######## design 1 ########
**config.mk**
```make
export PLATFORM = sky130hd
export DESIGN_NAME = pipelined_adder
export DESIGN_NICKNAME = d
export VERILOG_FILES = /design/src/rtl/pipelined_adder.sv
export SDC_FILE = /design/constraint.sdc
export NUM_CORES = 1
export LEC_CHECK = 0
export ABC_CLOCK_PERIOD_IN_PS = 5100
export CELL_PAD_IN_SITES_DETAIL_PLACEMENT = 2
export CELL_PAD_IN_SITES_GLOBAL_PLACEMENT = 2
export CORE_ASPECT_RATIO = 1.4
export CORE_MARGIN = 8
export CORE_UTILIZATION = 32
export DETAILED_ROUTE_END_ITERATION = 12
export PLACE_DENSITY = 0.79
export SLEW_MARGIN = 5
export SYNTH_ARGS = -nofsm -noshare
export SYNTH_HDL_FRONTEND = slang
export SYNTH_SLANG_ARGS = --single-unit
```
**constraint.sdc**
```tcl
create_clock -name clk -period 5.1 [get_ports clk]
set_clock_uncertainty 0.2 [all_clocks]
set_input_delay 1.02 -clock clk [delete_from_list [all_inputs] [get_ports clk]]
set_output_delay 1.02 -clock clk [all_outputs]
set_load 0.01 [all_outputs]
```
**src/rtl/pipelined_adder.sv**
```systemverilog
// Carry-chained adder/subtractor split into WIDTH/CHUNK register stages.
// Each stage adds one CHUNK-wide slice and passes its carry to the next stage.
module pipelined_adder #(
    parameter int WIDTH = 32,
    parameter int CHUNK = 8
) (
    input  logic             clk,
    input  logic             rst,
    input  logic             in_valid,
    output logic             in_ready,
    input  logic [WIDTH-1:0] in1,
    input  logic [WIDTH-1:0] in2,
    input  logic             cin,
    input  logic             sub,
    output logic             out_valid,
    input  logic             out_ready,
    output logic [WIDTH-1:0] sum,
    output logic             cout,
    output logic             ovf
);

    localparam int STAGES = WIDTH / CHUNK;

    // Handshake: a beat moves when valid && ready in the same cycle. The whole
    // pipeline freezes while the last stage holds a result nobody takes, so
    // in_ready depends only on that stall (and on reset).
    logic [STAGES-1:0][WIDTH-1:0] a_q, a_d;
    logic [STAGES-1:0][WIDTH-1:0] b_q, b_d;
    logic [STAGES-1:0][WIDTH-1:0] s_q, s_d;
    logic [STAGES-1:0]            c_q, c_d;
    logic [STAGES-1:0]            v_q, v_d;

    logic [STAGES-1:0][WIDTH-1:0] a_src;
    logic [STAGES-1:0][WIDTH-1:0] b_src;
    logic [STAGES-1:0][WIDTH-1:0] s_src;
    logic [STAGES-1:0]            c_src;
    logic [STAGES-1:0]            v_src;

    logic             stall;
    logic             accept;
    logic [WIDTH-1:0] b_op;
    logic             c0;
    logic [CHUNK:0]   part;

    assign stall    = v_q[STAGES-1] && !out_ready;
    assign in_ready = !stall && !rst;
    assign accept   = in_valid && in_ready;
    assign b_op     = sub ? ~in2 : in2;
    assign c0       = sub | cin;

    // Stage k reads the fresh operands (k=0) or the register of stage k-1.
    always_comb begin
        a_src[0] = in1;
        b_src[0] = b_op;
        s_src[0] = '0;
        c_src[0] = c0;
        v_src[0] = accept;
        for (int k = 1; k < STAGES; k++) begin
            a_src[k] = a_q[k-1];
            b_src[k] = b_q[k-1];
            s_src[k] = s_q[k-1];
            c_src[k] = c_q[k-1];
            v_src[k] = v_q[k-1];
        end
    end

    always_comb begin
        a_d  = a_q;
        b_d  = b_q;
        s_d  = s_q;
        c_d  = c_q;
        v_d  = v_q;
        part = '0;
        if (!stall) begin
            for (int k = 0; k < STAGES; k++) begin
                part = {1'b0, a_src[k][k*CHUNK +: CHUNK]}
                     + {1'b0, b_src[k][k*CHUNK +: CHUNK]}
                     + {{CHUNK{1'b0}}, c_src[k]};
                a_d[k] = a_src[k];
                b_d[k] = b_src[k];
                s_d[k] = s_src[k];
                s_d[k][k*CHUNK +: CHUNK] = part[CHUNK-1:0];
                c_d[k] = part[CHUNK];
                v_d[k] = v_src[k];
            end
        end
    end

    always_ff @(posedge clk) begin
        if (rst) begin
            a_q <= '0;
            b_q <= '0;
            s_q <= '0;
            c_q <= '0;
            v_q <= '0;
        end else begin
            a_q <= a_d;
            b_q <= b_d;
            s_q <= s_d;
            c_q <= c_d;
            v_q <= v_d;
        end
    end

    assign out_valid = v_q[STAGES-1];
    assign sum       = s_q[STAGES-1];
    assign cout      = c_q[STAGES-1];
    // Operand signs ride to the end of the pipe only to form the overflow flag.
    assign ovf       = (a_q[STAGES-1][WIDTH-1] == b_q[STAGES-1][WIDTH-1])
                    && (s_q[STAGES-1][WIDTH-1] != a_q[STAGES-1][WIDTH-1]);

    logic unused_low_operand_bits;
    assign unused_low_operand_bits = ^{a_q[STAGES-1][WIDTH-2:0], b_q[STAGES-1][WIDTH-2:0]};

endmodule

```
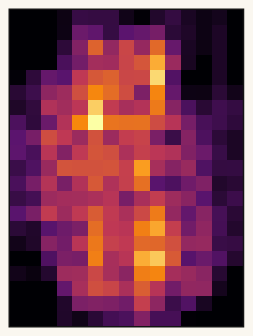
Fig. 1. Wire density map (design 1).
The die is cut into 15 by 21 equal tiles; black is low, pale yellow is high, scaled to the fullest tile. Values are wire area over tile area, all layers added.
mean over tiles: 0.11
tiles over half the peak: 23%
emptiest ninth of the die: top right
fullest tile: 0.37
nearly empty tiles: 13%

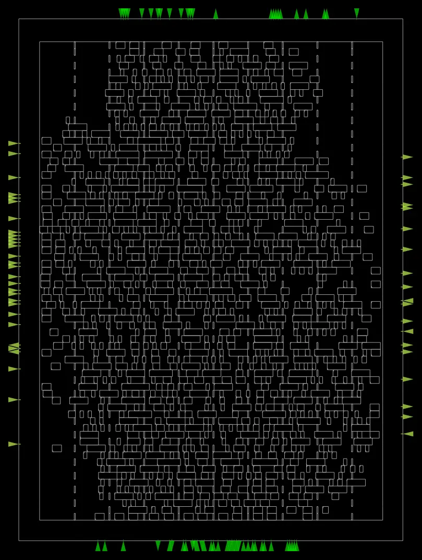
Fig. 2. Cell placement (design 1).
Seq area share: 0.373
floorplan row count: 70
final design utilization: 0.384

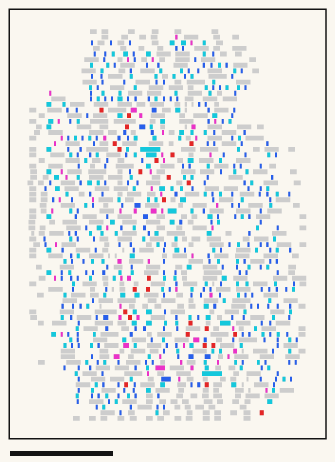
Fig. 3. Gate-type map (design 1).
Bar = 50 um.
legend:
  NAND gates:
    colour: blue
    cells: 299
    most_used: nand2_1
    where: all over the die
  AND and OR gates:
    colour: red
    cells: 26
    most_used: or3_1
  inverting AOI/OAI gates:
    colour: cyan
    cells: 216
    most_used: a21oi_1
  NOR gates:
    colour: magenta
    cells: 61
    most_used: nor2_1

==> summary.txt <==
run metrics: status finished clean, areal power density over the cells 340 mW/mm^2, Slew Limit Headroom 0.347, start-to-end type of the worst setup path in2out, total chip power 3400 uW, Clock Tree Root sky130_fd_sc_hd__clkbuf_16, power attributed to sequential cells 1600 uW, total vias in the final route 6984, Hold Fails Final Rpt 0, sequential share of power 0.472, largest registers a_q: 49 flops, b_q: 49 flops, s_q: 48 flops, number of detailed-routing iterations run before antenna repair 4, die extent in y 208 um, number of cells on the worst hold path 2, largest fanout of any net on the critical path 3, Layout Cells excl Fill 1385, post-route met1 wirelength 10400 um, worst ir drop on vdd 0.245 mV, top-level port count 106, hold path start sum[3], depth of the critical timing path with buffers and inverters included 4, post-synthesis chip area from yosys 0.00840 sq mm, Combinational Power 416 uW, Synthesized registers 186, vias per std cell 5.04, highest metal layer with signal wires met4, highest-count logic cell in the final layout sky130_fd_sc_hd__nand2_1, non-clock buffer area fraction after layout 0.113, instance tally after logic synthesis 1017, worst-case reg-to-reg path depth 6, dominant combinational cell family by area after synthesis AND-OR/OR-AND gates, min-delay worst type reg2reg, Largest stage delay, worst path 0.65 ns, RSZ-0062 raised after global routing false, clock-pin transition on the worst setup and hold timing paths 0.07 ns, count of routing violations after the opening detailed-route iteration 337, clock share of power 0.406, Critical Path Source out_ready, Max Cap Violations 0, area fraction in full adders, half adders and majority gates 0.0608, deepest clock path buffer count 2, Sequential cell area 0.00372 sq mm, dominant power group registers, Comb area 0.00408 sq mm, synthesized net count 1123, wire length per cell 17.1 um, total CTS buffers 17, post-layout minimum cycle time 3.88 ns, fraction of the cycle the final worst path needs 0.761, number of instances resized during post-cts repair 0, slowest CP cell sky130_fd_sc_hd__clkdlybuf4s50_1, Placed Area 0.00939 sq mm, nonclk inv count 14, met3 usage in global routing 0.0285, DRC violations left 0, Hold Crit Endpoint sum[3], number of buffers and inverters on the critical path 2, total clock network power 1380 uW, final worst setup slack 1.22 ns, Final setup viols 0, mux cell area share after synthesis 0.00119, Core Area 0.0260 sq mm, Switching Fraction 0.255, starting density of the core 0.323, GR Layer Usage met2 0.275, part of the Yosys area used for sequential elements 0.443, post-CTS setup buffer count 0, logic gate share of total power 0.122, cell area after technology mapping 0.00840 sq mm, buffers outside the clock class 116
## synthesized netlist by cell type, drive strengths merged
master | number | area [sq um]
nand2 | 278 | 1040
dfxtp | 186 | 3720
a21oi | 146 | 731
buf | 80 | 478
nor2 | 44 | 165
a211oi | 36 | 275
ha | 28 | 350
xnor2 | 25 | 219
clkbuf | 22 | 82.6
inv | 14 | 52.6
o21a | 14 | 106
a211o | 13 | 116
nand3 | 13 | 65.1
o21ai | 12 | 60.1
a21o | 9 | 72.6
fa | 8 | 160
or2 | 8 | 50.1
xor2 | 8 | 70.1
nor3 | 7 | 35.0
or3 | 7 | 43.8
and3 | 6 | 37.5
o211ai | 6 | 45.0
a31oi | 5 | 31.3
and2 | 5 | 31.3
nor4b | 5 | 43.8
nand3b | 4 | 30.0
nor2b | 4 | 25.0
o31a | 4 | 35.0
a311oi | 3 | 38.8
nand4b | 3 | 26.3
a2111oi | 2 | 55.1
a221o | 2 | 20.0
o22ai | 2 | 12.5
o2bb2ai | 2 | 17.5
a31o | 1 | 8.76
mux2i | 1 | 10.0
nand2b | 1 | 6.26
nor4 | 1 | 6.26
o221ai | 1 | 8.76
o311ai | 1 | 8.76

######## design 2 ########
$ cat src/rtl/calc2_engine.sv
`default_nettype none
// ==== calc2_engine : four-port tagged 32-bit calculator, shared ADD/SUB + SHIFT units ====
// ==== Rev 1.0                                                                         ====
module calc2_engine #(
  parameter int DATA_W     = 32,
  parameter int FIFO_DEPTH = 4
) (
  input  logic              c_clk,
  input  logic              reset,
  input  logic [3:0]        req1_cmd_in,
  input  logic [DATA_W-1:0] req1_data_in,
  input  logic [1:0]        req1_tag_in,
  input  logic [3:0]        req2_cmd_in,
  input  logic [DATA_W-1:0] req2_data_in,
  input  logic [1:0]        req2_tag_in,
  input  logic [3:0]        req3_cmd_in,
  input  logic [DATA_W-1:0] req3_data_in,
  input  logic [1:0]        req3_tag_in,
  input  logic [3:0]        req4_cmd_in,
  input  logic [DATA_W-1:0] req4_data_in,
  input  logic [1:0]        req4_tag_in,
  output logic [1:0]        out_resp1,
  output logic [DATA_W-1:0] out_data1,
  output logic [1:0]        out_tag1,
  output logic [1:0]        out_resp2,
  output logic [DATA_W-1:0] out_data2,
  output logic [1:0]        out_tag2,
  output logic [1:0]        out_resp3,
  output logic [DATA_W-1:0] out_data3,
  output logic [1:0]        out_tag3,
  output logic [1:0]        out_resp4,
  output logic [DATA_W-1:0] out_data4,
  output logic [1:0]        out_tag4
);
  // FIFO_DEPTH must be a power of two so the pointers wrap naturally.
  localparam int PTR_W = $clog2(FIFO_DEPTH);
  localparam int CNT_W = PTR_W + 1;
  localparam int SH_W  = $clog2(DATA_W);
  localparam int ENT_W = 6 + 2 * DATA_W;

  localparam logic [0:0] S_IDLE = 1'b0;
  localparam logic [0:0] S_OP2  = 1'b1;
  localparam logic [3:0] C_ADD  = 4'd1;
  localparam logic [3:0] C_SUB  = 4'd2;
  localparam logic [3:0] C_SHL  = 4'd5;
  localparam logic [3:0] C_SHR  = 4'd6;
  localparam logic [1:0] C_NONE = 2'd0;
  localparam logic [1:0] C_OK   = 2'd1;
  localparam logic [1:0] C_ERR  = 2'd2;

  logic [3:0]        w_cmd  [4];
  logic [DATA_W-1:0] w_data [4];
  logic [1:0]        w_tag  [4];

  logic [0:0]        r_state [4];
  logic [3:0]        r_cmd_l [4];
  logic [1:0]        r_tag_l [4];
  logic [DATA_W-1:0] r_op1_l [4];

  logic [ENT_W-1:0]  r_fifo   [4][FIFO_DEPTH];
  logic [PTR_W-1:0]  r_wr_ptr [4];
  logic [PTR_W-1:0]  r_rd_ptr [4];
  logic [CNT_W-1:0]  r_count  [4];
  logic [ENT_W-1:0]  w_head   [4];
  logic [3:0]        w_head_cmd [4];
  logic [3:0]        w_req_as, w_req_sh, w_push, w_pop;

  logic [1:0]        r_rr_as, r_rr_sh;
  logic [2:0]        w_pick_as, w_pick_sh;

  logic              r_as_vld, r_as_sub;
  logic [1:0]        r_as_port, r_as_tag;
  logic [DATA_W-1:0] r_as_a, r_as_b;
  logic              r_sh_vld;
  logic [3:0]        r_sh_cmd;
  logic [1:0]        r_sh_port, r_sh_tag;
  logic [DATA_W-1:0] r_sh_a;
  logic [SH_W-1:0]   r_sh_amt;

  logic [DATA_W:0]   w_add;
  logic [1:0]        w_as_resp, w_sh_resp;
  logic [DATA_W-1:0] w_as_data, w_sh_data;

  logic [1:0]        r_resp [4];
  logic [DATA_W-1:0] r_dout [4];
  logic [1:0]        r_tago [4];

  assign w_cmd[0] = req1_cmd_in;  assign w_data[0] = req1_data_in;  assign w_tag[0] = req1_tag_in;
  assign w_cmd[1] = req2_cmd_in;  assign w_data[1] = req2_data_in;  assign w_tag[1] = req2_tag_in;
  assign w_cmd[2] = req3_cmd_in;  assign w_data[2] = req3_data_in;  assign w_tag[2] = req3_tag_in;
  assign w_cmd[3] = req4_cmd_in;  assign w_data[3] = req4_data_in;  assign w_tag[3] = req4_tag_in;

  // Returns {valid, port}; scans from the port after 'last' so 'last' itself is tried last.
  function automatic logic [2:0] rr_pick(input logic [3:0] req, input logic [1:0] last);
    logic [2:0] res;
    logic [1:0] idx;
    res = 3'b000;
    for (int k = 4; k >= 1; k--) begin
      idx = last + 2'(k);
      if (req[idx]) res = {1'b1, idx};
    end
    return res;
  endfunction

  always_comb begin
    for (int p = 0; p < 4; p++) begin
      w_head[p]     = r_fifo[p][r_rd_ptr[p]];
      w_head_cmd[p] = w_head[p][ENT_W-1 -: 4];
      w_req_as[p]   = (r_count[p] != '0) && (w_head_cmd[p] == C_ADD || w_head_cmd[p] == C_SUB);
      w_req_sh[p]   = (r_count[p] != '0) && !(w_head_cmd[p] == C_ADD || w_head_cmd[p] == C_SUB);
      w_push[p]     = (r_state[p] == S_OP2) && (r_count[p] != CNT_W'(FIFO_DEPTH));
    end
  end

  assign w_pick_as = rr_pick(w_req_as, r_rr_as);
  assign w_pick_sh = rr_pick(w_req_sh, r_rr_sh);

  always_comb begin
    for (int p = 0; p < 4; p++) begin
      w_pop[p] = (w_pick_as[2] && w_pick_as[1:0] == 2'(p)) ||
                 (w_pick_sh[2] && w_pick_sh[1:0] == 2'(p));
    end
  end

  assign w_add = {1'b0, r_as_a} + {1'b0, r_as_b};

  always_comb begin
    w_as_resp = C_OK;
    w_as_data = '0;
    if (r_as_sub) begin
      if (r_as_a < r_as_b) w_as_resp = C_ERR;
      else                 w_as_data = r_as_a - r_as_b;
    end else if (w_add[DATA_W]) begin
      w_as_resp = C_ERR;
    end else begin
      w_as_data = w_add[DATA_W-1:0];
    end
  end

  always_comb begin
    w_sh_resp = C_OK;
    w_sh_data = '0;
    case (r_sh_cmd)
      C_SHL:   w_sh_data = r_sh_a << r_sh_amt;
      C_SHR:   w_sh_data = r_sh_a >> r_sh_amt;
      default: w_sh_resp = C_ERR;
    endcase
  end

  always_ff @(posedge c_clk) begin
    if (reset) begin
      for (int p = 0; p < 4; p++) begin
        r_state[p]  <= S_IDLE;
        r_cmd_l[p]  <= '0;
        r_tag_l[p]  <= '0;
        r_op1_l[p]  <= '0;
        r_wr_ptr[p] <= '0;
        r_rd_ptr[p] <= '0;
        r_count[p]  <= '0;
        r_resp[p]   <= C_NONE;
        r_dout[p]   <= '0;
        r_tago[p]   <= '0;
      end
      r_rr_as   <= 2'd3;
      r_rr_sh   <= 2'd3;
      r_as_vld  <= 1'b0;
      r_as_sub  <= 1'b0;
      r_as_port <= '0;
      r_as_tag  <= '0;
      r_as_a    <= '0;
      r_as_b    <= '0;
      r_sh_vld  <= 1'b0;
      r_sh_cmd  <= '0;
      r_sh_port <= '0;
      r_sh_tag  <= '0;
      r_sh_a    <= '0;
      r_sh_amt  <= '0;
    end else begin
      for (int p = 0; p < 4; p++) begin
        if (r_state[p] == S_IDLE) begin
          if (w_cmd[p] != 4'd0) begin
            r_cmd_l[p] <= w_cmd[p];
            r_tag_l[p] <= w_tag[p];
            r_op1_l[p] <= w_data[p];
            r_state[p] <= S_OP2;
          end
        end else begin
          r_state[p] <= S_IDLE;
        end
        if (w_push[p]) begin
          r_fifo[p][r_wr_ptr[p]] <= {r_cmd_l[p], r_tag_l[p], r_op1_l[p], w_data[p]};
          r_wr_ptr[p] <= r_wr_ptr[p] + PTR_W'(1);
        end
        if (w_pop[p]) r_rd_ptr[p] <= r_rd_ptr[p] + PTR_W'(1);
        if (w_push[p] && !w_pop[p])      r_count[p] <= r_count[p] + CNT_W'(1);
        else if (!w_push[p] && w_pop[p]) r_count[p] <= r_count[p] - CNT_W'(1);

        // A port has at most one head in flight, so the two units never target it together.
        r_resp[p] <= C_NONE;
        r_dout[p] <= '0;
        r_tago[p] <= '0;
        if (r_as_vld && r_as_port == 2'(p)) begin
          r_resp[p] <= w_as_resp;
          r_dout[p] <= w_as_data;
          r_tago[p] <= r_as_tag;
        end
        if (r_sh_vld && r_sh_port == 2'(p)) begin
          r_resp[p] <= w_sh_resp;
          r_dout[p] <= w_sh_data;
          r_tago[p] <= r_sh_tag;
        end
      end

      r_as_vld <= w_pick_as[2];
      if (w_pick_as[2]) begin
        r_rr_as   <= w_pick_as[1:0];
        r_as_port <= w_pick_as[1:0];
        r_as_sub  <= (w_head_cmd[w_pick_as[1:0]] == C_SUB);
        r_as_tag  <= w_head[w_pick_as[1:0]][ENT_W-5 -: 2];
        r_as_a    <= w_head[w_pick_as[1:0]][2*DATA_W-1 -: DATA_W];
        r_as_b    <= w_head[w_pick_as[1:0]][DATA_W-1:0];
      end
      r_sh_vld <= w_pick_sh[2];
      if (w_pick_sh[2]) begin
        r_rr_sh   <= w_pick_sh[1:0];
        r_sh_port <= w_pick_sh[1:0];
        r_sh_cmd  <= w_head_cmd[w_pick_sh[1:0]];
        r_sh_tag  <= w_head[w_pick_sh[1:0]][ENT_W-5 -: 2];
        r_sh_a    <= w_head[w_pick_sh[1:0]][2*DATA_W-1 -: DATA_W];
        r_sh_amt  <= w_head[w_pick_sh[1:0]][SH_W-1:0];
      end
    end
  end

  assign out_resp1 = r_resp[0];  assign out_data1 = r_dout[0];  assign out_tag1 = r_tago[0];
  assign out_resp2 = r_resp[1];  assign out_data2 = r_dout[1];  assign out_tag2 = r_tago[1];
  assign out_resp3 = r_resp[2];  assign out_data3 = r_dout[2];  assign out_tag3 = r_tago[2];
  assign out_resp4 = r_resp[3];  assign out_data4 = r_dout[3];  assign out_tag4 = r_tago[3];

endmodule
`default_nettype wire

$ cat config.mk
export PLATFORM = sky130hd
export DESIGN_NAME = calc2_engine
export DESIGN_NICKNAME = d
export VERILOG_FILES = /design/src/rtl/calc2_engine.sv
export SDC_FILE = /design/constraint.sdc
export NUM_CORES = 2
export LEC_CHECK = 0
export CORE_ASPECT_RATIO = 1.5
export CORE_MARGIN = 2
export CORE_UTILIZATION = 40
export CTS_CLUSTER_SIZE = 24
export DETAILED_ROUTE_END_ITERATION = 16
export PLACE_DENSITY = 0.62
export RECOVER_POWER = 50
export SYNTH_ARGS = -nofsm -noshare
export SYNTH_HDL_FRONTEND = slang
export SYNTH_SLANG_ARGS = --single-unit
$ cat constraint.sdc
create_clock -name c_clk -period 3.6 [get_ports c_clk]
set_input_delay 0.54 -clock c_clk [delete_from_list [all_inputs] [get_ports c_clk]]
set_output_delay 0.54 -clock c_clk [all_outputs]
set_load 0.005 [all_outputs]
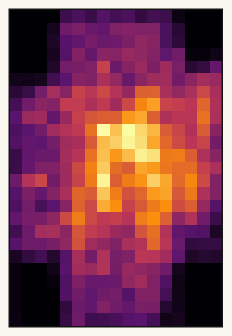
Fig. 4. Wire density map (design 2).
The die is cut into 17 by 25 equal tiles; black is low, pale yellow is high, scaled to the fullest tile. Values are wire area over tile area, all layers added.
tiles over half the peak: 25%
densest ninth of the die: middle
mean over tiles: 0.22
nearly empty tiles: 13%
fullest tile: 0.62

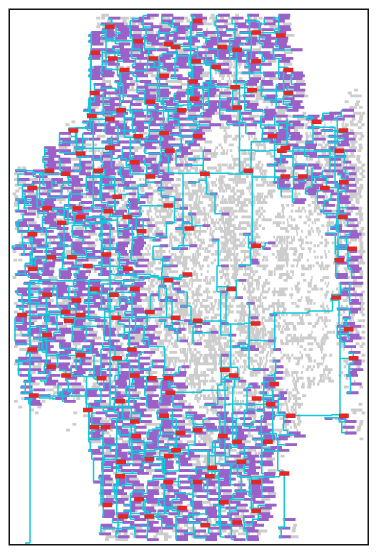
Fig. 5. Clock distribution (design 2).
legend:
  clock wires:
    colour: cyan
    length: 18000 um
  flip-flops:
    colour: purple
    count: 1568
  cells driving clock nets:
    colour: red
    count: 149
flops lie: all over the die

==> summary.txt <==
run metrics: status finished, violations left, violated checks max-capacitance violations, max-slew violations, negative setup slack, smallest hold slack 0.0640 ns, logic gate share of total power 0.474, pre-CTS WS -0.953 ns, Final setup viols 133, final worst setup slack -0.364 ns, wire length per cell 29.3 um, register-to-register setup slack -0.36 ns, Largest stage delay, worst path 0.47 ns, final number of max-transition violations 263, Max Cap Violations 11, fraction of the cycle the final worst path needs 1.10, dominant cell by count in the synthesized netlist sky130_fd_sc_hd__edfxtp_1, clock share of power 0.213, most area-hungry cell type in the Yosys netlist sky130_fd_sc_hd__edfxtp_1, largest fanout of any net on the critical path 8, floorplan row count 183, Clock Tree Root sky130_fd_sc_hd__clkbuf_16, cell area after layout 0.0827 sq mm, ys flop type sky130_fd_sc_hd__edfxtp_1, Combinational Power 34700 uW, area of the die 0.170 sq mm
[repair_timing]
| item | in CTS | in global routing |
|---|---|---|
| gates cloned | 4 | 7 |
| setup buffers | 23 | 40 |
| endpoints found under the hold margin | 0 | 0 |
| endpoints found under the setup margin | 234 | 240 |
| pin swaps | 36 | 87 |
| resized | 148 | 209 |
[routing by layer]
metal  track usage  routed length, um
met1         0.287              77900
met2         0.418             107000
met3        0.0442              13700
met4         0.184              19800
met5             0                230
[cell type report]
cell class	count	share of cell area
antenna	9	0.000272
clock buffer	195	0.0476
clock inverter	73	0.0107
inverter	91	0.00413
multi-input combinational	2506	0.261
sequential	1568	0.550
tap	2220	0.0336
timing repair buffer	793	0.0928
[how the worst max path moves through the flow]
| stage | to | slack, ns | cells after the start |
|---|---|---|---|
| after floorplan | r_count[2][2] | -0.14 | 15 |
| after global placement | r_dout[2][21] | -0.95 | 16 |
| after detailed placement | r_dout[1][21] | -0.95 | 16 |
| after CTS | r_dout[2][17] | -0.34 | 17 |
| after global routing | r_dout[1][28] | -0.43 | 16 |
| final | r_dout[2][17] | -0.36 | 17 |

######## design 3 ########
===== config.mk =====
export PLATFORM = sky130hd
export DESIGN_NAME = imem_loader
export DESIGN_NICKNAME = d
export VERILOG_FILES = /design/src/rtl/imem_loader.sv
export SDC_FILE = /design/constraint.sdc
export NUM_CORES = 1
export LEC_CHECK = 0
export CAP_MARGIN = 20
export CORE_MARGIN = 2
export CORE_UTILIZATION = 31
export CTS_BUF_LIST = sky130_fd_sc_hd__clkbuf_8
export CTS_CLUSTER_DIAMETER = 40
export CTS_CLUSTER_SIZE = 28
export DETAILED_ROUTE_END_ITERATION = 12
export PLACE_DENSITY_LB_ADDON = 0.25
export SYNTH_ARGS = -nofsm -noshare
export SYNTH_HDL_FRONTEND = slang
export SYNTH_SLANG_ARGS = --single-unit

===== constraint.sdc =====
create_clock -name clk -period 5.6 [get_ports clk]
set_input_delay 1.12 -clock clk [delete_from_list [all_inputs] [get_ports clk]]
set_output_delay 1.12 -clock clk [all_outputs]
set_load 0.02 [all_outputs]

===== src/rtl/imem_loader.sv =====
// Boot-time instruction-memory loader: takes a length-prefixed byte stream and writes 32-bit words from address 0.
// Optional trailing XOR checksum byte is enabled by defining IMEM_LOADER_CHECKSUM_EN.
module imem_loader #(
  parameter int WORD_SIZE        = 16,
  parameter int INSTRUCTION_SIZE = 32,
  parameter int DEPTH            = 256
) (
  input  logic                        clk,
  input  logic                        reset,
  input  logic                        start,
  input  logic                        byte_valid,
  input  logic [7:0]                  byte_data,
  output logic                        byte_ready,
  output logic                        imem_we,
  output logic [WORD_SIZE-1:0]        imem_addr,
  output logic [INSTRUCTION_SIZE-1:0] imem_wdata,
  output logic                        cpu_hold,
  output logic                        busy,
  output logic                        done,
  output logic                        error,
  output logic [WORD_SIZE-1:0]        word_count
);

  typedef enum logic [2:0] {
    S_IDLE,
    S_LEN_HI,
    S_LEN_LO,
    S_DATA,
    S_WRITE,
`ifdef IMEM_LOADER_CHECKSUM_EN
    S_CHK,
`endif
    S_DONE,
    S_ERR
  } state_t;

`ifdef IMEM_LOADER_CHECKSUM_EN
  localparam state_t END_STATE = S_CHK;
`else
  localparam state_t END_STATE = S_DONE;
`endif

  localparam logic [WORD_SIZE-1:0] DEPTH_W = WORD_SIZE'(DEPTH);

  state_t                        state_q, state_d;
  logic [WORD_SIZE-1:0]          len_q;
  logic [WORD_SIZE-1:0]          len_next;
  logic [WORD_SIZE-1:0]          wc_inc;
  logic [INSTRUCTION_SIZE-9:0]   asm_q;
  logic [1:0]                    byte_idx_q;
  logic                          xfer;
  logic                          start_ok;
`ifdef IMEM_LOADER_CHECKSUM_EN
  logic [7:0]                    csum_q;
`endif

  assign byte_ready = (state_q == S_LEN_HI) || (state_q == S_LEN_LO) ||
`ifdef IMEM_LOADER_CHECKSUM_EN
                      (state_q == S_CHK) ||
`endif
                      (state_q == S_DATA);
  assign xfer      = byte_valid && byte_ready;
  assign start_ok  = start && ((state_q == S_IDLE) || (state_q == S_DONE) || (state_q == S_ERR));
  assign busy      = !((state_q == S_IDLE) || (state_q == S_DONE) || (state_q == S_ERR));
  assign imem_we   = (state_q == S_WRITE);
  assign len_next  = {len_q[WORD_SIZE-9:0], byte_data};
  assign wc_inc    = word_count + WORD_SIZE'(1);

  always_ff @(posedge clk or posedge reset) begin
    if (reset) state_q <= S_IDLE;
    else       state_q <= state_d;
  end

  // NOTE: every always_comb output gets a default first so no path can leave it unassigned (no latch).
  always_comb begin
    state_d = state_q;
    unique case (state_q)
      S_IDLE, S_DONE, S_ERR: if (start) state_d = S_LEN_HI;
      S_LEN_HI: if (xfer) state_d = S_LEN_LO;
      S_LEN_LO: begin
        if (xfer) begin
          if (len_next > DEPTH_W)              state_d = S_ERR;
          else if (len_next == '0)             state_d = END_STATE;
          else                                 state_d = S_DATA;
        end
      end
      S_DATA:   if (xfer && (byte_idx_q == 2'd3)) state_d = S_WRITE;
      S_WRITE:  state_d = (wc_inc == len_q) ? END_STATE : S_DATA;
`ifdef IMEM_LOADER_CHECKSUM_EN
      S_CHK:    if (xfer) state_d = (byte_data == csum_q) ? S_DONE : S_ERR;
`endif
      default:  state_d = S_IDLE;
    endcase
  end

  // NOTE: sequential state uses non-blocking assignments so every register samples pre-edge values.
  always_ff @(posedge clk or posedge reset) begin
    if (reset) begin
      len_q      <= '0;
      asm_q      <= '0;
      byte_idx_q <= '0;
      imem_addr  <= '0;
      imem_wdata <= '0;
      word_count <= '0;
      done       <= 1'b0;
      error      <= 1'b0;
      cpu_hold   <= 1'b0;
`ifdef IMEM_LOADER_CHECKSUM_EN
      csum_q     <= '0;
`endif
    end else begin
      if (start_ok) begin
        len_q      <= '0;
        byte_idx_q <= '0;
        word_count <= '0;
        done       <= 1'b0;
        error      <= 1'b0;
        cpu_hold   <= 1'b1;
`ifdef IMEM_LOADER_CHECKSUM_EN
        csum_q     <= '0;
`endif
      end

      if (xfer && ((state_q == S_LEN_HI) || (state_q == S_LEN_LO)))
        len_q <= len_next;

      if (xfer && (state_q == S_DATA)) begin
        byte_idx_q <= byte_idx_q + 2'd1;
        asm_q      <= {asm_q[INSTRUCTION_SIZE-17:0], byte_data};
`ifdef IMEM_LOADER_CHECKSUM_EN
        csum_q     <= csum_q ^ byte_data;
`endif
        // Latch the word and its address as the 4th byte lands; they hold until the next word.
        if (byte_idx_q == 2'd3) begin
          imem_wdata <= {asm_q, byte_data};
          imem_addr  <= word_count;
        end
      end

      if (state_q == S_WRITE)
        word_count <= wc_inc;

      if ((state_d == S_DONE) && (state_q != S_DONE)) begin
        done     <= 1'b1;
        cpu_hold <= 1'b0;
      end
      if ((state_d == S_ERR) && (state_q != S_ERR)) begin
        error    <= 1'b1;
        cpu_hold <= 1'b0;
      end
    end
  end

endmodule


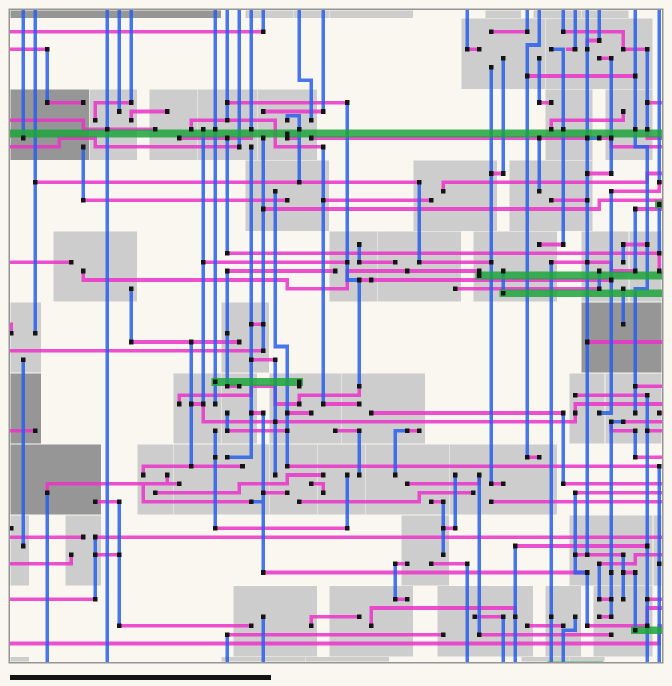
Fig. 6. Layout detail (design 3).
Bar = 10 um. Window x 54 to 79, y 27 to 52 um. Cells in grey, sequential cells in the stronger grey; small squares are vias.
legend:
  met2:
    colour: blue
  met1:
    colour: magenta
  met3:
    colour: green
sequential cells in the window: 0
most frequent: xnor2_1 (8)
cells with their middle in the window: 39

==> summary.txt <==
run metrics: number of detailed-routing iterations run before antenna repair 4, Antenna Cells 0, number of instances resized during post-cts repair 0, Final nets 581, RSZ-0062 raised after global routing false, most area-hungry cell type in the Yosys netlist sky130_fd_sc_hd__dfrtp_1, register-to-register setup slack 2.54 ns, Internal Pwr Total 1660 uW, Sequential cell area 0.00280 sq mm, net switching power 1030 uW, register name with the most flops imem_wdata, Hold Fails Final Rpt 0, Placed Area 0.00611 sq mm, smallest hold slack 0.486 ns, status finished clean, nonclk inv count 8, seq_cells 112, number of well-tap cells placed 220, number of multi-input logic gates 352, Die X-Extent 133 um, list of most frequent post-synthesis cells sky130_fd_sc_hd__nand2_1, sky130_fd_sc_hd__dfrtp_1, sky130_fd_sc_hd__mux2_2, fraction of final layout cells with drive strength greater than 1 0.128, die extent in y 133 um, clock tree from TritonCTS done, Layout Cells excl Fill 792, vias per std cell 4.87, setup skew after layout 0.0161 ns, fraction of synthesized cell area taken by the top area cell type 0.546, final number of max-transition violations 0, Slew Limit Headroom 0.338, area fraction in full adders, half adders and majority gates 0.00682, area of the die 0.0176 sq mm, sequential share of power 0.462, cell area after layout 0.00631 sq mm, post-synthesis chip area from yosys 0.00514 sq mm, reg-to-reg endpoint word_count[14], first-pass GRT wire length 20200 um, DRC violations left 0, via count of the first global-routing pass 3833, fraction of area in multi-input gates 0.344, Comb area 0.00217 sq mm, clock share of power 0.179, mux cell area share after synthesis 0.103, Hold Crit Endpoint asm_q[18], GR Layer Usage met2 0.215, met3 usage in global routing 0.0337, total chip power 2690 uW, total vias in the final route 3858, antenna violations before repair 0, Final setup viols 0, logic gate share of total power 0.359, number of clock buffers in the layout 10, Combinational Power 967 uW, final-layout clock-cell area share 0.0310, Max Cap Violations 0, Largest stage delay, worst path 0.65 ns, largest fanout of any net on the critical path 25, dominant combinational cell family by area after synthesis simple AND/OR/NAND/NOR gates, cell class with the largest area share sequential cells, global router's overall resource usage 0.143, tool warnings 26, worst slew pin tran 0.990 ns, part of the Yosys area used for sequential elements 0.546, final worst setup slack 1.56 ns, count of port buffers added during placement 81, fraction of the cycle the final worst path needs 0.722, crit path cell chain nor2_1 -> nand2_1 -> clkinv_1 -> clkdlybuf4s50_1, Switching Fraction 0.383, Netlist cell types 47
==> cell usage in the layout, fill, tap and decap left out, types with 3 or more instances in the layout <==
cell type and count:
sky130_fd_sc_hd__buf_4 3, sky130_fd_sc_hd__nor3_1 7, sky130_fd_sc_hd__clkbuf_8 10, sky130_fd_sc_hd__and4_1 3, sky130_fd_sc_hd__o21ai_0 43, sky130_fd_sc_hd__nor4_1 7
sky130_fd_sc_hd__nand4_1 6, sky130_fd_sc_hd__xor2_1 13, sky130_fd_sc_hd__and3_1 4, sky130_fd_sc_hd__and2_1 3, sky130_fd_sc_hd__mux2_2 47, sky130_fd_sc_hd__xnor2_1 15
sky130_fd_sc_hd__clkdlybuf4s50_1 81, sky130_fd_sc_hd__dfrtp_1 112, sky130_fd_sc_hd__nor2b_1 3, sky130_fd_sc_hd__nand3b_1 3, sky130_fd_sc_hd__inv_1 6, sky130_fd_sc_hd__nor2_1 16
sky130_fd_sc_hd__nor3b_1 3, sky130_fd_sc_hd__nand3_1 14, sky130_fd_sc_hd__o31ai_1 8, sky130_fd_sc_hd__a21oi_1 6, sky130_fd_sc_hd__nand2_1 122

######## design 4 ########
$ cat src/rtl/pump_seq_pkg.sv
// pump_seq_pkg: shared state/owner types and duty width for the pump sequencer
package pump_seq_pkg;
    localparam int DUTY_W = 8;
    typedef enum logic [2:0] {IDLE, RAMP_UP, RUN, RAMP_DOWN, DEAD} state_t;
    typedef enum logic {PUMP_A, PUMP_B} owner_t;
endpackage

$ cat src/rtl/pump_sequencer_duty_slew.sv
// duty_slew: moves a duty value one STEP toward a target, clamped so it never overshoots or wraps
module duty_slew
    import pump_seq_pkg::*;
#(
    parameter int STEP = 16
) (
    input  logic [DUTY_W-1:0] cur,
    input  logic [DUTY_W-1:0] target,
    output logic [DUTY_W-1:0] next
);
    logic [DUTY_W-1:0] step;
    assign step = DUTY_W'(STEP);
    // distance is taken in the direction of travel, so the clamp also prevents 8-bit wrap
    always_comb begin
        next = (cur < target) ? ((target - cur > step) ? cur + step : target)
                              : ((cur - target > step) ? cur - step : target);
    end
endmodule

$ cat src/rtl/pump_sequencer.sv
// pump_sequencer: two-pump owner arbitration with ramped duty and dead time; PUMP_SEQ_YIELD_EN adds the fairness yield
module pump_sequencer
    import pump_seq_pkg::*;
#(
    parameter int STEP             = 16,
    parameter int RAMP_STEP_CYCLES = 4,
    parameter int DEAD_CYCLES      = 8,
    parameter int MAX_RUN_CYCLES   = 1_000_000
) (
    input  logic              clk,
    input  logic              reset,
    input  logic [DUTY_W-1:0] req_duty_a,
    input  logic [DUTY_W-1:0] req_duty_b,
    input  logic              enable,
    output logic [DUTY_W-1:0] duty_a,
    output logic [DUTY_W-1:0] duty_b,
    output logic              grant_a,
    output logic              grant_b,
    output logic              busy
);
    localparam int CNT_MAX = (RAMP_STEP_CYCLES > DEAD_CYCLES) ? RAMP_STEP_CYCLES : DEAD_CYCLES;
    localparam int CNT_W   = $clog2(CNT_MAX + 1);
    state_t            state, state_nxt;
    owner_t            owner, owner_nxt, last, last_nxt;
    logic [DUTY_W-1:0] duty, duty_nxt, target, slew;
    logic [CNT_W-1:0]  cnt, cnt_nxt;
    logic              active, tick, own_req, yield;
    assign active  = state == RAMP_UP || state == RUN || state == RAMP_DOWN;
    assign tick    = active && cnt == CNT_W'(RAMP_STEP_CYCLES - 1);
    assign own_req = (owner == PUMP_A) ? |req_duty_a : |req_duty_b;
    assign target  = (state == RAMP_DOWN) ? '0 : ((owner == PUMP_A) ? req_duty_a : req_duty_b);
    duty_slew #(.STEP(STEP)) u_slew (
        .cur    (duty),
        .target (target),
        .next   (slew)
    );
`ifdef PUMP_SEQ_YIELD_EN
    localparam int RUN_W = $clog2(MAX_RUN_CYCLES + 1);
    logic [RUN_W-1:0] run_cnt;
    logic             other_req;
    assign other_req = (owner == PUMP_A) ? |req_duty_b : |req_duty_a;
    // ownership age: cleared while idle, counts RAMP_UP/RUN cycles and saturates at the limit
    always_ff @(posedge clk or posedge reset) begin
        if (reset) run_cnt <= '0;
        else if (state == IDLE) run_cnt <= '0;
        else if ((state == RAMP_UP || state == RUN) && run_cnt != RUN_W'(MAX_RUN_CYCLES)) run_cnt <= run_cnt + 1'b1;
    end
    assign yield = run_cnt == RUN_W'(MAX_RUN_CYCLES) && other_req;
`else
    assign yield = MAX_RUN_CYCLES < 1;
`endif
    // state, owner, last-served pointer, owner duty and shared tick/dead counter
    always_ff @(posedge clk or posedge reset) begin
        if (reset) begin
            state <= IDLE;
            owner <= PUMP_A;
            last  <= PUMP_B;
            duty  <= '0;
            cnt   <= '0;
        end else begin
            state <= state_nxt;
            owner <= owner_nxt;
            last  <= last_nxt;
            duty  <= duty_nxt;
            cnt   <= cnt_nxt;
        end
    end
    // next-state: arbitration in IDLE, slewing while owned, timed dead gap before re-arbitration
    always_comb begin
        state_nxt = state;
        owner_nxt = owner;
        last_nxt  = last;
        duty_nxt  = duty;
        cnt_nxt   = (state == IDLE || tick) ? '0 : cnt + 1'b1;
        case (state)
            IDLE: if (enable && (|req_duty_a || |req_duty_b)) begin
                owner_nxt = (|req_duty_a && |req_duty_b) ? ((last == PUMP_A) ? PUMP_B : PUMP_A)
                                                         : (|req_duty_a ? PUMP_A : PUMP_B);
                last_nxt  = owner_nxt;
                duty_nxt  = '0;
                state_nxt = RAMP_UP;
            end
            RAMP_UP, RUN: if (!own_req || !enable || yield) state_nxt = RAMP_DOWN;
            else begin
                if (tick) duty_nxt = slew;
                if (state == RAMP_UP && duty == target) state_nxt = RUN;
            end
            RAMP_DOWN: if (duty == '0 || (tick && slew == '0)) begin
                duty_nxt  = '0;
                state_nxt = DEAD;
            end else if (tick) duty_nxt = slew;
            DEAD: if (cnt == CNT_W'(DEAD_CYCLES - 1)) state_nxt = IDLE;
            default: state_nxt = IDLE;
        endcase
        if (state_nxt != state) cnt_nxt = '0;
    end
    assign grant_a = active && owner == PUMP_A;
    assign grant_b = active && owner == PUMP_B;
    assign duty_a  = grant_a ? duty : '0;
    assign duty_b  = grant_b ? duty : '0;
    assign busy    = state != IDLE;
endmodule
$ cat config.mk
export PLATFORM = sky130hd
export DESIGN_NAME = pump_sequencer
export DESIGN_NICKNAME = d
export VERILOG_FILES = /design/src/rtl/pump_seq_pkg.sv /design/src/rtl/pump_sequencer_duty_slew.sv /design/src/rtl/pump_sequencer.sv
export SDC_FILE = /design/constraint.sdc
export NUM_CORES = 1
export LEC_CHECK = 0
export ABC_AREA = 1
export CORE_ASPECT_RATIO = 0.5
export CORE_MARGIN = 10
export CORE_UTILIZATION = 45
export DETAILED_ROUTE_END_ITERATION = 8
export GPL_ROUTABILITY_DRIVEN = 0
export PLACE_DENSITY_LB_ADDON = 0.05
export SETUP_SLACK_MARGIN = 0.05
export SYNTH_ARGS = -nofsm -noshare
export SYNTH_HDL_FRONTEND = slang
export SYNTH_SLANG_ARGS = --single-unit
$ cat constraint.sdc
create_clock -name clk -period 4.9 [get_ports clk]
set_clock_uncertainty 0.15 [all_clocks]
set_input_delay 1.47 -clock clk [delete_from_list [all_inputs] [get_ports clk]]
set_output_delay 1.47 -clock clk [all_outputs]
set_load 0.03 [all_outputs]
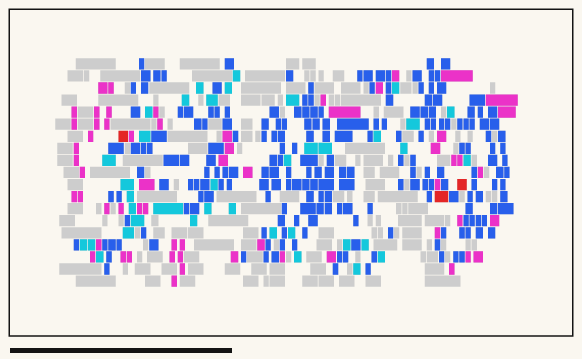
Fig. 7. Gate-type map (design 4).
Bar = 50 um.
legend:
  inverting AOI/OAI gates:
    colour: cyan
    cells: 38
    most_used: o21ai_0
  AND and OR gates:
    colour: red
    cells: 3
  NAND gates:
    colour: blue
    cells: 211
    most_used: nand2_1
  NOR gates:
    colour: magenta
    cells: 59
    most_used: nor2_1

==> summary.txt <==
run metrics: status finished clean, via count of the first global-routing pass 2644, data required time of the critical path 4.93 ns, cell area after technology mapping 0.00256 sq mm, instance count after placement with tap cells included 544, total negative slack for setup checks 0 ns, final design utilization 0.603, final worst setup slack 0.337 ns, number of clock sinks seen by CTS 17, Synthesized registers 17, Syn Area/Cell 5.92 sq um, total CTS buffers 3, tool warnings 37, pre-CTS WS -0.0239 ns, smallest hold slack 0.333 ns, instance tally after logic synthesis 433, power attributed to sequential cells 219 uW, number of detailed-routing iterations run before antenna repair 5, most area-hungry cell type in the Yosys netlist sky130_fd_sc_hd__nand2_1, post-synthesis chip area from yosys 0.00256 sq mm, synth warn 0, seq_cells 17, r2r startpoint state[2], Switching Fraction 0.577, fraction of synthesized cell area taken by the top area cell type 0.186, Critical Path Source req_duty_b[0], Final nets 524, post-layout minimum cycle time 4.56 ns, highest-count logic cell in the final layout sky130_fd_sc_hd__nand2_1, register-to-register setup slack 1.15 ns, count of port buffers added during placement 37, fraction of final layout cells with drive strength greater than 1 0.185
-- worst min path at each step --
stage	slack (ns)	cells after the start	startpoint	endpoint
final	0.33	2	last	last
after global routing	0.37	2	last	last
after CTS	0.34	2	last	last
after detailed placement	0.32	2	last	last
after global placement	0.32	2	last	last
after floorplan	0.31	2	last	last
-- repair_timing --
item | in CTS | in global routing
setup endpoints to repair | 0 | 12
hold buffers | 0 | 0
buffers inserted | 0 | 6
resized | 0 | 38
-- logic make-up after synthesis --
| family | share of synthesized area |
|---|---|
| AND/OR/NAND/NOR | 0.503 |
| buffers and inverters | 0.117 |
| AND-OR/OR-AND | 0.0899 |
| adder cells (fa/ha/maj) | 0.110 |
| flip-flops | 0.167 |
| XOR/XNOR | 0.0137 |
-- layer usage --
metal | share of wire | wire length, um
met3 | 0.064 | 503
met5 | 0 | 0
met1 | 0.49 | 3830
met4 | 0.0086 | 68
met2 | 0.44 | 3480
-- state kept, by name, summed over array words and instances, names as in the netlist --
name and flops:
owner 1, duty 8, last 1, state 3, cnt 4

######## design 5 ########
--- src/rtl/kogge.sv ---
// Kogge-Stone parallel-prefix adder: combinational Sum = A + B + Cin (MSB is carry-out),
// plus a registered copy Sum_r that is cleared asynchronously by rst.
module kogge #(
    parameter int N = 32
) (
    input  logic         clk,
    input  logic         rst,
    input  logic [N-1:0] A,
    input  logic [N-1:0] B,
    input  logic         Cin,
    output logic [N:0]   Sum,
    output logic [N:0]   Sum_r
);

    localparam int LEVELS = (N > 1) ? $clog2(N) : 0;

    logic [N-1:0] p;
    logic [N-1:0] g0;
    logic [N-1:0] g_final;
    logic [N-1:0] carry;
    logic [N:0]   sum_r_d;
    logic [N:0]   sum_r_q;

    genvar gi;

    // Bit 0 absorbs Cin into its generate term so the tree yields true carries.
    generate
        for (gi = 0; gi < N; gi++) begin : g_pre
            assign p[gi] = A[gi] ^ B[gi];
            if (gi == 0) begin : g_bit0
                assign g0[gi] = (A[gi] & B[gi]) | ((A[gi] ^ B[gi]) & Cin);
            end else begin : g_bitn
                assign g0[gi] = A[gi] & B[gi];
            end
        end
    endgenerate

    // Prefix tree: level k combines each bit with the one 2^k below it.
    always_comb begin
        logic [N-1:0] g_cur;
        logic [N-1:0] p_cur;
        logic [N-1:0] g_nxt;
        logic [N-1:0] p_nxt;
        g_cur = g0;
        p_cur = p;
        g_nxt = g0;
        p_nxt = p;
        for (int k = 0; k < LEVELS; k++) begin
            g_nxt = g_cur;
            p_nxt = p_cur;
            for (int i = (1 << k); i < N; i++) begin
                g_nxt[i] = g_cur[i] | (p_cur[i] & g_cur[i - (1 << k)]);
                p_nxt[i] = p_cur[i] & p_cur[i - (1 << k)];
            end
            g_cur = g_nxt;
            p_cur = p_nxt;
        end
        g_final = g_cur;
    end

    generate
        for (gi = 0; gi < N; gi++) begin : g_sum
            if (gi == 0) begin : g_c0
                assign carry[gi] = Cin;
            end else begin : g_cn
                assign carry[gi] = g_final[gi-1];
            end
            assign Sum[gi] = p[gi] ^ carry[gi];
        end
    endgenerate

    assign Sum[N] = g_final[N-1];

    always_comb begin
        sum_r_d = Sum;
    end

    always_ff @(posedge clk or posedge rst) begin
        if (rst) begin
            sum_r_q <= '0;
        end else begin
            sum_r_q <= sum_r_d;
        end
    end

    assign Sum_r = sum_r_q;

endmodule

--- config.mk ---
export PLATFORM = sky130hd
export DESIGN_NAME = kogge
export DESIGN_NICKNAME = d
export VERILOG_FILES = /design/src/rtl/kogge.sv
export SDC_FILE = /design/constraint.sdc
export NUM_CORES = 1
export LEC_CHECK = 0
export CAP_MARGIN = 30
export CORE_ASPECT_RATIO = 1.75
export CORE_MARGIN = 3
export CORE_UTILIZATION = 35
export DETAILED_ROUTE_END_ITERATION = 10
export GPL_TIMING_DRIVEN = 0
export PLACE_DENSITY_LB_ADDON = 0.2
export SLEW_MARGIN = 5
export SYNTH_ARGS = -nofsm -noshare
export SYNTH_HDL_FRONTEND = slang
export SYNTH_SLANG_ARGS = --single-unit
--- constraint.sdc ---
create_clock -name clk -period 13.9 [get_ports clk]
set_input_delay 4.17 -clock clk [delete_from_list [all_inputs] [get_ports clk]]
set_output_delay 4.17 -clock clk [all_outputs]
set_load 0.1 [all_outputs]
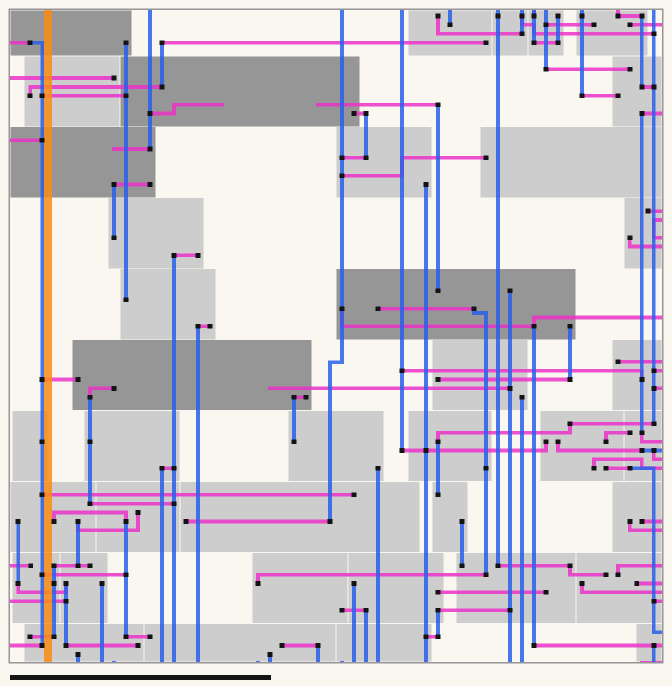
Fig. 8. Layout detail (design 5).
Bar = 10 um. Window x 22 to 47, y 23 to 48 um. Cells in grey, sequential cells in the stronger grey; small squares are vias.
legend:
  met4:
    colour: orange
  met1:
    colour: magenta
  met2:
    colour: blue
cells with their middle in the window: 38
most frequent: clkdlybuf4s50_1 (10), dfrtp_1 (5), xor2_1 (3)
sequential cells in the window: 5
netlist names of flops here include: Sum_r (5)

==> summary.txt <==
run metrics: status finished clean, final design utilization 0.601, clock tree from TritonCTS done, HPWL after DPL 6280 um, largest fanout of any net on the critical path 5, most area-hungry cell type in the Yosys netlist sky130_fd_sc_hd__dfrtp_1, number of clock sinks seen by CTS 33, total chip power 729 uW, Core Area 0.00669 sq mm, Slew Limit Headroom 0.323, Placed Area 0.00388 sq mm, Synthesized registers 33, wire length per cell 15.7 um, synth warn 0, smallest hold slack 4.34 ns, cell class with the largest area share logic gates, top library cells by usage in the layout, fill and taps aside sky130_fd_sc_hd__clkdlybuf4s50_1, sky130_fd_sc_hd__dfrtp_1, sky130_fd_sc_hd__ha_1, DRC violations left 0, count of routing violations after the opening detailed-route iteration 69, total CTS buffers 5, Netlist cell types 49, Antenna Violating Nets Remaining 0, vias per std cell 5.23, clock share of power 0.146, starting density of the core 0.367, Internal Pwr Total 300 uW, count of port buffers added during placement 132, final number of max-transition violations 0, pre-CTS WS 1.30 ns, cell area after technology mapping 0.00246 sq mm, Antenna Cells 0, post-CTS setup buffer count 0, slowest CP cell sky130_fd_sc_hd__clkdlybuf4s50_1, total leakage power 0.00171 uW, Layout Cells excl Fill 478, Die X-Extent 69.3 um, number of buffers and inverters on the critical path 2, Final setup viols 0, count of flip-flops with a built-in enable after synthesis 0, WL final 7480 um
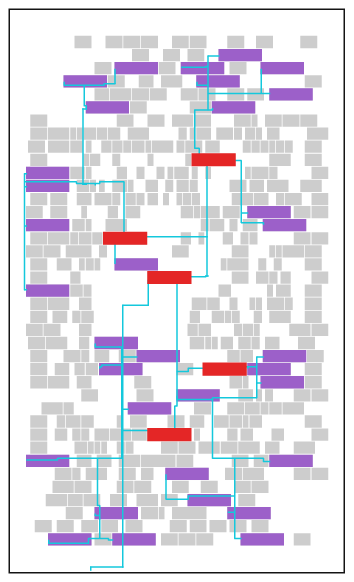
Fig. 9. Clock distribution (design 5).
legend:
  flip-flops:
    colour: purple
    count: 33
  cells driving clock nets:
    colour: red
    count: 5
  clock wires:
    colour: cyan
    length: 558 um
flops lie: all over the die
routed clock nets: 6

==> path summary, 6_finish.rpt <==
path	end	slack [ns]	from	cells past startpoint
min in group clk	Sum_r[0]	4.58	Cin	2
worst max-delay path	Sum[26]	1.32	A[0]	12
worst min-delay path	Sum_r[3]	4.34	rst	2
max in group asynchronous	Sum_r[17]	9.08	rst	2
==> per-layer routing <==
layer / part of all wire / wire length, um / track usage
met2: 0.59 / 4430 / 0.393
met5: 0 / 0 / 0
met3: 0.055 / 410 / 0.0410
met1: 0.33 / 2470 / 0.164
met4: 0.024 / 178 / 0.0808
==> power by group through the flow <==
stage	Sequential, uW	Clock (uW)	Combinational [uW]
finish	121	106	501
global route	123	112	519
CTS	122	109	505
detailed placement	123	0	503
global placement	122	0	501
floorplan	277	0	228
==> kinds of logic after synthesis <==
logic type	count (synthesis)	synth area share
flip-flops	33	0.336
adder cells (fa/ha/maj)	33	0.174
buffers and inverters	11	0.0168
AND-OR/OR-AND	88	0.251
multiplexers	1	0.00408
AND/OR/NAND/NOR	64	0.125
XOR/XNOR	26	0.0927

######## design 6 ########
Fig. 10: design 6, cell placement
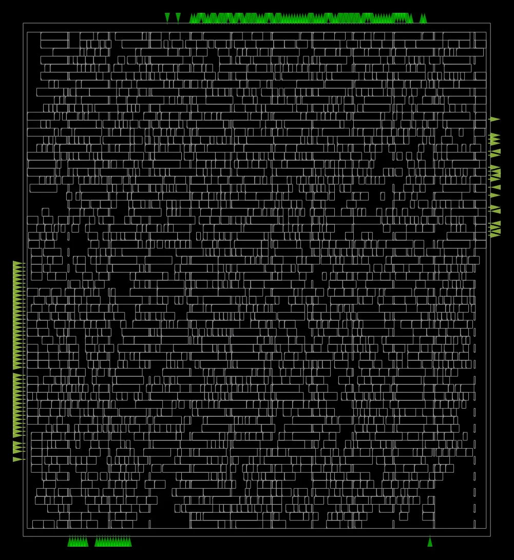
[src/rtl/ex_muldiv.sv]
// Iterative 32x32 multiply / 32/32 divide unit with HI/LO registers for the EX stage.
// Runs in the background for 33 cycles; stalls only HI/LO-dependent instructions.
module ex_muldiv (
    input  logic        clk,
    input  logic        reset,
    input  logic        start,
    input  logic [1:0]  op,
    input  logic [31:0] src_a,
    input  logic [31:0] src_b,
    input  logic        hi_we,
    input  logic        lo_we,
    input  logic [31:0] wdata,
    input  logic        hilo_use,
    input  logic        flush,
    output logic        busy,
    output logic        stall,
    output logic        done,
    output logic [31:0] hi,
    output logic [31:0] lo
);
    localparam int unsigned W    = 32;
    localparam int unsigned CW   = 5;

    localparam logic [1:0] S_IDLE = 2'd0;
    localparam logic [1:0] S_CALC = 2'd1;
    localparam logic [1:0] S_FIX  = 2'd2;

    logic [1:0]     state, state_next;
    logic           busy_next;
    logic [CW-1:0]  cnt;
    logic [1:0]     op_q;
    logic [W-1:0]   a_q, b_q;
    logic [2*W-1:0] acc;
    logic           neg_q, neg_r;

    logic           signed_op;
    logic [W-1:0]   abs_a, abs_b;
    logic [W:0]     mul_sum, div_shift, div_diff;
    logic           div_ok;
    logic [2*W-1:0] calc_next, prod_fix;
    logic [W-1:0]   fix_hi, fix_lo;

    assign stall = busy & hilo_use;

    // Operand conditioning at issue: signed ops work on magnitudes
    assign signed_op = ~op[0];
    assign abs_a     = (signed_op && src_a[W-1]) ? W'(-src_a) : src_a;
    assign abs_b     = (signed_op && src_b[W-1]) ? W'(-src_b) : src_b;

    // One iteration: shift-add multiply (LSB first) or restoring divide (MSB first)
    assign mul_sum   = {1'b0, acc[2*W-1:W]} + (acc[0] ? {1'b0, a_q} : {(W+1){1'b0}});
    assign div_shift = acc[2*W-1:W-1];
    assign div_diff  = div_shift - {1'b0, b_q};
    assign div_ok    = ~div_diff[W];
    assign calc_next = op_q[1]
                     ? {(div_ok ? div_diff[W-1:0] : div_shift[W-1:0]), acc[W-2:0], div_ok}
                     : {mul_sum, acc[W-1:1]};

    // Sign correction; divide-by-zero forces an all-ones quotient regardless of sign
    assign prod_fix = neg_q ? (2*W)'(-acc) : acc;
    always_comb begin
        fix_hi = prod_fix[2*W-1:W];
        fix_lo = prod_fix[W-1:0];
        if (op_q[1]) begin
            fix_hi = neg_r ? W'(-acc[2*W-1:W]) : acc[2*W-1:W];
            if (b_q == '0)
                fix_lo = '1;
            else
                fix_lo = neg_q ? W'(-acc[W-1:0]) : acc[W-1:0];
        end
    end

    always_comb begin
        state_next = state;
        case (state)
            S_IDLE:  if (start) state_next = S_CALC;
            S_CALC:  if (cnt == CW'(W - 1)) state_next = S_FIX;
            S_FIX:   state_next = S_IDLE;
            default: state_next = S_IDLE;
        endcase
        if (flush)
            state_next = S_IDLE;
        busy_next = (state_next != S_IDLE);
    end

    always_ff @(posedge clk or posedge reset) begin
        if (reset) begin
            state <= S_IDLE;
            busy  <= 1'b0;
        end else begin
            state <= state_next;
            busy  <= busy_next;
        end
    end

    always_ff @(posedge clk or posedge reset) begin
        if (reset) begin
            cnt   <= '0;
            op_q  <= '0;
            a_q   <= '0;
            b_q   <= '0;
            acc   <= '0;
            neg_q <= 1'b0;
            neg_r <= 1'b0;
            hi    <= '0;
            lo    <= '0;
            done  <= 1'b0;
        end else begin
            done <= 1'b0;
            if (flush) begin
                cnt <= '0;
            end else begin
                case (state)
                    S_IDLE: begin
                        if (hi_we) hi <= wdata;
                        if (lo_we) lo <= wdata;
                        if (start) begin
                            op_q  <= op;
                            a_q   <= abs_a;
                            b_q   <= abs_b;
                            neg_q <= signed_op & (src_a[W-1] ^ src_b[W-1]);
                            neg_r <= signed_op & src_a[W-1];
                            cnt   <= '0;
                            acc   <= {{W{1'b0}}, (op[1] ? abs_a : abs_b)};
                        end
                    end
                    S_CALC: begin
                        acc <= calc_next;
                        cnt <= CW'(cnt + CW'(1));
                    end
                    S_FIX: begin
                        hi   <= fix_hi;
                        lo   <= fix_lo;
                        done <= 1'b1;
                    end
                    default: ;
                endcase
            end
        end
    end
endmodule

[config.mk]
export PLATFORM = sky130hd
export DESIGN_NAME = ex_muldiv
export DESIGN_NICKNAME = d
export VERILOG_FILES = /design/src/rtl/ex_muldiv.sv
export SDC_FILE = /design/constraint.sdc
export NUM_CORES = 1
export LEC_CHECK = 0
export ABC_AREA = 0
export CAP_MARGIN = 20
export CORE_ASPECT_RATIO = 1.1
export CORE_UTILIZATION = 58
export DETAILED_ROUTE_END_ITERATION = 8
export PLACE_DENSITY = 0.82
export SLEW_MARGIN = 20
export SYNTH_ARGS = -nofsm -noshare
export SYNTH_HDL_FRONTEND = slang
export SYNTH_SLANG_ARGS = --single-unit
[constraint.sdc]
create_clock -name clk -period 7.6 [get_ports clk]
set_clock_uncertainty 0.05 [all_clocks]
set_input_delay 1.14 -clock clk [delete_from_list [all_inputs] [get_ports clk]]
set_output_delay 1.14 -clock clk [all_outputs]
set_load 0.01 [all_outputs]
==> summary.txt <==
run metrics: starting density of the core 0.596, HPWL after DPL 39400 um, r2r startpoint acc[0], seq_cells 204, synthesized net count 2120, fraction of final layout cells with drive strength greater than 1 0.0486, start-to-end type of the worst setup path reg2reg, crit path cell chain buf_4 -> nand2_1 -> inv_1 -> ha_1 -> a211oi_1 -> nor2_1 -> o31ai_1 -> o221ai_1 -> a311oi_1 -> o21ai_0 -> a41oi_1 -> o21ai_0 -> a32oi_1 -> a31oi_1, count of routing violations after the opening detailed-route iteration 1620, largest fanout of any net on the critical path 32, number of detailed-routing iterations run before antenna repair 5, number of well-tap cells placed 352, Antenna Violating Nets Remaining 0, total vias in the final route 15200, gate family responsible for the most delay along the worst path AND-OR/OR-AND gates, Remaining Overflow, GRT 0, logic gate share of total power 0.394, nonclk inv count 62, part of the Yosys area used for sequential elements 0.326, smallest hold slack 0.423 ns, net switching power 1700 uW, number of H-tree levels 1, Clock Tree Root sky130_fd_sc_hd__clkbuf_16, post-CTS setup buffer count 0, hold path start a_q[30], top-level port count 172, dominant cell by count in the synthesized netlist sky130_fd_sc_hd__nand2_1, status finished clean, Antenna Cells 0, areal power density over the cells 238 mW/mm^2, Max Cap Violations 0, largest net degree at the start of global routing 124, synth warn 0, power attributed to sequential cells 1500 uW, ys flop type sky130_fd_sc_hd__dfrtp_1, global router's overall resource usage 0.372, RSZ-0062 raised after global routing false, count of flip-flops with a built-in enable after synthesis 0, post-synthesis chip area from yosys 0.0157 sq mm, list of most frequent post-synthesis cells sky130_fd_sc_hd__nand2_1, sky130_fd_sc_hd__o21ai_0, sky130_fd_sc_hd__dfrtp_1, count of port buffers added during placement 171, number of clock buffers in the layout 29, worst ir drop on vdd 0.183 mV, total clock network power 1150 uW, fraction of the cycle the final worst path needs 0.574, Largest stage delay, worst path 0.62 ns, clock tree from TritonCTS done, clk latency of the worst-skew pair 0.55 ns, DRC violations left 0, most area-hungry cell type in the Yosys netlist sky130_fd_sc_hd__dfrtp_1, final-layout clock-cell area share 0.0421, register-to-register setup slack 3.24 ns, Die X-Extent 159 um, total leakage power 0.00792 uW, Netlist cell types 76, Layout Cells excl Fill 2409, Hold Fails Final Rpt 0, vias per std cell 6.31, cell area after technology mapping 0.0157 sq mm, fraction of synthesized cell area taken by the top area cell type 0.326, fraction of area in multi-input gates 0.543, pre-CTS WS 3.25 ns, Hold Crit Endpoint a_q[30], cell area after layout 0.0183 sq mm, fmax 229 MHz, critical path startpoint category register
About Fig. 10:
Core Area: 0.0263 sq mm
fill cell total of the finished layout: 2137

[kinds of logic after synthesis]
| group | Yosys count | synth area share |
|---|---|---|
| simple gates | 627 | 0.188 |
| xor+xnor | 172 | 0.0961 |
| buf+inv | 174 | 0.0432 |
| flops | 204 | 0.326 |
| mux | 95 | 0.0610 |
| fa+ha+maj | 72 | 0.0584 |
| compound gates | 599 | 0.228 |
[metal layers]
metal	global-route usage	wire (um)	vias to the layer above
met3	0.0506	4100	137
met5	0	13	-
met4	0.201	3020	2
li1	-	-	7093
met1	0.505	21800	7241
met2	0.577	22700	725
[cells in the final DEF, fill, tap and decap left out, drive strengths merged, types with 6 or more instances in the layout]
cell type        n
o21bai           9
clkdlybuf4s50  170
mux2i           91
buf             16
nor4            23
nor2           150
a211oi           8
a22oi           20
o211ai           8
o22ai           27
nand2          262
dfrtp          204
nand3           16
or3              9
or4              9
a21o            29
o41ai           13
a31oi           11
and3             9
xor2            72
a21oi          145
clkbuf          29
nor3            47
and2            36
nand2b          25
o21a             7
ha              70
xnor2          100
nand4           11
or2              6
inv             64
o21ai          255
o31ai           32
nor2b           12

######## design 7 ########
Fig. 11: design 7, layout detail
Bar = 10 um. Window x 85 to 110, y 58 to 83 um. Cells in grey, sequential cells in the stronger grey; small squares are vias.
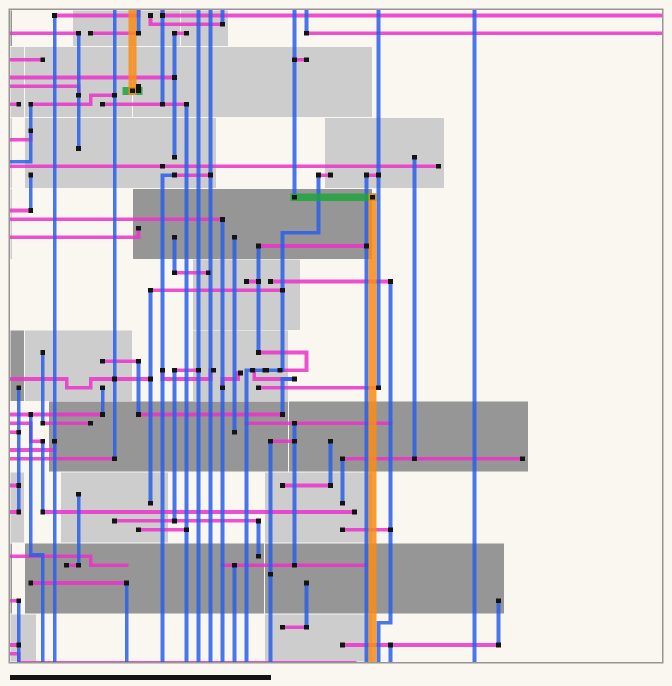
Fig. 12: design 7, wire density map
The die is cut into 20 by 24 equal tiles; black is low, pale yellow is high, scaled to the fullest tile. Values are wire area over tile area, all layers added.
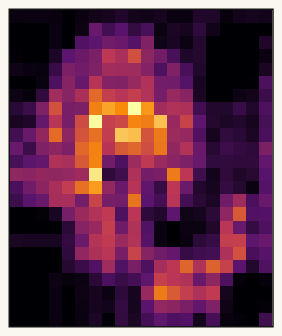
Fig. 13: design 7, cell placement
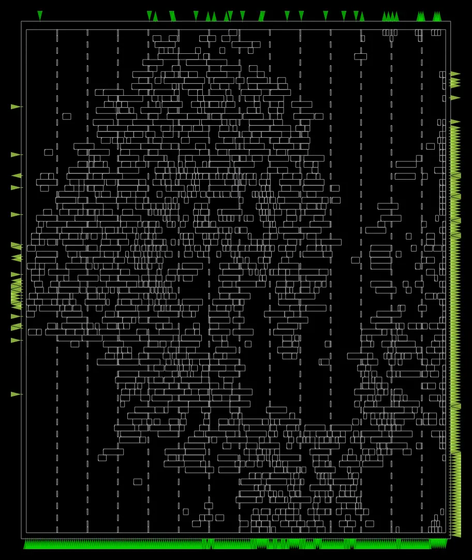
File: config.mk
export PLATFORM = sky130hd
export DESIGN_NAME = wrapped_instrumented_adder_kogge
export DESIGN_NICKNAME = d
export VERILOG_FILES = /design/src/rtl/adder_kogge_pkg.sv /design/src/rtl/kogge_stone_adder32.sv /design/src/rtl/wrapped_instrumented_adder_kogge.sv
export SDC_FILE = /design/constraint.sdc
export NUM_CORES = 1
export LEC_CHECK = 0
export CAP_MARGIN = 10
export CORE_AREA = 2 2 193 233
export DETAILED_ROUTE_END_ITERATION = 16
export DIE_AREA = 0 0 195 235
export GPL_ROUTABILITY_DRIVEN = 1
export HOLD_SLACK_MARGIN = 0.02
export PLACE_DENSITY = 0.61
export SYNTH_ARGS = -nofsm -noshare
export SYNTH_HDL_FRONTEND = slang
export SYNTH_SLANG_ARGS = --single-unit
File: constraint.sdc
create_clock -name wb_clk_i -period 12.29 [get_ports wb_clk_i]
set_clock_uncertainty 0.1 [all_clocks]
set_input_delay 2.458 -clock wb_clk_i [delete_from_list [all_inputs] [get_ports wb_clk_i]]
set_output_delay 2.458 -clock wb_clk_i [all_outputs]
set_load 0.01 [all_outputs]
File: src/rtl/adder_kogge_pkg.sv
// Shared definitions for the instrumented Kogge-Stone adder wrapper.
//   - Geometry: adder width, Caravel GPIO count and the two GPIO indices in use.
//   - Control word layout on la3_data_in (register select, write, run, clear).
//   - Status word layout on la3_data_out.
package adder_kogge_pkg;

  localparam int WIDTH    = 32;  // adder, operand and mask width (LA buses are 32 bits)
  localparam int IO_W     = 38;  // Caravel GPIO count
  localparam int CHAIN_IO = 9;   // GPIO driven by chain_out
  localparam int EXT_IO   = 8;   // GPIO sampled as external stimulus

  // Register select field, la3_data_in[2:0]. Codes 5..7 are ignored.
  typedef enum logic [2:0] {
    SEL_A     = 3'd0,  // a_input
    SEL_B     = 3'd1,  // b_input
    SEL_RING  = 3'd2,  // ring feedback mask
    SEL_EXT   = 3'd3,  // external stimulus mask
    SEL_SMASK = 3'd4   // sum tap mask
  } sel_e;

  // Control word bit positions.
  localparam int CTL_SEL_LSB = 0;
  localparam int CTL_WR      = 3;
  localparam int CTL_RUN     = 4;
  localparam int CTL_CLR     = 5;

  // Status word bit positions; all other bits read 0.
  localparam int ST_CHAIN = 0;
  localparam int ST_COUT  = 1;
  localparam int ST_EXT   = 2;
  localparam int ST_RUN   = 3;

endpackage

File: src/rtl/kogge_stone_adder32.sv
// 32-bit adder with carry in / carry out.
//   a, b : operands          cin  : carry in
//   sum  : a + b + cin       cout : carry out of the top bit
// Build option KOGGE_STONE_EN selects an explicit Kogge-Stone parallel prefix
// network (5 levels, strides 1/2/4/8/16); without it the adder is a plain "+".
// Both variants produce identical results.
module kogge_stone_adder32
  import adder_kogge_pkg::*;
(
  input  logic [WIDTH-1:0] a,
  input  logic [WIDTH-1:0] b,
  input  logic             cin,
  output logic [WIDTH-1:0] sum,
  output logic             cout
);

`ifdef KOGGE_STONE_EN
  localparam int LEVELS = 5;  // log2(WIDTH)

  logic [WIDTH-1:0] p_bit;
  logic [WIDTH-1:0] g_lvl [LEVELS+1];
  logic [WIDTH-1:0] p_lvl [LEVELS+1];

  assign p_bit = a ^ b;

  // Folding cin into bit 0's generate makes every group generate at the last
  // level equal to the carry into the next bit, so no separate carry tree.
  assign g_lvl[0] = {a[WIDTH-1:1] & b[WIDTH-1:1], (a[0] & b[0]) | (p_bit[0] & cin)};
  assign p_lvl[0] = p_bit;

  for (genvar l = 0; l < LEVELS; l++) begin : g_level
    localparam int STRIDE = 1 << l;
    for (genvar i = 0; i < WIDTH; i++) begin : g_bit
      if (i >= STRIDE) begin : g_combine
        assign g_lvl[l+1][i] = g_lvl[l][i] | (p_lvl[l][i] & g_lvl[l][i-STRIDE]);
        assign p_lvl[l+1][i] = p_lvl[l][i] & p_lvl[l][i-STRIDE];
      end else begin : g_pass
        assign g_lvl[l+1][i] = g_lvl[l][i];
        assign p_lvl[l+1][i] = p_lvl[l][i];
      end
    end
  end

  assign sum  = p_bit ^ {g_lvl[LEVELS][WIDTH-2:0], cin};
  assign cout = g_lvl[LEVELS][WIDTH-1];
`else
  assign {cout, sum} = {1'b0, a} + {1'b0, b} + (WIDTH+1)'(cin);
`endif

endmodule

File: src/rtl/wrapped_instrumented_adder_kogge.sv
// Caravel user-project wrapper: 32-bit adder instrumented as a clocked pseudo
// ring oscillator for delay characterisation.
//   wb_clk_i, wb_rst_n : clock, async active-low reset
//   active             : wrapper select; 0 forces all outputs to 0, io_oeb to 1
//   la1_data_in        : write data for operand/mask registers
//   la1_data_out       : registered sum
//   la2_data_out       : chain rising-edge counter (saturating)
//   la3_data_in        : control {clr, run, wr, sel[2:0]}
//   la3_data_out       : status {run, ext_s, cout, chain_out}
//   io_in[EXT_IO]      : external stimulus (synchronised)
//   io_out[CHAIN_IO]   : chain_out; io_oeb low only on that pin when active
//   la*_oenb, la2_data_in : unused
// Build option KOGGE_STONE_EN selects the explicit prefix-network adder.
module wrapped_instrumented_adder_kogge
  import adder_kogge_pkg::*;
(
  input  logic             wb_clk_i,
  input  logic             wb_rst_n,
  input  logic             active,
  input  logic [WIDTH-1:0] la1_data_in,
  output logic [WIDTH-1:0] la1_data_out,
  input  logic [WIDTH-1:0] la1_oenb,
  input  logic [WIDTH-1:0] la2_data_in,
  output logic [WIDTH-1:0] la2_data_out,
  input  logic [WIDTH-1:0] la2_oenb,
  input  logic [WIDTH-1:0] la3_data_in,
  output logic [WIDTH-1:0] la3_data_out,
  input  logic [WIDTH-1:0] la3_oenb,
  input  logic [IO_W-1:0]  io_in,
  output logic [IO_W-1:0]  io_out,
  output logic [IO_W-1:0]  io_oeb
);

  logic [2:0]       sel;
  logic             wr, run, clr;
  logic [WIDTH-1:0] a_input, b_input;
  logic [WIDTH-1:0] a_input_ring_bit_b, a_input_ext_bit_b, s_output_bit_b;
  logic             ext_meta, ext_s;
  logic             chain_out, chain_next;
  logic [WIDTH-1:0] a_eff, sum, sum_q, counter;
  logic             cout, cout_q, run_q;
  logic             unused_inputs;

  assign sel = la3_data_in[CTL_SEL_LSB +: 3];
  assign wr  = la3_data_in[CTL_WR];
  assign run = la3_data_in[CTL_RUN];
  assign clr = la3_data_in[CTL_CLR];

  assign unused_inputs = ^{la1_oenb, la2_data_in, la2_oenb, la3_oenb,
                           la3_data_in[WIDTH-1:CTL_CLR+1],
                           io_in[IO_W-1:EXT_IO+1], io_in[EXT_IO-1:0]};

  // NOTE: sequential state uses non-blocking assignments so every flop samples
  // pre-edge values regardless of process ordering.
  always_ff @(posedge wb_clk_i or negedge wb_rst_n) begin
    if (!wb_rst_n) begin
      a_input            <= '0;
      b_input            <= '0;
      a_input_ring_bit_b <= '0;
      a_input_ext_bit_b  <= '0;
      s_output_bit_b     <= '0;
    end else if (wr) begin
      case (sel)
        SEL_A:     a_input            <= la1_data_in;
        SEL_B:     b_input            <= la1_data_in;
        SEL_RING:  a_input_ring_bit_b <= la1_data_in;
        SEL_EXT:   a_input_ext_bit_b  <= la1_data_in;
        SEL_SMASK: s_output_bit_b     <= la1_data_in;
        default:   ;
      endcase
    end
  end

  // Two-flop synchroniser for the asynchronous pad input.
  always_ff @(posedge wb_clk_i or negedge wb_rst_n) begin
    if (!wb_rst_n) begin
      ext_meta <= 1'b0;
      ext_s    <= 1'b0;
    end else begin
      ext_meta <= io_in[EXT_IO];
      ext_s    <= ext_meta;
    end
  end

  // Ring bits take the inverted chain; ext bits (not also ring) take ext_s.
  assign a_eff = (a_input & ~a_input_ring_bit_b & ~a_input_ext_bit_b)
               | (a_input_ring_bit_b & {WIDTH{~chain_out}})
               | (a_input_ext_bit_b & ~a_input_ring_bit_b & {WIDTH{ext_s}});

  kogge_stone_adder32 u_adder (
    .a    (a_eff),
    .b    (b_input),
    .cin  (1'b0),
    .sum  (sum),
    .cout (cout)
  );

  assign chain_next = run & |(sum & s_output_bit_b);

  always_ff @(posedge wb_clk_i or negedge wb_rst_n) begin
    if (!wb_rst_n) begin
      sum_q     <= '0;
      cout_q    <= 1'b0;
      chain_out <= 1'b0;
      run_q     <= 1'b0;
      counter   <= '0;
    end else begin
      sum_q     <= sum;
      cout_q    <= cout;
      chain_out <= chain_next;
      run_q     <= run;
      if (clr)
        counter <= '0;
      else if (run && !chain_out && chain_next && counter != '1)
        counter <= counter + 32'd1;
    end
  end

  // NOTE: every output gets a default before the conditional overrides so the
  // block stays purely combinational with no inferred latch.
  always_comb begin
    la1_data_out = '0;
    la2_data_out = '0;
    la3_data_out = '0;
    io_out       = '0;
    io_oeb       = '1;
    if (active) begin
      la1_data_out           = sum_q;
      la2_data_out           = counter;
      la3_data_out[ST_CHAIN] = chain_out;
      la3_data_out[ST_COUT]  = cout_q;
      la3_data_out[ST_EXT]   = ext_s;
      la3_data_out[ST_RUN]   = run_q;
      io_out[CHAIN_IO]       = chain_out;
      io_oeb[CHAIN_IO]       = 1'b0;
    end
  end

endmodule

==> summary.txt <==
run metrics: status finished clean, area of the die 0.0458 sq mm, critical path startpoint category input port, min-delay worst type reg2reg, start-to-end type of the worst setup path in2out, total CTS buffers 26, number of detailed-routing iterations run before antenna repair 5, instance tally after logic synthesis 1195, final weighted congestion in routability-driven placement 0.872, Largest stage delay, worst path 0.56 ns, number of clock sinks seen by CTS 229, area growth from synthesis to final layout 17.4%, first-pass GRT wire length 50100 um, nonclk inv count 10, number of buffers and inverters on the critical path 3, total clock network power 849 uW, Core Area 0.0435 sq mm, Crit path arrival time 3.91 ns, gate family responsible for the most delay along the worst path buffers and inverters, Hold Fails Final Rpt 0, total negative slack for setup checks 0 ns, starting density of the core 0.296, Post-CTS Hold Buffers 0, antenna violations before repair 1, dominant cell by count in the synthesized netlist sky130_fd_sc_hd__dfrtp_1, Antenna Cells 2, largest fanout of any net on the critical path 70, most area-hungry cell type in the Yosys netlist sky130_fd_sc_hd__dfrtp_1, slowest CP cell sky130_fd_sc_hd__clkdlybuf4s50_1, clk latency of the worst-skew pair 0.54 ns, fraction of final layout cells with drive strength greater than 1 0.182, wire length per cell 16.9 um, fraction of synthesized cell area taken by the top area cell type 0.445, instance count after placement with tap cells included 1820, DRC violations left 0, list of most frequent post-synthesis cells sky130_fd_sc_hd__dfrtp_1, sky130_fd_sc_hd__mux2_2, sky130_fd_sc_hd__buf_4, cell area after layout 0.0151 sq mm, total vias in the final route 9100, crit path cell chain buf_2 -> buf_4 -> and2_1 -> clkdlybuf4s50_1
About Fig. 11:
legend:
  met4:
    colour: orange
  met3:
    colour: green
  met2:
    colour: blue
  met1:
    colour: magenta
most frequent: mux2_2 (7), dfrtp_1 (5)
netlist names of flops here include: s_output_bit_b (3)
sequential cells in the window: 5
cells with their middle in the window: 17

About Fig. 12:
mean over tiles: 0.11
densest ninth of the die: middle
tiles over half the peak: 12%

About Fig. 13:
Seq area share: 0.379
fill cell total of the finished layout: 4288

kinds of logic (layout without fill, tap and decap cells):
kind of cell / count (synthesis) / after routing / synth area share
AND-OR/OR-AND: 223 / 223 / 0.116
XOR/XNOR: 30 / 30 / 0.0210
adder cells (fa/ha/maj): 37 / 37 / 0.0365
buffers and inverters: 168 / 181 / 0.0824
flip-flops: 229 / 229 / 0.445
multiplexers: 175 / 175 / 0.153
other: 2 / 104 / 0.000583
AND/OR/NAND/NOR: 331 / 331 / 0.146
metal layers:
metal  up-vias  track usage  share of wire
met3        40       0.0171          0.047
li1       4273            -              -
met4         0       0.0382          0.020
met2       264        0.230           0.49
met1      4523        0.181           0.45
met5         -            0              0
path summary, 6_finish.rpt:
path,from,to,slack [ns],cells past startpoint
max in group asynchronous,wb_rst_n,a_input[9],8.90,2
worst min register to register,ext_meta,ext_s,0.25,0
worst max-delay path,active,io_out[9],5.82,4
min in group asynchronous,wb_rst_n,a_input_ext_bit_b[21],1.84,1
worst min-delay path,ext_meta,ext_s,0.25,0
worst max register to register,ext_s,counter[6],6.67,17

######## design 8 ########
Fig. 14: design 8, clock distribution
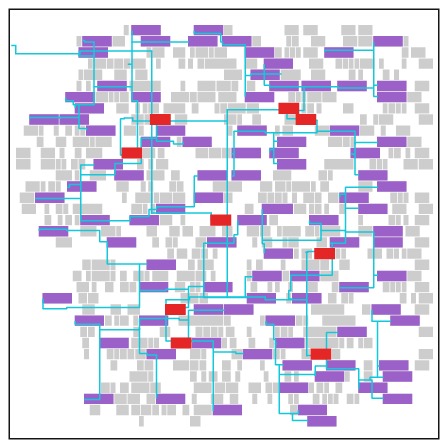
Fig. 15: design 8, gate-type map
Bar = 20 um.
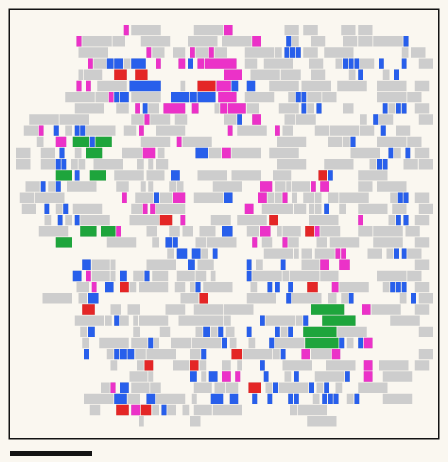
File: src/rtl/calc_display_sequencer_pkg.sv
// calc_display_sequencer_pkg
// Shared types and constants for the calculator display sequencer:
//   state_t      - sequencer FSM states
//   BCD_DIGITS   - number of FND digits driven
//   NIBBLE_W     - width of one BCD digit
//   BCD_W        - width of the packed BCD result
//   MAX_DATA_W   - widest binary result that still fits in BCD_DIGITS digits
//   add3_digits  - shift-add-3 correction applied before every shift
package calc_display_sequencer_pkg;

    typedef enum logic [1:0] {
        IDLE = 2'd0,
        EXEC = 2'd1,
        CONV = 2'd2,
        SHOW = 2'd3
    } state_t;

    localparam int BCD_DIGITS = 4;
    localparam int NIBBLE_W   = 4;
    localparam int BCD_W      = BCD_DIGITS * NIBBLE_W;
    localparam int MAX_DATA_W = 13;

    // Any digit that is 5 or more would overflow past 9 when doubled by the
    // next shift, so it is pre-corrected by 3 to carry into the next digit.
    function automatic logic [BCD_W-1:0] add3_digits(input logic [BCD_W-1:0] bcd);
        logic [BCD_W-1:0] adjusted;
        adjusted = bcd;
        for (int i = 0; i < BCD_DIGITS; i++) begin
            if (bcd[i*NIBBLE_W +: NIBBLE_W] >= 4'd5) begin
                adjusted[i*NIBBLE_W +: NIBBLE_W] = bcd[i*NIBBLE_W +: NIBBLE_W] + 4'd3;
            end
        end
        return adjusted;
    endfunction

endpackage

File: src/rtl/calc_display_sequencer_bin2bcd.sv
// bin2bcd_seq
// Iterative binary-to-BCD converter (shift-add-3), one bit per clock.
// Ports:
//   i_clk   - clock, all state on rising edge
//   i_reset - synchronous active-high reset
//   i_load  - capture i_bin and start a conversion (clears the BCD accumulator)
//   i_bin   - binary value to convert
//   o_busy  - high while shifts remain
//   o_done  - one-cycle pulse in the cycle after the final shift
//   o_bcd   - packed BCD result, valid when o_done pulses
module bin2bcd_seq
    import calc_display_sequencer_pkg::*;
#(
    parameter int DATA_W = 8
)
(
    input  logic              i_clk,
    input  logic              i_reset,
    input  logic              i_load,
    input  logic [DATA_W-1:0] i_bin,
    output logic              o_busy,
    output logic              o_done,
    output logic [BCD_W-1:0]  o_bcd
);

    localparam int CNT_W = $clog2(DATA_W + 1);

    logic [DATA_W-1:0]       bin_q;
    logic [CNT_W-1:0]        shift_cnt;
    logic [BCD_W+DATA_W-1:0] shifted;

    // Correct the BCD digits, then move the next binary bit into digit 0.
    assign shifted = {add3_digits(o_bcd), bin_q} << 1;

    // The counter starts at DATA_W; busy and done flip on the edge that
    // performs the last shift so the result is ready when done is seen.
    always_ff @(posedge i_clk) begin
        if (i_reset) begin
            bin_q     <= '0;
            o_bcd     <= '0;
            shift_cnt <= '0;
            o_busy    <= 1'b0;
            o_done    <= 1'b0;
        end else begin
            o_done <= 1'b0;
            if (i_load) begin
                bin_q     <= i_bin;
                o_bcd     <= '0;
                shift_cnt <= CNT_W'(DATA_W);
                o_busy    <= 1'b1;
            end else if (o_busy) begin
                o_bcd     <= shifted[BCD_W+DATA_W-1:DATA_W];
                bin_q     <= shifted[DATA_W-1:0];
                shift_cnt <= shift_cnt - CNT_W'(1);
                if (shift_cnt == CNT_W'(1)) begin
                    o_busy <= 1'b0;
                    o_done <= 1'b1;
                end
            end
        end
    end

endmodule

File: src/rtl/calc_display_sequencer.sv
// calc_display_sequencer
// Runs one calculator operation through the shared datapath, converts the
// binary result to BCD and continuously scans it onto a 4-digit FND with
// leading-zero blanking.
// Ports:
//   i_clk, i_reset               - clock and synchronous active-high reset
//   i_start / o_ready            - start handshake, accepted when both high
//   i_a, i_b, i_selOperator      - operands and operator for the next run
//   o_a, o_b, o_selOperator      - latched operands/operator to the datapath
//   i_result                     - datapath result, valid CALC_LAT cycles on
//   o_busy                       - high while executing or converting
//   o_done                       - one-cycle pulse when the display updates
//   o_digitSelect, o_value, o_en - registered digit index, BCD nibble, enable
module calc_display_sequencer
    import calc_display_sequencer_pkg::*;
#(
    parameter int DATA_W      = 8,
    parameter int CALC_LAT    = 1,
    parameter int REFRESH_DIV = 100000
)
(
    input  logic              i_clk,
    input  logic              i_reset,
    input  logic              i_start,
    output logic              o_ready,
    input  logic [DATA_W-1:0] i_a,
    input  logic [DATA_W-1:0] i_b,
    input  logic [1:0]        i_selOperator,
    output logic [DATA_W-1:0] o_a,
    output logic [DATA_W-1:0] o_b,
    output logic [1:0]        o_selOperator,
    input  logic [DATA_W-1:0] i_result,
    output logic              o_busy,
    output logic              o_done,
    output logic [1:0]        o_digitSelect,
    output logic [3:0]        o_value,
    output logic              o_en
);

    generate
        if (DATA_W < 1 || DATA_W > MAX_DATA_W) begin : g_bad_width
            $error("calc_display_sequencer: DATA_W must be 1..13");
        end
    endgenerate

    localparam int LAT_W = (CALC_LAT > 1) ? $clog2(CALC_LAT) : 1;
    localparam int REF_W = (REFRESH_DIV > 1) ? $clog2(REFRESH_DIV) : 1;

    state_t             state;
    logic [LAT_W-1:0]   lat_cnt;
    logic [BCD_W-1:0]   disp;
    logic               disp_valid;
    logic [REF_W-1:0]   refresh_cnt;
    logic [1:0]         digit_idx;

    logic               exec_last;
    logic               conv_busy;
    logic               conv_done;
    logic [BCD_W-1:0]   conv_bcd;
    logic [NIBBLE_W-1:0] cur_nibble;
    logic               digit_on;

    assign o_ready   = (state == IDLE) || (state == SHOW);
    assign exec_last = (state == EXEC) && (lat_cnt == LAT_W'(CALC_LAT - 1));

    // The converter loads i_result directly on the final EXEC edge, so no
    // extra capture register sits between the datapath and the engine.
    bin2bcd_seq #(.DATA_W(DATA_W)) u_bin2bcd (
        .i_clk   (i_clk),
        .i_reset (i_reset),
        .i_load  (exec_last),
        .i_bin   (i_result),
        .o_busy  (conv_busy),
        .o_done  (conv_done),
        .o_bcd   (conv_bcd)
    );

    // Sequencer: a start in SHOW relaunches while the old result stays on
    // the display until the new conversion finishes.
    always_ff @(posedge i_clk) begin
        if (i_reset) begin
            state         <= IDLE;
            lat_cnt       <= '0;
            o_a           <= '0;
            o_b           <= '0;
            o_selOperator <= '0;
            o_busy        <= 1'b0;
            o_done        <= 1'b0;
            disp          <= '0;
            disp_valid    <= 1'b0;
        end else begin
            o_done <= 1'b0;
            case (state)
                IDLE, SHOW: begin
                    if (i_start) begin
                        o_a           <= i_a;
                        o_b           <= i_b;
                        o_selOperator <= i_selOperator;
                        lat_cnt       <= '0;
                        o_busy        <= 1'b1;
                        state         <= EXEC;
                    end
                end
                EXEC: begin
                    if (exec_last) begin
                        state <= CONV;
                    end else begin
                        lat_cnt <= lat_cnt + LAT_W'(1);
                    end
                end
                CONV: begin
                    // The engine drops busy on the same edge it raises done.
                    if (conv_done && !conv_busy) begin
                        disp       <= conv_bcd;
                        disp_valid <= 1'b1;
                        o_done     <= 1'b1;
                        o_busy     <= 1'b0;
                        state      <= SHOW;
                    end
                end
                default: state <= IDLE;
            endcase
        end
    end

    // Digit enable: digit 0 always shows once valid, higher digits only if
    // they or any more significant digit are nonzero.
    always_comb begin
        cur_nibble = disp[digit_idx*NIBBLE_W +: NIBBLE_W];
        digit_on   = (digit_idx == 2'd0);
        for (int i = 0; i < BCD_DIGITS; i++) begin
            if (2'(i) >= digit_idx && disp[i*NIBBLE_W +: NIBBLE_W] != '0) begin
                digit_on = 1'b1;
            end
        end
    end

    // Scanner runs in every state; outputs lag the index by one register.
    always_ff @(posedge i_clk) begin
        if (i_reset) begin
            refresh_cnt   <= '0;
            digit_idx     <= '0;
            o_digitSelect <= '0;
            o_value       <= '0;
            o_en          <= 1'b0;
        end else begin
            if (refresh_cnt == REF_W'(REFRESH_DIV - 1)) begin
                refresh_cnt <= '0;
                digit_idx   <= digit_idx + 2'd1;
            end else begin
                refresh_cnt <= refresh_cnt + REF_W'(1);
            end
            o_digitSelect <= digit_idx;
            o_value       <= cur_nibble;
            o_en          <= disp_valid && digit_on;
        end
    end

endmodule

File: config.mk
export PLATFORM = sky130hd
export DESIGN_NAME = calc_display_sequencer
export DESIGN_NICKNAME = d
export VERILOG_FILES = /design/src/rtl/calc_display_sequencer_pkg.sv /design/src/rtl/calc_display_sequencer_bin2bcd.sv /design/src/rtl/calc_display_sequencer.sv
export SDC_FILE = /design/constraint.sdc
export NUM_CORES = 1
export LEC_CHECK = 0
export CORE_UTILIZATION = 42
export CTS_BUF_LIST = sky130_fd_sc_hd__clkbuf_8
export DETAILED_ROUTE_END_ITERATION = 12
export SYNTH_ARGS = -nofsm -noshare
export SYNTH_HDL_FRONTEND = slang
export SYNTH_HIERARCHICAL = 1
export SYNTH_SLANG_ARGS = --single-unit
File: constraint.sdc
create_clock -name i_clk -period 1.8 [get_ports i_clk]
set_input_delay 0.45 -clock i_clk [delete_from_list [all_inputs] [get_ports i_clk]]
set_output_delay 0.45 -clock i_clk [all_outputs]
set_load 0.01 [all_outputs]
==> summary.txt <==
run metrics: start-to-end type of the worst setup path reg2out, synthesized net count 550, status finished clean, number of buffers and inverters on the critical path 1, fraction of final layout cells with drive strength greater than 1 0.120, critical path startpoint category register, Clock Tree Root sky130_fd_sc_hd__clkbuf_8, total vias in the final route 3566, fraction of the cycle the final worst path needs 0.940, Remaining Overflow, GRT 0, largest registers refresh_cnt: 17 flops, disp: 16 flops, u_bin2bcd/o_bcd: 16 flops, post-CTS setup buffer count 0, Largest stage delay, worst path 0.55 ns, dominant combinational cell family by area after synthesis simple AND/OR/NAND/NOR gates, highest-count logic cell in the final layout sky130_fd_sc_hd__nand2_1, Synthesized registers 96, antenna violations before repair 0, Core Area 0.00995 sq mm, part of the Yosys area used for sequential elements 0.438, share of async-settable or async-resettable flops after synthesis 0, Post-CTS Hold Buffers 0, Slew Limit Headroom 0.739, areal power density over the cells 1100 mW/mm^2, register name with the most flops refresh_cnt, HPWL after DPL 6140 um, Placed Area 0.00513 sq mm, largest net degree at the start of global routing 64, Netlist cell types 59, worst slew pin tran 0.386 ns, Max Cap Violations 0, final number of max-transition violations 0, count of flip-flops with a built-in enable after synthesis 0, flip-flop count of the largest register, all copies and words added 17, post-synthesis chip area from yosys 0.00438 sq mm, area of the die 0.0109 sq mm, fmax 591 MHz, number of cells in Yosys stat 505, Final nets 608, slowest CP cell sky130_fd_sc_hd__clkdlybuf4s50_1, AO/OA Area Share 0.128, nonclk inv count 22, vias per std cell 5.09, smallest hold slack 0.457 ns, cell class with the largest area share logic gates, clock-pin transition on the worst setup and hold timing paths 0.09 ns, WL final 8930 um, post-route met1 wirelength 4460 um
About Fig. 14:
legend:
  flip-flops:
    colour: purple
    count: 96
  clock wires:
    colour: cyan
    length: 1170 um
  cells driving clock nets:
    colour: red
    count: 9
routed clock nets: 10

About Fig. 15:
legend:
  multiplexers:
    colour: green
    cells: 12
    most_used: mux2_2
  NOR gates:
    colour: magenta
    cells: 67
    most_used: nor2_1
  AND and OR gates:
    colour: red
    cells: 17
    most_used: or3_1
  NAND gates:
    colour: blue
    cells: 135
    most_used: nand2_1
    where: all over the die

[power by group]
part           internal [uW]  leakage (uW)  switching (uW)  total, uW
registers               2380      0.000780             205       2590
logic                    875      0.000965             960       1830
clock network            714      0.000101             744       1460
[worst paths after layout]
kind | endpoint | cells after the start | startpoint
hold / removal | o_a[6] | 2 | o_a[6]
setup reg to reg | state[1] | 7 | state[0]
setup / recovery | o_busy | 1 | o_busy
hold reg to reg | o_a[6] | 2 | o_a[6]
[Yosys cell counts, drive strengths merged (6+ instances only)]
| cell type | n | area, sq um |
|---|---|---|
| buf | 14 | 91.3 |
| xnor2 | 14 | 123 |
| nor4 | 6 | 71.3 |
| a31oi | 6 | 37.5 |
| a21oi | 54 | 270 |
| mux2 | 7 | 78.8 |
| nand2 | 101 | 379 |
| nor2b | 10 | 62.6 |
| nand2b | 10 | 65.1 |
| nor2 | 38 | 153 |
| ha | 16 | 200 |
| clkbuf | 12 | 46.3 |
| nand3 | 12 | 65.1 |
| inv | 21 | 78.8 |
| o21ai | 13 | 65.1 |
| nand4 | 7 | 71.3 |
| dfxtp | 96 | 1920 |

######## design 9 ########
--- src/rtl/vga_timing_pkg.sv ---
// Shared constants and types for the VGA raster timing generator.
// Defaults describe 640x480@60 with a 25.175 MHz-class pixel rate.
package vga_timing_pkg;

    localparam int unsigned POS_W = 10;

    localparam int unsigned H_ACTIVE_DEF = 640;
    localparam int unsigned H_FRONT_DEF  = 16;
    localparam int unsigned H_SYNC_DEF   = 96;
    localparam int unsigned H_BACK_DEF   = 48;
    localparam int unsigned H_TOTAL_DEF  = H_ACTIVE_DEF + H_FRONT_DEF + H_SYNC_DEF + H_BACK_DEF;

    localparam int unsigned V_ACTIVE_DEF = 480;
    localparam int unsigned V_FRONT_DEF  = 10;
    localparam int unsigned V_SYNC_DEF   = 2;
    localparam int unsigned V_BACK_DEF   = 33;
    localparam int unsigned V_TOTAL_DEF  = V_ACTIVE_DEF + V_FRONT_DEF + V_SYNC_DEF + V_BACK_DEF;

    typedef logic [POS_W-1:0] pos_t;

    typedef enum logic [1:0] {
        PH_ACTIVE = 2'd0,
        PH_FRONT  = 2'd1,
        PH_SYNC   = 2'd2,
        PH_BACK   = 2'd3
    } phase_e;

endpackage

--- src/rtl/vga_timing_gen_if.sv ---
// Raster timing bundle: pixel enable in, sync/blanking/coordinates/strobes out.
interface vga_timing_gen_if;
    import vga_timing_pkg::*;

    logic pix_ce;
    logic hsync;
    logic vsync;
    logic display_on;
    pos_t hpos;
    pos_t vpos;
    logic line_start;
    logic frame_start;
    logic vblank_tick;

    modport master (
        input  pix_ce,
        output hsync, vsync, display_on, hpos, vpos,
        output line_start, frame_start, vblank_tick
    );

    modport slave (
        output pix_ce,
        input  hsync, vsync, display_on, hpos, vpos,
        input  line_start, frame_start, vblank_tick
    );

endinterface

--- src/rtl/vga_axis_counter.sv ---
// One raster axis: position counter plus an ACTIVE/FRONT/SYNC/BACK phase FSM.
// Next-state phase is exported so the top can register sync/blanking aligned with pos.
module vga_axis_counter
    import vga_timing_pkg::*;
#(
    parameter int unsigned ACTIVE_LEN = H_ACTIVE_DEF,
    parameter int unsigned FRONT_LEN  = H_FRONT_DEF,
    parameter int unsigned SYNC_LEN   = H_SYNC_DEF,
    parameter int unsigned BACK_LEN   = H_BACK_DEF
) (
    input  logic   clk,
    input  logic   rst_n,
    input  logic   step_i,
    output pos_t   pos_o,
    output phase_e phase_d_o,
    output logic   wrap_o,
    output logic   sync_active_o
);

    localparam int unsigned TOTAL    = ACTIVE_LEN + FRONT_LEN + SYNC_LEN + BACK_LEN;
    localparam pos_t        LAST_POS = pos_t'(TOTAL - 1);

    if (TOTAL > 1024 || ACTIVE_LEN < 1 || FRONT_LEN < 1 || SYNC_LEN < 1 || BACK_LEN < 1) begin : g_bad_params
        $error("vga_axis_counter: phase lengths must be >=1 and sum to <=1024");
    end

    function automatic pos_t phase_len(input phase_e p);
        unique case (p)
            PH_ACTIVE: phase_len = pos_t'(ACTIVE_LEN);
            PH_FRONT:  phase_len = pos_t'(FRONT_LEN);
            PH_SYNC:   phase_len = pos_t'(SYNC_LEN);
            PH_BACK:   phase_len = pos_t'(BACK_LEN);
        endcase
    endfunction

    pos_t   pos_q, pos_d;
    pos_t   cnt_q, cnt_d;
    phase_e phase_q, phase_d;
    logic   phase_end;
    logic   wrap;

    assign phase_end = (cnt_q == phase_len(phase_q) - pos_t'(1));
    assign wrap      = (phase_q == PH_BACK) && phase_end;

    always_comb begin
        pos_d   = pos_q;
        cnt_d   = cnt_q;
        phase_d = phase_q;
        if (step_i) begin
            pos_d = wrap ? '0 : pos_q + pos_t'(1);
            if (phase_end) begin
                cnt_d = '0;
                unique case (phase_q)
                    PH_ACTIVE: phase_d = PH_FRONT;
                    PH_FRONT:  phase_d = PH_SYNC;
                    PH_SYNC:   phase_d = PH_BACK;
                    PH_BACK:   phase_d = PH_ACTIVE;
                endcase
            end else begin
                cnt_d = cnt_q + pos_t'(1);
            end
        end
    end

    // Reset parks the axis on its final position so the first step lands on 0.
    always_ff @(posedge clk or negedge rst_n) begin
        if (!rst_n) begin
            pos_q   <= LAST_POS;
            cnt_q   <= pos_t'(BACK_LEN - 1);
            phase_q <= PH_BACK;
        end else begin
            pos_q   <= pos_d;
            cnt_q   <= cnt_d;
            phase_q <= phase_d;
        end
    end

    assign pos_o         = pos_q;
    assign phase_d_o     = phase_d;
    assign wrap_o        = wrap;
    assign sync_active_o = (phase_d == PH_SYNC);

endmodule

--- src/rtl/vga_timing_gen.sv ---
// VGA raster timing generator: registered sync, blanking, coordinates and
// single-cycle line/frame/vblank strobes, advancing only on pix_ce.
module vga_timing_gen
    import vga_timing_pkg::*;
#(
    parameter int unsigned H_ACTIVE  = H_ACTIVE_DEF,
    parameter int unsigned H_FRONT   = H_FRONT_DEF,
    parameter int unsigned H_SYNC    = H_SYNC_DEF,
    parameter int unsigned H_BACK    = H_BACK_DEF,
    parameter int unsigned V_ACTIVE  = V_ACTIVE_DEF,
    parameter int unsigned V_FRONT   = V_FRONT_DEF,
    parameter int unsigned V_SYNC    = V_SYNC_DEF,
    parameter int unsigned V_BACK    = V_BACK_DEF,
    parameter bit          HSYNC_POL = 1'b0,
    parameter bit          VSYNC_POL = 1'b0
) (
    input logic               clk,
    input logic               rst_n,
    vga_timing_gen_if.master  vga
);

    pos_t   h_pos, v_pos;
    phase_e h_phase_d, v_phase_d;
    logic   h_wrap, v_wrap;
    logic   h_sync_d, v_sync_d;
    logic   v_step;

    assign v_step = vga.pix_ce & h_wrap;

    vga_axis_counter #(
        .ACTIVE_LEN(H_ACTIVE), .FRONT_LEN(H_FRONT), .SYNC_LEN(H_SYNC), .BACK_LEN(H_BACK)
    ) u_h_axis (
        .clk(clk), .rst_n(rst_n), .step_i(vga.pix_ce),
        .pos_o(h_pos), .phase_d_o(h_phase_d), .wrap_o(h_wrap), .sync_active_o(h_sync_d)
    );

    vga_axis_counter #(
        .ACTIVE_LEN(V_ACTIVE), .FRONT_LEN(V_FRONT), .SYNC_LEN(V_SYNC), .BACK_LEN(V_BACK)
    ) u_v_axis (
        .clk(clk), .rst_n(rst_n), .step_i(v_step),
        .pos_o(v_pos), .phase_d_o(v_phase_d), .wrap_o(v_wrap), .sync_active_o(v_sync_d)
    );

    logic hsync_q, hsync_d;
    logic vsync_q, vsync_d;
    logic display_on_q, display_on_d;
    logic line_start_q, line_start_d;
    logic frame_start_q, frame_start_d;
    logic vblank_tick_q, vblank_tick_d;

    // Derived from next-state phases so these registers update on the same edge as the counters.
    always_comb begin
        hsync_d       = h_sync_d ? HSYNC_POL : ~HSYNC_POL;
        vsync_d       = v_sync_d ? VSYNC_POL : ~VSYNC_POL;
        display_on_d  = (h_phase_d == PH_ACTIVE) && (v_phase_d == PH_ACTIVE);
        line_start_d  = v_step;
        frame_start_d = v_step && v_wrap;
        vblank_tick_d = v_step && (v_pos == pos_t'(V_ACTIVE - 1));
    end

    always_ff @(posedge clk or negedge rst_n) begin
        if (!rst_n) begin
            hsync_q       <= ~HSYNC_POL;
            vsync_q       <= ~VSYNC_POL;
            display_on_q  <= 1'b0;
            line_start_q  <= 1'b0;
            frame_start_q <= 1'b0;
            vblank_tick_q <= 1'b0;
        end else begin
            hsync_q       <= hsync_d;
            vsync_q       <= vsync_d;
            display_on_q  <= display_on_d;
            line_start_q  <= line_start_d;
            frame_start_q <= frame_start_d;
            vblank_tick_q <= vblank_tick_d;
        end
    end

    assign vga.hsync       = hsync_q;
    assign vga.vsync       = vsync_q;
    assign vga.display_on  = display_on_q;
    assign vga.hpos        = h_pos;
    assign vga.vpos        = v_pos;
    assign vga.line_start  = line_start_q;
    assign vga.frame_start = frame_start_q;
    assign vga.vblank_tick = vblank_tick_q;

endmodule

--- src/flat_wrapper.sv ---
// flat-port wrapper written by rule: the top's interface ports become plain ports
module vga_timing_gen_flat import vga_timing_pkg::*;
#(
    parameter int unsigned H_ACTIVE  = H_ACTIVE_DEF,
    parameter int unsigned H_FRONT   = H_FRONT_DEF,
    parameter int unsigned H_SYNC    = H_SYNC_DEF,
    parameter int unsigned H_BACK    = H_BACK_DEF,
    parameter int unsigned V_ACTIVE  = V_ACTIVE_DEF,
    parameter int unsigned V_FRONT   = V_FRONT_DEF,
    parameter int unsigned V_SYNC    = V_SYNC_DEF,
    parameter int unsigned V_BACK    = V_BACK_DEF,
    parameter bit          HSYNC_POL = 1'b0,
    parameter bit          VSYNC_POL = 1'b0
)
  (clk, rst_n, vga_pix_ce, vga_hsync, vga_vsync, vga_display_on, vga_hpos, vga_vpos, vga_line_start, vga_frame_start, vga_vblank_tick);
  vga_timing_gen_if vga_i ();
  input logic clk;
  input logic rst_n;
  input wire logic [$bits(vga_i.pix_ce)-1:0] vga_pix_ce;
  output wire logic [$bits(vga_i.hsync)-1:0] vga_hsync;
  output wire logic [$bits(vga_i.vsync)-1:0] vga_vsync;
  output wire logic [$bits(vga_i.display_on)-1:0] vga_display_on;
  output wire logic [$bits(vga_i.hpos)-1:0] vga_hpos;
  output wire logic [$bits(vga_i.vpos)-1:0] vga_vpos;
  output wire logic [$bits(vga_i.line_start)-1:0] vga_line_start;
  output wire logic [$bits(vga_i.frame_start)-1:0] vga_frame_start;
  output wire logic [$bits(vga_i.vblank_tick)-1:0] vga_vblank_tick;
  assign vga_i.pix_ce = vga_pix_ce;
  assign vga_hsync = vga_i.hsync;
  assign vga_vsync = vga_i.vsync;
  assign vga_display_on = vga_i.display_on;
  assign vga_hpos = vga_i.hpos;
  assign vga_vpos = vga_i.vpos;
  assign vga_line_start = vga_i.line_start;
  assign vga_frame_start = vga_i.frame_start;
  assign vga_vblank_tick = vga_i.vblank_tick;
  vga_timing_gen #(.H_ACTIVE(H_ACTIVE), .H_FRONT(H_FRONT), .H_SYNC(H_SYNC), .H_BACK(H_BACK), .V_ACTIVE(V_ACTIVE), .V_FRONT(V_FRONT), .V_SYNC(V_SYNC), .V_BACK(V_BACK), .HSYNC_POL(HSYNC_POL), .VSYNC_POL(VSYNC_POL)) u_core (.clk(clk), .rst_n(rst_n), .vga(vga_i));
endmodule
--- config.mk ---
export PLATFORM = sky130hd
export DESIGN_NAME = vga_timing_gen_flat
export DESIGN_NICKNAME = d
export VERILOG_FILES = /design/src/rtl/vga_timing_pkg.sv /design/src/rtl/vga_timing_gen_if.sv /design/src/rtl/vga_axis_counter.sv /design/src/rtl/vga_timing_gen.sv /design/src/flat_wrapper.sv
export SDC_FILE = /design/constraint.sdc
export NUM_CORES = 1
export LEC_CHECK = 0
export CORE_MARGIN = 2
export CORE_UTILIZATION = 38
export CTS_CLUSTER_DIAMETER = 60
export CTS_CLUSTER_SIZE = 24
export DETAILED_ROUTE_END_ITERATION = 7
export GPL_TIMING_DRIVEN = 0
export PLACE_DENSITY = 0.61
export SLEW_MARGIN = 10
export SYNTH_ARGS = -nofsm -noshare
export SYNTH_HDL_FRONTEND = slang
export SYNTH_HIERARCHICAL = 1
export SYNTH_SLANG_ARGS = --single-unit
--- constraint.sdc ---
create_clock -name clk -period 7.5 [get_ports clk]
set_input_delay 2.25 -clock clk [delete_from_list [all_inputs] [get_ports clk]]
set_output_delay 2.25 -clock clk [all_outputs]
set_load 0.02 [all_outputs]
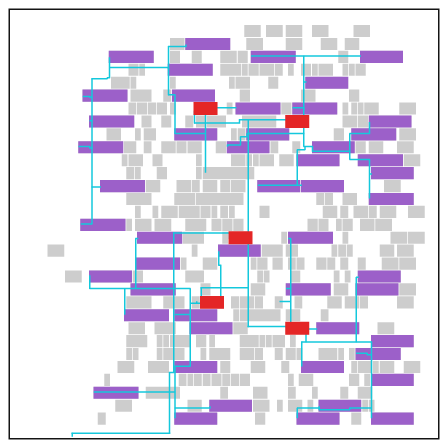
Fig. 16. Clock distribution (design 9).
legend:
  cells driving clock nets:
    colour: red
    count: 5
  clock wires:
    colour: cyan
    length: 612 um
  flip-flops:
    colour: purple
    count: 50
flops lie: all over the die
routed clock nets: 6

==> summary.txt <==
run metrics: Remaining Overflow, GRT 0, clock share of power 0.250, worst-case reg-to-reg path depth 10, total clock network power 186 uW, number of H-tree levels 2, dominant combinational cell family by area after synthesis simple AND/OR/NAND/NOR gates, smallest hold slack 0.496 ns, ranking of synthesized cells by area sky130_fd_sc_hd__dfrtp_1, sky130_fd_sc_hd__dfstp_2, sky130_fd_sc_hd__xnor2_1, sky130_fd_sc_hd__ha_1, sky130_fd_sc_hd__xor2_1, highest-count logic cell in the final layout sky130_fd_sc_hd__dfrtp_1, most area-hungry cell type in the Yosys netlist sky130_fd_sc_hd__dfrtp_1, synth warn 6, tool warnings 34, Max Cap Violations 0, largest net degree at the start of global routing 36, Netlist cell types 43, synthesized net count 295, areal power density over the cells 223 mW/mm^2, Antenna Cells 0, clock-pin transition on the worst setup and hold timing paths 0.09 ns, Clock Tree Root sky130_fd_sc_hd__clkbuf_8, Layout Cells excl Fill 414, wire length per cell 13.6 um, slowest CP cell sky130_fd_sc_hd__clkdlybuf4s50_1, part of the Yosys area used for sequential elements 0.454, reg-to-reg endpoint u_core/vga.display_on, fraction of final layout cells with drive strength greater than 1 0.140, largest fanout of any net on the critical path 8, status finished clean, share of async-settable or async-resettable flops after synthesis 1.00, clk latency of the worst-skew pair 0.30 ns, crit path cell chain clkdlybuf4s50_1 -> and2_1 -> nor4b_4 -> mux2_4 -> nor4_1, Basic Gates by Area 0.188
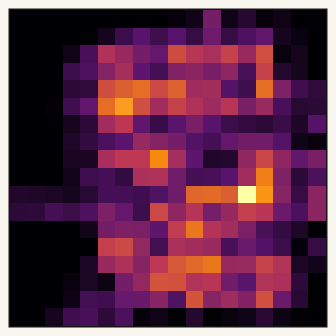
Fig. 17. Wire density map (design 9).
The die is cut into 18 by 18 equal tiles; black is low, pale yellow is high, scaled to the fullest tile. Values are wire area over tile area, all layers added.
fullest tile: 0.47
tiles over half the peak: 12%
mean over tiles: 0.11
nearly empty tiles: 24%

routing by layer:
layer | GRT usage | vias to the layer above | share of wire
met2 | 0.221 | 45 | 0.45
met1 | 0.198 | 1052 | 0.50
li1 | - | 1054 | -
met3 | 0.0327 | 6 | 0.035
met5 | 0 | - | 0
met4 | 0.0474 | 0 | 0.015
worst max-delay path by stage:
stage,startpoint,to,slack (ns),cells after the start
2_1_floorplan,vga_pix_ce,u_core/vga.display_on,3.99,4
6_report,vga_pix_ce,u_core/vga.display_on,3.22,5
4_1_cts,vga_pix_ce,u_core/vga.display_on,3.25,5
5_1_grt,vga_pix_ce,u_core/vga.display_on,3.12,5
3_3_place_gp,rst_n,u_core/u_h_axis/pos_o[6],2.65,1
3_5_place_dp,vga_pix_ce,u_core/vga.display_on,2.97,5
layout make-up:
class	instances	area (sq um)	share of cell area
Buffer	10	76.3	0.0228
Clock buffer	5	68.8	0.0206
Clock inverter	3	40.0	0.0120
Inverter	16	60.1	0.0180
Multi-Input combinational cell	202	1400	0.419
Sequential cell	50	1280	0.382
Tap cell	99	124	0.0370
Timing Repair Buffer	29	295	0.0883

######## design 10 ########
Fig. 18: design 10, layout detail
Bar = 10 um. Window x 9 to 34, y 13 to 38 um. Cells in grey, sequential cells in the stronger grey; small squares are vias.
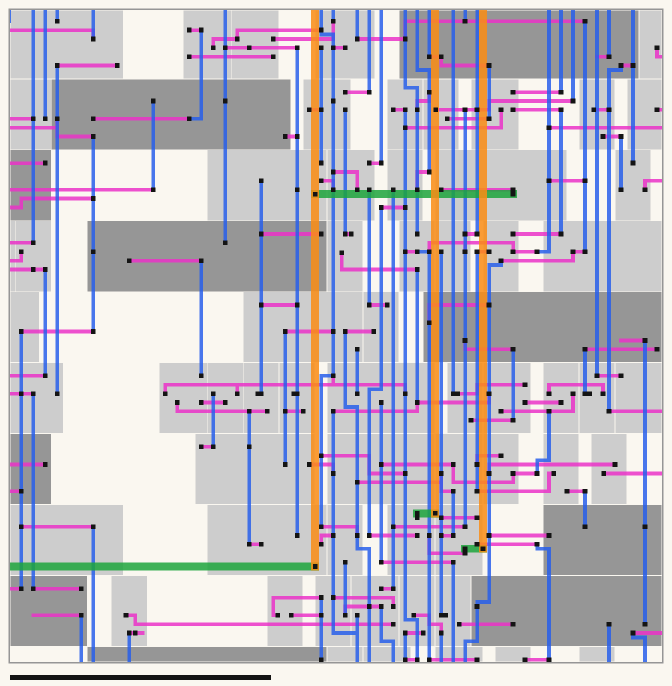
Fig. 19: design 10, wire density map
The die is cut into 9 by 17 equal tiles; black is low, pale yellow is high, scaled to the fullest tile. Values are wire area over tile area, all layers added.
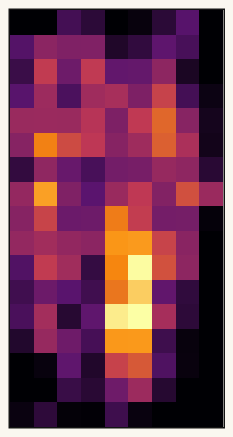
Fig. 20: design 10, cell placement
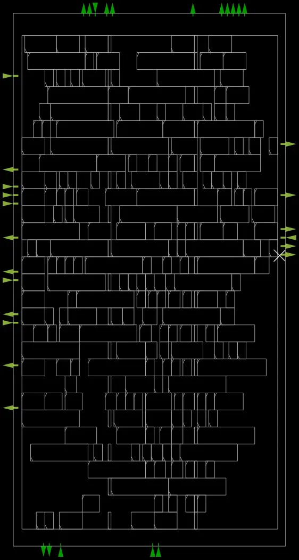
[config.mk]
export PLATFORM = sky130hd
export DESIGN_NAME = sram_req_ctrl_flat
export DESIGN_NICKNAME = d
export VERILOG_FILES = /design/src/rtl/sram_req_ctrl_pkg.sv /design/src/rtl/sram_req_ctrl_if.sv /design/src/rtl/sram_rsp_fifo.sv /design/src/rtl/sram_req_ctrl.sv /design/src/flat_wrapper.sv
export SDC_FILE = /design/constraint.sdc
export NUM_CORES = 1
export LEC_CHECK = 0
export ABC_AREA = 1
export CORE_ASPECT_RATIO = 2
export CORE_UTILIZATION = 51
export DETAILED_ROUTE_END_ITERATION = 6
export PLACE_DENSITY = 0.83
export SYNTH_ARGS = -nofsm -noshare
export SYNTH_HDL_FRONTEND = slang
export SYNTH_SLANG_ARGS = --single-unit
export TNS_END_PERCENT = 50
[constraint.sdc]
create_clock -name clk -period 2.5 [get_ports clk]
set_clock_uncertainty 0.15 [all_clocks]
set_input_delay 0.375 -clock clk [delete_from_list [all_inputs] [get_ports clk]]
set_output_delay 0.375 -clock clk [all_outputs]
set_load 0.02 [all_outputs]
[src/rtl/sram_req_ctrl_pkg.sv]
// Shared types, default widths and helpers for the SRAM request controller.
// Imported by the interface, the response FIFO and the top level.
package sram_pkg;

  localparam int SRAM_AW = 2;
  localparam int SRAM_DW = 2;

  typedef enum logic {
    INIT = 1'b0,
    RUN  = 1'b1
  } ctrl_state_e;

  // Observability bundle; occupancy is zero-extended to a fixed width.
  typedef struct packed {
    ctrl_state_e state;
    logic [1:0]  inflight;
    logic [7:0]  fifo_occ;
    logic        fifo_full;
    logic        fifo_empty;
  } ctrl_dbg_t;

  function automatic int clog2(input int value);
    int v;
    int r;
    v = value - 1;
    r = 0;
    while (v > 0) begin
      r = r + 1;
      v = v >> 1;
    end
    return r;
  endfunction

endpackage

[src/rtl/sram_req_ctrl_if.sv]
// Request, response and SRAM pin bundle for sram_req_ctrl.
// Handshakes: a transfer happens on a rising edge where valid && ready; a
// producer holds valid and its payload until that edge.
interface sram_req_ctrl_if
  import sram_pkg::*;
#(
  parameter int AW = SRAM_AW,
  parameter int DW = SRAM_DW
) ();

  logic          req_valid;
  logic          req_ready;
  logic          req_we;
  logic [AW-1:0] req_adr;
  logic [DW-1:0] req_wdata;

  logic          rsp_valid;
  logic          rsp_ready;
  logic [DW-1:0] rsp_data;

  logic          init_done;

  logic          sram_nWE;
  logic [AW-1:0] sram_adr;
  logic [DW-1:0] sram_d_in;
  logic [DW-1:0] sram_d_out;

  ctrl_dbg_t     dbg;

  modport slave (
    input  req_valid, req_we, req_adr, req_wdata, rsp_ready, sram_d_out,
    output req_ready, rsp_valid, rsp_data, init_done,
    output sram_nWE, sram_adr, sram_d_in, dbg
  );

  modport master (
    output req_valid, req_we, req_adr, req_wdata, rsp_ready, sram_d_out,
    input  req_ready, rsp_valid, rsp_data, init_done,
    input  sram_nWE, sram_adr, sram_d_in, dbg
  );

endinterface

[src/rtl/sram_rsp_fifo.sv]
// Synchronous response FIFO with a registered head (valid/data) so the
// consumer-facing outputs come straight from flops.
module sram_rsp_fifo
  import sram_pkg::*;
#(
  parameter int DW        = SRAM_DW,
  parameter int RSP_DEPTH = 4,
  localparam int PW = (clog2(RSP_DEPTH) > 0) ? clog2(RSP_DEPTH) : 1,
  localparam int OW = clog2(RSP_DEPTH + 1)
) (
  input  logic          clk,
  input  logic          rst_n,
  input  logic          push_i,
  input  logic [DW-1:0] push_data_i,
  input  logic          pop_i,
  output logic          rd_valid_o,
  output logic [DW-1:0] rd_data_o,
  output logic [OW-1:0] occ_o,
  output logic          full_o,
  output logic          empty_o
);

  logic [DW-1:0] mem_q [RSP_DEPTH];
  logic [DW-1:0] mem_d [RSP_DEPTH];
  logic [PW-1:0] wr_ptr_q, wr_ptr_d;
  logic [PW-1:0] rd_ptr_q, rd_ptr_d;
  logic [OW-1:0] occ_q, occ_d;
  logic          valid_q, valid_d;
  logic [DW-1:0] data_q, data_d;
  logic          pop;

  function automatic logic [PW-1:0] ptr_inc(input logic [PW-1:0] p);
    return (p == PW'(RSP_DEPTH - 1)) ? '0 : p + PW'(1);
  endfunction

  always_comb begin
    mem_d    = mem_q;
    wr_ptr_d = wr_ptr_q;
    rd_ptr_d = rd_ptr_q;
    occ_d    = occ_q;
    pop      = pop_i && valid_q;
    if (push_i) begin
      mem_d[wr_ptr_q] = push_data_i;
      wr_ptr_d        = ptr_inc(wr_ptr_q);
    end
    if (pop) begin
      rd_ptr_d = ptr_inc(rd_ptr_q);
    end
    case ({push_i, pop})
      2'b10:   occ_d = occ_q + OW'(1);
      2'b01:   occ_d = occ_q - OW'(1);
      default: occ_d = occ_q;
    endcase
    // Head is taken from the post-update array so a push into an empty
    // (or emptying) FIFO is visible on the very next cycle.
    valid_d = (occ_d != '0);
    data_d  = valid_d ? mem_d[rd_ptr_d] : data_q;
  end

  always_ff @(posedge clk or negedge rst_n) begin
    if (!rst_n) begin
      for (int i = 0; i < RSP_DEPTH; i++) begin
        mem_q[i] <= '0;
      end
      wr_ptr_q <= '0;
      rd_ptr_q <= '0;
      occ_q    <= '0;
      valid_q  <= 1'b0;
      data_q   <= '0;
    end else begin
      mem_q    <= mem_d;
      wr_ptr_q <= wr_ptr_d;
      rd_ptr_q <= rd_ptr_d;
      occ_q    <= occ_d;
      valid_q  <= valid_d;
      data_q   <= data_d;
    end
  end

  assign rd_valid_o = valid_q;
  assign rd_data_o  = data_q;
  assign occ_o      = occ_q;
  assign full_o     = (occ_q == OW'(RSP_DEPTH));
  assign empty_o    = (occ_q == '0);

endmodule

[src/rtl/sram_req_ctrl.sv]
// Front-end for a single-port synchronous SRAM: clears the array after reset,
// then serves valid/ready reads and writes with credit-protected responses.
module sram_req_ctrl
  import sram_pkg::*;
#(
  parameter int AW        = SRAM_AW,
  parameter int DW        = SRAM_DW,
  parameter int RSP_DEPTH = 4
) (
  input  logic           clk,
  input  logic           nRST,
  sram_req_ctrl_if.slave bus
);

  localparam int CW = clog2(RSP_DEPTH + 1);

  ctrl_state_e   state_q, state_d;
  logic [AW:0]   init_cnt_q, init_cnt_d;
  logic          nwe_q, nwe_d;
  logic [AW-1:0] adr_q, adr_d;
  logic [DW-1:0] din_q, din_d;
  logic          p1_q, p1_d;
  logic          p2_q, p2_d;
  logic [CW-1:0] credits_q, credits_d;
  logic          ready_q, ready_d;
  logic          init_done_q, init_done_d;

  logic          accept;
  logic          rd_accept;
  logic          pop;
  logic [CW-1:0] fifo_occ;
  logic          fifo_full;
  logic          fifo_empty;

  always_comb begin
    state_d     = state_q;
    init_cnt_d  = init_cnt_q;
    nwe_d       = 1'b1;
    adr_d       = adr_q;
    din_d       = din_q;
    p1_d        = 1'b0;
    p2_d        = p1_q;
    init_done_d = init_done_q;

    accept    = bus.req_valid && ready_q;
    rd_accept = accept && !bus.req_we;
    pop       = bus.rsp_valid && bus.rsp_ready;

    case (state_q)
      INIT: begin
        // The extra counter bit marks that the last address has been written.
        if (init_cnt_q[AW]) begin
          state_d     = RUN;
          init_done_d = 1'b1;
        end else begin
          nwe_d      = 1'b0;
          adr_d      = init_cnt_q[AW-1:0];
          din_d      = '0;
          init_cnt_d = init_cnt_q + {{AW{1'b0}}, 1'b1};
        end
      end
      RUN: begin
        if (accept) begin
          adr_d = bus.req_adr;
          if (bus.req_we) begin
            nwe_d = 1'b0;
            din_d = bus.req_wdata;
          end else begin
            p1_d = 1'b1;
          end
        end
      end
      default: state_d = INIT;
    endcase

    // Credits count reads in the pipeline plus FIFO entries; a push only
    // moves a read from the pipeline into the FIFO, so it is neutral here.
    credits_d = credits_q + CW'(rd_accept) - CW'(pop);
    ready_d   = (state_d == RUN) && (credits_d < CW'(RSP_DEPTH));
  end

  always_ff @(posedge clk or negedge nRST) begin
    if (!nRST) begin
      state_q     <= INIT;
      init_cnt_q  <= '0;
      nwe_q       <= 1'b1;
      adr_q       <= '0;
      din_q       <= '0;
      p1_q        <= 1'b0;
      p2_q        <= 1'b0;
      credits_q   <= '0;
      ready_q     <= 1'b0;
      init_done_q <= 1'b0;
    end else begin
      state_q     <= state_d;
      init_cnt_q  <= init_cnt_d;
      nwe_q       <= nwe_d;
      adr_q       <= adr_d;
      din_q       <= din_d;
      p1_q        <= p1_d;
      p2_q        <= p2_d;
      credits_q   <= credits_d;
      ready_q     <= ready_d;
      init_done_q <= init_done_d;
    end
  end

  sram_rsp_fifo #(
    .DW        (DW),
    .RSP_DEPTH (RSP_DEPTH)
  ) u_rsp_fifo (
    .clk         (clk),
    .rst_n       (nRST),
    .push_i      (p2_q),
    .push_data_i (bus.sram_d_out),
    .pop_i       (pop),
    .rd_valid_o  (bus.rsp_valid),
    .rd_data_o   (bus.rsp_data),
    .occ_o       (fifo_occ),
    .full_o      (fifo_full),
    .empty_o     (fifo_empty)
  );

  assign bus.req_ready = ready_q;
  assign bus.init_done = init_done_q;
  assign bus.sram_nWE  = nwe_q;
  assign bus.sram_adr  = adr_q;
  assign bus.sram_d_in = din_q;

  always_comb begin
    bus.dbg            = '0;
    bus.dbg.state      = state_q;
    bus.dbg.inflight   = {1'b0, p1_q} + {1'b0, p2_q};
    bus.dbg.fifo_occ   = 8'(fifo_occ);
    bus.dbg.fifo_full  = fifo_full;
    bus.dbg.fifo_empty = fifo_empty;
  end

endmodule

[src/flat_wrapper.sv]
// flat-port wrapper written by rule: the top's interface ports become plain ports
module sram_req_ctrl_flat import sram_pkg::*;
#(
  parameter int AW        = SRAM_AW,
  parameter int DW        = SRAM_DW,
  parameter int RSP_DEPTH = 4
)
  (clk, nRST, bus_req_valid, bus_req_we, bus_req_adr, bus_req_wdata, bus_rsp_ready, bus_sram_d_out, bus_req_ready, bus_rsp_valid, bus_rsp_data, bus_init_done, bus_sram_nWE, bus_sram_adr, bus_sram_d_in, bus_dbg);
  sram_req_ctrl_if #(.AW(AW), .DW(DW)) bus_i ();
  input  logic clk;
  input  logic nRST;
  input wire logic [$bits(bus_i.req_valid)-1:0] bus_req_valid;
  input wire logic [$bits(bus_i.req_we)-1:0] bus_req_we;
  input wire logic [$bits(bus_i.req_adr)-1:0] bus_req_adr;
  input wire logic [$bits(bus_i.req_wdata)-1:0] bus_req_wdata;
  input wire logic [$bits(bus_i.rsp_ready)-1:0] bus_rsp_ready;
  input wire logic [$bits(bus_i.sram_d_out)-1:0] bus_sram_d_out;
  output wire logic [$bits(bus_i.req_ready)-1:0] bus_req_ready;
  output wire logic [$bits(bus_i.rsp_valid)-1:0] bus_rsp_valid;
  output wire logic [$bits(bus_i.rsp_data)-1:0] bus_rsp_data;
  output wire logic [$bits(bus_i.init_done)-1:0] bus_init_done;
  output wire logic [$bits(bus_i.sram_nWE)-1:0] bus_sram_nWE;
  output wire logic [$bits(bus_i.sram_adr)-1:0] bus_sram_adr;
  output wire logic [$bits(bus_i.sram_d_in)-1:0] bus_sram_d_in;
  output wire logic [$bits(bus_i.dbg)-1:0] bus_dbg;
  assign bus_i.req_valid = bus_req_valid;
  assign bus_i.req_we = bus_req_we;
  assign bus_i.req_adr = bus_req_adr;
  assign bus_i.req_wdata = bus_req_wdata;
  assign bus_i.rsp_ready = bus_rsp_ready;
  assign bus_i.sram_d_out = bus_sram_d_out;
  assign bus_req_ready = bus_i.req_ready;
  assign bus_rsp_valid = bus_i.rsp_valid;
  assign bus_rsp_data = bus_i.rsp_data;
  assign bus_init_done = bus_i.init_done;
  assign bus_sram_nWE = bus_i.sram_nWE;
  assign bus_sram_adr = bus_i.sram_adr;
  assign bus_sram_d_in = bus_i.sram_d_in;
  assign bus_dbg = bus_i.dbg;
  sram_req_ctrl #(.AW(AW), .DW(DW), .RSP_DEPTH(RSP_DEPTH)) u_core (.clk(clk), .nRST(nRST), .bus(bus_i));
endmodule
==> summary.txt <==
run metrics: reg-to-reg endpoint u_core.bus.req_ready, Hold Fails Final Rpt 0, deepest clock path buffer count 2, instance tally after logic synthesis 194, worst ir drop on vdd 0.829 mV, post-route met1 wirelength 1070 um, dominant cell by count in the synthesized netlist sky130_fd_sc_hd__nand2_1, instance count after placement with tap cells included 251, Antenna Cells 0, Synthesized registers 34, DRC violations left 2, status finished, violations left, total clock network power 498 uW, Remaining Overflow, GRT 0, number of cells in Yosys stat 194, sequential share of power 0.337, areal power density over the cells 1250 mW/mm^2, worst-case reg-to-reg path depth 9, clk latency of the worst-skew pair 0.29 ns, WL final 2970 um, share of async-settable or async-resettable flops after synthesis 1.00, violated checks design-rule violations, highest metal layer with signal wires met4, r2r startpoint u_core.u_rsp_fifo.rd_valid_o, most area-hungry cell type in the Yosys netlist sky130_fd_sc_hd__dfrtp_1, first-pass GRT wire length 5380 um, number of H-tree levels 2, post-synthesis chip area from yosys 0.00176 sq mm, clock share of power 0.185, total CTS buffers 5, total vias in the final route 1282, Die X-Extent 43.6 um, post-CTS setup buffer count 0, floorplan row count 29, fraction of final layout cells with drive strength greater than 1 0.140, Max Cap Violations 0, clock-pin transition on the worst setup and hold timing paths 0.07 ns
## Picture notes: Fig. 18
legend:
  met1:
    colour: magenta
  met3:
    colour: green
  met2:
    colour: blue
  met4:
    colour: orange
most frequent: inv_1 (14), nand2_1 (11)
cells with their middle in the window: 54
netlist names of flops here include: u_core.u_rsp_fifo.mem_q (2), u_core.u_rsp_fifo.wr_ptr_q (2)
sequential cells in the window: 5

## Picture notes: Fig. 19
nearly empty tiles: 15%
densest ninth of the die: middle
fullest tile: 0.43
mean over tiles: 0.13

## Picture notes: Fig. 20
Layout Cells excl Fill: 259
fill cell total of the finished layout: 278
final design utilization: 0.668
Core Area: 0.00323 sq mm

logic make-up after synthesis:
kind of cell | after synthesis | share of synthesized area
buf+inv | 48 | 0.123
compound gates | 16 | 0.0582
simple gates | 79 | 0.219
fa+ha+maj | 12 | 0.0937
flops | 34 | 0.483
other cells | 1 | 0.00213
xor+xnor | 4 | 0.0199
cell type report:
class,instances,area (sq um)
clock buffers,5,68.8
flip-flops and latches,34,852
repair buffers,31,303
well taps,31,38.8
fillers,278,1070
clock inverters,3,40.0
inverters,39,146
multi-input cells,116,708
cells in the final DEF (no fill, tap or decap), drive strengths merged, types with 3 or more instances in the layout:
cell type      Yosys  final
nand2             53     53
inv               39     39
dfrtp             33     33
clkdlybuf4s50      0     28
o21ai             11     11
ha                10     10
nand3             10     10
nor2               9      9
conb               1      5
clkbuf             0      5
xnor2              3      3
nor3               3      3
buf                9      3
nand4              3      3
stage by stage:
stage	setup slack [ns]	total power [uW]	area, sq um
after floorplan	0.464	1820	1780
after global placement	0.128	2160	2050
after detailed placement	0.0912	2190	2050
after CTS	0.214	2720	2160
after global routing	0.171	2930	2160
final	0.236	2690	2160

######## design 11 ########
**src/rtl/bin_to_bcd_4digit_if.sv**
```systemverilog
// bin_to_bcd_4digit_if
//   Ready/valid bundle for the binary-to-BCD converter.
//   master : producer of `bin` and consumer of `bcd`/`err`.
//            Drives in_valid, bin and out_ready.
//   slave  : the converter itself.
//            Drives in_ready, out_valid, bcd and err.
//   in_valid/in_ready/bin     - input handshake and 14-bit operand
//   out_valid/out_ready/bcd/err - output handshake, packed BCD result, range flag
interface bin_to_bcd_4digit_if;
    logic        in_valid;
    logic        in_ready;
    logic [13:0] bin;
    logic        out_valid;
    logic        out_ready;
    logic [15:0] bcd;
    logic        err;

    modport master (
        output in_valid, bin, out_ready,
        input  in_ready, out_valid, bcd, err
    );

    modport slave (
        input  in_valid, bin, out_ready,
        output in_ready, out_valid, bcd, err
    );
endinterface

```
**src/rtl/bin_to_bcd_4digit.sv**
```systemverilog
// bin_to_bcd_4digit
//   Sequential 14-bit binary to 4-digit packed BCD converter (double dabble,
//   one bit per clock). A value is accepted in IDLE, shifted through 14
//   iterations, and the result is presented in OUT until taken.
//   Ports:
//     clk   - rising-edge clock
//     rst_n - asynchronous active-low reset
//     bus   - bin_to_bcd_4digit_if.slave (in_valid/in_ready/bin,
//             out_valid/out_ready/bcd/err)
//   Optional feature, macro BIN2BCD_RANGE_CHECK_EN:
//     defined   - inputs above 9999 give err=1 and bcd=16'h9999
//     undefined - err tied 0, bcd is the BCD of (bin mod 10000)
module bin_to_bcd_4digit (
    input logic                clk,
    input logic                rst_n,
    bin_to_bcd_4digit_if.slave bus
);

    localparam logic [1:0] ST_IDLE  = 2'd0;
    localparam logic [1:0] ST_SHIFT = 2'd1;
    localparam logic [1:0] ST_OUT   = 2'd2;

    logic [1:0]  state;
    logic [13:0] shift_q;
    logic [15:0] scratch_q;
    logic [3:0]  count_q;
    logic [15:0] bcd_q;
    logic [15:0] adjusted;
    logic [15:0] scratch_next;
`ifdef BIN2BCD_RANGE_CHECK_EN
    logic        range_q;
    logic        err_q;
`endif

    // Add-3 correction on each digit, then shift in the next binary bit.
    // The fifth (ten-thousands) digit only ever receives the carry out of
    // the thousands digit and is never read, so it is dropped by the cast.
    always_comb begin
        adjusted = scratch_q;
        for (int unsigned d = 0; d < 4; d++) begin
            if (scratch_q[d*4 +: 4] >= 4'd5)
                adjusted[d*4 +: 4] = scratch_q[d*4 +: 4] + 4'd3;
        end
        scratch_next = 16'({adjusted, shift_q[13]});
    end

    always_ff @(posedge clk or negedge rst_n) begin
        if (!rst_n) begin
            state     <= ST_IDLE;
            shift_q   <= '0;
            scratch_q <= '0;
            count_q   <= '0;
            bcd_q     <= '0;
`ifdef BIN2BCD_RANGE_CHECK_EN
            range_q   <= 1'b0;
            err_q     <= 1'b0;
`endif
        end else begin
            case (state)
                ST_IDLE: begin
                    if (bus.in_valid) begin
                        shift_q   <= bus.bin;
                        scratch_q <= '0;
                        count_q   <= 4'd13;
`ifdef BIN2BCD_RANGE_CHECK_EN
                        range_q   <= (bus.bin > 14'd9999);
`endif
                        state     <= ST_SHIFT;
                    end
                end
                ST_SHIFT: begin
                    shift_q   <= {shift_q[12:0], 1'b0};
                    scratch_q <= scratch_next;
                    count_q   <= count_q - 4'd1;
                    if (count_q == 4'd0) begin
`ifdef BIN2BCD_RANGE_CHECK_EN
                        bcd_q <= range_q ? 16'h9999 : scratch_next;
                        err_q <= range_q;
`else
                        bcd_q <= scratch_next;
`endif
                        state <= ST_OUT;
                    end
                end
                ST_OUT: begin
                    if (bus.out_ready)
                        state <= ST_IDLE;
                end
                default: state <= ST_IDLE;
            endcase
        end
    end

    assign bus.in_ready  = (state == ST_IDLE);
    assign bus.out_valid = (state == ST_OUT);
    assign bus.bcd       = bcd_q;
`ifdef BIN2BCD_RANGE_CHECK_EN
    assign bus.err       = err_q;
`else
    assign bus.err       = 1'b0;
`endif

endmodule
```
**src/flat_wrapper.sv**
```systemverilog
// flat-port wrapper written by rule: the top's interface ports become plain ports
module bin_to_bcd_4digit_flat 
  (clk, rst_n, bus_in_valid, bus_bin, bus_out_ready, bus_in_ready, bus_out_valid, bus_bcd, bus_err);
  bin_to_bcd_4digit_if bus_i ();
  input logic clk;
  input logic rst_n;
  input wire logic [$bits(bus_i.in_valid)-1:0] bus_in_valid;
  input wire logic [$bits(bus_i.bin)-1:0] bus_bin;
  input wire logic [$bits(bus_i.out_ready)-1:0] bus_out_ready;
  output wire logic [$bits(bus_i.in_ready)-1:0] bus_in_ready;
  output wire logic [$bits(bus_i.out_valid)-1:0] bus_out_valid;
  output wire logic [$bits(bus_i.bcd)-1:0] bus_bcd;
  output wire logic [$bits(bus_i.err)-1:0] bus_err;
  assign bus_i.in_valid = bus_in_valid;
  assign bus_i.bin = bus_bin;
  assign bus_i.out_ready = bus_out_ready;
  assign bus_in_ready = bus_i.in_ready;
  assign bus_out_valid = bus_i.out_valid;
  assign bus_bcd = bus_i.bcd;
  assign bus_err = bus_i.err;
  bin_to_bcd_4digit u_core (.clk(clk), .rst_n(rst_n), .bus(bus_i));
endmodule
```
**config.mk**
```make
export PLATFORM = sky130hd
export DESIGN_NAME = bin_to_bcd_4digit_flat
export DESIGN_NICKNAME = d
export VERILOG_FILES = /design/src/rtl/bin_to_bcd_4digit_if.sv /design/src/rtl/bin_to_bcd_4digit.sv /design/src/flat_wrapper.sv
export SDC_FILE = /design/constraint.sdc
export NUM_CORES = 1
export LEC_CHECK = 0
export CAP_MARGIN = 10
export CORE_ASPECT_RATIO = 1.2
export CORE_UTILIZATION = 40
export CTS_CLUSTER_DIAMETER = 50
export DETAILED_ROUTE_END_ITERATION = 10
export GPL_ROUTABILITY_DRIVEN = 0
export PLACE_DENSITY = 0.71
export SYNTH_ARGS = -nofsm -noshare
export SYNTH_HDL_FRONTEND = slang
export SYNTH_SLANG_ARGS = --single-unit
```
**constraint.sdc**
```tcl
create_clock -name clk -period 1.85 [get_ports clk]
set_input_delay 0.37 -clock clk [delete_from_list [all_inputs] [get_ports clk]]
set_output_delay 0.37 -clock clk [all_outputs]
set_load 0.005 [all_outputs]
```
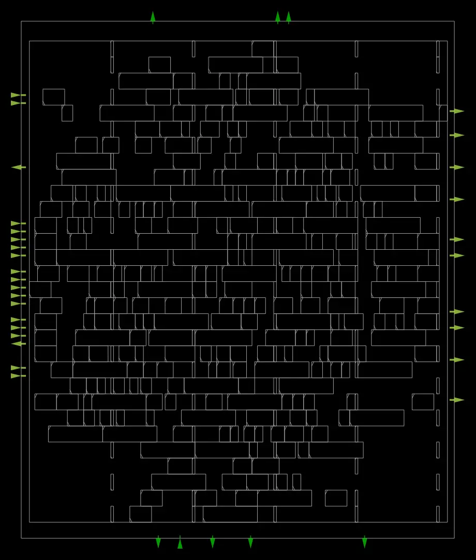
Fig. 21. Cell placement (design 11).
fill cell total of the finished layout: 555
final design utilization: 0.530

==> summary.txt <==
run metrics: Clock Tree Root sky130_fd_sc_hd__clkbuf_8, Hold Fails Final Rpt 0, start-to-end type of the worst setup path reg2out, share of async-settable or async-resettable flops after synthesis 1.00, Max Cap Violations 0, antenna violations before repair 0, Crit path arrival time 1.37 ns, count of flip-flops with a built-in enable after synthesis 0, Die X-Extent 73.4 um, floorplan row count 30, Basic Gates by Area 0.131, count of routing violations after the opening detailed-route iteration 126, via count of the first global-routing pass 1849, total chip power 4720 uW, synth warn 0, Critical Path Source u_core.state[0], critical path startpoint category register, total CTS buffers 5, crit path to bus_out_valid, Antenna Cells 0, instance tally after logic synthesis 241, Largest stage delay, worst path 0.50 ns, cell area after technology mapping 0.00245 sq mm, number of detailed-routing iterations run before antenna repair 6, status finished clean, RSZ-0062 raised after global routing false, Final nets 314, highest metal layer with signal wires met4, xor/xnor cell area share of the yosys netlist 0.0143, r2r startpoint u_core.scratch_q[4], crit path cell chain nor2_2 -> clkdlybuf4s50_1, clock-pin transition on the worst setup and hold timing paths 0.10 ns, Final setup viols 0, global router's overall resource usage 0.167, total leakage power 0.00134 uW, AO/OA Area Share 0.189, worst ir drop on vdd 0.619 mV, area of the die 0.00643 sq mm, largest net degree at the start of global routing 28, post-route met1 wirelength 2240 um, Antenna Violating Nets Remaining 0, tool warnings 30, data required time of the critical path 1.48 ns, ranking of synthesized cells by area sky130_fd_sc_hd__dfrtp_1, sky130_fd_sc_hd__o21ai_0, sky130_fd_sc_hd__nand2_1, sky130_fd_sc_hd__ha_1, sky130_fd_sc_hd__a22oi_1, largest fanout of any net on the critical path 8, pre-CTS WS 0.216 ns, count of port buffers added during placement 35, deepest clock path buffer count 2, met2 wire len 2270 um, routed length on met3 135 um, fmax 574 MHz, WL final 4680 um, total negative slack for setup checks 0 ns, list of most frequent post-synthesis cells sky130_fd_sc_hd__dfrtp_1, sky130_fd_sc_hd__nand2_1, sky130_fd_sc_hd__o21ai_0, worst-case reg-to-reg path depth 6, post-synthesis chip area from yosys 0.00245 sq mm, top library cells by usage in the layout, fill and taps aside sky130_fd_sc_hd__dfrtp_1, sky130_fd_sc_hd__nand2_1, sky130_fd_sc_hd__clkdlybuf4s50_1, Netlist cell types 29
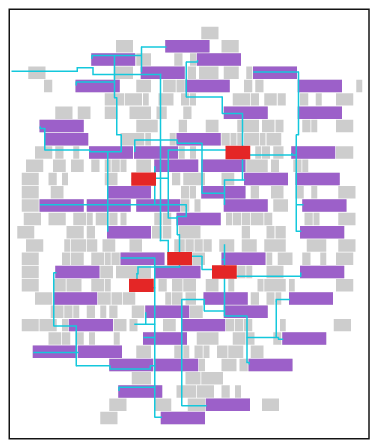
Fig. 22. Clock distribution (design 11).
legend:
  flip-flops:
    colour: purple
    count: 52
  cells driving clock nets:
    colour: red
    count: 5
  clock wires:
    colour: cyan
    length: 622 um
routed clock nets: 6
flops lie: all over the die

state kept, by name, summed over array words and instances (netlist names):
name	cells
u_core.bus.bcd	16
u_core.scratch_q	16
u_core.shift_q	14
u_core.count_q	4
u_core.state	2
what timing repair did:
item / in CTS / in global routing
hold buffers: 1 / 0
buffers inserted: 2 / 2
gates resized: 1 / 2
setup endpoints to repair: 1 / 1
pin swaps: 0 / 0
endpoints found under the hold margin: 1 / 0
metrics by stage:
step                hold slack [ns]  std cells  utilization
global route                  0.358        368        0.530
global placement              0.164        355        0.506
floorplan                    0.0744        241            -
finish                        0.368        368        0.530
CTS                           0.358        366        0.527
detailed placement            0.163        355        0.506
where the power goes:
group	switching [uW]	leakage, uW	total (uW)	internal [uW]
Sequential	370	0.000663	1990	1620
Clock	379	0.0000516	685	307
Combinational	972	0.000623	2050	1080
Total	1720	0.00134	4720	3000
layout make-up:
cell class,count,area (sq um)
fillers,555,2720
flip-flops and latches,52,1300
multi-input cells,166,1040
repair buffers,51,479
well taps,80,100
clock buffers,6,82.6
inverters,11,41.3
clock inverters,2,13.8

######## design 12 ########
Fig. 23: design 12, layout detail
Bar = 10 um. Window x 80 to 105, y 37 to 62 um. Cells in grey, sequential cells in the stronger grey; small squares are vias.
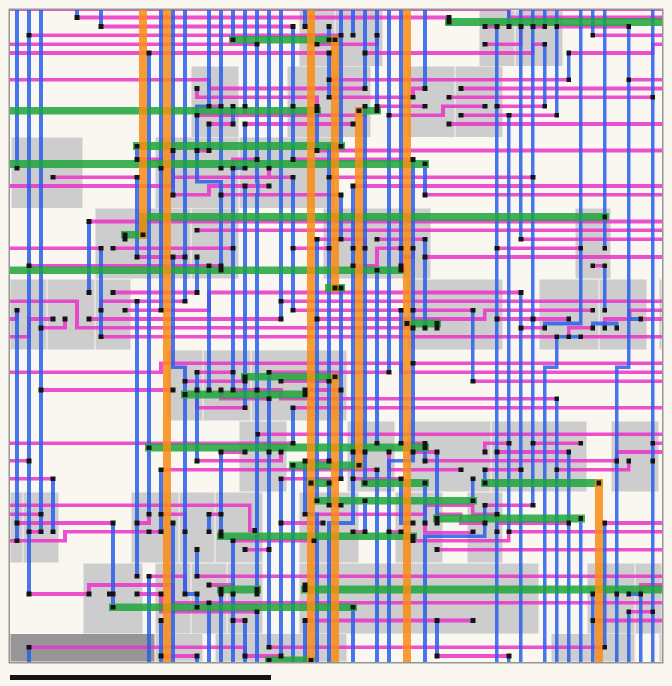
Fig. 24: design 12, clock distribution
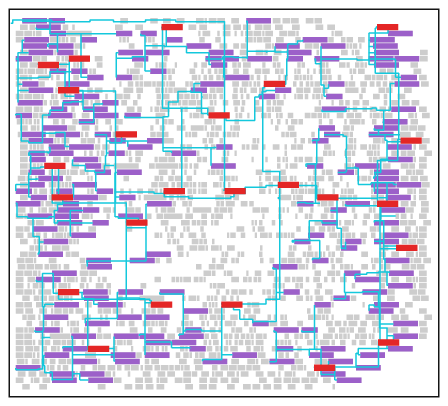
[config.mk]
export PLATFORM = sky130hd
export DESIGN_NAME = mem_stage_lsu
export DESIGN_NICKNAME = d
export VERILOG_FILES = /design/src/rtl/mem_stage_lsu.sv
export SDC_FILE = /design/constraint.sdc
export NUM_CORES = 1
export LEC_CHECK = 0
export CORE_ASPECT_RATIO = 0.9
export CORE_MARGIN = 2
export CORE_UTILIZATION = 45
export DETAILED_ROUTE_END_ITERATION = 10
export PLACE_DENSITY = 0.8
export REMOVE_ABC_BUFFERS = 1
export SETUP_SLACK_MARGIN = 0.1
export SLEW_MARGIN = 40
export SYNTH_ARGS = -nofsm -noshare
export SYNTH_HDL_FRONTEND = slang
export SYNTH_SLANG_ARGS = --single-unit
export TNS_END_PERCENT = 1
[constraint.sdc]
create_clock -name clk -period 11.55 [get_ports clk]
set_input_delay 2.31 -clock clk [delete_from_list [all_inputs] [get_ports clk]]
set_output_delay 2.31 -clock clk [all_outputs]
set_load 0.02 [all_outputs]
[src/rtl/mem_stage_lsu.sv]
// MEM pipeline stage: load/store unit on a req/gnt/rvalid data-memory bus,
// followed by the MEM/WB register.
module mem_stage_lsu #(
    parameter int XLEN         = 32,
    parameter int WB_SEL_WIDTH = 2,
    parameter int MAX_WAIT     = 15
) (
    input  logic                    clk,
    input  logic                    rst,
    input  logic                    valid_mem,
    input  logic [XLEN-1:0]         pc_mem,
    input  logic [XLEN-1:0]         instr_mem,
    input  logic [XLEN-1:0]         alu_mem,
    input  logic [XLEN-1:0]         rs2_mem,
    input  logic                    mem_rd,
    input  logic                    mem_wr,
    input  logic [WB_SEL_WIDTH-1:0] wb_sel,
    output logic                    stall_mem,
    output logic                    dmem_req,
    output logic                    dmem_we,
    output logic [XLEN-1:0]         dmem_addr,
    output logic [XLEN/8-1:0]       dmem_be,
    output logic [XLEN-1:0]         dmem_wdata,
    input  logic                    dmem_gnt,
    input  logic                    dmem_rvalid,
    input  logic [XLEN-1:0]         dmem_rdata,
    output logic                    valid_wb,
    output logic [XLEN-1:0]         mem_wb,
    output logic [XLEN-1:0]         instr_wb,
    output logic [1:0]              exc_wb
);
    localparam int NB = XLEN / 8;

    typedef enum logic [1:0] {IDLE = 2'd0, REQ = 2'd1, RESP = 2'd2} state_t;

    state_t     state, state_nxt;
    logic [3:0] wait_cnt, wait_cnt_nxt;

    logic                    we_p1;
    logic [2:0]              f3_p1;
    logic [XLEN-1:0]         addr_p1, wdata_p1, pc_p1, instr_p1;
    logic [NB-1:0]           be_p1;
    logic [WB_SEL_WIDTH-1:0] wb_sel_p1;

    logic            capture, wb_load, wb_valid_nxt;
    logic [1:0]      wb_exc_nxt;
    logic [XLEN-1:0] wb_data_nxt, wb_instr_nxt;
    logic [2:0]      f3;
    logic [1:0]      alo;
    logic            is_mem, mis, issue;

    function automatic logic [NB-1:0] be_gen(input logic [2:0] fn, input logic [1:0] a);
        case (fn[1:0])
            2'b00:   be_gen = NB'(1) << a;
            2'b01:   be_gen = NB'(3) << a;
            default: be_gen = '1;
        endcase
    endfunction

    function automatic logic misaligned(input logic [2:0] fn, input logic [1:0] a);
        case (fn[1:0])
            2'b00:   misaligned = 1'b0;
            2'b01:   misaligned = a[0];
            default: misaligned = |a;
        endcase
    endfunction

    function automatic logic [XLEN-1:0] store_data(input logic [2:0] fn, input logic [XLEN-1:0] rs2);
        case (fn[1:0])
            2'b00:   store_data = {NB{rs2[7:0]}};
            2'b01:   store_data = {(NB/2){rs2[15:0]}};
            default: store_data = rs2;
        endcase
    endfunction

    // funct3[2] selects zero extension (LBU/LHU); signed locals sign-extend through the cast
    function automatic logic [XLEN-1:0] load_ext(input logic [2:0] fn, input logic [1:0] a,
                                                 input logic [XLEN-1:0] rdata);
        logic [XLEN-1:0]    sh;
        logic signed [7:0]  sb;
        logic signed [15:0] shw;
        sh  = rdata >> {a, 3'b000};
        sb  = sh[7:0];
        shw = sh[15:0];
        case (fn[1:0])
            2'b00:   load_ext = fn[2] ? XLEN'(sh[7:0])  : XLEN'(sb);
            2'b01:   load_ext = fn[2] ? XLEN'(sh[15:0]) : XLEN'(shw);
            default: load_ext = rdata;
        endcase
    endfunction

    function automatic logic [XLEN-1:0] wb_mux(input logic [WB_SEL_WIDTH-1:0] sel,
                                               input logic [XLEN-1:0] pc,
                                               input logic [XLEN-1:0] alu,
                                               input logic [XLEN-1:0] mdata);
        if (sel == WB_SEL_WIDTH'(0))      wb_mux = pc + XLEN'(4);
        else if (sel == WB_SEL_WIDTH'(1)) wb_mux = alu;
        else if (sel == WB_SEL_WIDTH'(2)) wb_mux = mdata;
        else                              wb_mux = '0;
    endfunction

    assign f3     = instr_mem[14:12];
    assign alo    = alu_mem[1:0];
    assign is_mem = valid_mem & (mem_rd | mem_wr);
    assign mis    = is_mem & misaligned(f3, alo);
    assign issue  = (state == IDLE) & is_mem & ~mis;

    // MEM stage: bus handshake, stall and WB-register next values
    always_comb begin
        state_nxt    = state;
        wait_cnt_nxt = wait_cnt;
        capture      = 1'b0;
        dmem_req     = 1'b0;
        dmem_we      = 1'b0;
        dmem_addr    = '0;
        dmem_be      = '0;
        dmem_wdata   = '0;
        stall_mem    = 1'b0;
        wb_load      = 1'b0;
        wb_valid_nxt = 1'b0;
        wb_exc_nxt   = 2'd0;
        wb_data_nxt  = '0;
        wb_instr_nxt = '0;
        if (!rst) begin
            case (state)
                IDLE: begin
                    if (issue) begin
                        dmem_req   = 1'b1;
                        dmem_we    = mem_wr;
                        dmem_addr  = {alu_mem[XLEN-1:2], 2'b00};
                        dmem_be    = be_gen(f3, alo);
                        dmem_wdata = mem_wr ? store_data(f3, rs2_mem) : '0;
                        capture    = 1'b1;
                        if (dmem_gnt && (mem_wr || dmem_rvalid)) begin
                            wb_load      = 1'b1;
                            wb_valid_nxt = 1'b1;
                            wb_instr_nxt = instr_mem;
                            wb_data_nxt  = wb_mux(wb_sel, pc_mem, alu_mem,
                                                  mem_wr ? '0 : load_ext(f3, alo, dmem_rdata));
                        end else begin
                            state_nxt    = dmem_gnt ? RESP : REQ;
                            wait_cnt_nxt = '0;
                            stall_mem    = 1'b1;
                        end
                    end else begin
                        wb_load      = 1'b1;
                        wb_instr_nxt = instr_mem;
                        if (mis) begin
                            wb_valid_nxt = 1'b1;
                            wb_exc_nxt   = 2'd1;
                            wb_data_nxt  = alu_mem;
                        end else begin
                            wb_valid_nxt = valid_mem;
                            wb_data_nxt  = wb_mux(wb_sel, pc_mem, alu_mem, '0);
                        end
                    end
                end
                REQ: begin
                    dmem_req   = 1'b1;
                    dmem_we    = we_p1;
                    dmem_addr  = {addr_p1[XLEN-1:2], 2'b00};
                    dmem_be    = be_p1;
                    dmem_wdata = wdata_p1;
                    if (dmem_gnt && (we_p1 || dmem_rvalid)) begin
                        state_nxt    = IDLE;
                        wb_load      = 1'b1;
                        wb_valid_nxt = 1'b1;
                        wb_instr_nxt = instr_p1;
                        wb_data_nxt  = wb_mux(wb_sel_p1, pc_p1, addr_p1,
                                              we_p1 ? '0 : load_ext(f3_p1, addr_p1[1:0], dmem_rdata));
                    end else if (dmem_gnt) begin
                        state_nxt    = RESP;
                        wait_cnt_nxt = '0;
                        stall_mem    = 1'b1;
                    end else if (wait_cnt == 4'(MAX_WAIT - 1)) begin
                        state_nxt    = IDLE;
                        wb_load      = 1'b1;
                        wb_valid_nxt = 1'b1;
                        wb_exc_nxt   = 2'd2;
                        wb_data_nxt  = addr_p1;
                        wb_instr_nxt = instr_p1;
                    end else begin
                        wait_cnt_nxt = wait_cnt + 4'd1;
                        stall_mem    = 1'b1;
                    end
                end
                RESP: begin
                    if (dmem_rvalid) begin
                        state_nxt    = IDLE;
                        wb_load      = 1'b1;
                        wb_valid_nxt = 1'b1;
                        wb_instr_nxt = instr_p1;
                        wb_data_nxt  = wb_mux(wb_sel_p1, pc_p1, addr_p1,
                                              load_ext(f3_p1, addr_p1[1:0], dmem_rdata));
                    end else if (wait_cnt == 4'(MAX_WAIT - 1)) begin
                        state_nxt    = IDLE;
                        wb_load      = 1'b1;
                        wb_valid_nxt = 1'b1;
                        wb_exc_nxt   = 2'd2;
                        wb_data_nxt  = addr_p1;
                        wb_instr_nxt = instr_p1;
                    end else begin
                        wait_cnt_nxt = wait_cnt + 4'd1;
                        stall_mem    = 1'b1;
                    end
                end
                default: state_nxt = IDLE;
            endcase
        end
    end

    // MEM/WB register boundary
    always_ff @(posedge clk) begin
        if (rst) begin
            state    <= IDLE;
            wait_cnt <= '0;
            valid_wb <= 1'b0;
            exc_wb   <= 2'd0;
            mem_wb   <= '0;
            instr_wb <= '0;
        end else begin
            state    <= state_nxt;
            wait_cnt <= wait_cnt_nxt;
            valid_wb <= wb_valid_nxt;
            exc_wb   <= wb_exc_nxt;
            if (wb_load) begin
                mem_wb   <= wb_data_nxt;
                instr_wb <= wb_instr_nxt;
            end
        end
    end

    // Request snapshot keeps bus outputs stable while waiting for grant/response
    always_ff @(posedge clk) begin
        if (capture) begin
            we_p1     <= mem_wr;
            f3_p1     <= f3;
            addr_p1   <= alu_mem;
            be_p1     <= be_gen(f3, alo);
            wdata_p1  <= mem_wr ? store_data(f3, rs2_mem) : '0;
            pc_p1     <= pc_mem;
            instr_p1  <= instr_mem;
            wb_sel_p1 <= wb_sel;
        end
    end

endmodule

==> summary.txt <==
run metrics: status finished clean, r2r startpoint state[1], synth warn 0, Placed Area 0.0165 sq mm, final number of max-transition violations 0, Largest stage delay, worst path 0.61 ns, Final setup viols 0, worst-case reg-to-reg path depth 5, fraction of area in multi-input gates 0.409, post-CTS setup buffer count 0, setup skew after layout 0.0128 ns, fraction of the cycle the final worst path needs 0.694, crit path cell chain clkdlybuf4s50_1 -> buf_4 -> o21a_1 -> nand2_1 -> nor3_2 -> buf_4 -> and2_1 -> a22oi_1 -> nor2_1 -> clkdlybuf4s50_1, smallest hold slack 0.485 ns, fraction of synthesized cell area taken by the top area cell type 0.307, list of most frequent post-synthesis cells sky130_fd_sc_hd__nor2_1, sky130_fd_sc_hd__a21oi_1, sky130_fd_sc_hd__edfxtp_1, number of well-tap cells placed 396, non-clock buffer area fraction after layout 0.189, Antenna Cells 0
## Picture notes: Fig. 23
legend:
  met4:
    colour: orange
  met3:
    colour: green
  met1:
    colour: magenta
  met2:
    colour: blue
sequential cells in the window: 0
most frequent: a21oi_1 (7), o21ai_0 (7), nor2_1 (7)
cells with their middle in the window: 43

## Picture notes: Fig. 24
legend:
  clock wires:
    colour: cyan
    length: 3150 um
  cells driving clock nets:
    colour: red
    count: 24
  flip-flops:
    colour: purple
    count: 208
routed clock nets: 25
flops lie: all over the die

-- state kept, by name, summed over array words and instances, names as in the netlist --
register	flops
exc_wb	2
state	2
wb_sel_p1	2
f3_p1	2
instr_p1	30
be_p1	4
wdata_p1	32
we_p1	1
mem_wb	32
wait_cnt	4
pc_p1	32
instr_wb	32
valid_wb	1
addr_p1	32
-- final timing paths --
path	to	slack [ns]
hold / removal	mem_wb[1]	0.48
setup / recovery	dmem_wdata[2]	3.53
hold reg to reg	mem_wb[1]	0.48
setup reg to reg	instr_p1[4]	7.90
-- tightest hold or removal path, stage by stage, from the launching register on --
cell and delay [ns]:
sky130_fd_sc_hd__dfxtp_1 0.33, sky130_fd_sc_hd__a21oi_1 0.06, sky130_fd_sc_hd__o21ai_0 0.06
-- layer usage --
| metal | track usage | share of wire | up-vias |
|---|---|---|---|
| met1 | 0.492 | 0.41 | 6606 |
| met2 | 0.512 | 0.43 | 1077 |
| li1 | - | - | 6162 |
| met5 | 0 | 0 | - |
| met4 | 0.113 | 0.039 | 0 |
| met3 | 0.0866 | 0.13 | 159 |
-- power breakdown --
group          internal [uW]  leakage, uW  switching, uW
Combinational            293      0.00381            450
Sequential               860      0.00184           47.4
Clock                    489     0.000407            334

######## design 13 ########
Fig. 25: design 13, clock distribution
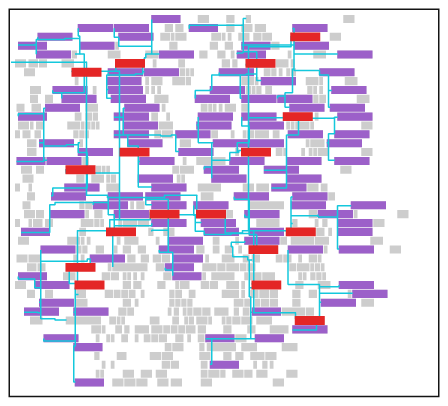
Fig. 26: design 13, layout detail
Bar = 10 um. Window x 53 to 78, y 23 to 48 um. Cells in grey, sequential cells in the stronger grey; small squares are vias.
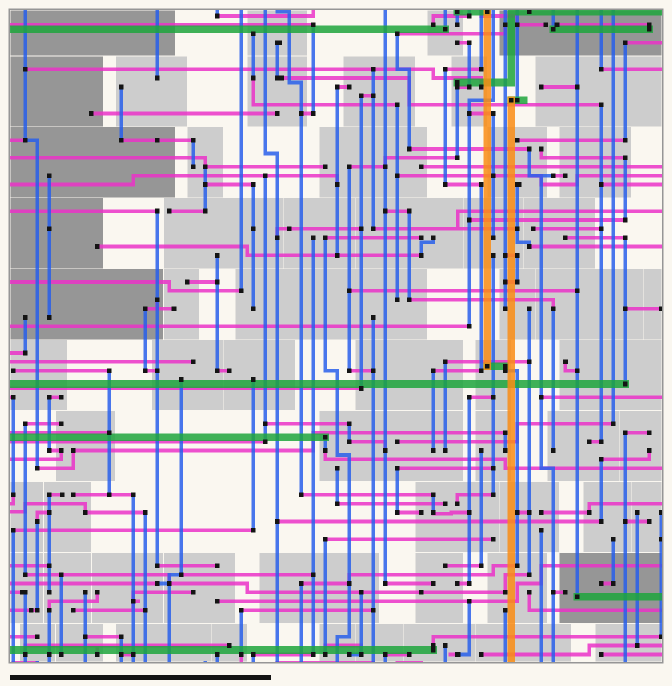
Fig. 27: design 13, wire density map
The die is cut into 26 by 24 equal tiles; black is low, pale yellow is high, scaled to the fullest tile. Values are wire area over tile area, all layers added.
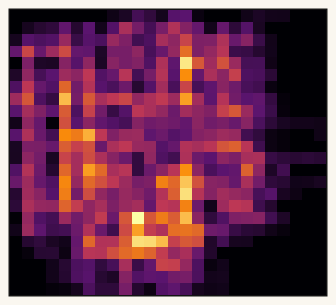
## src/rtl/stack_top_gen2.sv

```systemverilog
// rtl/stack_top_gen2.sv - parametrised return/PSW LIFO stack with status and sticky errors (optional STACK_WRAP_EN)
module stack_top_gen2 #(
    parameter int WIDTH     = 12,
    parameter int DEPTH     = 8,
    parameter int AFULL_LVL = 6,
    localparam int PTR_W    = $clog2(DEPTH),
    localparam int CNT_W    = $clog2(DEPTH + 1)
) (
    input  logic             Clk,
    input  logic             Reset,
    input  logic             enable_signal,
    input  logic             PushEnbl,
    input  logic             PopEnbl,
    input  logic             Stack_Clr,
    input  logic             Err_Clr,
    input  logic [WIDTH-1:0] PushDataIn,
    output logic [WIDTH-1:0] PopDataOut,
    output logic [WIDTH-1:0] Top_Data,
    output logic [CNT_W-1:0] Stack_Cnt,
    output logic             STACK_EMPTY,
    output logic             STACK_FULL,
    output logic             STACK_AFULL,
    output logic             STACK_OVF,
    output logic             STACK_UNF
);

    logic [WIDTH-1:0] mem [DEPTH];

    logic [CNT_W-1:0] cnt_q, cnt_d;
    logic [WIDTH-1:0] pop_data_q, pop_data_d;
    logic             ovf_q, ovf_d;
    logic             unf_q, unf_d;

    logic             empty, full;
    logic [PTR_W-1:0] wr_idx, top_idx;
    logic [WIDTH-1:0] top_raw;

    logic             mem_we;
    logic [PTR_W-1:0] mem_waddr;
    logic [WIDTH-1:0] mem_wdata;

`ifdef STACK_WRAP_EN
    localparam int SUM_W = CNT_W + 2;

    logic [PTR_W-1:0] base_q, base_d, base_next;
    logic [SUM_W-1:0] wsum, tsum;

    // Circular addressing: write slot is base+count, top is base+count-1, both mod DEPTH
    always_comb begin
        wsum = SUM_W'(base_q) + SUM_W'(cnt_q);
        if (wsum >= SUM_W'(DEPTH)) wsum = wsum - SUM_W'(DEPTH);
        // DEPTH-1 is added instead of subtracting 1 so the sum never goes negative when empty
        tsum = SUM_W'(base_q) + SUM_W'(cnt_q) + SUM_W'(DEPTH - 1);
        if (tsum >= SUM_W'(DEPTH)) tsum = tsum - SUM_W'(DEPTH);
        if (tsum >= SUM_W'(DEPTH)) tsum = tsum - SUM_W'(DEPTH);
        wr_idx    = PTR_W'(wsum);
        top_idx   = PTR_W'(tsum);
        base_next = (base_q == PTR_W'(DEPTH - 1)) ? '0 : base_q + PTR_W'(1);
    end
`else
    // Linear addressing: the stack grows upward from slot 0
    always_comb begin
        wr_idx  = full  ? '0 : PTR_W'(cnt_q);
        top_idx = empty ? '0 : PTR_W'(cnt_q - CNT_W'(1));
    end
`endif

    // Status flags are decoded from the registered occupancy only
    always_comb begin
        empty       = (cnt_q == '0);
        full        = (cnt_q == CNT_W'(DEPTH));
        STACK_EMPTY = empty;
        STACK_FULL  = full;
        STACK_AFULL = (cnt_q >= CNT_W'(AFULL_LVL));
        Stack_Cnt   = cnt_q;
        PopDataOut  = pop_data_q;
        STACK_OVF   = ovf_q;
        STACK_UNF   = unf_q;
        top_raw     = mem[top_idx];
        Top_Data    = empty ? '0 : top_raw;
    end

    // Next-state decode: clear beats push/pop; a fresh error overrides Err_Clr
    always_comb begin
        cnt_d      = cnt_q;
        pop_data_d = pop_data_q;
        ovf_d      = ovf_q;
        unf_d      = unf_q;
        mem_we     = 1'b0;
        mem_waddr  = wr_idx;
        mem_wdata  = PushDataIn;
`ifdef STACK_WRAP_EN
        base_d     = base_q;
`endif
        if (enable_signal) begin
            if (Err_Clr) begin
                ovf_d = 1'b0;
                unf_d = 1'b0;
            end
            if (Stack_Clr) begin
                cnt_d = '0;
`ifdef STACK_WRAP_EN
                base_d = '0;
`endif
            end else if (PushEnbl && !PopEnbl) begin
                if (!full) begin
                    mem_we = 1'b1;
                    cnt_d  = cnt_q + CNT_W'(1);
                end else begin
`ifdef STACK_WRAP_EN
                    // Overwrite the oldest frame and slide the window up by one
                    mem_we    = 1'b1;
                    mem_waddr = base_q;
                    base_d    = base_next;
`else
                    ovf_d = 1'b1;
`endif
                end
            end else if (PopEnbl && !PushEnbl) begin
                if (!empty) begin
                    pop_data_d = top_raw;
                    cnt_d      = cnt_q - CNT_W'(1);
                end else begin
                    unf_d = 1'b1;
                end
            end else if (PushEnbl && PopEnbl) begin
                if (!empty) begin
                    // Replace-top: old top leaves, new frame takes its slot
                    pop_data_d = top_raw;
                    mem_we     = 1'b1;
                    mem_waddr  = top_idx;
                end else begin
                    pop_data_d = PushDataIn;
                end
            end
        end
        // An edge seen while reset is held must not disturb storage
        if (!Reset) mem_we = 1'b0;
    end

    // Control and status registers with asynchronous active-low reset
    always_ff @(posedge Clk or negedge Reset) begin
        if (!Reset) begin
            cnt_q      <= '0;
            pop_data_q <= '0;
            ovf_q      <= 1'b0;
            unf_q      <= 1'b0;
`ifdef STACK_WRAP_EN
            base_q     <= '0;
`endif
        end else begin
            cnt_q      <= cnt_d;
            pop_data_q <= pop_data_d;
            ovf_q      <= ovf_d;
            unf_q      <= unf_d;
`ifdef STACK_WRAP_EN
            base_q     <= base_d;
`endif
        end
    end

    // Frame storage, intentionally not reset
    always_ff @(posedge Clk) begin
        if (mem_we) mem[mem_waddr] <= mem_wdata;
    end

endmodule
```

## config.mk

```make
export PLATFORM = sky130hd
export DESIGN_NAME = stack_top_gen2
export DESIGN_NICKNAME = d
export VERILOG_FILES = /design/src/rtl/stack_top_gen2.sv
export SDC_FILE = /design/constraint.sdc
export NUM_CORES = 1
export LEC_CHECK = 0
export CAP_MARGIN = 15
export CORE_ASPECT_RATIO = 0.9
export CORE_UTILIZATION = 35
export DETAILED_ROUTE_END_ITERATION = 12
export MAX_ROUTING_LAYER = met4
export PLACE_DENSITY_LB_ADDON = 0.2
export SLEW_MARGIN = 10
export SYNTH_ARGS = -nofsm -noshare
export SYNTH_HDL_FRONTEND = slang
export SYNTH_SLANG_ARGS = --single-unit
```

## constraint.sdc

```tcl
create_clock -name Clk -period 3.01 [get_ports Clk]
set_input_delay 0.602 -clock Clk [delete_from_list [all_inputs] [get_ports Clk]]
set_output_delay 0.602 -clock Clk [all_outputs]
set_load 0.02 [all_outputs]
```

==> summary.txt <==
run metrics: tool warnings 32, worst ir drop on vdd 0.643 mV, post-CTS setup buffer count 0, area fraction in full adders, half adders and majority gates 0.00950, wire length per cell 19.0 um, deepest clock path buffer count 2, largest fanout of any net on the critical path 8, total negative slack for setup checks 0 ns, cell area after layout 0.00709 sq mm, final design utilization 0.482, status finished clean, Critical Path Source Stack_Cnt[0], Crit path arrival time 2.34 ns, cell area after technology mapping 0.00527 sq mm, list of most frequent post-synthesis cells sky130_fd_sc_hd__edfxtp_1, sky130_fd_sc_hd__nand2_1, sky130_fd_sc_hd__nor2_1, fraction of the cycle the final worst path needs 0.978, number of clock sinks seen by CTS 114, Antenna Violating Nets Remaining 0, worst slew pin tran 0.879 ns, number of cells on the worst hold path 2, fraction of final layout cells with drive strength greater than 1 0.294, top-level port count 52, smallest hold slack 0.473 ns, ys flop type sky130_fd_sc_hd__edfxtp_1, floorplan row count 42, AO/OA Area Share 0.123, start-to-end type of the worst setup path reg2out, total leakage power 0.00270 uW, antenna violations before repair 0, RSZ-0062 raised after global routing true, via count of the first global-routing pass 3711, fraction of met1 tracks used by global routing 0.246, highest-count logic cell in the final layout sky130_fd_sc_hd__edfxtp_1, crit path cell chain inv_2 -> ha_1 -> or3b_4 -> buf_6 -> and3_1 -> o22ai_1 -> a22o_1 -> nor2_1 -> buf_2, Final setup viols 0, depth of the critical timing path with buffers and inverters included 9
About Fig. 25:
legend:
  cells driving clock nets:
    colour: red
    count: 17
  clock wires:
    colour: cyan
    length: 1460 um
  flip-flops:
    colour: purple
    count: 114
flops lie: all over the die
routed clock nets: 18

About Fig. 26:
legend:
  met1:
    colour: magenta
  met2:
    colour: blue
  met3:
    colour: green
  met4:
    colour: orange
most frequent: buf_4 (8), nand2_1 (5)
sequential cells in the window: 4
netlist names of flops here include: Stack_Cnt (2), mem (2)
cells with their middle in the window: 55

About Fig. 27:
fullest tile: 0.54
nearly empty tiles: 20%
tiles over half the peak: 13%

==> area by class of cell <==
class / count / area (sq um)
fill: 1357 / 7630
sequential: 114 / 3330
multi-input combinational: 282 / 1860
timing repair buffer: 114 / 1040
clock buffer: 21 / 440
tap: 198 / 248
clock inverter: 11 / 138
inverter: 6 / 30.0
==> flip-flops by register name, summed over array words and instances, names as in the netlist <==
signal and cells:
PopDataOut 12, STACK_OVF 1, STACK_UNF 1, Stack_Cnt 4
mem 96
==> kinds of logic (layout without fill, tap and decap cells) <==
family                     Yosys count  count (layout)
muxes                               28              28
DFF                                114             114
AOI/OAI and AO/OA                   93              93
and+or+nand+nor                    155             155
adders and majority gates            4               4
xor gates and xnor gates             2               2
buffers and inverters               35             152
==> metal layers <==
metal	share of wire	up-vias	wire, um
met5	0	-	0
met4	0.016	0	220
met3	0.039	21	559
met2	0.49	100	6960
met1	0.45	1908	6440
li1	-	1799	-
==> power by group through the flow <==
stage               Sequential [uW]  Clock [uW]  Combinational [uW]
detailed placement             1930           0                4230
CTS                            1900        1990                4250
global route                   1910        2060                5130
floorplan                      2060           0                2320
finish                         1900        1970                4790
global placement               1920           0                4220

######## design 14 ########
Fig. 28: design 14, gate-type map
Bar = 50 um.
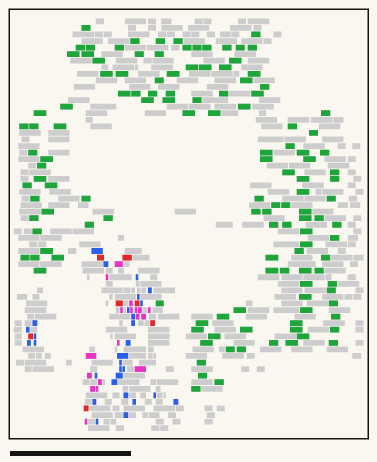
Fig. 29: design 14, wire density map
The die is cut into 30 by 35 equal tiles; black is low, pale yellow is high, scaled to the fullest tile. Values are wire area over tile area, all layers added.
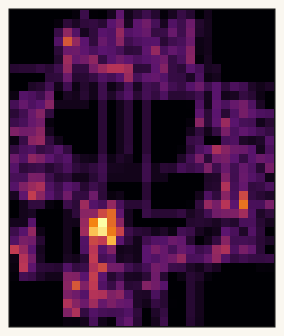
Fig. 30: design 14, layout detail
Bar = 10 um. Window x 62 to 87, y 41 to 66 um. Cells in grey, sequential cells in the stronger grey; small squares are vias.
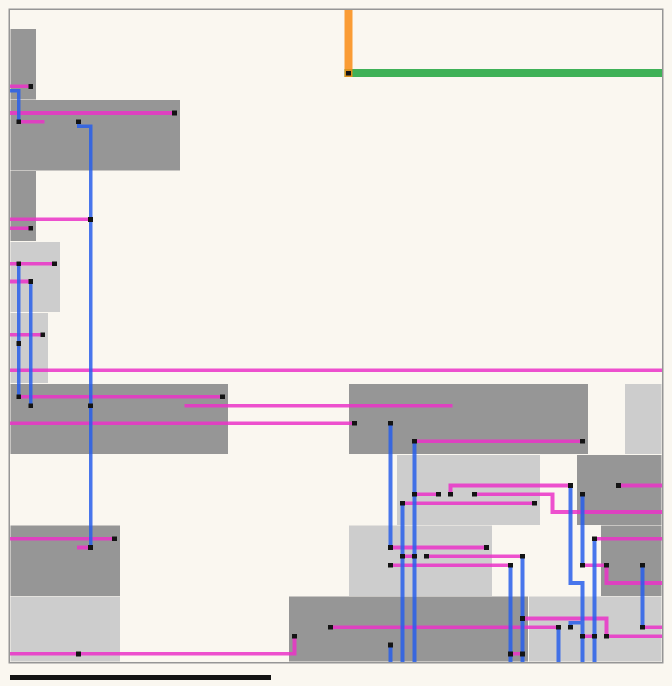
File: config.mk
export PLATFORM = sky130hd
export DESIGN_NAME = gol_frame_receiver
export DESIGN_NICKNAME = d
export VERILOG_FILES = /design/src/rtl/gol_pkg.sv /design/src/rtl/gol_popcount.sv /design/src/rtl/gol_frame_receiver.sv
export SDC_FILE = /design/constraint.sdc
export NUM_CORES = 1
export LEC_CHECK = 0
export CAP_MARGIN = 0
export CORE_ASPECT_RATIO = 1.2
export CORE_UTILIZATION = 25
export DETAILED_ROUTE_END_ITERATION = 10
export HOLD_SLACK_MARGIN = 0.06
export SETUP_SLACK_MARGIN = 0.2
export SYNTH_ARGS = -nofsm -noshare
export SYNTH_HDL_FRONTEND = slang
export SYNTH_SLANG_ARGS = --single-unit
File: constraint.sdc
create_clock -name clk -period 2.05 [get_ports clk]
set_clock_uncertainty 0.05 [all_clocks]
set_input_delay 0.41 -clock clk [delete_from_list [all_inputs] [get_ports clk]]
set_output_delay 0.41 -clock clk [all_outputs]
set_load 0.01 [all_outputs]
File: src/rtl/gol_pkg.sv
// gol_pkg: phase codes and board constants shared by the Game of Life core and its receiver
package gol_pkg;
  typedef enum logic [1:0] {
    GOL_INPUT  = 2'b00,
    GOL_UPDATE = 2'b01,
    GOL_OUTPUT = 2'b10
  } gol_phase_t;
  localparam int GOL_N_CELLS = 64;
  localparam int GOL_ROW_W   = 8;
endpackage

File: src/rtl/gol_popcount.sv
// gol_popcount: combinational population count of an N-bit vector
module gol_popcount #(
  parameter  int N = 64,
  localparam int W = $clog2(N) + 1
) (
  input  logic [N-1:0] bits,
  output logic [W-1:0] count
);
  always_comb begin
    count = '0;
    for (int i = 0; i < N; i++) count = count + W'(bits[i]);
  end
endmodule

File: src/rtl/gol_frame_receiver.sv
// gol_frame_receiver: deserialises OUTPUT phases into frames with valid/ready; GOL_RX_POPCOUNT_EN adds live_count
module gol_frame_receiver
  import gol_pkg::*;
#(
  parameter  int ROW_W   = GOL_ROW_W,
  parameter  int N_CELLS = ROW_W * ROW_W,
  parameter  int GEN_W   = 16,
  localparam int CW      = $clog2(N_CELLS) + 1
) (
  input  logic               clk,
  input  logic               rst_n,
  input  logic [1:0]         gol_state,
  input  logic               gol_bit,
  input  logic               frame_ready,
  input  logic               clr_flags,
  output logic               frame_valid,
  output logic [N_CELLS-1:0] frame_data,
  output logic [GEN_W-1:0]   gen_count,
  output logic               short_err,
  output logic               overrun
`ifdef GOL_RX_POPCOUNT_EN
  ,
  output logic [CW-1:0]      live_count
`endif
);
  typedef enum logic [1:0] {S_IDLE, S_CAPTURE, S_DONE, S_DISCARD} rx_state_t;
  rx_state_t state_q, state_d;
  logic [1:0] prev_q;
  logic seen_q;
  logic [CW-1:0] cnt_q, cnt_d;
  logic [N_CELLS-1:0] sr_q, sr_d, data_q, data_d, shifted;
  logic valid_q, valid_d, short_q, short_d, over_q, over_d;
  logic [GEN_W-1:0] gen_q, gen_d;
  logic is_out, entry, free, load;
  assign is_out  = gol_state == GOL_OUTPUT;
  // seen_q blocks a phase already running when reset releases from looking like an entry
  assign entry   = is_out && prev_q != GOL_OUTPUT && seen_q;
  assign shifted = {gol_bit, sr_q[N_CELLS-1:1]};
  assign free    = !valid_q || frame_ready;
  assign load    = state_q == S_DONE && free;
  always_comb begin
    state_d = state_q;
    cnt_d   = cnt_q;
    sr_d    = sr_q;
    case (state_q)
      S_IDLE: if (entry) begin
        state_d = S_CAPTURE;
        cnt_d   = CW'(1);
        sr_d    = shifted;
      end
      S_CAPTURE: if (!is_out) state_d = S_IDLE;
      else begin
        sr_d    = shifted;
        cnt_d   = cnt_q + CW'(1);
        state_d = cnt_d == CW'(N_CELLS) ? S_DONE : S_CAPTURE;
      end
      default: state_d = is_out ? S_DISCARD : S_IDLE;
    endcase
    data_d  = load ? sr_q : data_q;
    valid_d = load || (valid_q && !frame_ready);
    gen_d   = state_q == S_DONE ? gen_q + GEN_W'(1) : gen_q;
    short_d = (state_q == S_CAPTURE && !is_out) || (short_q && !clr_flags);
    over_d  = (state_q == S_DONE && !free) || (over_q && !clr_flags);
  end
  always_ff @(posedge clk or negedge rst_n) begin
    if (!rst_n) begin
      state_q <= S_IDLE;
      prev_q  <= GOL_INPUT;
      seen_q  <= 1'b0;
      cnt_q   <= '0;
      sr_q    <= '0;
      data_q  <= '0;
      valid_q <= 1'b0;
      gen_q   <= '0;
      short_q <= 1'b0;
      over_q  <= 1'b0;
    end else begin
      state_q <= state_d;
      prev_q  <= gol_state;
      seen_q  <= 1'b1;
      cnt_q   <= cnt_d;
      sr_q    <= sr_d;
      data_q  <= data_d;
      valid_q <= valid_d;
      gen_q   <= gen_d;
      short_q <= short_d;
      over_q  <= over_d;
    end
  end
  assign frame_valid = valid_q;
  assign frame_data  = data_q;
  assign gen_count   = gen_q;
  assign short_err   = short_q;
  assign overrun     = over_q;
`ifdef GOL_RX_POPCOUNT_EN
  logic [CW-1:0] pop, live_q, live_d;
  gol_popcount #(.N(N_CELLS)) u_popcount (.bits(sr_q), .count(pop));
  assign live_d = load ? pop : live_q;
  always_ff @(posedge clk or negedge rst_n) begin
    if (!rst_n) live_q <= '0;
    else live_q <= live_d;
  end
  assign live_count = live_q;
`endif
endmodule
==> summary.txt <==
run metrics: Post-CTS Hold Buffers 1, synthesized net count 407, start-to-end type of the worst setup path reg2out, Placed Area 0.00771 sq mm, antenna violations before repair 0, register-to-register setup slack 0.29 ns, top-level port count 90, clk latency of the worst-skew pair 0.42 ns, DRC violations left 0, number of buffers and inverters on the critical path 1, area of the die 0.0263 sq mm, Internal Pwr Total 5590 uW, largest fanout of any net on the critical path 2, HPWL after DPL 8120 um, mux cell area share after synthesis 0.260, count of routing violations after the opening detailed-route iteration 195, status finished clean, highest-count logic cell in the final layout sky130_fd_sc_hd__dfrtp_1, fraction of the cycle the final worst path needs 0.877, list of most frequent post-synthesis cells sky130_fd_sc_hd__dfrtp_1, sky130_fd_sc_hd__mux2_2, sky130_fd_sc_hd__mux2_4, Antenna Cells 0
## Picture notes: Fig. 28
legend:
  AND and OR gates:
    colour: red
    cells: 7
    most_used: and3_1
  NOR gates:
    colour: magenta
    cells: 18
    most_used: nor2_1
  NAND gates:
    colour: blue
    cells: 29
    most_used: nand2_1
  multiplexers:
    colour: green
    cells: 129
    most_used: mux2_2
    where: all over the die

## Picture notes: Fig. 29
nearly empty tiles: 31%
mean over tiles: 0.072
tiles over half the peak: 2.1%
fullest tile: 0.52

## Picture notes: Fig. 30
legend:
  met3:
    colour: green
  met2:
    colour: blue
  met1:
    colour: magenta
  met4:
    colour: orange
netlist names of flops here include: cnt_q (2), sr_q (2)
cells with their middle in the window: 8
sequential cells in the window: 4
most frequent: dfrtp_1 (4), mux2_4 (3), mux2i_1 (1)

[layout make-up]
type | instances | area (sq um)
fill | 2444 | 16400
clock buffer | 19 | 433
clock inverter | 13 | 213
tap | 325 | 407
inverter | 5 | 18.8
multi-input combinational | 218 | 2260
sequential | 159 | 3980
timing repair buffer | 115 | 1200
[final timing paths]
| kind | to | depth (start not counted) | from |
|---|---|---|---|
| setup / recovery | gen_count[13] | 1 | gen_count[13] |
| hold / removal | frame_data[39] | 2 | rst_n |
| setup reg to reg | frame_data[30] | 4 | state_q[1] |
| hold reg to reg | gen_count[15] | 1 | gen_count[15] |
| max in group asynchronous | gen_count[0] | 3 | rst_n |
| min in group clk | gen_count[15] | 1 | gen_count[15] |
[kinds of logic after synthesis]
| family | count (synthesis) |
|---|---|
| DFF | 159 |
| xor gates and xnor gates | 15 |
| and+or+nand+nor | 54 |
| AOI/OAI and AO/OA | 17 |
| muxes | 129 |
| adders and majority gates | 2 |
| other | 1 |
| buffers and inverters | 21 |
[layer usage]
layer  share of wire  vias up
met2            0.49       69
met1            0.45     1871
met5               0        -
li1                -     1637
met3           0.034       19
met4           0.027        0

######## design 15 ########
Fig. 31: design 15, wire density map
The die is cut into 33 by 33 equal tiles; black is low, pale yellow is high, scaled to the fullest tile. Values are wire area over tile area, all layers added.
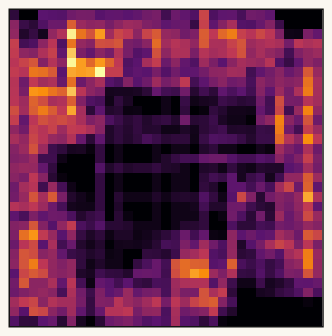
Fig. 32: design 15, layout detail
Bar = 10 um. Window x 69 to 94, y 37 to 62 um. Cells in grey, sequential cells in the stronger grey; small squares are vias.
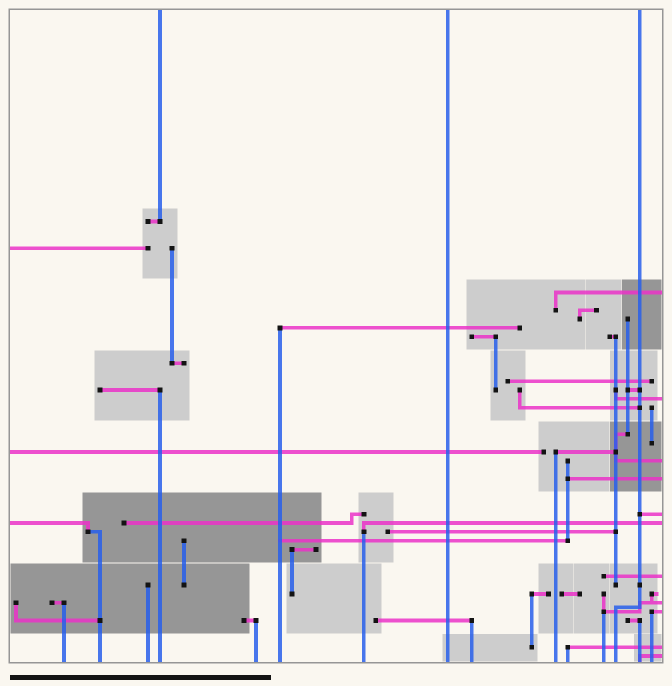
===== src/rtl/alu_share_arbiter.sv =====
// Round-robin front end that shares one registered ALU among N requesters.
// Latches the winner's operands, waits out the ALU latency and routes the result back.
module alu_share_arbiter #(
    parameter int N   = 4,
    parameter int W   = 32,
    parameter int LAT = 1
) (
    input  logic           clk,
    input  logic           rst,
    input  logic [N-1:0]   req,
    input  logic [N*W-1:0] req_a,
    input  logic [N*W-1:0] req_b,
    input  logic [N*4-1:0] req_func,
    output logic [N-1:0]   gnt,
    output logic [N-1:0]   rsp_valid,
    output logic [W-1:0]   rsp_data,
    output logic           rsp_err,
    output logic [W-1:0]   alu_in1,
    output logic [W-1:0]   alu_in2,
    output logic [3:0]     alu_func,
    input  logic [W-1:0]   alu_out
);

    localparam int         PW       = $clog2(N);
    localparam int         CW       = $clog2(LAT + 1);
    localparam logic [3:0] FUNC_MAX = 4'd8;

    typedef enum logic [1:0] {IDLE, BUSY, ERR} state_t;

    state_t        state_q, state_d;
    logic [PW-1:0] ptr_q, ptr_d;
    logic [PW-1:0] owner_q, owner_d;
    logic [CW-1:0] cnt_q, cnt_d;
    logic [N-1:0]  gnt_q, gnt_d;
    logic [N-1:0]  rsp_valid_q, rsp_valid_d;
    logic [W-1:0]  rsp_data_q, rsp_data_d;
    logic          rsp_err_q, rsp_err_d;
    logic [W-1:0]  in1_q, in1_d;
    logic [W-1:0]  in2_q, in2_d;
    logic [3:0]    func_q, func_d;

    logic [W-1:0]  a_arr [N];
    logic [W-1:0]  b_arr [N];
    logic [3:0]    f_arr [N];

    for (genvar i = 0; i < N; i++) begin : g_slice
        assign a_arr[i] = req_a[i*W +: W];
        assign b_arr[i] = req_b[i*W +: W];
        assign f_arr[i] = req_func[i*4 +: 4];
    end

    // First set request at or above the rr pointer, wrapping modulo N.
    logic [PW-1:0] win_idx;
    logic [PW-1:0] cand;
    logic          win_vld;

    always_comb begin
        win_vld = 1'b0;
        win_idx = '0;
        cand    = '0;
        for (int off = 0; off < N; off++) begin
            cand = PW'((int'(ptr_q) + off) % N);
            if (!win_vld && req[cand]) begin
                win_vld = 1'b1;
                win_idx = cand;
            end
        end
    end

    always_comb begin
        state_d     = state_q;
        ptr_d       = ptr_q;
        owner_d     = owner_q;
        cnt_d       = cnt_q;
        gnt_d       = '0;
        rsp_valid_d = '0;
        rsp_data_d  = rsp_data_q;
        rsp_err_d   = 1'b0;
        in1_d       = in1_q;
        in2_d       = in2_q;
        func_d      = func_q;
        case (state_q)
            IDLE: begin
                if (win_vld) begin
                    gnt_d[win_idx] = 1'b1;
                    in1_d          = a_arr[win_idx];
                    in2_d          = b_arr[win_idx];
                    owner_d        = win_idx;
                    ptr_d          = (win_idx == PW'(N - 1)) ? '0 : win_idx + PW'(1);
                    if (f_arr[win_idx] <= FUNC_MAX) begin
                        func_d  = f_arr[win_idx];
                        cnt_d   = CW'(LAT);
                        state_d = BUSY;
                    end else begin
                        // Illegal codes never reach the ALU; it sees ADD on held operands.
                        func_d  = 4'd0;
                        state_d = ERR;
                    end
                end
            end
            BUSY: begin
                if (cnt_q == '0) begin
                    rsp_data_d           = alu_out;
                    rsp_valid_d[owner_q] = 1'b1;
                    state_d              = IDLE;
                end else begin
                    cnt_d = cnt_q - CW'(1);
                end
            end
            ERR: begin
                rsp_data_d           = '0;
                rsp_valid_d[owner_q] = 1'b1;
                rsp_err_d            = 1'b1;
                state_d              = IDLE;
            end
            default: state_d = IDLE;
        endcase
    end

    always_ff @(posedge clk or posedge rst) begin
        if (rst) begin
            state_q     <= IDLE;
            ptr_q       <= '0;
            owner_q     <= '0;
            cnt_q       <= '0;
            gnt_q       <= '0;
            rsp_valid_q <= '0;
            rsp_data_q  <= '0;
            rsp_err_q   <= 1'b0;
            in1_q       <= '0;
            in2_q       <= '0;
            func_q      <= '0;
        end else begin
            state_q     <= state_d;
            ptr_q       <= ptr_d;
            owner_q     <= owner_d;
            cnt_q       <= cnt_d;
            gnt_q       <= gnt_d;
            rsp_valid_q <= rsp_valid_d;
            rsp_data_q  <= rsp_data_d;
            rsp_err_q   <= rsp_err_d;
            in1_q       <= in1_d;
            in2_q       <= in2_d;
            func_q      <= func_d;
        end
    end

    assign gnt       = gnt_q;
    assign rsp_valid = rsp_valid_q;
    assign rsp_data  = rsp_data_q;
    assign rsp_err   = rsp_err_q;
    assign alu_in1   = in1_q;
    assign alu_in2   = in2_q;
    assign alu_func  = func_q;

endmodule


===== config.mk =====
export PLATFORM = sky130hd
export DESIGN_NAME = alu_share_arbiter
export DESIGN_NICKNAME = d
export VERILOG_FILES = /design/src/rtl/alu_share_arbiter.sv
export SDC_FILE = /design/constraint.sdc
export NUM_CORES = 1
export LEC_CHECK = 0
export ABC_AREA = 1
export CORE_AREA = 2 2 161 163
export DETAILED_ROUTE_END_ITERATION = 7
export DIE_AREA = 0 0 163 165
export GPL_TIMING_DRIVEN = 1
export PLACE_DENSITY = 0.73
export SKIP_LAST_GASP = 1
export SYNTH_ARGS = -nofsm -noshare
export SYNTH_HDL_FRONTEND = slang
export SYNTH_SLANG_ARGS = --single-unit

===== constraint.sdc =====
create_clock -name clk -period 8.6 [get_ports clk]
set_clock_uncertainty 0.1 [all_clocks]
set_input_delay 1.72 -clock clk [delete_from_list [all_inputs] [get_ports clk]]
set_output_delay 1.72 -clock clk [all_outputs]
set_load 0.02 [all_outputs]

==> summary.txt <==
run metrics: status finished clean, number of cells on the worst hold path 1, fill cell total of the finished layout 2418, met2 wire len 14100 um, routed length on met3 2530 um, nonclk inv count 73, floorplan row count 58, Netlist cell types 31, Die X-Extent 163 um, reg-to-reg endpoint ptr_q[0], xor/xnor cell area share of the yosys netlist 0, global router's overall resource usage 0.200, count of routing violations after the opening detailed-route iteration 427, final number of max-transition violations 0, Antenna Violating Nets Remaining 0, final-layout clock-cell area share 0.0524, antenna violations before repair 3, post-CTS setup buffer count 0, WL final 28000 um, Post-CTS Hold Buffers 0, areal power density over the cells 442 mW/mm^2, Syn Area/Cell 7.65 sq um, count of port buffers added during placement 418, tool warnings 34, Final nets 1594, final design utilization 0.471, Final setup viols 0, Seq area share 0.246, fraction of synthesized cell area taken by the top area cell type 0.424, seq_cells 116, via count of the first global-routing pass 7510, highest-count logic cell in the final layout sky130_fd_sc_hd__clkdlybuf4s50_1, Max Cap Violations 0, largest fanout of any net on the critical path 103, non-clock buffer area fraction after layout 0.360, met3 usage in global routing 0.0693, Placed Area 0.0112 sq mm, clk latency of the worst-skew pair 0.41 ns, number of clock buffers in the layout 17, number of buffers and inverters on the critical path 6, number of cells in Yosys stat 896, cell class with the largest area share non-clock buffers, total vias in the final route 7729, buffers outside the clock class 426, dominant combinational cell family by area after synthesis simple AND/OR/NAND/NOR gates, number of H-tree levels 4, fraction of the cycle the final worst path needs 0.627, worst slew pin tran 1.04 ns, area growth from synthesis to final layout 72.2%, fraction of met1 tracks used by global routing 0.225, Core Area 0.0250 sq mm, Basic Gates by Area 0.256, cell area after technology mapping 0.00685 sq mm, data required time of the critical path 8.75 ns, Hold Fails Final Rpt 0, gate family responsible for the most delay along the worst path buffers and inverters, number of clock sinks seen by CTS 116, total CTS buffers 17, total leakage power 0.00508 uW, ranking of synthesized cells by area sky130_fd_sc_hd__dfrtp_1, sky130_fd_sc_hd__nand2_1, sky130_fd_sc_hd__o21ai_0, sky130_fd_sc_hd__nor2_1, sky130_fd_sc_hd__a221o_1, hold path start owner_q[1]
Notes on Fig. 31 above:
emptiest ninth of the die: middle
densest ninth of the die: top left
tiles over half the peak: 13%
fullest tile: 0.63
nearly empty tiles: 9.7%

Notes on Fig. 32 above:
legend:
  met1:
    colour: magenta
  met2:
    colour: blue
netlist names of flops here include: gnt (2)
cells with their middle in the window: 14
sequential cells in the window: 2

metrics by stage:
step / power [uW] / instances / hold slack, ns
2_1_floorplan: 3410 / 896 / 0.324
3_3_place_gp: 4430 / 1588 / 0.344
4_1_cts: 5290 / 1620 / 0.354
5_1_grt: 5670 / 1622 / 0.397
6_report: 5220 / 1623 / 0.355
3_5_place_dp: 4520 / 1588 / 0.344
state kept, by name, indices dropped and copies added (netlist names):
signal     flops
ptr_q          2
state_q        2
rsp_data      32
alu_in2       32
owner_q        2
rsp_valid      4
alu_func       4
alu_in1       32
cnt_q          1
rsp_err        1
gnt            4
worst max-delay path by stage:
stage / startpoint / endpoint / slack, ns / depth (start not counted)
after floorplan: rst / alu_func[0] / 3.71 / 1
final: req[3] / ptr_q[0] / 3.21 / 14
after global routing: req[3] / ptr_q[0] / 2.92 / 14
after detailed placement: req[3] / ptr_q[0] / 2.76 / 14
after global placement: req[1] / ptr_q[1] / 2.89 / 13
after CTS: req[3] / ptr_q[0] / 3.19 / 14
where the power goes:
group	switching, uW	leakage (uW)	internal [uW]
Clock	287	0.000302	464
Combinational	2180	0.00334	1330
Sequential	144	0.00145	809
Total	2610	0.00508	2600

######## design 16 ########
Fig. 33: design 16, wire density map
The die is cut into 16 by 31 equal tiles; black is low, pale yellow is high, scaled to the fullest tile. Values are wire area over tile area, all layers added.
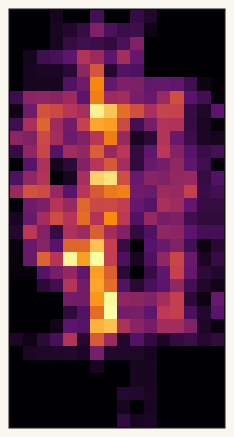
Fig. 34: design 16, gate-type map
Bar = 20 um.
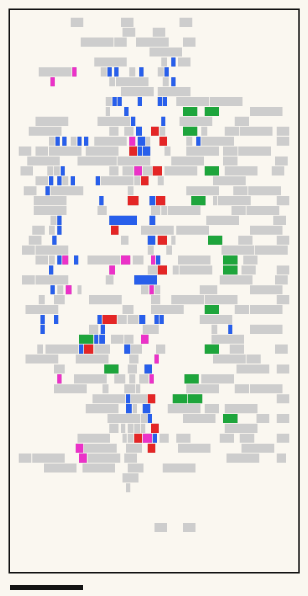
[config.mk]
export PLATFORM = sky130hd
export DESIGN_NAME = pwm_capture
export DESIGN_NICKNAME = d
export VERILOG_FILES = /design/src/rtl/pwm_pkg.sv /design/src/rtl/pwm_sync_edge.sv /design/src/rtl/pwm_capture.sv
export SDC_FILE = /design/constraint.sdc
export NUM_CORES = 1
export LEC_CHECK = 0
export ABC_AREA = 0
export CAP_MARGIN = 5
export CORE_ASPECT_RATIO = 2
export CORE_MARGIN = 2
export CORE_UTILIZATION = 30
export DETAILED_ROUTE_END_ITERATION = 12
export PLACE_DENSITY = 0.53
export SLEW_MARGIN = 5
export SYNTH_ARGS = -nofsm -noshare
export SYNTH_HDL_FRONTEND = slang
export SYNTH_SLANG_ARGS = --single-unit
export TNS_END_PERCENT = 30
[constraint.sdc]
create_clock -name clk -period 3.55 [get_ports clk]
set_input_delay 0.355 -clock clk [delete_from_list [all_inputs] [get_ports clk]]
set_output_delay 0.355 -clock clk [all_outputs]
set_load 0.05 [all_outputs]
[src/rtl/pwm_pkg.sv]
// Shared types and helpers for the PWM capture block.
// State encoding, counter width derivation, saturation constant.
package pwm_pkg;

   typedef enum logic [1:0] {
      IDLE      = 2'd0,
      MEAS_HIGH = 2'd1,
      MEAS_LOW  = 2'd2
   } state_e;

   // Counter must hold a full 2^bits period without saturating.
   function automatic int cnt_bits_f(input int bits);
      return bits + 1;
   endfunction

   // Low `width` bits set; used as the counter saturation value.
   function automatic logic [31:0] all_ones_f(input int width);
      logic [31:0] r;
      r = '0;
      for (int i = 0; i < 32; i++)
         if (i < width) r[i] = 1'b1;
      return r;
   endfunction

endpackage

[src/rtl/pwm_sync_edge.sv]
// Input synchroniser with registered rise/fall flags.
// s is the synchronised line; rise/fall lag s by one cycle.
module pwm_sync_edge #(
   parameter int STAGES = 2
) (
   input  logic clk,
   input  logic rst_n,
   input  logic pwm_in,
   output logic s,
   output logic rise,
   output logic fall
);

   logic [STAGES-1:0] sync_q;
   logic              prev_q;
   logic              rise_q;
   logic              fall_q;

   assign s    = sync_q[STAGES-1];
   assign rise = rise_q;
   assign fall = fall_q;

   // Shift the line through the synchroniser and register edge flags.
   always_ff @(posedge clk or negedge rst_n) begin
      if (!rst_n) begin
         sync_q <= '0;
         prev_q <= 1'b0;
         rise_q <= 1'b0;
         fall_q <= 1'b0;
      end else begin
         sync_q <= {sync_q[STAGES-2:0], pwm_in};
         prev_q <= s;
         rise_q <= s & ~prev_q;
         fall_q <= ~s & prev_q;
      end
   end

endmodule

[src/rtl/pwm_capture.sv]
// Measures period and high time of an external PWM line.
// Publishes each measurement with a one-cycle valid strobe.
module pwm_capture
   import pwm_pkg::*;
#(
   parameter int BITS        = 16,
   parameter int CNT_BITS    = cnt_bits_f(BITS),
   parameter int SYNC_STAGES = 2
) (
   input  logic                clk,
   input  logic                rst_n,
   input  logic                pwm_in,
   output logic [CNT_BITS-1:0] period,
   output logic [CNT_BITS-1:0] high_time,
   output logic                valid,
   output logic                stuck
);

   localparam logic [CNT_BITS-1:0] ONES = CNT_BITS'(all_ones_f(CNT_BITS));
   localparam logic [CNT_BITS-1:0] ONE  = CNT_BITS'(1);

   state_e              state_q, state_d;
   logic [CNT_BITS-1:0] cnt_q, cnt_d;
   logic [CNT_BITS-1:0] hi_q, hi_d;
   logic [CNT_BITS-1:0] per_q, per_d;
   logic [CNT_BITS-1:0] ht_q, ht_d;
   logic                valid_q, valid_d;
   logic                stuck_q, stuck_d;
   logic                s, rise, fall;
   logic                sat, timeout;

   pwm_sync_edge #(
      .STAGES (SYNC_STAGES)
   ) u_sync (
      .clk    (clk),
      .rst_n  (rst_n),
      .pwm_in (pwm_in),
      .s      (s),
      .rise   (rise),
      .fall   (fall)
   );

   assign sat       = (cnt_q == ONES);
   assign timeout   = sat & ~rise & ~fall;
   assign period    = per_q;
   assign high_time = ht_q;
   assign valid     = valid_q;
   assign stuck     = stuck_q;

   // State register.
   always_ff @(posedge clk or negedge rst_n) begin
      if (!rst_n) state_q <= IDLE;
      else        state_q <= state_d;
   end

   // Next state: an edge always beats the timeout.
   always_comb begin
      state_d = state_q;
      unique case (state_q)
         IDLE:      if (rise) state_d = MEAS_HIGH;
         MEAS_HIGH: begin
            if (fall)         state_d = MEAS_LOW;
            else if (timeout) state_d = IDLE;
         end
         MEAS_LOW: begin
            if (rise)         state_d = MEAS_HIGH;
            else if (timeout) state_d = IDLE;
         end
         default:   state_d = IDLE;
      endcase
   end

   // Counter and result updates, sampled from pre-update counter.
   always_comb begin
      cnt_d   = cnt_q;
      hi_d    = hi_q;
      per_d   = per_q;
      ht_d    = ht_q;
      valid_d = 1'b0;
      stuck_d = stuck_q;
      unique case (state_q)
         IDLE: if (rise) cnt_d = ONE;
         MEAS_HIGH: begin
            if (rise)      cnt_d = ONE;
            else if (!sat) cnt_d = cnt_q + ONE;
            if (fall) hi_d = cnt_q;
            if (timeout) begin
               stuck_d = 1'b1;
               per_d   = '0;
               ht_d    = s ? ONES : '0;
            end
         end
         MEAS_LOW: begin
            if (rise)      cnt_d = ONE;
            else if (!sat) cnt_d = cnt_q + ONE;
            if (rise) begin
               per_d   = cnt_q;
               ht_d    = hi_q;
               valid_d = 1'b1;
               stuck_d = 1'b0;
            end else if (timeout) begin
               stuck_d = 1'b1;
               per_d   = '0;
               ht_d    = s ? ONES : '0;
            end
         end
         default: ;
      endcase
   end

   // Datapath registers.
   always_ff @(posedge clk or negedge rst_n) begin
      if (!rst_n) begin
         cnt_q   <= '0;
         hi_q    <= '0;
         per_q   <= '0;
         ht_q    <= '0;
         valid_q <= 1'b0;
         stuck_q <= 1'b0;
      end else begin
         cnt_q   <= cnt_d;
         hi_q    <= hi_d;
         per_q   <= per_d;
         ht_q    <= ht_d;
         valid_q <= valid_d;
         stuck_q <= stuck_d;
      end
   end

endmodule

==> summary.txt <==
run metrics: status finished clean, ys flop type sky130_fd_sc_hd__dfrtp_1, power attributed to sequential cells 1130 uW, instance tally after logic synthesis 301, min-delay worst type in2async, highest metal layer with signal wires met4, pre-CTS WS 0.821 ns, gate family responsible for the most delay along the worst path simple AND/OR/NAND/NOR gates, fill cell total of the finished layout 1127, area of the die 0.0122 sq mm, Clock Tree Root sky130_fd_sc_hd__clkbuf_16, global router's overall resource usage 0.137, ranking of synthesized cells by area sky130_fd_sc_hd__dfrtp_1, sky130_fd_sc_hd__o221a_2, sky130_fd_sc_hd__mux2_2, sky130_fd_sc_hd__nand2_1, sky130_fd_sc_hd__a21oi_1, largest fanout of any net on the critical path 17, GR Layer Usage met2 0.222, number of multi-input logic gates 197, Final setup viols 0, final number of max-transition violations 0, setup skew after layout 0.00433 ns, synth warn 0, Slew Limit Headroom 0.360, count of port buffers added during placement 38, fraction of final layout cells with drive strength greater than 1 0.165, post-layout minimum cycle time 2.72 ns, worst slew pin tran 0.959 ns, Switching Fraction 0.366, Crit path arrival time 2.99 ns, Syn Area/Cell 11.3 sq um, Layout Cells excl Fill 481, worst ir drop on vdd 0.398 mV, wire length per cell 16.2 um, net switching power 1130 uW, number of cells in Yosys stat 301, Max Cap Violations 0, largest net degree at the start of global routing 78, fraction of synthesized cell area taken by the top area cell type 0.568, Placed Area 0.00386 sq mm, number of instances resized during post-cts repair 0, number of detailed-routing iterations run before antenna repair 4, RSZ-0062 raised after global routing false, crit path cell chain and4_4 -> nand3_4 -> nor2_1 -> ha_1 -> nand2b_1 -> nor3b_1 -> o21a_1 -> o221a_2, post-route met1 wirelength 3400 um, list of most frequent post-synthesis cells sky130_fd_sc_hd__dfrtp_1, sky130_fd_sc_hd__nand2_1, sky130_fd_sc_hd__a21oi_1, areal power density over the cells 743 mW/mm^2, number of clock sinks seen by CTS 77, Largest stage delay, worst path 0.66 ns, Critical Path Source cnt_q[3], Remaining Overflow, GRT 0, antenna violations before repair 0, Combinational Power 1060 uW, count of routing violations after the opening detailed-route iteration 152, cell area after technology mapping 0.00339 sq mm, non-clock buffer area fraction after layout 0.0945, HPWL after DPL 5450 um, clock tree from TritonCTS done, clk latency of the worst-skew pair 0.33 ns, sequential share of power 0.366, Comb area 0.00133 sq mm, reg-to-reg endpoint high_time[13], dominant power group registers, total clock network power 894 uW, Antenna Cells 0, total leakage power 0.00179 uW, met2 wire len 3980 um, top-level port count 39, total negative slack for setup checks 0 ns, die extent in y 154 um, number of well-tap cells placed 142, deepest clock path buffer count 2, share of async-settable or async-resettable flops after synthesis 1.00
About Fig. 33:
densest ninth of the die: middle
emptiest ninth of the die: bottom left
fullest tile: 0.43
nearly empty tiles: 28%

About Fig. 34:
legend:
  AND and OR gates:
    colour: red
    cells: 16
  NAND gates:
    colour: blue
    cells: 62
    most_used: nand2_1
  NOR gates:
    colour: magenta
    cells: 17
    most_used: nor2_1
  multiplexers:
    colour: green
    cells: 16
    most_used: mux2_2

## state kept, by name, summed over array words and instances, names as in the netlist
register	flops
u_sync.fall	1
u_sync.rise	1
u_sync.sync_q	2
period	17
state_q	2
high_time	17
hi_q	17
cnt_q	17
u_sync.prev_q	1
stuck	1
valid	1
## cell families (layout without fill, tap and decap cells)
kind of cell	after synthesis	after routing	share of synthesized area
multiplexers	16	16	0.0531
XOR/XNOR	2	2	0.00517
buffers and inverters	27	65	0.0395
AND/OR/NAND/NOR	95	95	0.143
flip-flops	77	77	0.568
AND-OR/OR-AND	78	78	0.169
adder cells (fa/ha/maj)	6	6	0.0221
## layout by cell type, fill, tap and decap left out, types with 9 or more instances in the layout
cell and instances:
sky130_fd_sc_hd__nand2_1 48, sky130_fd_sc_hd__dfrtp_1 77, sky130_fd_sc_hd__a21oi_1 26, sky130_fd_sc_hd__clkdlybuf4s50_1 37, sky130_fd_sc_hd__clkbuf_16 9, sky130_fd_sc_hd__inv_1 9, sky130_fd_sc_hd__o21ai_0 9, sky130_fd_sc_hd__mux2_2 16
sky130_fd_sc_hd__o221a_2 17

######## design 17 ########
Fig. 35: design 17, gate-type map
Bar = 20 um.
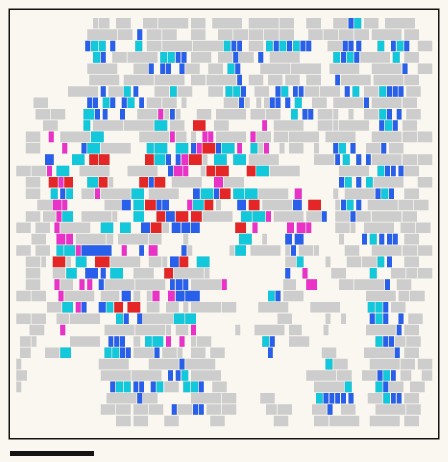
Fig. 36: design 17, cell placement
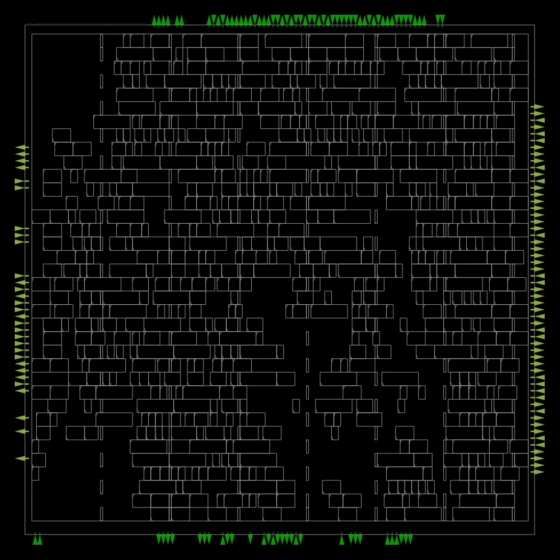
Fig. 37: design 17, clock distribution
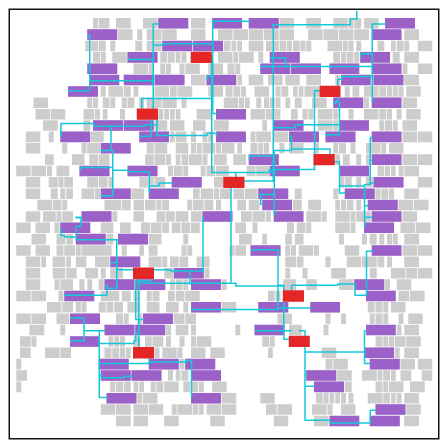
**config.mk**
```make
export PLATFORM = sky130hd
export DESIGN_NAME = instr_fetch_flat
export DESIGN_NICKNAME = d
export VERILOG_FILES = /design/src/rtl/instr_fetch_pkg.sv /design/src/rtl/instr_fetch_if.sv /design/src/rtl/instr_fetch_fetch_buffer.sv /design/src/rtl/instr_fetch.sv /design/src/flat_wrapper.sv
export SDC_FILE = /design/constraint.sdc
export NUM_CORES = 1
export LEC_CHECK = 0
export CORE_MARGIN = 1
export CORE_UTILIZATION = 40
export CTS_CLUSTER_SIZE = 14
export DETAILED_ROUTE_END_ITERATION = 6
export GPL_TIMING_DRIVEN = 0
export PLACE_DENSITY = 0.85
export SKIP_LAST_GASP = 1
export SYNTH_ARGS = -nofsm -noshare
export SYNTH_HDL_FRONTEND = slang
export SYNTH_SLANG_ARGS = --single-unit
```
**constraint.sdc**
```tcl
create_clock -name clock -period 5.45 [get_ports clock]
set_clock_uncertainty 0.15 [all_clocks]
set_input_delay 1.09 -clock clock [delete_from_list [all_inputs] [get_ports clock]]
set_output_delay 1.09 -clock clock [all_outputs]
set_load 0.1 [all_outputs]
```
**src/rtl/instr_fetch_pkg.sv**
```systemverilog
// instr_fetch_pkg: shared FSM state type, reset default, opcode constants and
// instruction field helpers for the instruction fetch unit.
package instr_fetch_pkg;

  typedef enum logic [1:0] {
    IDLE  = 2'd0,
    FETCH = 2'd1,
    HOLD  = 2'd2
  } fetch_state_e;

  localparam logic [31:0] DEFAULT_RESET_PC = 32'h0000_0000;

  localparam logic [5:0] OP_RTYPE = 6'd0;
  localparam logic [5:0] OP_BEQ   = 6'd4;
  localparam logic [5:0] OP_LW    = 6'd35;
  localparam logic [5:0] OP_SW    = 6'd43;

  localparam int OPCODE_MSB = 31;
  localparam int OPCODE_LSB = 26;

  function automatic logic [5:0] opcode_of(input logic [31:0] instr);
    return instr[OPCODE_MSB:OPCODE_LSB];
  endfunction

endpackage

```
**src/rtl/instr_fetch_if.sv**
```systemverilog
// instr_fetch_if: instruction-memory read port, decoder handshake and branch
// redirect signals of the fetch unit. master = fetch unit, slave = environment.
interface instr_fetch_if #(
  parameter int ADDR_W = 32
);

  logic              imem_req;
  logic [ADDR_W-1:0] imem_addr;
  logic              imem_ack;
  logic [31:0]       imem_rdata;

  logic              instr_valid;
  logic              instr_ready;
  logic [31:0]       instrucao;
  logic [5:0]        Opcode;
  logic [ADDR_W-1:0] pc_out;

  logic              redirect;
  logic [ADDR_W-1:0] redirect_pc;

  modport master (
    output imem_req, imem_addr, instr_valid, instrucao, Opcode, pc_out,
    input  imem_ack, imem_rdata, instr_ready, redirect, redirect_pc
  );

  modport slave (
    input  imem_req, imem_addr, instr_valid, instrucao, Opcode, pc_out,
    output imem_ack, imem_rdata, instr_ready, redirect, redirect_pc
  );

endinterface

```
**src/rtl/instr_fetch_fetch_buffer.sv**
```systemverilog
// fetch_buffer: 2-entry FIFO of {pc, instruction} sitting between the memory
// and the decoder in the prefetching build. Flush empties both entries.
module fetch_buffer #(
  parameter int ADDR_W = 32
) (
  input  logic              clock,
  input  logic              reset,
  input  logic              flush,
  input  logic              push,
  input  logic [ADDR_W-1:0] push_pc,
  input  logic [31:0]       push_instr,
  input  logic              pop,
  output logic [ADDR_W-1:0] head_pc,
  output logic [31:0]       head_instr,
  output logic [1:0]        count
);

  logic [ADDR_W-1:0] pc_mem [2];
  logic [31:0]       instr_mem [2];
  logic              rd_ptr;
  logic              wr_ptr;
  logic              push_ok;
  logic              pop_ok;

  assign push_ok = push & (count != 2'd2);
  assign pop_ok  = pop & (count != 2'd0);

  // Storage, pointers and occupancy; flush drops everything held.
  always_ff @(posedge clock) begin
    if (reset) begin
      rd_ptr <= 1'b0;
      wr_ptr <= 1'b0;
      count  <= 2'd0;
      for (int i = 0; i < 2; i++) begin
        pc_mem[i]    <= '0;
        instr_mem[i] <= '0;
      end
    end else if (flush) begin
      rd_ptr <= 1'b0;
      wr_ptr <= 1'b0;
      count  <= 2'd0;
    end else begin
      if (push_ok) begin
        pc_mem[wr_ptr]    <= push_pc;
        instr_mem[wr_ptr] <= push_instr;
        wr_ptr            <= ~wr_ptr;
      end
      if (pop_ok) begin
        rd_ptr <= ~rd_ptr;
      end
      count <= count + 2'(push_ok) - 2'(pop_ok);
    end
  end

  assign head_pc    = pc_mem[rd_ptr];
  assign head_instr = instr_mem[rd_ptr];

endmodule

```
**src/rtl/instr_fetch.sv**
```systemverilog
// instr_fetch: IDLE/FETCH/HOLD fetch unit feeding the decoder with one held
// instruction at a time. Defining INSTR_FETCH_PREFETCH_EN inserts a 2-entry
// fetch_buffer so fetching overlaps with the decoder holding an instruction.
module instr_fetch
  import instr_fetch_pkg::*;
#(
  parameter int                ADDR_W   = 32,
  parameter logic [ADDR_W-1:0] RESET_PC = ADDR_W'(DEFAULT_RESET_PC)
) (
  input logic           clock,
  input logic           reset,
  instr_fetch_if.master bus
);

  localparam logic [ADDR_W-1:0] ALIGN_MASK = ~ADDR_W'(3);

  fetch_state_e      state;
  fetch_state_e      state_next;
  logic [ADDR_W-1:0] pc;
  logic              ack_taken;

  // An ack only means something while a request is actually outstanding.
  assign ack_taken = bus.imem_req & bus.imem_ack;

  // Program counter: redirect wins, otherwise advance on each accepted read.
  always_ff @(posedge clock) begin
    if (reset) begin
      pc <= RESET_PC & ALIGN_MASK;
    end else if (bus.redirect) begin
      pc <= bus.redirect_pc & ALIGN_MASK;
    end else if (ack_taken) begin
      pc <= pc + ADDR_W'(4);
    end
  end

  // FSM state register.
  always_ff @(posedge clock) begin
    if (reset) begin
      state <= IDLE;
    end else begin
      state <= state_next;
    end
  end

`ifdef INSTR_FETCH_PREFETCH_EN
  logic [1:0]        buf_count;
  logic [1:0]        count_next;
  logic              buf_push;
  logic              buf_pop;
  logic [31:0]       head_instr;
  logic [ADDR_W-1:0] head_pc;

  assign buf_push   = ack_taken & ~bus.redirect;
  assign buf_pop    = (buf_count != 2'd0) & bus.instr_ready & ~bus.redirect;
  assign count_next = buf_count + 2'(buf_push) - 2'(buf_pop);

  fetch_buffer #(
    .ADDR_W (ADDR_W)
  ) u_fetch_buffer (
    .clock      (clock),
    .reset      (reset),
    .flush      (bus.redirect),
    .push       (buf_push),
    .push_pc    (pc),
    .push_instr (bus.imem_rdata),
    .pop        (buf_pop),
    .head_pc    (head_pc),
    .head_instr (head_instr),
    .count      (buf_count)
  );

  // Next state: keep fetching until the buffer will be full, then hold.
  always_comb begin
    state_next = state;
    unique case (state)
      IDLE: state_next = FETCH;
      FETCH, HOLD: begin
        if (bus.redirect) begin
          state_next = FETCH;
        end else if (count_next == 2'd2) begin
          state_next = HOLD;
        end else begin
          state_next = FETCH;
        end
      end
      default: state_next = IDLE;
    endcase
  end

  // Outputs: request while fetching, present the buffer head when non-empty.
  always_comb begin
    bus.imem_req    = (state == FETCH);
    bus.imem_addr   = pc;
    bus.instr_valid = (buf_count != 2'd0);
  end

  assign bus.instrucao = head_instr;
  assign bus.pc_out    = head_pc;
`else
  logic [31:0]       instr_q;
  logic [ADDR_W-1:0] pc_q;

  // Capture the returned word and its address unless a redirect discards it.
  always_ff @(posedge clock) begin
    if (reset) begin
      instr_q <= '0;
      pc_q    <= '0;
    end else if (ack_taken && !bus.redirect) begin
      instr_q <= bus.imem_rdata;
      pc_q    <= pc;
    end
  end

  // Next state: fetch until ack, hold until the decoder takes it; redirect restarts.
  always_comb begin
    state_next = state;
    unique case (state)
      IDLE: state_next = FETCH;
      FETCH: begin
        if (bus.redirect) begin
          state_next = FETCH;
        end else if (ack_taken) begin
          state_next = HOLD;
        end else begin
          state_next = FETCH;
        end
      end
      HOLD: begin
        if (bus.redirect || bus.instr_ready) begin
          state_next = FETCH;
        end else begin
          state_next = HOLD;
        end
      end
      default: state_next = IDLE;
    endcase
  end

  // Outputs: request only in FETCH, valid only in HOLD.
  always_comb begin
    bus.imem_req    = (state == FETCH);
    bus.imem_addr   = pc;
    bus.instr_valid = (state == HOLD);
  end

  assign bus.instrucao = instr_q;
  assign bus.pc_out    = pc_q;
`endif

  assign bus.Opcode = opcode_of(bus.instrucao);

endmodule

```
**src/flat_wrapper.sv**
```systemverilog
// flat-port wrapper written by rule: the top's interface ports become plain ports
module instr_fetch_flat import instr_fetch_pkg::*;
#(
  parameter int                ADDR_W   = 32,
  parameter logic [ADDR_W-1:0] RESET_PC = ADDR_W'(DEFAULT_RESET_PC)
)
  (clock, reset, bus_imem_req, bus_imem_addr, bus_instr_valid, bus_instrucao, bus_Opcode, bus_pc_out, bus_imem_ack, bus_imem_rdata, bus_instr_ready, bus_redirect, bus_redirect_pc);
  instr_fetch_if #(.ADDR_W(ADDR_W)) bus_i ();
  input logic clock;
  input logic reset;
  output wire logic [$bits(bus_i.imem_req)-1:0] bus_imem_req;
  output wire logic [$bits(bus_i.imem_addr)-1:0] bus_imem_addr;
  output wire logic [$bits(bus_i.instr_valid)-1:0] bus_instr_valid;
  output wire logic [$bits(bus_i.instrucao)-1:0] bus_instrucao;
  output wire logic [$bits(bus_i.Opcode)-1:0] bus_Opcode;
  output wire logic [$bits(bus_i.pc_out)-1:0] bus_pc_out;
  input wire logic [$bits(bus_i.imem_ack)-1:0] bus_imem_ack;
  input wire logic [$bits(bus_i.imem_rdata)-1:0] bus_imem_rdata;
  input wire logic [$bits(bus_i.instr_ready)-1:0] bus_instr_ready;
  input wire logic [$bits(bus_i.redirect)-1:0] bus_redirect;
  input wire logic [$bits(bus_i.redirect_pc)-1:0] bus_redirect_pc;
  assign bus_imem_req = bus_i.imem_req;
  assign bus_imem_addr = bus_i.imem_addr;
  assign bus_instr_valid = bus_i.instr_valid;
  assign bus_instrucao = bus_i.instrucao;
  assign bus_Opcode = bus_i.Opcode;
  assign bus_pc_out = bus_i.pc_out;
  assign bus_i.imem_ack = bus_imem_ack;
  assign bus_i.imem_rdata = bus_imem_rdata;
  assign bus_i.instr_ready = bus_instr_ready;
  assign bus_i.redirect = bus_redirect;
  assign bus_i.redirect_pc = bus_redirect_pc;
  instr_fetch #(.ADDR_W(ADDR_W), .RESET_PC(RESET_PC)) u_core (.clock(clock), .reset(reset), .bus(bus_i));
endmodule
```
==> summary.txt <==
run metrics: flip-flop count of the largest register, all copies and words added 32, min-delay worst type reg2reg, critical path startpoint category register, r2r startpoint u_core.bus.imem_addr[2], Largest stage delay, worst path 1.16 ns, number of multi-input logic gates 369, starting density of the core 0.413, Die X-Extent 102 um, highest metal layer with signal wires met4, fraction of synthesized cell area taken by the top area cell type 0.466, worst ir drop on vdd 0.118 mV, clock-pin transition on the worst setup and hold timing paths 0.09 ns, Combinational Power 429 uW, ys flop type sky130_fd_sc_hd__dfxtp_1, slowest CP cell sky130_fd_sc_hd__clkdlybuf4s50_1, clk latency of the worst-skew pair 0.36 ns, vias per std cell 5.26, depth of the critical timing path with buffers and inverters included 2, Switching Fraction 0.367, worst-case reg-to-reg path depth 6, first-pass GRT wire length 19600 um, mux cell area share after synthesis 0, highest-count logic cell in the final layout sky130_fd_sc_hd__clkdlybuf4s50_1, nonclk inv count 7, status finished clean, Placed Area 0.00588 sq mm, HPWL after DPL 9580 um, cell area after layout 0.00604 sq mm, final design utilization 0.618
Notes on Fig. 35 above:
legend:
  NOR gates:
    colour: magenta
    cells: 48
    most_used: nor2_1
  NAND gates:
    colour: blue
    cells: 165
    most_used: nand2_1
    where: all over the die
  AND and OR gates:
    colour: red
    cells: 30
    most_used: or4_1
  inverting AOI/OAI gates:
    colour: cyan
    cells: 108
    most_used: a21oi_1
    where: all over the die

Notes on Fig. 36 above:
floorplan row count: 36
fill cell total of the finished layout: 852
Seq area share: 0.312
seq_cells: 94
Layout Cells excl Fill: 831

Notes on Fig. 37 above:
legend:
  cells driving clock nets:
    colour: red
    count: 9
  flip-flops:
    colour: purple
    count: 94
  clock wires:
    colour: cyan
    length: 1060 um
flops lie: all over the die
routed clock nets: 10

synth_stat cells (2+ instances only):
library cell	count
sky130_fd_sc_hd__a2111oi_0	3
sky130_fd_sc_hd__a211oi_1	11
sky130_fd_sc_hd__a21oi_1	63
sky130_fd_sc_hd__a221o_1	2
sky130_fd_sc_hd__a311oi_1	16
sky130_fd_sc_hd__and3_1	5
sky130_fd_sc_hd__and4_1	7
sky130_fd_sc_hd__buf_1	3
sky130_fd_sc_hd__buf_4	10
sky130_fd_sc_hd__clkbuf_1	31
sky130_fd_sc_hd__dfxtp_1	94
sky130_fd_sc_hd__inv_1	7
sky130_fd_sc_hd__nand2_1	144
sky130_fd_sc_hd__nand3_1	5
sky130_fd_sc_hd__nand4_1	13
sky130_fd_sc_hd__nor2_1	35
sky130_fd_sc_hd__nor2b_1	3
sky130_fd_sc_hd__nor3_1	6
sky130_fd_sc_hd__nor4_1	3
sky130_fd_sc_hd__o21ai_0	7
sky130_fd_sc_hd__o31ai_1	7
sky130_fd_sc_hd__or3_1	7
sky130_fd_sc_hd__or4_1	8
sky130_fd_sc_hd__xnor2_1	5
sky130_fd_sc_hd__xor2_1	5

######## design 18 ########
===== src/rtl/sd_pkg.sv =====
// Shared constants and types for the sigma-delta modulator and its matching decimator.
// Derived widths follow from the sample width and the oversampling ratio.
package sd_pkg;

    localparam int DEF_DATA_W   = 8;
    localparam int DEF_OSR_LOG2 = 6;
    localparam int DEF_OSR      = 1 << DEF_OSR_LOG2;
    localparam int DEF_LEVEL_W  = DEF_DATA_W + DEF_OSR_LOG2;
    localparam int DEF_ACC_W    = DEF_LEVEL_W + 1;
    localparam logic [DEF_ACC_W-1:0] DEF_FS = DEF_ACC_W'(1) << DEF_LEVEL_W;

    typedef enum logic {
        IDLE = 1'b0,
        RUN  = 1'b1
    } sd_state_e;

endpackage


===== src/rtl/sd_mod_core.sv =====
// First-order sigma-delta core: error accumulator plus comparator against full scale.
// BIT is registered; acc and BIT freeze while EN is low.
module sd_mod_core
    import sd_pkg::*;
#(
    parameter int LEVEL_W = DEF_LEVEL_W
) (
    input  logic               CLK,
    input  logic               RST,
    input  logic               EN,
    input  logic [LEVEL_W-1:0] LEVEL,
    output logic               BIT
);

    localparam int ACC_W = LEVEL_W + 1;

    logic [ACC_W-1:0] acc_q, acc_d;
    logic [ACC_W-1:0] sum;
    logic             bit_q, bit_d;

    // NOTE: every always_comb output gets a default first so no path can infer a latch.
    always_comb begin
        sum   = acc_q + {1'b0, LEVEL};
        acc_d = acc_q;
        bit_d = bit_q;
        if (EN) begin
            // acc < FS and LEVEL < FS, so sum < 2*FS and its top bit is exactly (sum >= FS).
            bit_d = sum[LEVEL_W];
            acc_d = {1'b0, sum[LEVEL_W-1:0]};
        end
    end

    // NOTE: state registers use non-blocking assignment so all flops update together.
    always_ff @(posedge CLK) begin
        if (!RST) begin
            acc_q <= '0;
            bit_q <= 1'b0;
        end else begin
            acc_q <= acc_d;
            bit_q <= bit_d;
        end
    end

    assign BIT = bit_q;

endmodule


===== src/rtl/sigma_delta_modulator.sv =====
// PCM-to-bitstream modulator: accepts one sample every OSR clocks, linearly interpolates
// between consecutive samples and feeds the interpolated level to the sigma-delta core.
module sigma_delta_modulator
    import sd_pkg::*;
#(
    parameter int DATA_W   = DEF_DATA_W,
    parameter int OSR_LOG2 = DEF_OSR_LOG2
) (
    input  logic              CLK,
    input  logic              RST,
    input  logic [DATA_W-1:0] IN_DATA,
    input  logic              IN_VALID,
    output logic              IN_READY,
    output logic              OUT,
    output logic              UNDERRUN
);

    localparam int K       = OSR_LOG2;
    localparam int LEVEL_W = DATA_W + K;
    localparam int DELTA_W = DATA_W + 1;
    localparam logic [K-1:0] LAST_PHASE = '1;

    sd_state_e                  state_q, state_d;
    logic [K-1:0]               n_q, n_d;
    logic [DATA_W-1:0]          cur_q, cur_d;
    logic signed [DELTA_W-1:0]  delta_q, delta_d;
    logic [LEVEL_W-1:0]         lvl_q, lvl_d;
    logic                       und_q, und_d;
    logic                       take;

    assign IN_READY = RST && ((state_q == IDLE) || (n_q == LAST_PHASE));
    assign take     = IN_VALID && IN_READY;

    always_comb begin
        state_d = state_q;
        n_d     = n_q;
        cur_d   = cur_q;
        delta_d = delta_q;
        lvl_d   = lvl_q;
        und_d   = 1'b0;
        if (state_q == RUN) begin
            lvl_d = lvl_q + {{(LEVEL_W - DELTA_W){delta_q[DELTA_W-1]}}, delta_q};
            n_d   = n_q + 1'b1;
        end
        if (take) begin
            // Ramp restarts at the old level and reaches IN_DATA<<K after exactly OSR steps.
            delta_d = $signed({1'b0, IN_DATA}) - $signed({1'b0, cur_q});
            lvl_d   = {cur_q, {K{1'b0}}};
            n_d     = '0;
            cur_d   = IN_DATA;
            state_d = RUN;
        end else if (state_q == RUN && n_q == LAST_PHASE) begin
            delta_d = '0;
            lvl_d   = {cur_q, {K{1'b0}}};
            und_d   = 1'b1;
        end
    end

    always_ff @(posedge CLK) begin
        if (!RST) begin
            state_q <= IDLE;
            n_q     <= '0;
            cur_q   <= '0;
            delta_q <= '0;
            lvl_q   <= '0;
            und_q   <= 1'b0;
        end else begin
            state_q <= state_d;
            n_q     <= n_d;
            cur_q   <= cur_d;
            delta_q <= delta_d;
            lvl_q   <= lvl_d;
            und_q   <= und_d;
        end
    end

    sd_mod_core #(
        .LEVEL_W (LEVEL_W)
    ) u_core (
        .CLK   (CLK),
        .RST   (RST),
        .EN    (state_q == RUN),
        .LEVEL (lvl_q),
        .BIT   (OUT)
    );

    assign UNDERRUN = und_q;

endmodule

===== config.mk =====
export PLATFORM = sky130hd
export DESIGN_NAME = sigma_delta_modulator
export DESIGN_NICKNAME = d
export VERILOG_FILES = /design/src/rtl/sd_pkg.sv /design/src/rtl/sd_mod_core.sv /design/src/rtl/sigma_delta_modulator.sv
export SDC_FILE = /design/constraint.sdc
export NUM_CORES = 1
export LEC_CHECK = 0
export CAP_MARGIN = 5
export CORE_MARGIN = 5
export CORE_UTILIZATION = 60
export CTS_CLUSTER_SIZE = 16
export DETAILED_ROUTE_END_ITERATION = 6
export GPL_TIMING_DRIVEN = 0
export HOLD_SLACK_MARGIN = 0.02
export PLACE_DENSITY = 0.86
export SLEW_MARGIN = 10
export SYNTH_ARGS = -nofsm -noshare
export SYNTH_HDL_FRONTEND = slang
export SYNTH_SLANG_ARGS = --single-unit

===== constraint.sdc =====
create_clock -name CLK -period 3 [get_ports CLK]
set_clock_uncertainty 0.2 [all_clocks]
set_input_delay 0.75 -clock CLK [delete_from_list [all_inputs] [get_ports CLK]]
set_output_delay 0.75 -clock CLK [all_outputs]
set_load 0.02 [all_outputs]

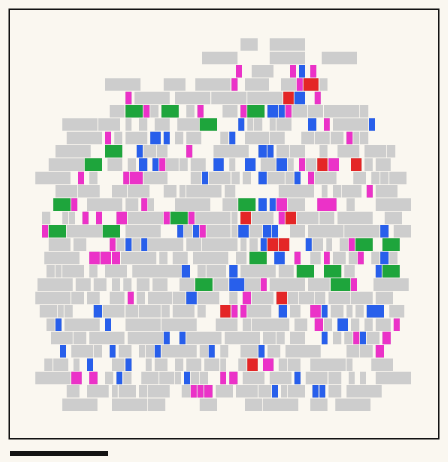
Fig. 38. Gate-type map (design 18).
Bar = 20 um.
legend:
  AND and OR gates:
    colour: red
    cells: 11
    most_used: and3_1
  NAND gates:
    colour: blue
    cells: 64
    most_used: nand2_1
  multiplexers:
    colour: green
    cells: 19
    most_used: mux2i_1
  NOR gates:
    colour: magenta
    cells: 63
    most_used: nor2_1
    where: all over the die

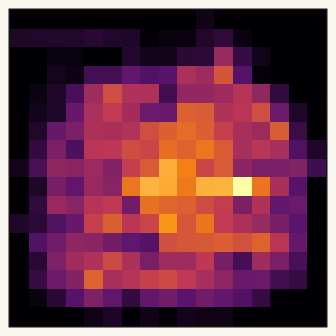
Fig. 39. Wire density map (design 18).
The die is cut into 17 by 17 equal tiles; black is low, pale yellow is high, scaled to the fullest tile. Values are wire area over tile area, all layers added.
nearly empty tiles: 24%
densest ninth of the die: middle
mean over tiles: 0.17

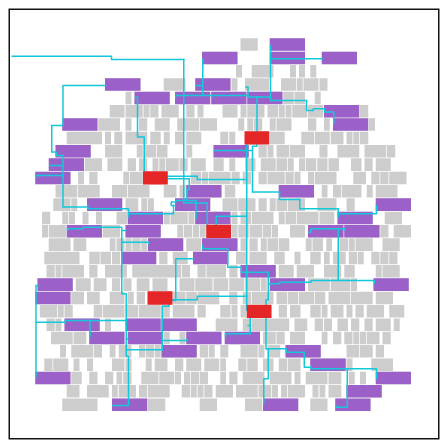
Fig. 40. Clock distribution (design 18).
legend:
  clock wires:
    colour: cyan
    length: 705 um
  flip-flops:
    colour: purple
    count: 54
  cells driving clock nets:
    colour: red
    count: 5
routed clock nets: 6

==> summary.txt <==
run metrics: Sequential cell area 0.00108 sq mm, instance count after placement with tap cells included 518, die extent in y 87.3 um, area growth from synthesis to final layout 9.04%, number of well-tap cells placed 75, total CTS buffers 5, Final setup viols 0, post-layout minimum cycle time 2.93 ns, areal power density over the cells 412 mW/mm^2, first-pass GRT wire length 14200 um, GR Layer Usage met2 0.371, Netlist cell types 53, HPWL after DPL 6350 um, ranking of synthesized cells by area sky130_fd_sc_hd__dfxtp_1, sky130_fd_sc_hd__ha_1, sky130_fd_sc_hd__mux2i_1, sky130_fd_sc_hd__nor2_1, sky130_fd_sc_hd__a21oi_1, Final nets 500, fraction of the cycle the final worst path needs 0.976, synth warn 0, crit path cell chain clkdlybuf4s50_1 -> clkinv_4 -> clkbuf_4 -> nor2_1 -> buf_2, WL final 8390 um, Max Cap Violations 0, starting density of the core 0.613, number of buffers and inverters on the critical path 4, largest net degree at the start of global routing 17, Core Area 0.00585 sq mm, synthesized net count 480, post-CTS setup buffer count 0, met2 wire len 3860 um, number of cells on the worst hold path 2, status finished clean, total negative slack for setup checks 0 ns, area of the die 0.00762 sq mm, Clock Tree Root sky130_fd_sc_hd__clkbuf_8, met3 usage in global routing 0.0350, list of most frequent post-synthesis cells sky130_fd_sc_hd__dfxtp_1, sky130_fd_sc_hd__nor2_1, sky130_fd_sc_hd__nand2_1, nonclk inv count 20, post-synthesis chip area from yosys 0.00358 sq mm, number of clock sinks seen by CTS 54, number of cells in Yosys stat 430, endpoint kind of the worst setup timing path primary output, gate family responsible for the most delay along the worst path buffers and inverters, clock-pin transition on the worst setup and hold timing paths 0.10 ns, number of detailed-routing iterations run before antenna repair 5, critical path startpoint category input port, floorplan row count 28, most area-hungry cell type in the Yosys netlist sky130_fd_sc_hd__dfxtp_1, cell class with the largest area share logic gates, Remaining Overflow, GRT 0, Crit path arrival time 1.98 ns, worst ir drop on vdd 0.231 mV, fraction of met1 tracks used by global routing 0.325, Syn Area/Cell 8.34 sq um, Internal Pwr Total 1100 uW, Antenna Violating Nets Remaining 0
==> logic make-up (layout without fill, tap and decap cells) <==
kind of cell,after synthesis,in the layout,synth area share
xor gates and xnor gates,21,21,0.0513
muxes,19,19,0.0534
DFF,54,54,0.302
and+or+nand+nor,138,138,0.179
AOI/OAI and AO/OA,124,124,0.234
buffers and inverters,35,56,0.0384
adders and majority gates,39,39,0.142
==> stage by stage <==
stage	total power (uW)	utilization	hold slack [ns]
finish	1610	0.668	0.276
floorplan	1080	-	0.232
global placement	1160	0.651	0.252
detailed placement	1170	0.651	0.261
global route	1690	0.668	0.301
CTS	1600	0.668	0.283
==> path summary, 6_finish.rpt <==
check,start,to,slack [ns]
worst min register to register,delta_q[6],delta_q[6],0.28
worst min-delay path,delta_q[6],delta_q[6],0.28
worst max register to register,lvl_q[1],lvl_q[11],0.30
worst max-delay path,RST,IN_READY,0.07
==> flip-flops by register name, indices dropped and copies added (netlist names) <==
register / flops
u_core.acc_q: 14
u_core.BIT: 1
lvl_q: 14
cur_q: 8
state_q: 1
UNDERRUN: 1
delta_q: 9
n_q: 6
==> timing repair <==
item / CTS / global route
endpoints found under the setup margin: 1 / 1
gates resized: 8 / 2
hold buffers: 0 / 0

######## design 19 ########
$ cat config.mk
export PLATFORM = sky130hd
export DESIGN_NAME = control_sequencer
export DESIGN_NICKNAME = d
export VERILOG_FILES = /design/src/rtl/cpu_pkg.sv /design/src/rtl/microcode_decoder.sv /design/src/rtl/control_sequencer.sv
export SDC_FILE = /design/constraint.sdc
export NUM_CORES = 1
export LEC_CHECK = 0
export CORE_ASPECT_RATIO = 1.1
export CORE_MARGIN = 4
export CORE_UTILIZATION = 45
export DETAILED_ROUTE_END_ITERATION = 16
export GPL_TIMING_DRIVEN = 0
export PLACE_DENSITY_LB_ADDON = 0.1
export SYNTH_ARGS = -nofsm -noshare
export SYNTH_HDL_FRONTEND = slang
export SYNTH_HIERARCHICAL = 1
export SYNTH_SLANG_ARGS = --single-unit
$ cat constraint.sdc
create_clock -name clk -period 4 [get_ports clk]
set_input_delay 1.2 -clock clk [delete_from_list [all_inputs] [get_ports clk]]
set_output_delay 1.2 -clock clk [all_outputs]
set_load 0.005 [all_outputs]
$ cat src/rtl/cpu_pkg.sv
// Shared definitions for the micro-coded CPU control path.
// Latency: n/a (types and constants only).
// Backpressure: n/a.
package cpu_pkg;

    // Instruction-register upper nibble. 1001..1101 are undefined and decode as NOP.
    typedef enum logic [3:0] {
        OP_NOP = 4'b0000,
        OP_LDA = 4'b0001,
        OP_ADD = 4'b0010,
        OP_SUB = 4'b0011,
        OP_STA = 4'b0100,
        OP_LDI = 4'b0101,
        OP_JMP = 4'b0110,
        OP_JC  = 4'b0111,
        OP_JZ  = 4'b1000,
        OP_OUT = 4'b1110,
        OP_HLT = 4'b1111
    } opcode_e;

    // Encodings 0..4 equal the micro-step index, so step can be read straight off the state.
    typedef enum logic [2:0] {
        ST_T0     = 3'd0,
        ST_T1     = 3'd1,
        ST_T2     = 3'd2,
        ST_T3     = 3'd3,
        ST_T4     = 3'd4,
        ST_HALTED = 3'd5
    } state_e;

    localparam int CTRL_W = 16;

    // Bit positions of each strobe inside the control word.
    localparam int B_PC_OUT   = 0;
    localparam int B_PC_INC   = 1;
    localparam int B_PC_LOAD  = 2;
    localparam int B_MAR_IN   = 3;
    localparam int B_RAM_IN   = 4;
    localparam int B_RAM_OUT  = 5;
    localparam int B_IR_IN    = 6;
    localparam int B_IR_OUT   = 7;
    localparam int B_A_IN     = 8;
    localparam int B_A_OUT    = 9;
    localparam int B_B_IN     = 10;
    localparam int B_ALU_OUT  = 11;
    localparam int B_ALU_SUB  = 12;
    localparam int B_OUT_IN   = 13;
    localparam int B_FLAGS_IN = 14;
    localparam int B_HALT     = 15;

    // One-hot mask for a strobe index.
    function automatic logic [CTRL_W-1:0] strobe(input int idx);
        logic [CTRL_W-1:0] m;
        m = '0;
        m[idx] = 1'b1;
        return m;
    endfunction

endpackage

$ cat src/rtl/microcode_decoder.sv
// Combinational decode of (state, opcode, flags, run) into the 16-bit control word.
// Latency: 0 cycles. Ports: state/opcode/carry_flag/zero_flag/run in; ctrl, last out.
// Backpressure: run=0 blanks every strobe except halt in HALTED; last flags an instruction's final step.
module microcode_decoder
    import cpu_pkg::*;
(
    input  logic [2:0]  state,
    input  logic [3:0]  opcode,
    input  logic        carry_flag,
    input  logic        zero_flag,
    input  logic        run,
    output logic [15:0] ctrl,
    output logic        last
);

    state_e            st;
    logic [CTRL_W-1:0] word;

    assign st = state_e'(state);

    always_comb begin
        word = '0;
        last = 1'b0;
        case (st)
            ST_T0: word = strobe(B_PC_OUT) | strobe(B_MAR_IN);
            ST_T1: word = strobe(B_RAM_OUT) | strobe(B_IR_IN) | strobe(B_PC_INC);
            ST_T2: begin
                last = 1'b1;
                case (opcode)
                    OP_LDA, OP_ADD, OP_SUB, OP_STA: begin
                        word = strobe(B_IR_OUT) | strobe(B_MAR_IN);
                        last = 1'b0;
                    end
                    OP_LDI: word = strobe(B_IR_OUT) | strobe(B_A_IN);
                    OP_JMP: word = strobe(B_IR_OUT) | strobe(B_PC_LOAD);
                    // Untaken branch issues nothing at all, not even ir_out.
                    OP_JC:  word = carry_flag ? (strobe(B_IR_OUT) | strobe(B_PC_LOAD)) : '0;
                    OP_JZ:  word = zero_flag  ? (strobe(B_IR_OUT) | strobe(B_PC_LOAD)) : '0;
                    OP_OUT: word = strobe(B_A_OUT) | strobe(B_OUT_IN);
                    OP_HLT: word = strobe(B_HALT);
                    default: word = '0;
                endcase
            end
            ST_T3: begin
                last = 1'b1;
                case (opcode)
                    OP_LDA: word = strobe(B_RAM_OUT) | strobe(B_A_IN);
                    OP_ADD, OP_SUB: begin
                        word = strobe(B_RAM_OUT) | strobe(B_B_IN);
                        last = 1'b0;
                    end
                    OP_STA: word = strobe(B_A_OUT) | strobe(B_RAM_IN);
                    // Opcode changed under an instruction: close it out cleanly.
                    default: word = '0;
                endcase
            end
            ST_T4: begin
                last = 1'b1;
                case (opcode)
                    OP_ADD: word = strobe(B_ALU_OUT) | strobe(B_A_IN) | strobe(B_FLAGS_IN);
                    OP_SUB: word = strobe(B_ALU_OUT) | strobe(B_A_IN) | strobe(B_FLAGS_IN)
                                 | strobe(B_ALU_SUB);
                    default: word = '0;
                endcase
            end
            ST_HALTED: word = strobe(B_HALT);
            default: begin
                word = '0;
                last = 1'b1;
            end
        endcase

        // HALTED keeps its halt strobe regardless of run.
        if (st == ST_HALTED) begin
            ctrl = strobe(B_HALT);
        end else if (run) begin
            ctrl = word;
        end else begin
            ctrl = '0;
        end
    end

endmodule

$ cat src/rtl/control_sequencer.sv
// Micro-step sequencer: owns the T0..T4/HALTED state register, decode is delegated.
// Latency: ctrl is combinational from the current state; one micro-step per clock when run=1.
// Backpressure: run=0 freezes the step and forces strobes low; rst=0 clears state and ctrl at once.
// Ports: clk, rst (async active-low), run, opcode, carry_flag, zero_flag -> ctrl[15:0], step[2:0].
module control_sequencer
    import cpu_pkg::*;
(
    input  logic        clk,
    input  logic        rst,
    input  logic        run,
    input  logic [3:0]  opcode,
    input  logic        carry_flag,
    input  logic        zero_flag,
    output logic [15:0] ctrl,
    output logic [2:0]  step
);

    state_e      state;
    logic [15:0] dec_ctrl;
    logic        dec_last;

    microcode_decoder u_decoder (
        .state      (state),
        .opcode     (opcode),
        .carry_flag (carry_flag),
        .zero_flag  (zero_flag),
        .run        (run),
        .ctrl       (dec_ctrl),
        .last       (dec_last)
    );

    always_ff @(posedge clk or negedge rst) begin
        if (!rst) begin
            state <= ST_T0;
        end else if (run && state != ST_HALTED) begin
            // The halt strobe only appears in T2 of HLT, so it doubles as the halt trigger.
            if (dec_ctrl[B_HALT]) begin
                state <= ST_HALTED;
            end else if (dec_last) begin
                state <= ST_T0;
            end else begin
                state <= state_e'(state + 3'd1);
            end
        end
    end

    // Reset must blank everything, halt included, even though state already reads T0.
    assign ctrl = rst ? dec_ctrl : '0;
    // HALTED is not a micro-step; report 0 so the debug index stays within 0..4.
    assign step = (state == ST_HALTED) ? 3'd0 : state;

endmodule

==> summary.txt <==
run metrics: floorplan row count 14, fraction of final layout cells with drive strength greater than 1 0.204, logic gate share of total power 0.737, area of the die 0.00222 sq mm, worst ir drop on vdd 0.335 mV, number of cells in Yosys stat 103, largest net degree at the start of global routing 12, fraction of the cycle the final worst path needs 0.988, ys flop type sky130_fd_sc_hd__dfrtp_1, Clock Tree Root sky130_fd_sc_hd__clkbuf_4, count of routing violations after the opening detailed-route iteration 18, number of H-tree levels 1, met3 usage in global routing 0.0111, clk latency of the worst-skew pair 0.23 ns, Largest stage delay, worst path 0.49 ns, highest-count logic cell in the final layout sky130_fd_sc_hd__and2_1, Max Cap Violations 0, area growth from synthesis to final layout 56.7%, fmax 253 MHz, gate family responsible for the most delay along the worst path buffers and inverters, Switching Fraction 0.455, critical path startpoint category input port, final number of max-transition violations 0, start-to-end type of the worst setup path in2out, Antenna Violating Nets Remaining 0, total vias in the final route 836, post-route met1 wirelength 831 um, list of most frequent post-synthesis cells sky130_fd_sc_hd__and2_1, sky130_fd_sc_hd__nor3_1, sky130_fd_sc_hd__nor2_1, part of the Yosys area used for sequential elements 0.109, total chip power 461 uW, Antenna Cells 0, total leakage power 0.000506 uW, number of detailed-routing iterations run before antenna repair 4, cell area after layout 0.00108 sq mm, Layout Cells excl Fill 153, status finished clean, fill cell total of the finished layout 113
==> cell type report <==
type,count,area [sq um],share of cell area
Multi-Input combinational cell,87,597,0.553
Buffer,10,67.6,0.0626
Timing Repair Buffer,30,282,0.261
Clock buffer,4,26.3,0.0244
Sequential cell,3,75.1,0.0696
Tap cell,16,20.0,0.0186
Inverter,3,11.3,0.0104
==> cell families (layout without fill, tap and decap cells) <==
group                    count (synthesis)  count (layout)  share of synthesized area
XOR/XNOR                                 1               1                     0.0127
AND-OR/OR-AND                           17              17                      0.169
adder cells (fa/ha/maj)                  2               2                     0.0364
flip-flops                               3               3                      0.109
multiplexers                             1               1                     0.0218
buffers and inverters                   13              47                     0.0873
AND/OR/NAND/NOR                         66              66                      0.564
==> power groups by stage <==
stage,Combinational [uW],Clock (uW),Sequential [uW]
after global placement,311,0,66.5
after floorplan,218,0,61.7
after detailed placement,319,0,67.4
after global routing,376,60.7,70.9
final,340,52.4,68.8
after CTS,339,55.8,68.3
==> timing repair <==
item / in CTS / in global routing
setup buffers: 2 / 1
endpoints found under the setup margin: 16 / 11
pin swaps: 3 / 6
resized: 26 / 11
cloned: 0 / 0
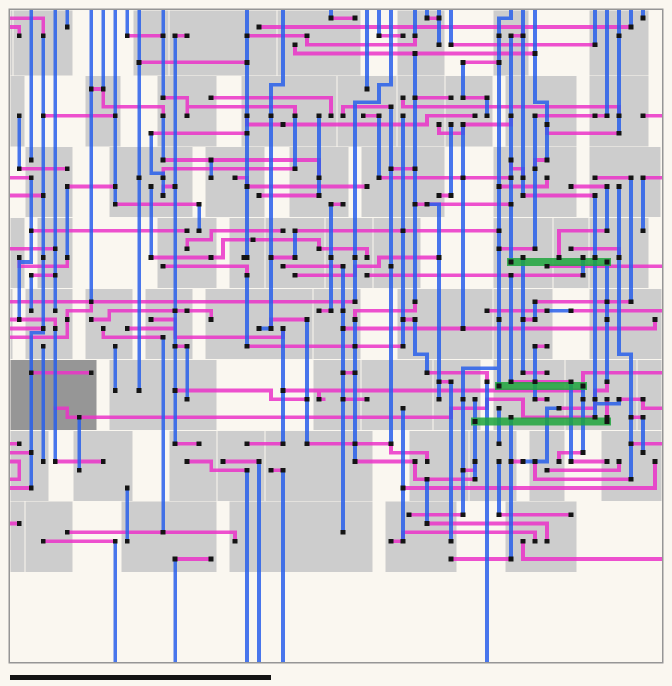
Fig. 41. Layout detail (design 19).
Bar = 10 um. Window x 10 to 35, y 2 to 27 um. Cells in grey, sequential cells in the stronger grey; small squares are vias.
legend:
  met2:
    colour: blue
  met3:
    colour: green
  met1:
    colour: magenta
cells with their middle in the window: 58
most frequent: and2_1 (6), nand3_1 (5)
sequential cells in the window: 0


######## design 20 ########
Fig. 42: design 20, gate-type map
Bar = 50 um.
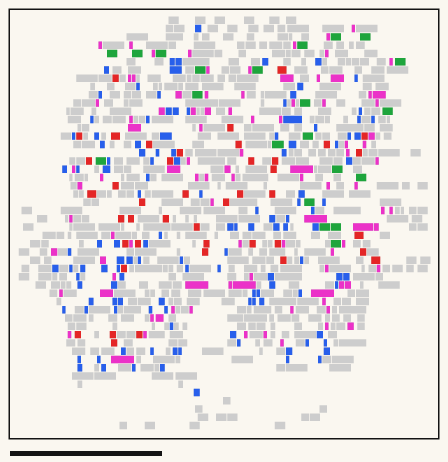
===== src/rtl/psync_pkg.sv =====
// Shared constants and per-channel status type for the pulse-synchronizer receive side.
package psync_pkg;

  localparam int unsigned PSYNC_MIN_STAGES = 2;
  localparam int unsigned PSYNC_TOTAL_W    = 16;
  localparam int unsigned PSYNC_CNT_MAX_W  = 16;

  // Pending field sized for the widest supported CNT_W; bits above CNT_W stay zero.
  typedef struct packed {
    logic [PSYNC_CNT_MAX_W-1:0] pending;
    logic                       ovf;
  } psync_chan_status_t;

endpackage


===== src/rtl/pulse_sync_rx_multi_chan.sv =====
// One receive channel: sync chain, edge detect, saturating pending counter, sticky ovf.
// Optional evt_total counter when PSYNC_RX_EVT_CNT_EN is defined.
module psync_rx_chan
  import psync_pkg::*;
#(
  parameter int unsigned SYNC_STAGES = 2,
  parameter int unsigned CNT_W       = 4
) (
  input  logic             clk,
  input  logic             rst_n,
  input  logic             prime_done,
  input  logic             tgl,
  input  logic             evt_ready,
  input  logic             ovf_clr,
  output logic             evt_pulse,
  output logic             evt_valid,
  output logic [CNT_W-1:0] pending,
  output logic             ovf
`ifdef PSYNC_RX_EVT_CNT_EN
  ,
  output logic [PSYNC_TOTAL_W-1:0] evt_total
`endif
);

  localparam logic [PSYNC_CNT_MAX_W-1:0] SAT =
    PSYNC_CNT_MAX_W'((64'd1 << CNT_W) - 64'd1);
  localparam logic [PSYNC_CNT_MAX_W-1:0] ONE = PSYNC_CNT_MAX_W'(1);

  logic [SYNC_STAGES-1:0] sync_q;
  logic                   hist;
  logic                   det;
  logic                   pop;
  logic                   sat;
  psync_chan_status_t     st;

  always_comb begin
    evt_valid = (st.pending != '0);
    det       = prime_done & (sync_q[SYNC_STAGES-1] ^ hist);
    pop       = evt_valid & evt_ready;
    sat       = (st.pending == SAT);
    pending   = st.pending[CNT_W-1:0];
    ovf       = st.ovf;
  end

  always_ff @(posedge clk) begin
    if (!rst_n) begin
      sync_q    <= '0;
      hist      <= 1'b0;
      evt_pulse <= 1'b0;
      st        <= '0;
    end else begin
      sync_q    <= {sync_q[SYNC_STAGES-2:0], tgl};
      hist      <= sync_q[SYNC_STAGES-1];
      evt_pulse <= det;
      if (det && !pop && !sat)
        st.pending <= st.pending + ONE;
      else if (pop && !det)
        st.pending <= st.pending - ONE;
      // A det that is dropped only counts as overflow when no pop frees a slot.
      st.ovf <= (det & sat & ~pop) | (st.ovf & ~ovf_clr);
    end
  end

`ifdef PSYNC_RX_EVT_CNT_EN
  always_ff @(posedge clk) begin
    if (!rst_n)
      evt_total <= '0;
    else if (det)
      evt_total <= evt_total + PSYNC_TOTAL_W'(1);
  end
`endif

endmodule


===== src/rtl/pulse_sync_rx_multi.sv =====
// Multi-channel toggle pulse-synchronizer receiver; owns the shared priming counter.
// Optional per-channel evt_total output when PSYNC_RX_EVT_CNT_EN is defined.
module pulse_sync_rx_multi
  import psync_pkg::*;
#(
  parameter int unsigned CHANNELS    = 4,
  parameter int unsigned SYNC_STAGES = 2,
  parameter int unsigned CNT_W       = 4
) (
  input  logic                      clk,
  input  logic                      rst_n,
  input  logic [CHANNELS-1:0]       tgl_in,
  output logic                      sync_rdy,
  output logic [CHANNELS-1:0]       evt_pulse,
  output logic [CHANNELS-1:0]       evt_valid,
  input  logic [CHANNELS-1:0]       evt_ready,
  output logic [CHANNELS*CNT_W-1:0] pending,
  output logic [CHANNELS-1:0]       ovf,
  input  logic [CHANNELS-1:0]       ovf_clr
`ifdef PSYNC_RX_EVT_CNT_EN
  ,
  output logic [CHANNELS*PSYNC_TOTAL_W-1:0] evt_total
`endif
);

  if (SYNC_STAGES < PSYNC_MIN_STAGES) begin : g_bad_stages
    $error("pulse_sync_rx_multi: SYNC_STAGES must be >= 2");
  end
  if (CNT_W < 1 || CNT_W > PSYNC_CNT_MAX_W) begin : g_bad_cnt_w
    $error("pulse_sync_rx_multi: CNT_W must be 1..16");
  end

  localparam int unsigned PRIME_W = $clog2(SYNC_STAGES + 1) + 1;
  localparam logic [PRIME_W-1:0] PRIME_LAST = PRIME_W'(SYNC_STAGES);

  logic [PRIME_W-1:0] prime_cnt;

  // SYNC_STAGES+1 edges: fill the chain, then load hist from a settled last stage.
  always_ff @(posedge clk) begin
    if (!rst_n) begin
      prime_cnt <= '0;
      sync_rdy  <= 1'b0;
    end else if (!sync_rdy) begin
      prime_cnt <= prime_cnt + PRIME_W'(1);
      if (prime_cnt == PRIME_LAST)
        sync_rdy <= 1'b1;
    end
  end

  for (genvar c = 0; c < CHANNELS; c++) begin : g_chan
    psync_rx_chan #(
      .SYNC_STAGES(SYNC_STAGES),
      .CNT_W      (CNT_W)
    ) u_chan (
      .clk       (clk),
      .rst_n     (rst_n),
      .prime_done(sync_rdy),
      .tgl       (tgl_in[c]),
      .evt_ready (evt_ready[c]),
      .ovf_clr   (ovf_clr[c]),
      .evt_pulse (evt_pulse[c]),
      .evt_valid (evt_valid[c]),
      .pending   (pending[c*CNT_W +: CNT_W]),
      .ovf       (ovf[c])
`ifdef PSYNC_RX_EVT_CNT_EN
      ,
      .evt_total (evt_total[c*PSYNC_TOTAL_W +: PSYNC_TOTAL_W])
`endif
    );
  end

endmodule

===== config.mk =====
export PLATFORM = sky130hd
export DESIGN_NAME = pulse_sync_rx_multi
export DESIGN_NICKNAME = d
export VERILOG_FILES = /design/src/rtl/psync_pkg.sv /design/src/rtl/pulse_sync_rx_multi_chan.sv /design/src/rtl/pulse_sync_rx_multi.sv
export SDC_FILE = /design/constraint.sdc
export NUM_CORES = 1
export LEC_CHECK = 0
export CORE_MARGIN = 1.5
export CORE_UTILIZATION = 34
export DETAILED_ROUTE_END_ITERATION = 10
export GPL_TIMING_DRIVEN = 0
export SYNTH_ARGS = -nofsm -noshare
export SYNTH_HDL_FRONTEND = slang
export SYNTH_SLANG_ARGS = --single-unit

===== constraint.sdc =====
create_clock -name clk -period 3.58 [get_ports clk]
set_input_delay 0.716 -clock clk [delete_from_list [all_inputs] [get_ports clk]]
set_output_delay 0.716 -clock clk [all_outputs]
set_load 0.1 [all_outputs]

==> summary.txt <==
run metrics: Remaining Overflow, GRT 0, number of well-tap cells placed 234, synth warn 0, Core Area 0.0186 sq mm, cell area after layout 0.00784 sq mm, endpoint kind of the worst setup timing path register, Layout Cells excl Fill 1083, gate family responsible for the most delay along the worst path simple AND/OR/NAND/NOR gates, number of buffers and inverters on the critical path 2, setup skew after layout 0.00919 ns, number of detailed-routing iterations run before antenna repair 5, total CTS buffers 9, post-route met1 wirelength 7790 um, top-level port count 43, number of multi-input logic gates 605, min-delay worst type reg2reg, Syn Area/Cell 8.37 sq um, vias per std cell 5.20, data required time of the critical path 3.85 ns, register-to-register setup slack 0.19 ns, Crit path arrival time 3.66 ns, final-layout clock-cell area share 0.0385, starting density of the core 0.346, Slew Limit Headroom 0.342, slowest CP cell sky130_fd_sc_hd__ha_1, deepest clock path buffer count 2, largest net degree at the start of global routing 25, Die X-Extent 141 um, seq_cells 88, status finished clean, list of most frequent post-synthesis cells sky130_fd_sc_hd__dfxtp_1, sky130_fd_sc_hd__nor2_1, sky130_fd_sc_hd__a21oi_1, sky130_fd_sc_hd__ha_1, sky130_fd_sc_hd__nand2_1, start-to-end type of the worst setup path reg2reg, ranking of synthesized cells by area sky130_fd_sc_hd__dfxtp_1, sky130_fd_sc_hd__ha_1, sky130_fd_sc_hd__a21oi_1, sky130_fd_sc_hd__nor2_1, sky130_fd_sc_hd__xnor2_1, first-pass GRT wire length 26000 um, number of clock buffers in the layout 10, worst slew pin tran 0.983 ns, clock-pin transition on the worst setup and hold timing paths 0.07 ns, non-clock buffer area fraction after layout 0.117, Clock Tree Root sky130_fd_sc_hd__clkbuf_16, global router's overall resource usage 0.161, busiest grt layer met2, fraction of met1 tracks used by global routing 0.219, mux cell area share after synthesis 0.0328
Notes on Fig. 42 above:
legend:
  NAND gates:
    colour: blue
    cells: 124
    most_used: nand2_1
  NOR gates:
    colour: magenta
    cells: 95
    most_used: nor2_1
  AND and OR gates:
    colour: red
    cells: 42
    most_used: and2_1
  multiplexers:
    colour: green
    cells: 21
    most_used: mux2i_1

## what timing repair did
| action | in CTS | in global routing |
|---|---|---|
| gates resized | 18 | 21 |
| pin swaps | 2 | 6 |
| setup endpoints to repair | 28 | 18 |
| setup buffers | 4 | 15 |
| gates cloned | 0 | 1 |
## state kept, by name, indices dropped and copies added, names as in the netlist
register,count
prime_cnt,3
g_chan.u_chan.st,48
g_chan.u_chan.ovf,4
g_chan.u_chan.sync_q,8
g_chan.u_chan.pending,16
g_chan.u_chan.hist,4
g_chan.u_chan.evt_pulse,4
sync_rdy,1
## placed cells by master (no fill, tap or decap), drive strengths merged, types with 4 or more instances in the layout
master         count
o211ai             5
o21a               9
clkdlybuf4s50     42
nor2b              5
a211oi            13
xnor2             28
ha                63
o31ai              5
clkbuf            25
xor2              22
nand4             17
inv               30
nand2b             8
dfxtp             88
a21o              24
a311oi             5
nand3             23
nor4              16
o21bai             4
nor2              68
and2              20
and3              12
mux2i             20
nor3               4
a21oi             71
o21ai             28
a31oi              7
buf               55
o22ai              9
fa                 4
nand2             73
or3                5

######## design 21 ########
Fig. 43: design 21, gate-type map
Bar = 20 um.
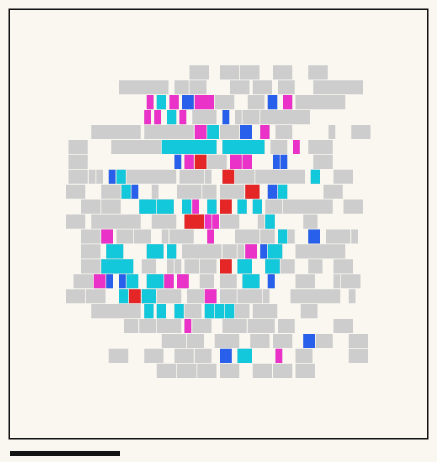
Fig. 44: design 21, clock distribution
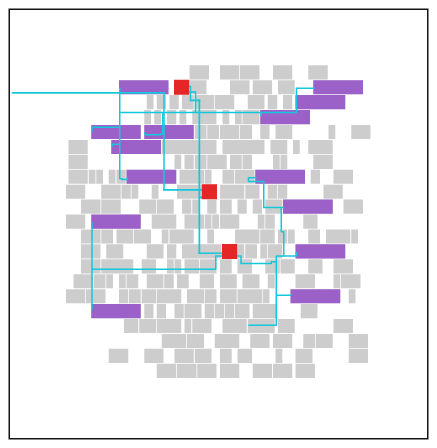
### src/rtl/counter_pkg.sv
// -----------------------------------------------------------------------------
// counter_pkg
// Shared constants for the programmable counter family: default widths and
// the counting-mode encodings presented on mode_i.
// -----------------------------------------------------------------------------
package counter_pkg;

    localparam int COUNTER_WIDTH_DEFAULT = 8;
    localparam int PRESC_W_DEFAULT       = 4;

    localparam logic [1:0] MODE_WRAP    = 2'd0;
    localparam logic [1:0] MODE_SAT     = 2'd1;
    localparam logic [1:0] MODE_ONESHOT = 2'd2;
    // Encoding 3 is reserved and is treated exactly like MODE_WRAP.
    localparam logic [1:0] MODE_RSVD    = 2'd3;

endpackage

### src/rtl/counter_prescaler.sv
// -----------------------------------------------------------------------------
// counter_prescaler
// Divides the enabled clock by (presc_i + 1) and emits a one-cycle tick.
//
// Ports
//   clk      in   clock, rising edge
//   reset_n  in   asynchronous active-low reset
//   en_i     in   advance enable
//   clr_i    in   synchronous clear of the divide counter (wins over counting)
//   hold_i   in   freezes the divide counter and suppresses the tick
//   presc_i  in   divide select; tick every presc_i+1 enabled cycles
//   tick_o   out  combinational tick, high on the cycle pcnt reaches presc_i
// -----------------------------------------------------------------------------
module counter_prescaler
    import counter_pkg::*;
#(
    parameter int PRESC_W = PRESC_W_DEFAULT
) (
    input  logic               clk,
    input  logic               reset_n,
    input  logic               en_i,
    input  logic               clr_i,
    input  logic               hold_i,
    input  logic [PRESC_W-1:0] presc_i,
    output logic               tick_o
);

    logic [PRESC_W-1:0] pcnt_q;
    logic [PRESC_W-1:0] pcnt_d;
    logic               active;

    assign active = en_i && !hold_i;
    assign tick_o = active && (pcnt_q == presc_i);

    // If presc_i is lowered below the current pcnt, the count runs on and
    // wraps modulo 2^PRESC_W before it meets presc_i again.
    always_comb begin
        pcnt_d = pcnt_q;
        if (clr_i) begin
            pcnt_d = '0;
        end else if (tick_o) begin
            pcnt_d = '0;
        end else if (active) begin
            pcnt_d = pcnt_q + PRESC_W'(1);
        end
    end

    always_ff @(posedge clk or negedge reset_n) begin
        if (!reset_n) begin
            pcnt_q <= '0;
        end else begin
            pcnt_q <= pcnt_d;
        end
    end

endmodule

### src/rtl/counter_prog.sv
// -----------------------------------------------------------------------------
// counter_prog
// Up/down counter with programmable upper bound and prescaler. Supports wrap,
// saturate and one-shot behaviour at the bound, a terminal-count pulse and a
// combinational compare output.
//
// Ports
//   clk          in   clock, rising edge
//   reset_n      in   asynchronous active-low reset
//   en_i         in   count enable (gates the prescaler)
//   clear_i      in   sync clear of q, prescaler and done
//   load_i       in   sync load of d_i into q; clears prescaler and done
//   up_i         in   1 = count up, 0 = count down
//   mode_i       in   0 wrap, 1 saturate, 2 one-shot, 3 as wrap
//   presc_i      in   tick every presc_i+1 enabled cycles
//   max_val_i    in   upper count bound (lower bound fixed at 0)
//   d_i          in   parallel load value
//   cmp_val_i    in   compare value
//   q_o          out  registered count
//   tc_o         out  registered one-cycle terminal-count pulse
//   done_o       out  registered one-shot completion flag
//   cmp_match_o  out  combinational q_o == cmp_val_i
// -----------------------------------------------------------------------------
module counter_prog
    import counter_pkg::*;
#(
    parameter int WIDTH   = COUNTER_WIDTH_DEFAULT,
    parameter int PRESC_W = PRESC_W_DEFAULT
) (
    input  logic               clk,
    input  logic               reset_n,
    input  logic               en_i,
    input  logic               clear_i,
    input  logic               load_i,
    input  logic               up_i,
    input  logic [1:0]         mode_i,
    input  logic [PRESC_W-1:0] presc_i,
    input  logic [WIDTH-1:0]   max_val_i,
    input  logic [WIDTH-1:0]   d_i,
    input  logic [WIDTH-1:0]   cmp_val_i,
    output logic [WIDTH-1:0]   q_o,
    output logic               tc_o,
    output logic               done_o,
    output logic               cmp_match_o
);

    logic [WIDTH-1:0] q_q;
    logic [WIDTH-1:0] q_d;
    logic             tc_q;
    logic             tc_d;
    logic             done_q;
    logic             done_d;
    logic             tick;
    logic             at_bound;

    // done freezes the prescaler, so no tick can reach the count logic
    // once a one-shot has completed.
    counter_prescaler #(
        .PRESC_W (PRESC_W)
    ) u_presc (
        .clk     (clk),
        .reset_n (reset_n),
        .en_i    (en_i),
        .clr_i   (clear_i || load_i),
        .hold_i  (done_q),
        .presc_i (presc_i),
        .tick_o  (tick)
    );

    // Counting up uses >= so a loaded value above the bound is still
    // treated as being at the bound.
    assign at_bound = up_i ? (q_q >= max_val_i) : (q_q == '0);

    always_comb begin
        q_d    = q_q;
        tc_d   = 1'b0;
        done_d = done_q;
        if (clear_i) begin
            q_d    = '0;
            done_d = 1'b0;
        end else if (load_i) begin
            q_d    = d_i;
            done_d = 1'b0;
        end else if (tick) begin
            if (!at_bound) begin
                q_d = up_i ? (q_q + WIDTH'(1)) : (q_q - WIDTH'(1));
            end else begin
                tc_d = 1'b1;
                case (mode_i)
                    MODE_SAT: begin
                        q_d = q_q;
                    end
                    MODE_ONESHOT: begin
                        q_d    = q_q;
                        done_d = 1'b1;
                    end
                    default: begin
                        q_d = up_i ? '0 : max_val_i;
                    end
                endcase
            end
        end
    end

    always_ff @(posedge clk or negedge reset_n) begin
        if (!reset_n) begin
            q_q    <= '0;
            tc_q   <= 1'b0;
            done_q <= 1'b0;
        end else begin
            q_q    <= q_d;
            tc_q   <= tc_d;
            done_q <= done_d;
        end
    end

    assign q_o         = q_q;
    assign tc_o        = tc_q;
    assign done_o      = done_q;
    assign cmp_match_o = (q_q == cmp_val_i);

endmodule
### config.mk
export PLATFORM = sky130hd
export DESIGN_NAME = counter_prog
export DESIGN_NICKNAME = d
export VERILOG_FILES = /design/src/rtl/counter_pkg.sv /design/src/rtl/counter_prescaler.sv /design/src/rtl/counter_prog.sv
export SDC_FILE = /design/constraint.sdc
export NUM_CORES = 1
export LEC_CHECK = 0
export CORE_AREA = 10 10 66 68
export DETAILED_ROUTE_END_ITERATION = 8
export DIE_AREA = 0 0 76 78
export GPL_TIMING_DRIVEN = 1
export HOLD_SLACK_MARGIN = 0.06
export PLACE_DENSITY = 0.78
export SLEW_MARGIN = 40
export SYNTH_ARGS = -nofsm -noshare
export SYNTH_HDL_FRONTEND = slang
export SYNTH_SLANG_ARGS = --single-unit
### constraint.sdc
create_clock -name clk -period 4.3 [get_ports clk]
set_clock_uncertainty 0.2 [all_clocks]
set_input_delay 0.43 -clock clk [delete_from_list [all_inputs] [get_ports clk]]
set_output_delay 0.43 -clock clk [all_outputs]
set_load 0.005 [all_outputs]
==> summary.txt <==
run metrics: status finished clean, Netlist cell types 41, final design utilization 0.628, count of port buffers added during placement 46, Clock Tree Root sky130_fd_sc_hd__clkbuf_4, part of the Yosys area used for sequential elements 0.240, xor/xnor cell area share of the yosys netlist 0.114, fraction of met1 tracks used by global routing 0.178, fraction of area in multi-input gates 0.517, number of cells in Yosys stat 172, vias per std cell 5.57, areal power density over the cells 269 mW/mm^2, total CTS buffers 3, floorplan row count 21, GR Layer Usage met2 0.253, gate family responsible for the most delay along the worst path AND-OR/OR-AND gates, total chip power 538 uW, area growth from synthesis to final layout 36.5%, Slew Limit Headroom 0.556, smallest hold slack 0.321 ns, endpoint kind of the worst setup timing path register, Antenna Violating Nets Remaining 0, r2r startpoint q_o[3], cell area after technology mapping 0.00146 sq mm, top-level port count 47, slowest CP cell sky130_fd_sc_hd__or4b_1
About Fig. 43:
legend:
  inverting AOI/OAI gates:
    colour: cyan
    cells: 36
    most_used: a21oi_1
  NAND gates:
    colour: blue
    cells: 17
    most_used: nand2_1
  AND and OR gates:
    colour: red
    cells: 7
    where: middle
  NOR gates:
    colour: magenta
    cells: 25
    most_used: nor2_1

About Fig. 44:
legend:
  flip-flops:
    colour: purple
    count: 14
  clock wires:
    colour: cyan
    length: 276 um
  cells driving clock nets:
    colour: red
    count: 3
routed clock nets: 4

==> placed cells by master (no fill, tap or decap), types with 3 or more instances in the layout <==
master                            instances
sky130_fd_sc_hd__nor2_1                  11
sky130_fd_sc_hd__nand2_1                 10
sky130_fd_sc_hd__nor2b_1                  5
sky130_fd_sc_hd__clkdlybuf4s50_1         46
sky130_fd_sc_hd__xor2_1                   4
sky130_fd_sc_hd__clkbuf_4                 3
sky130_fd_sc_hd__dfrtp_1                 14
sky130_fd_sc_hd__o21ai_0                  7
sky130_fd_sc_hd__a21oi_1                 11
sky130_fd_sc_hd__xnor2_1                 15
sky130_fd_sc_hd__a21o_1                   6
sky130_fd_sc_hd__nor3_1                   6
sky130_fd_sc_hd__o21a_1                   3
sky130_fd_sc_hd__nand4_1                  3
sky130_fd_sc_hd__ha_1                    16
sky130_fd_sc_hd__a221oi_1                 4
sky130_fd_sc_hd__inv_1                   16
==> report_power, final <==
part / switching (uW) / internal (uW)
Sequential: 26.2 / 143
Clock: 54.4 / 51.7
Combinational: 122 / 140
==> registers in the layout, summed over array words and instances, names as in the netlist <==
signal	flops
q_o	8
u_presc.pcnt_q	4
done_o	1
tc_o	1


==> screenshots <==
Cell placement.
shot_01.png
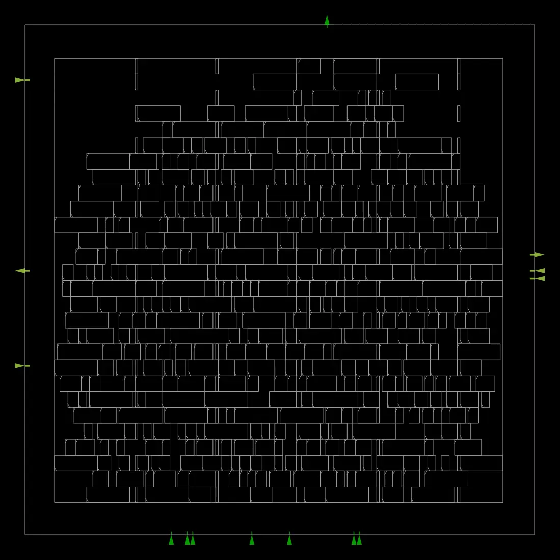
shot_02.png
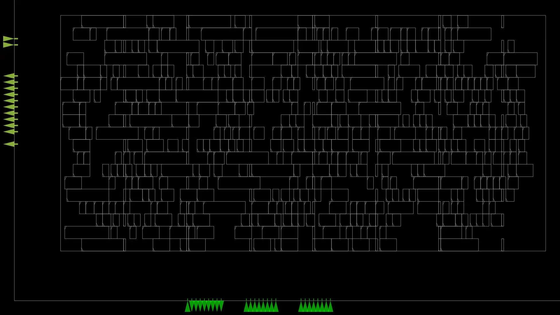
shot_03.png
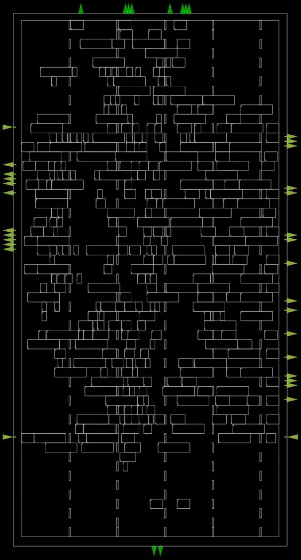
shot_04.png
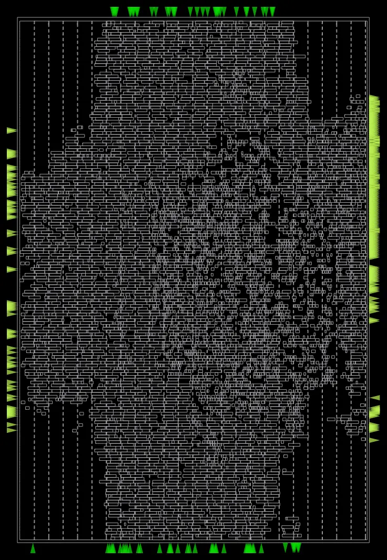
shot_05.png
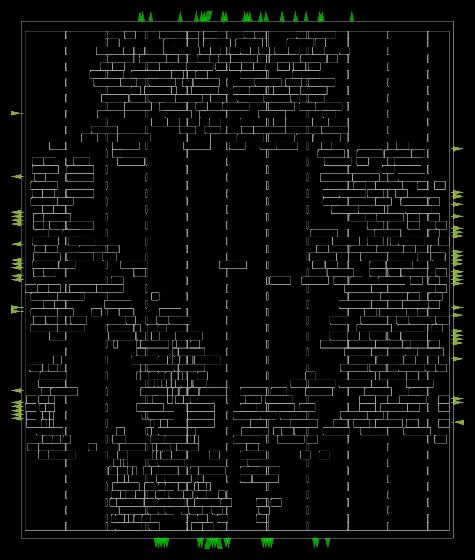
shot_06.png
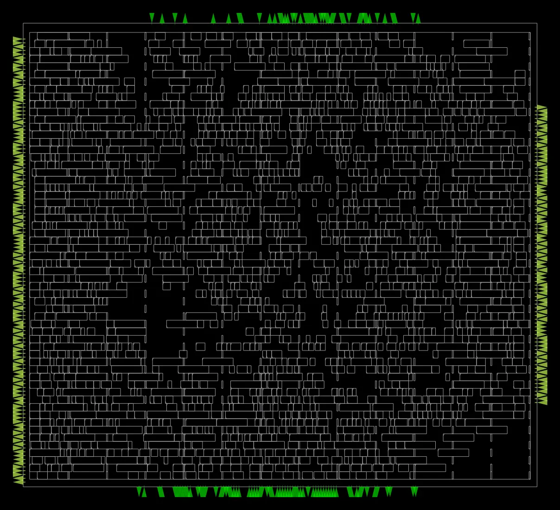
shot_01.png is design 18.
shot_02.png is design 4.
shot_04.png is design 2.
shot_05.png is design 14.
shot_03.png is design 16.
shot_06.png is design 12.


## Gallery

Cell placement.
image #1
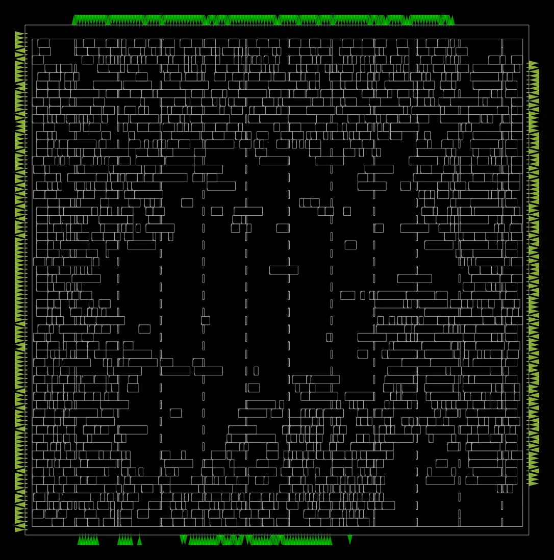
image #2
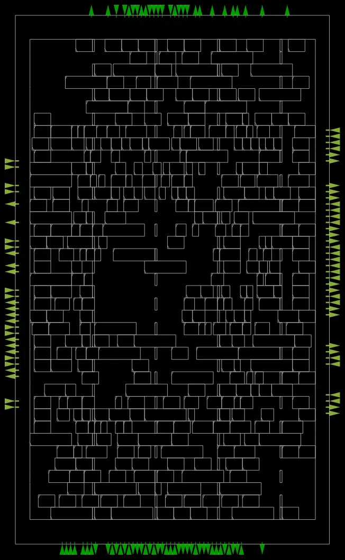
image #3
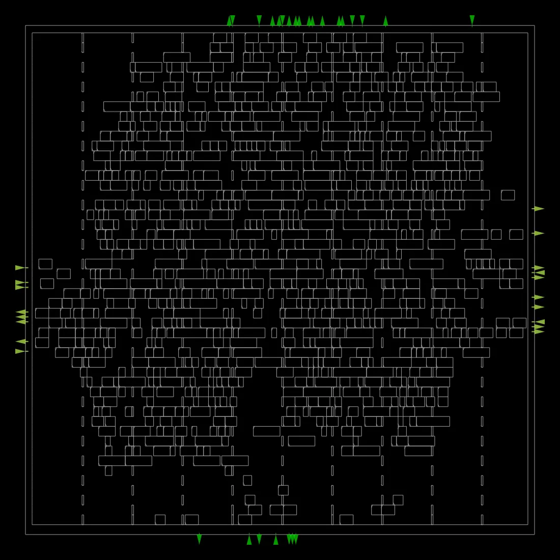
image #4
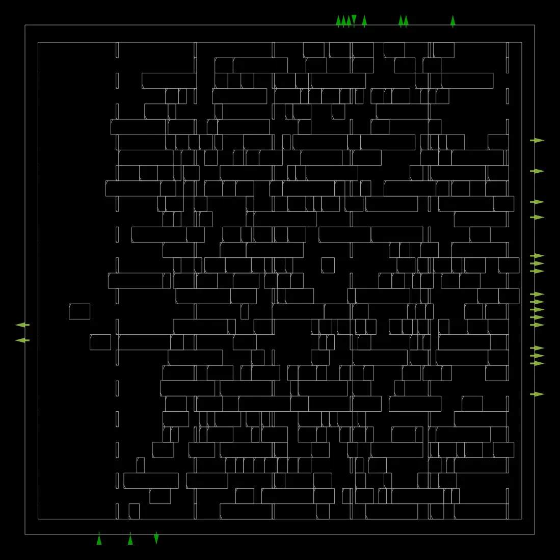
image #5
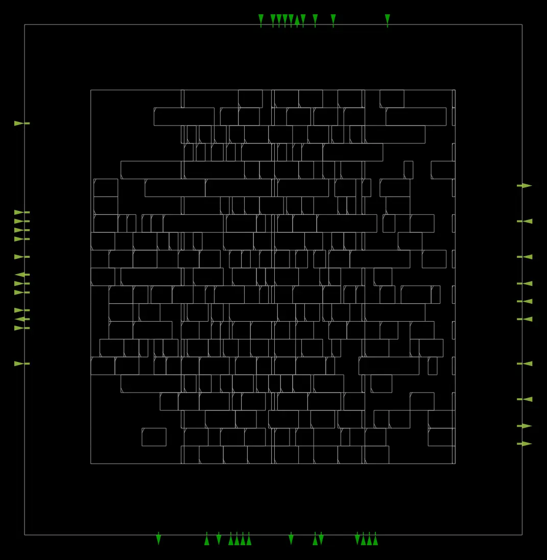
image #6
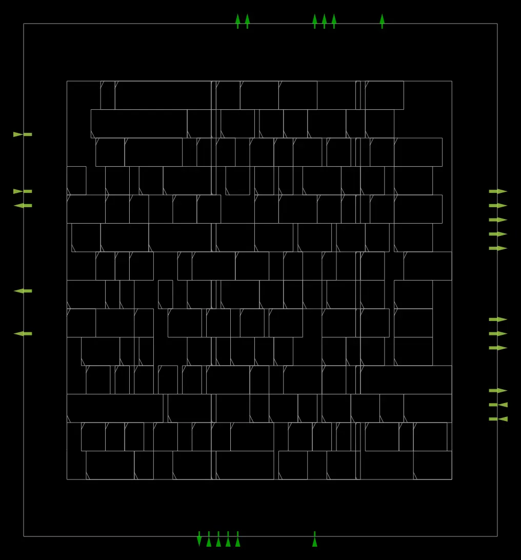
- highest utilization: image #6
- fewest cells: image #6
design 15: image #1
design 20: image #3
design 19: image #6
design 9: image #4
design 5: image #2
design 21: image #5

No activity file was given, so power comes from the tool's default toggle rates.
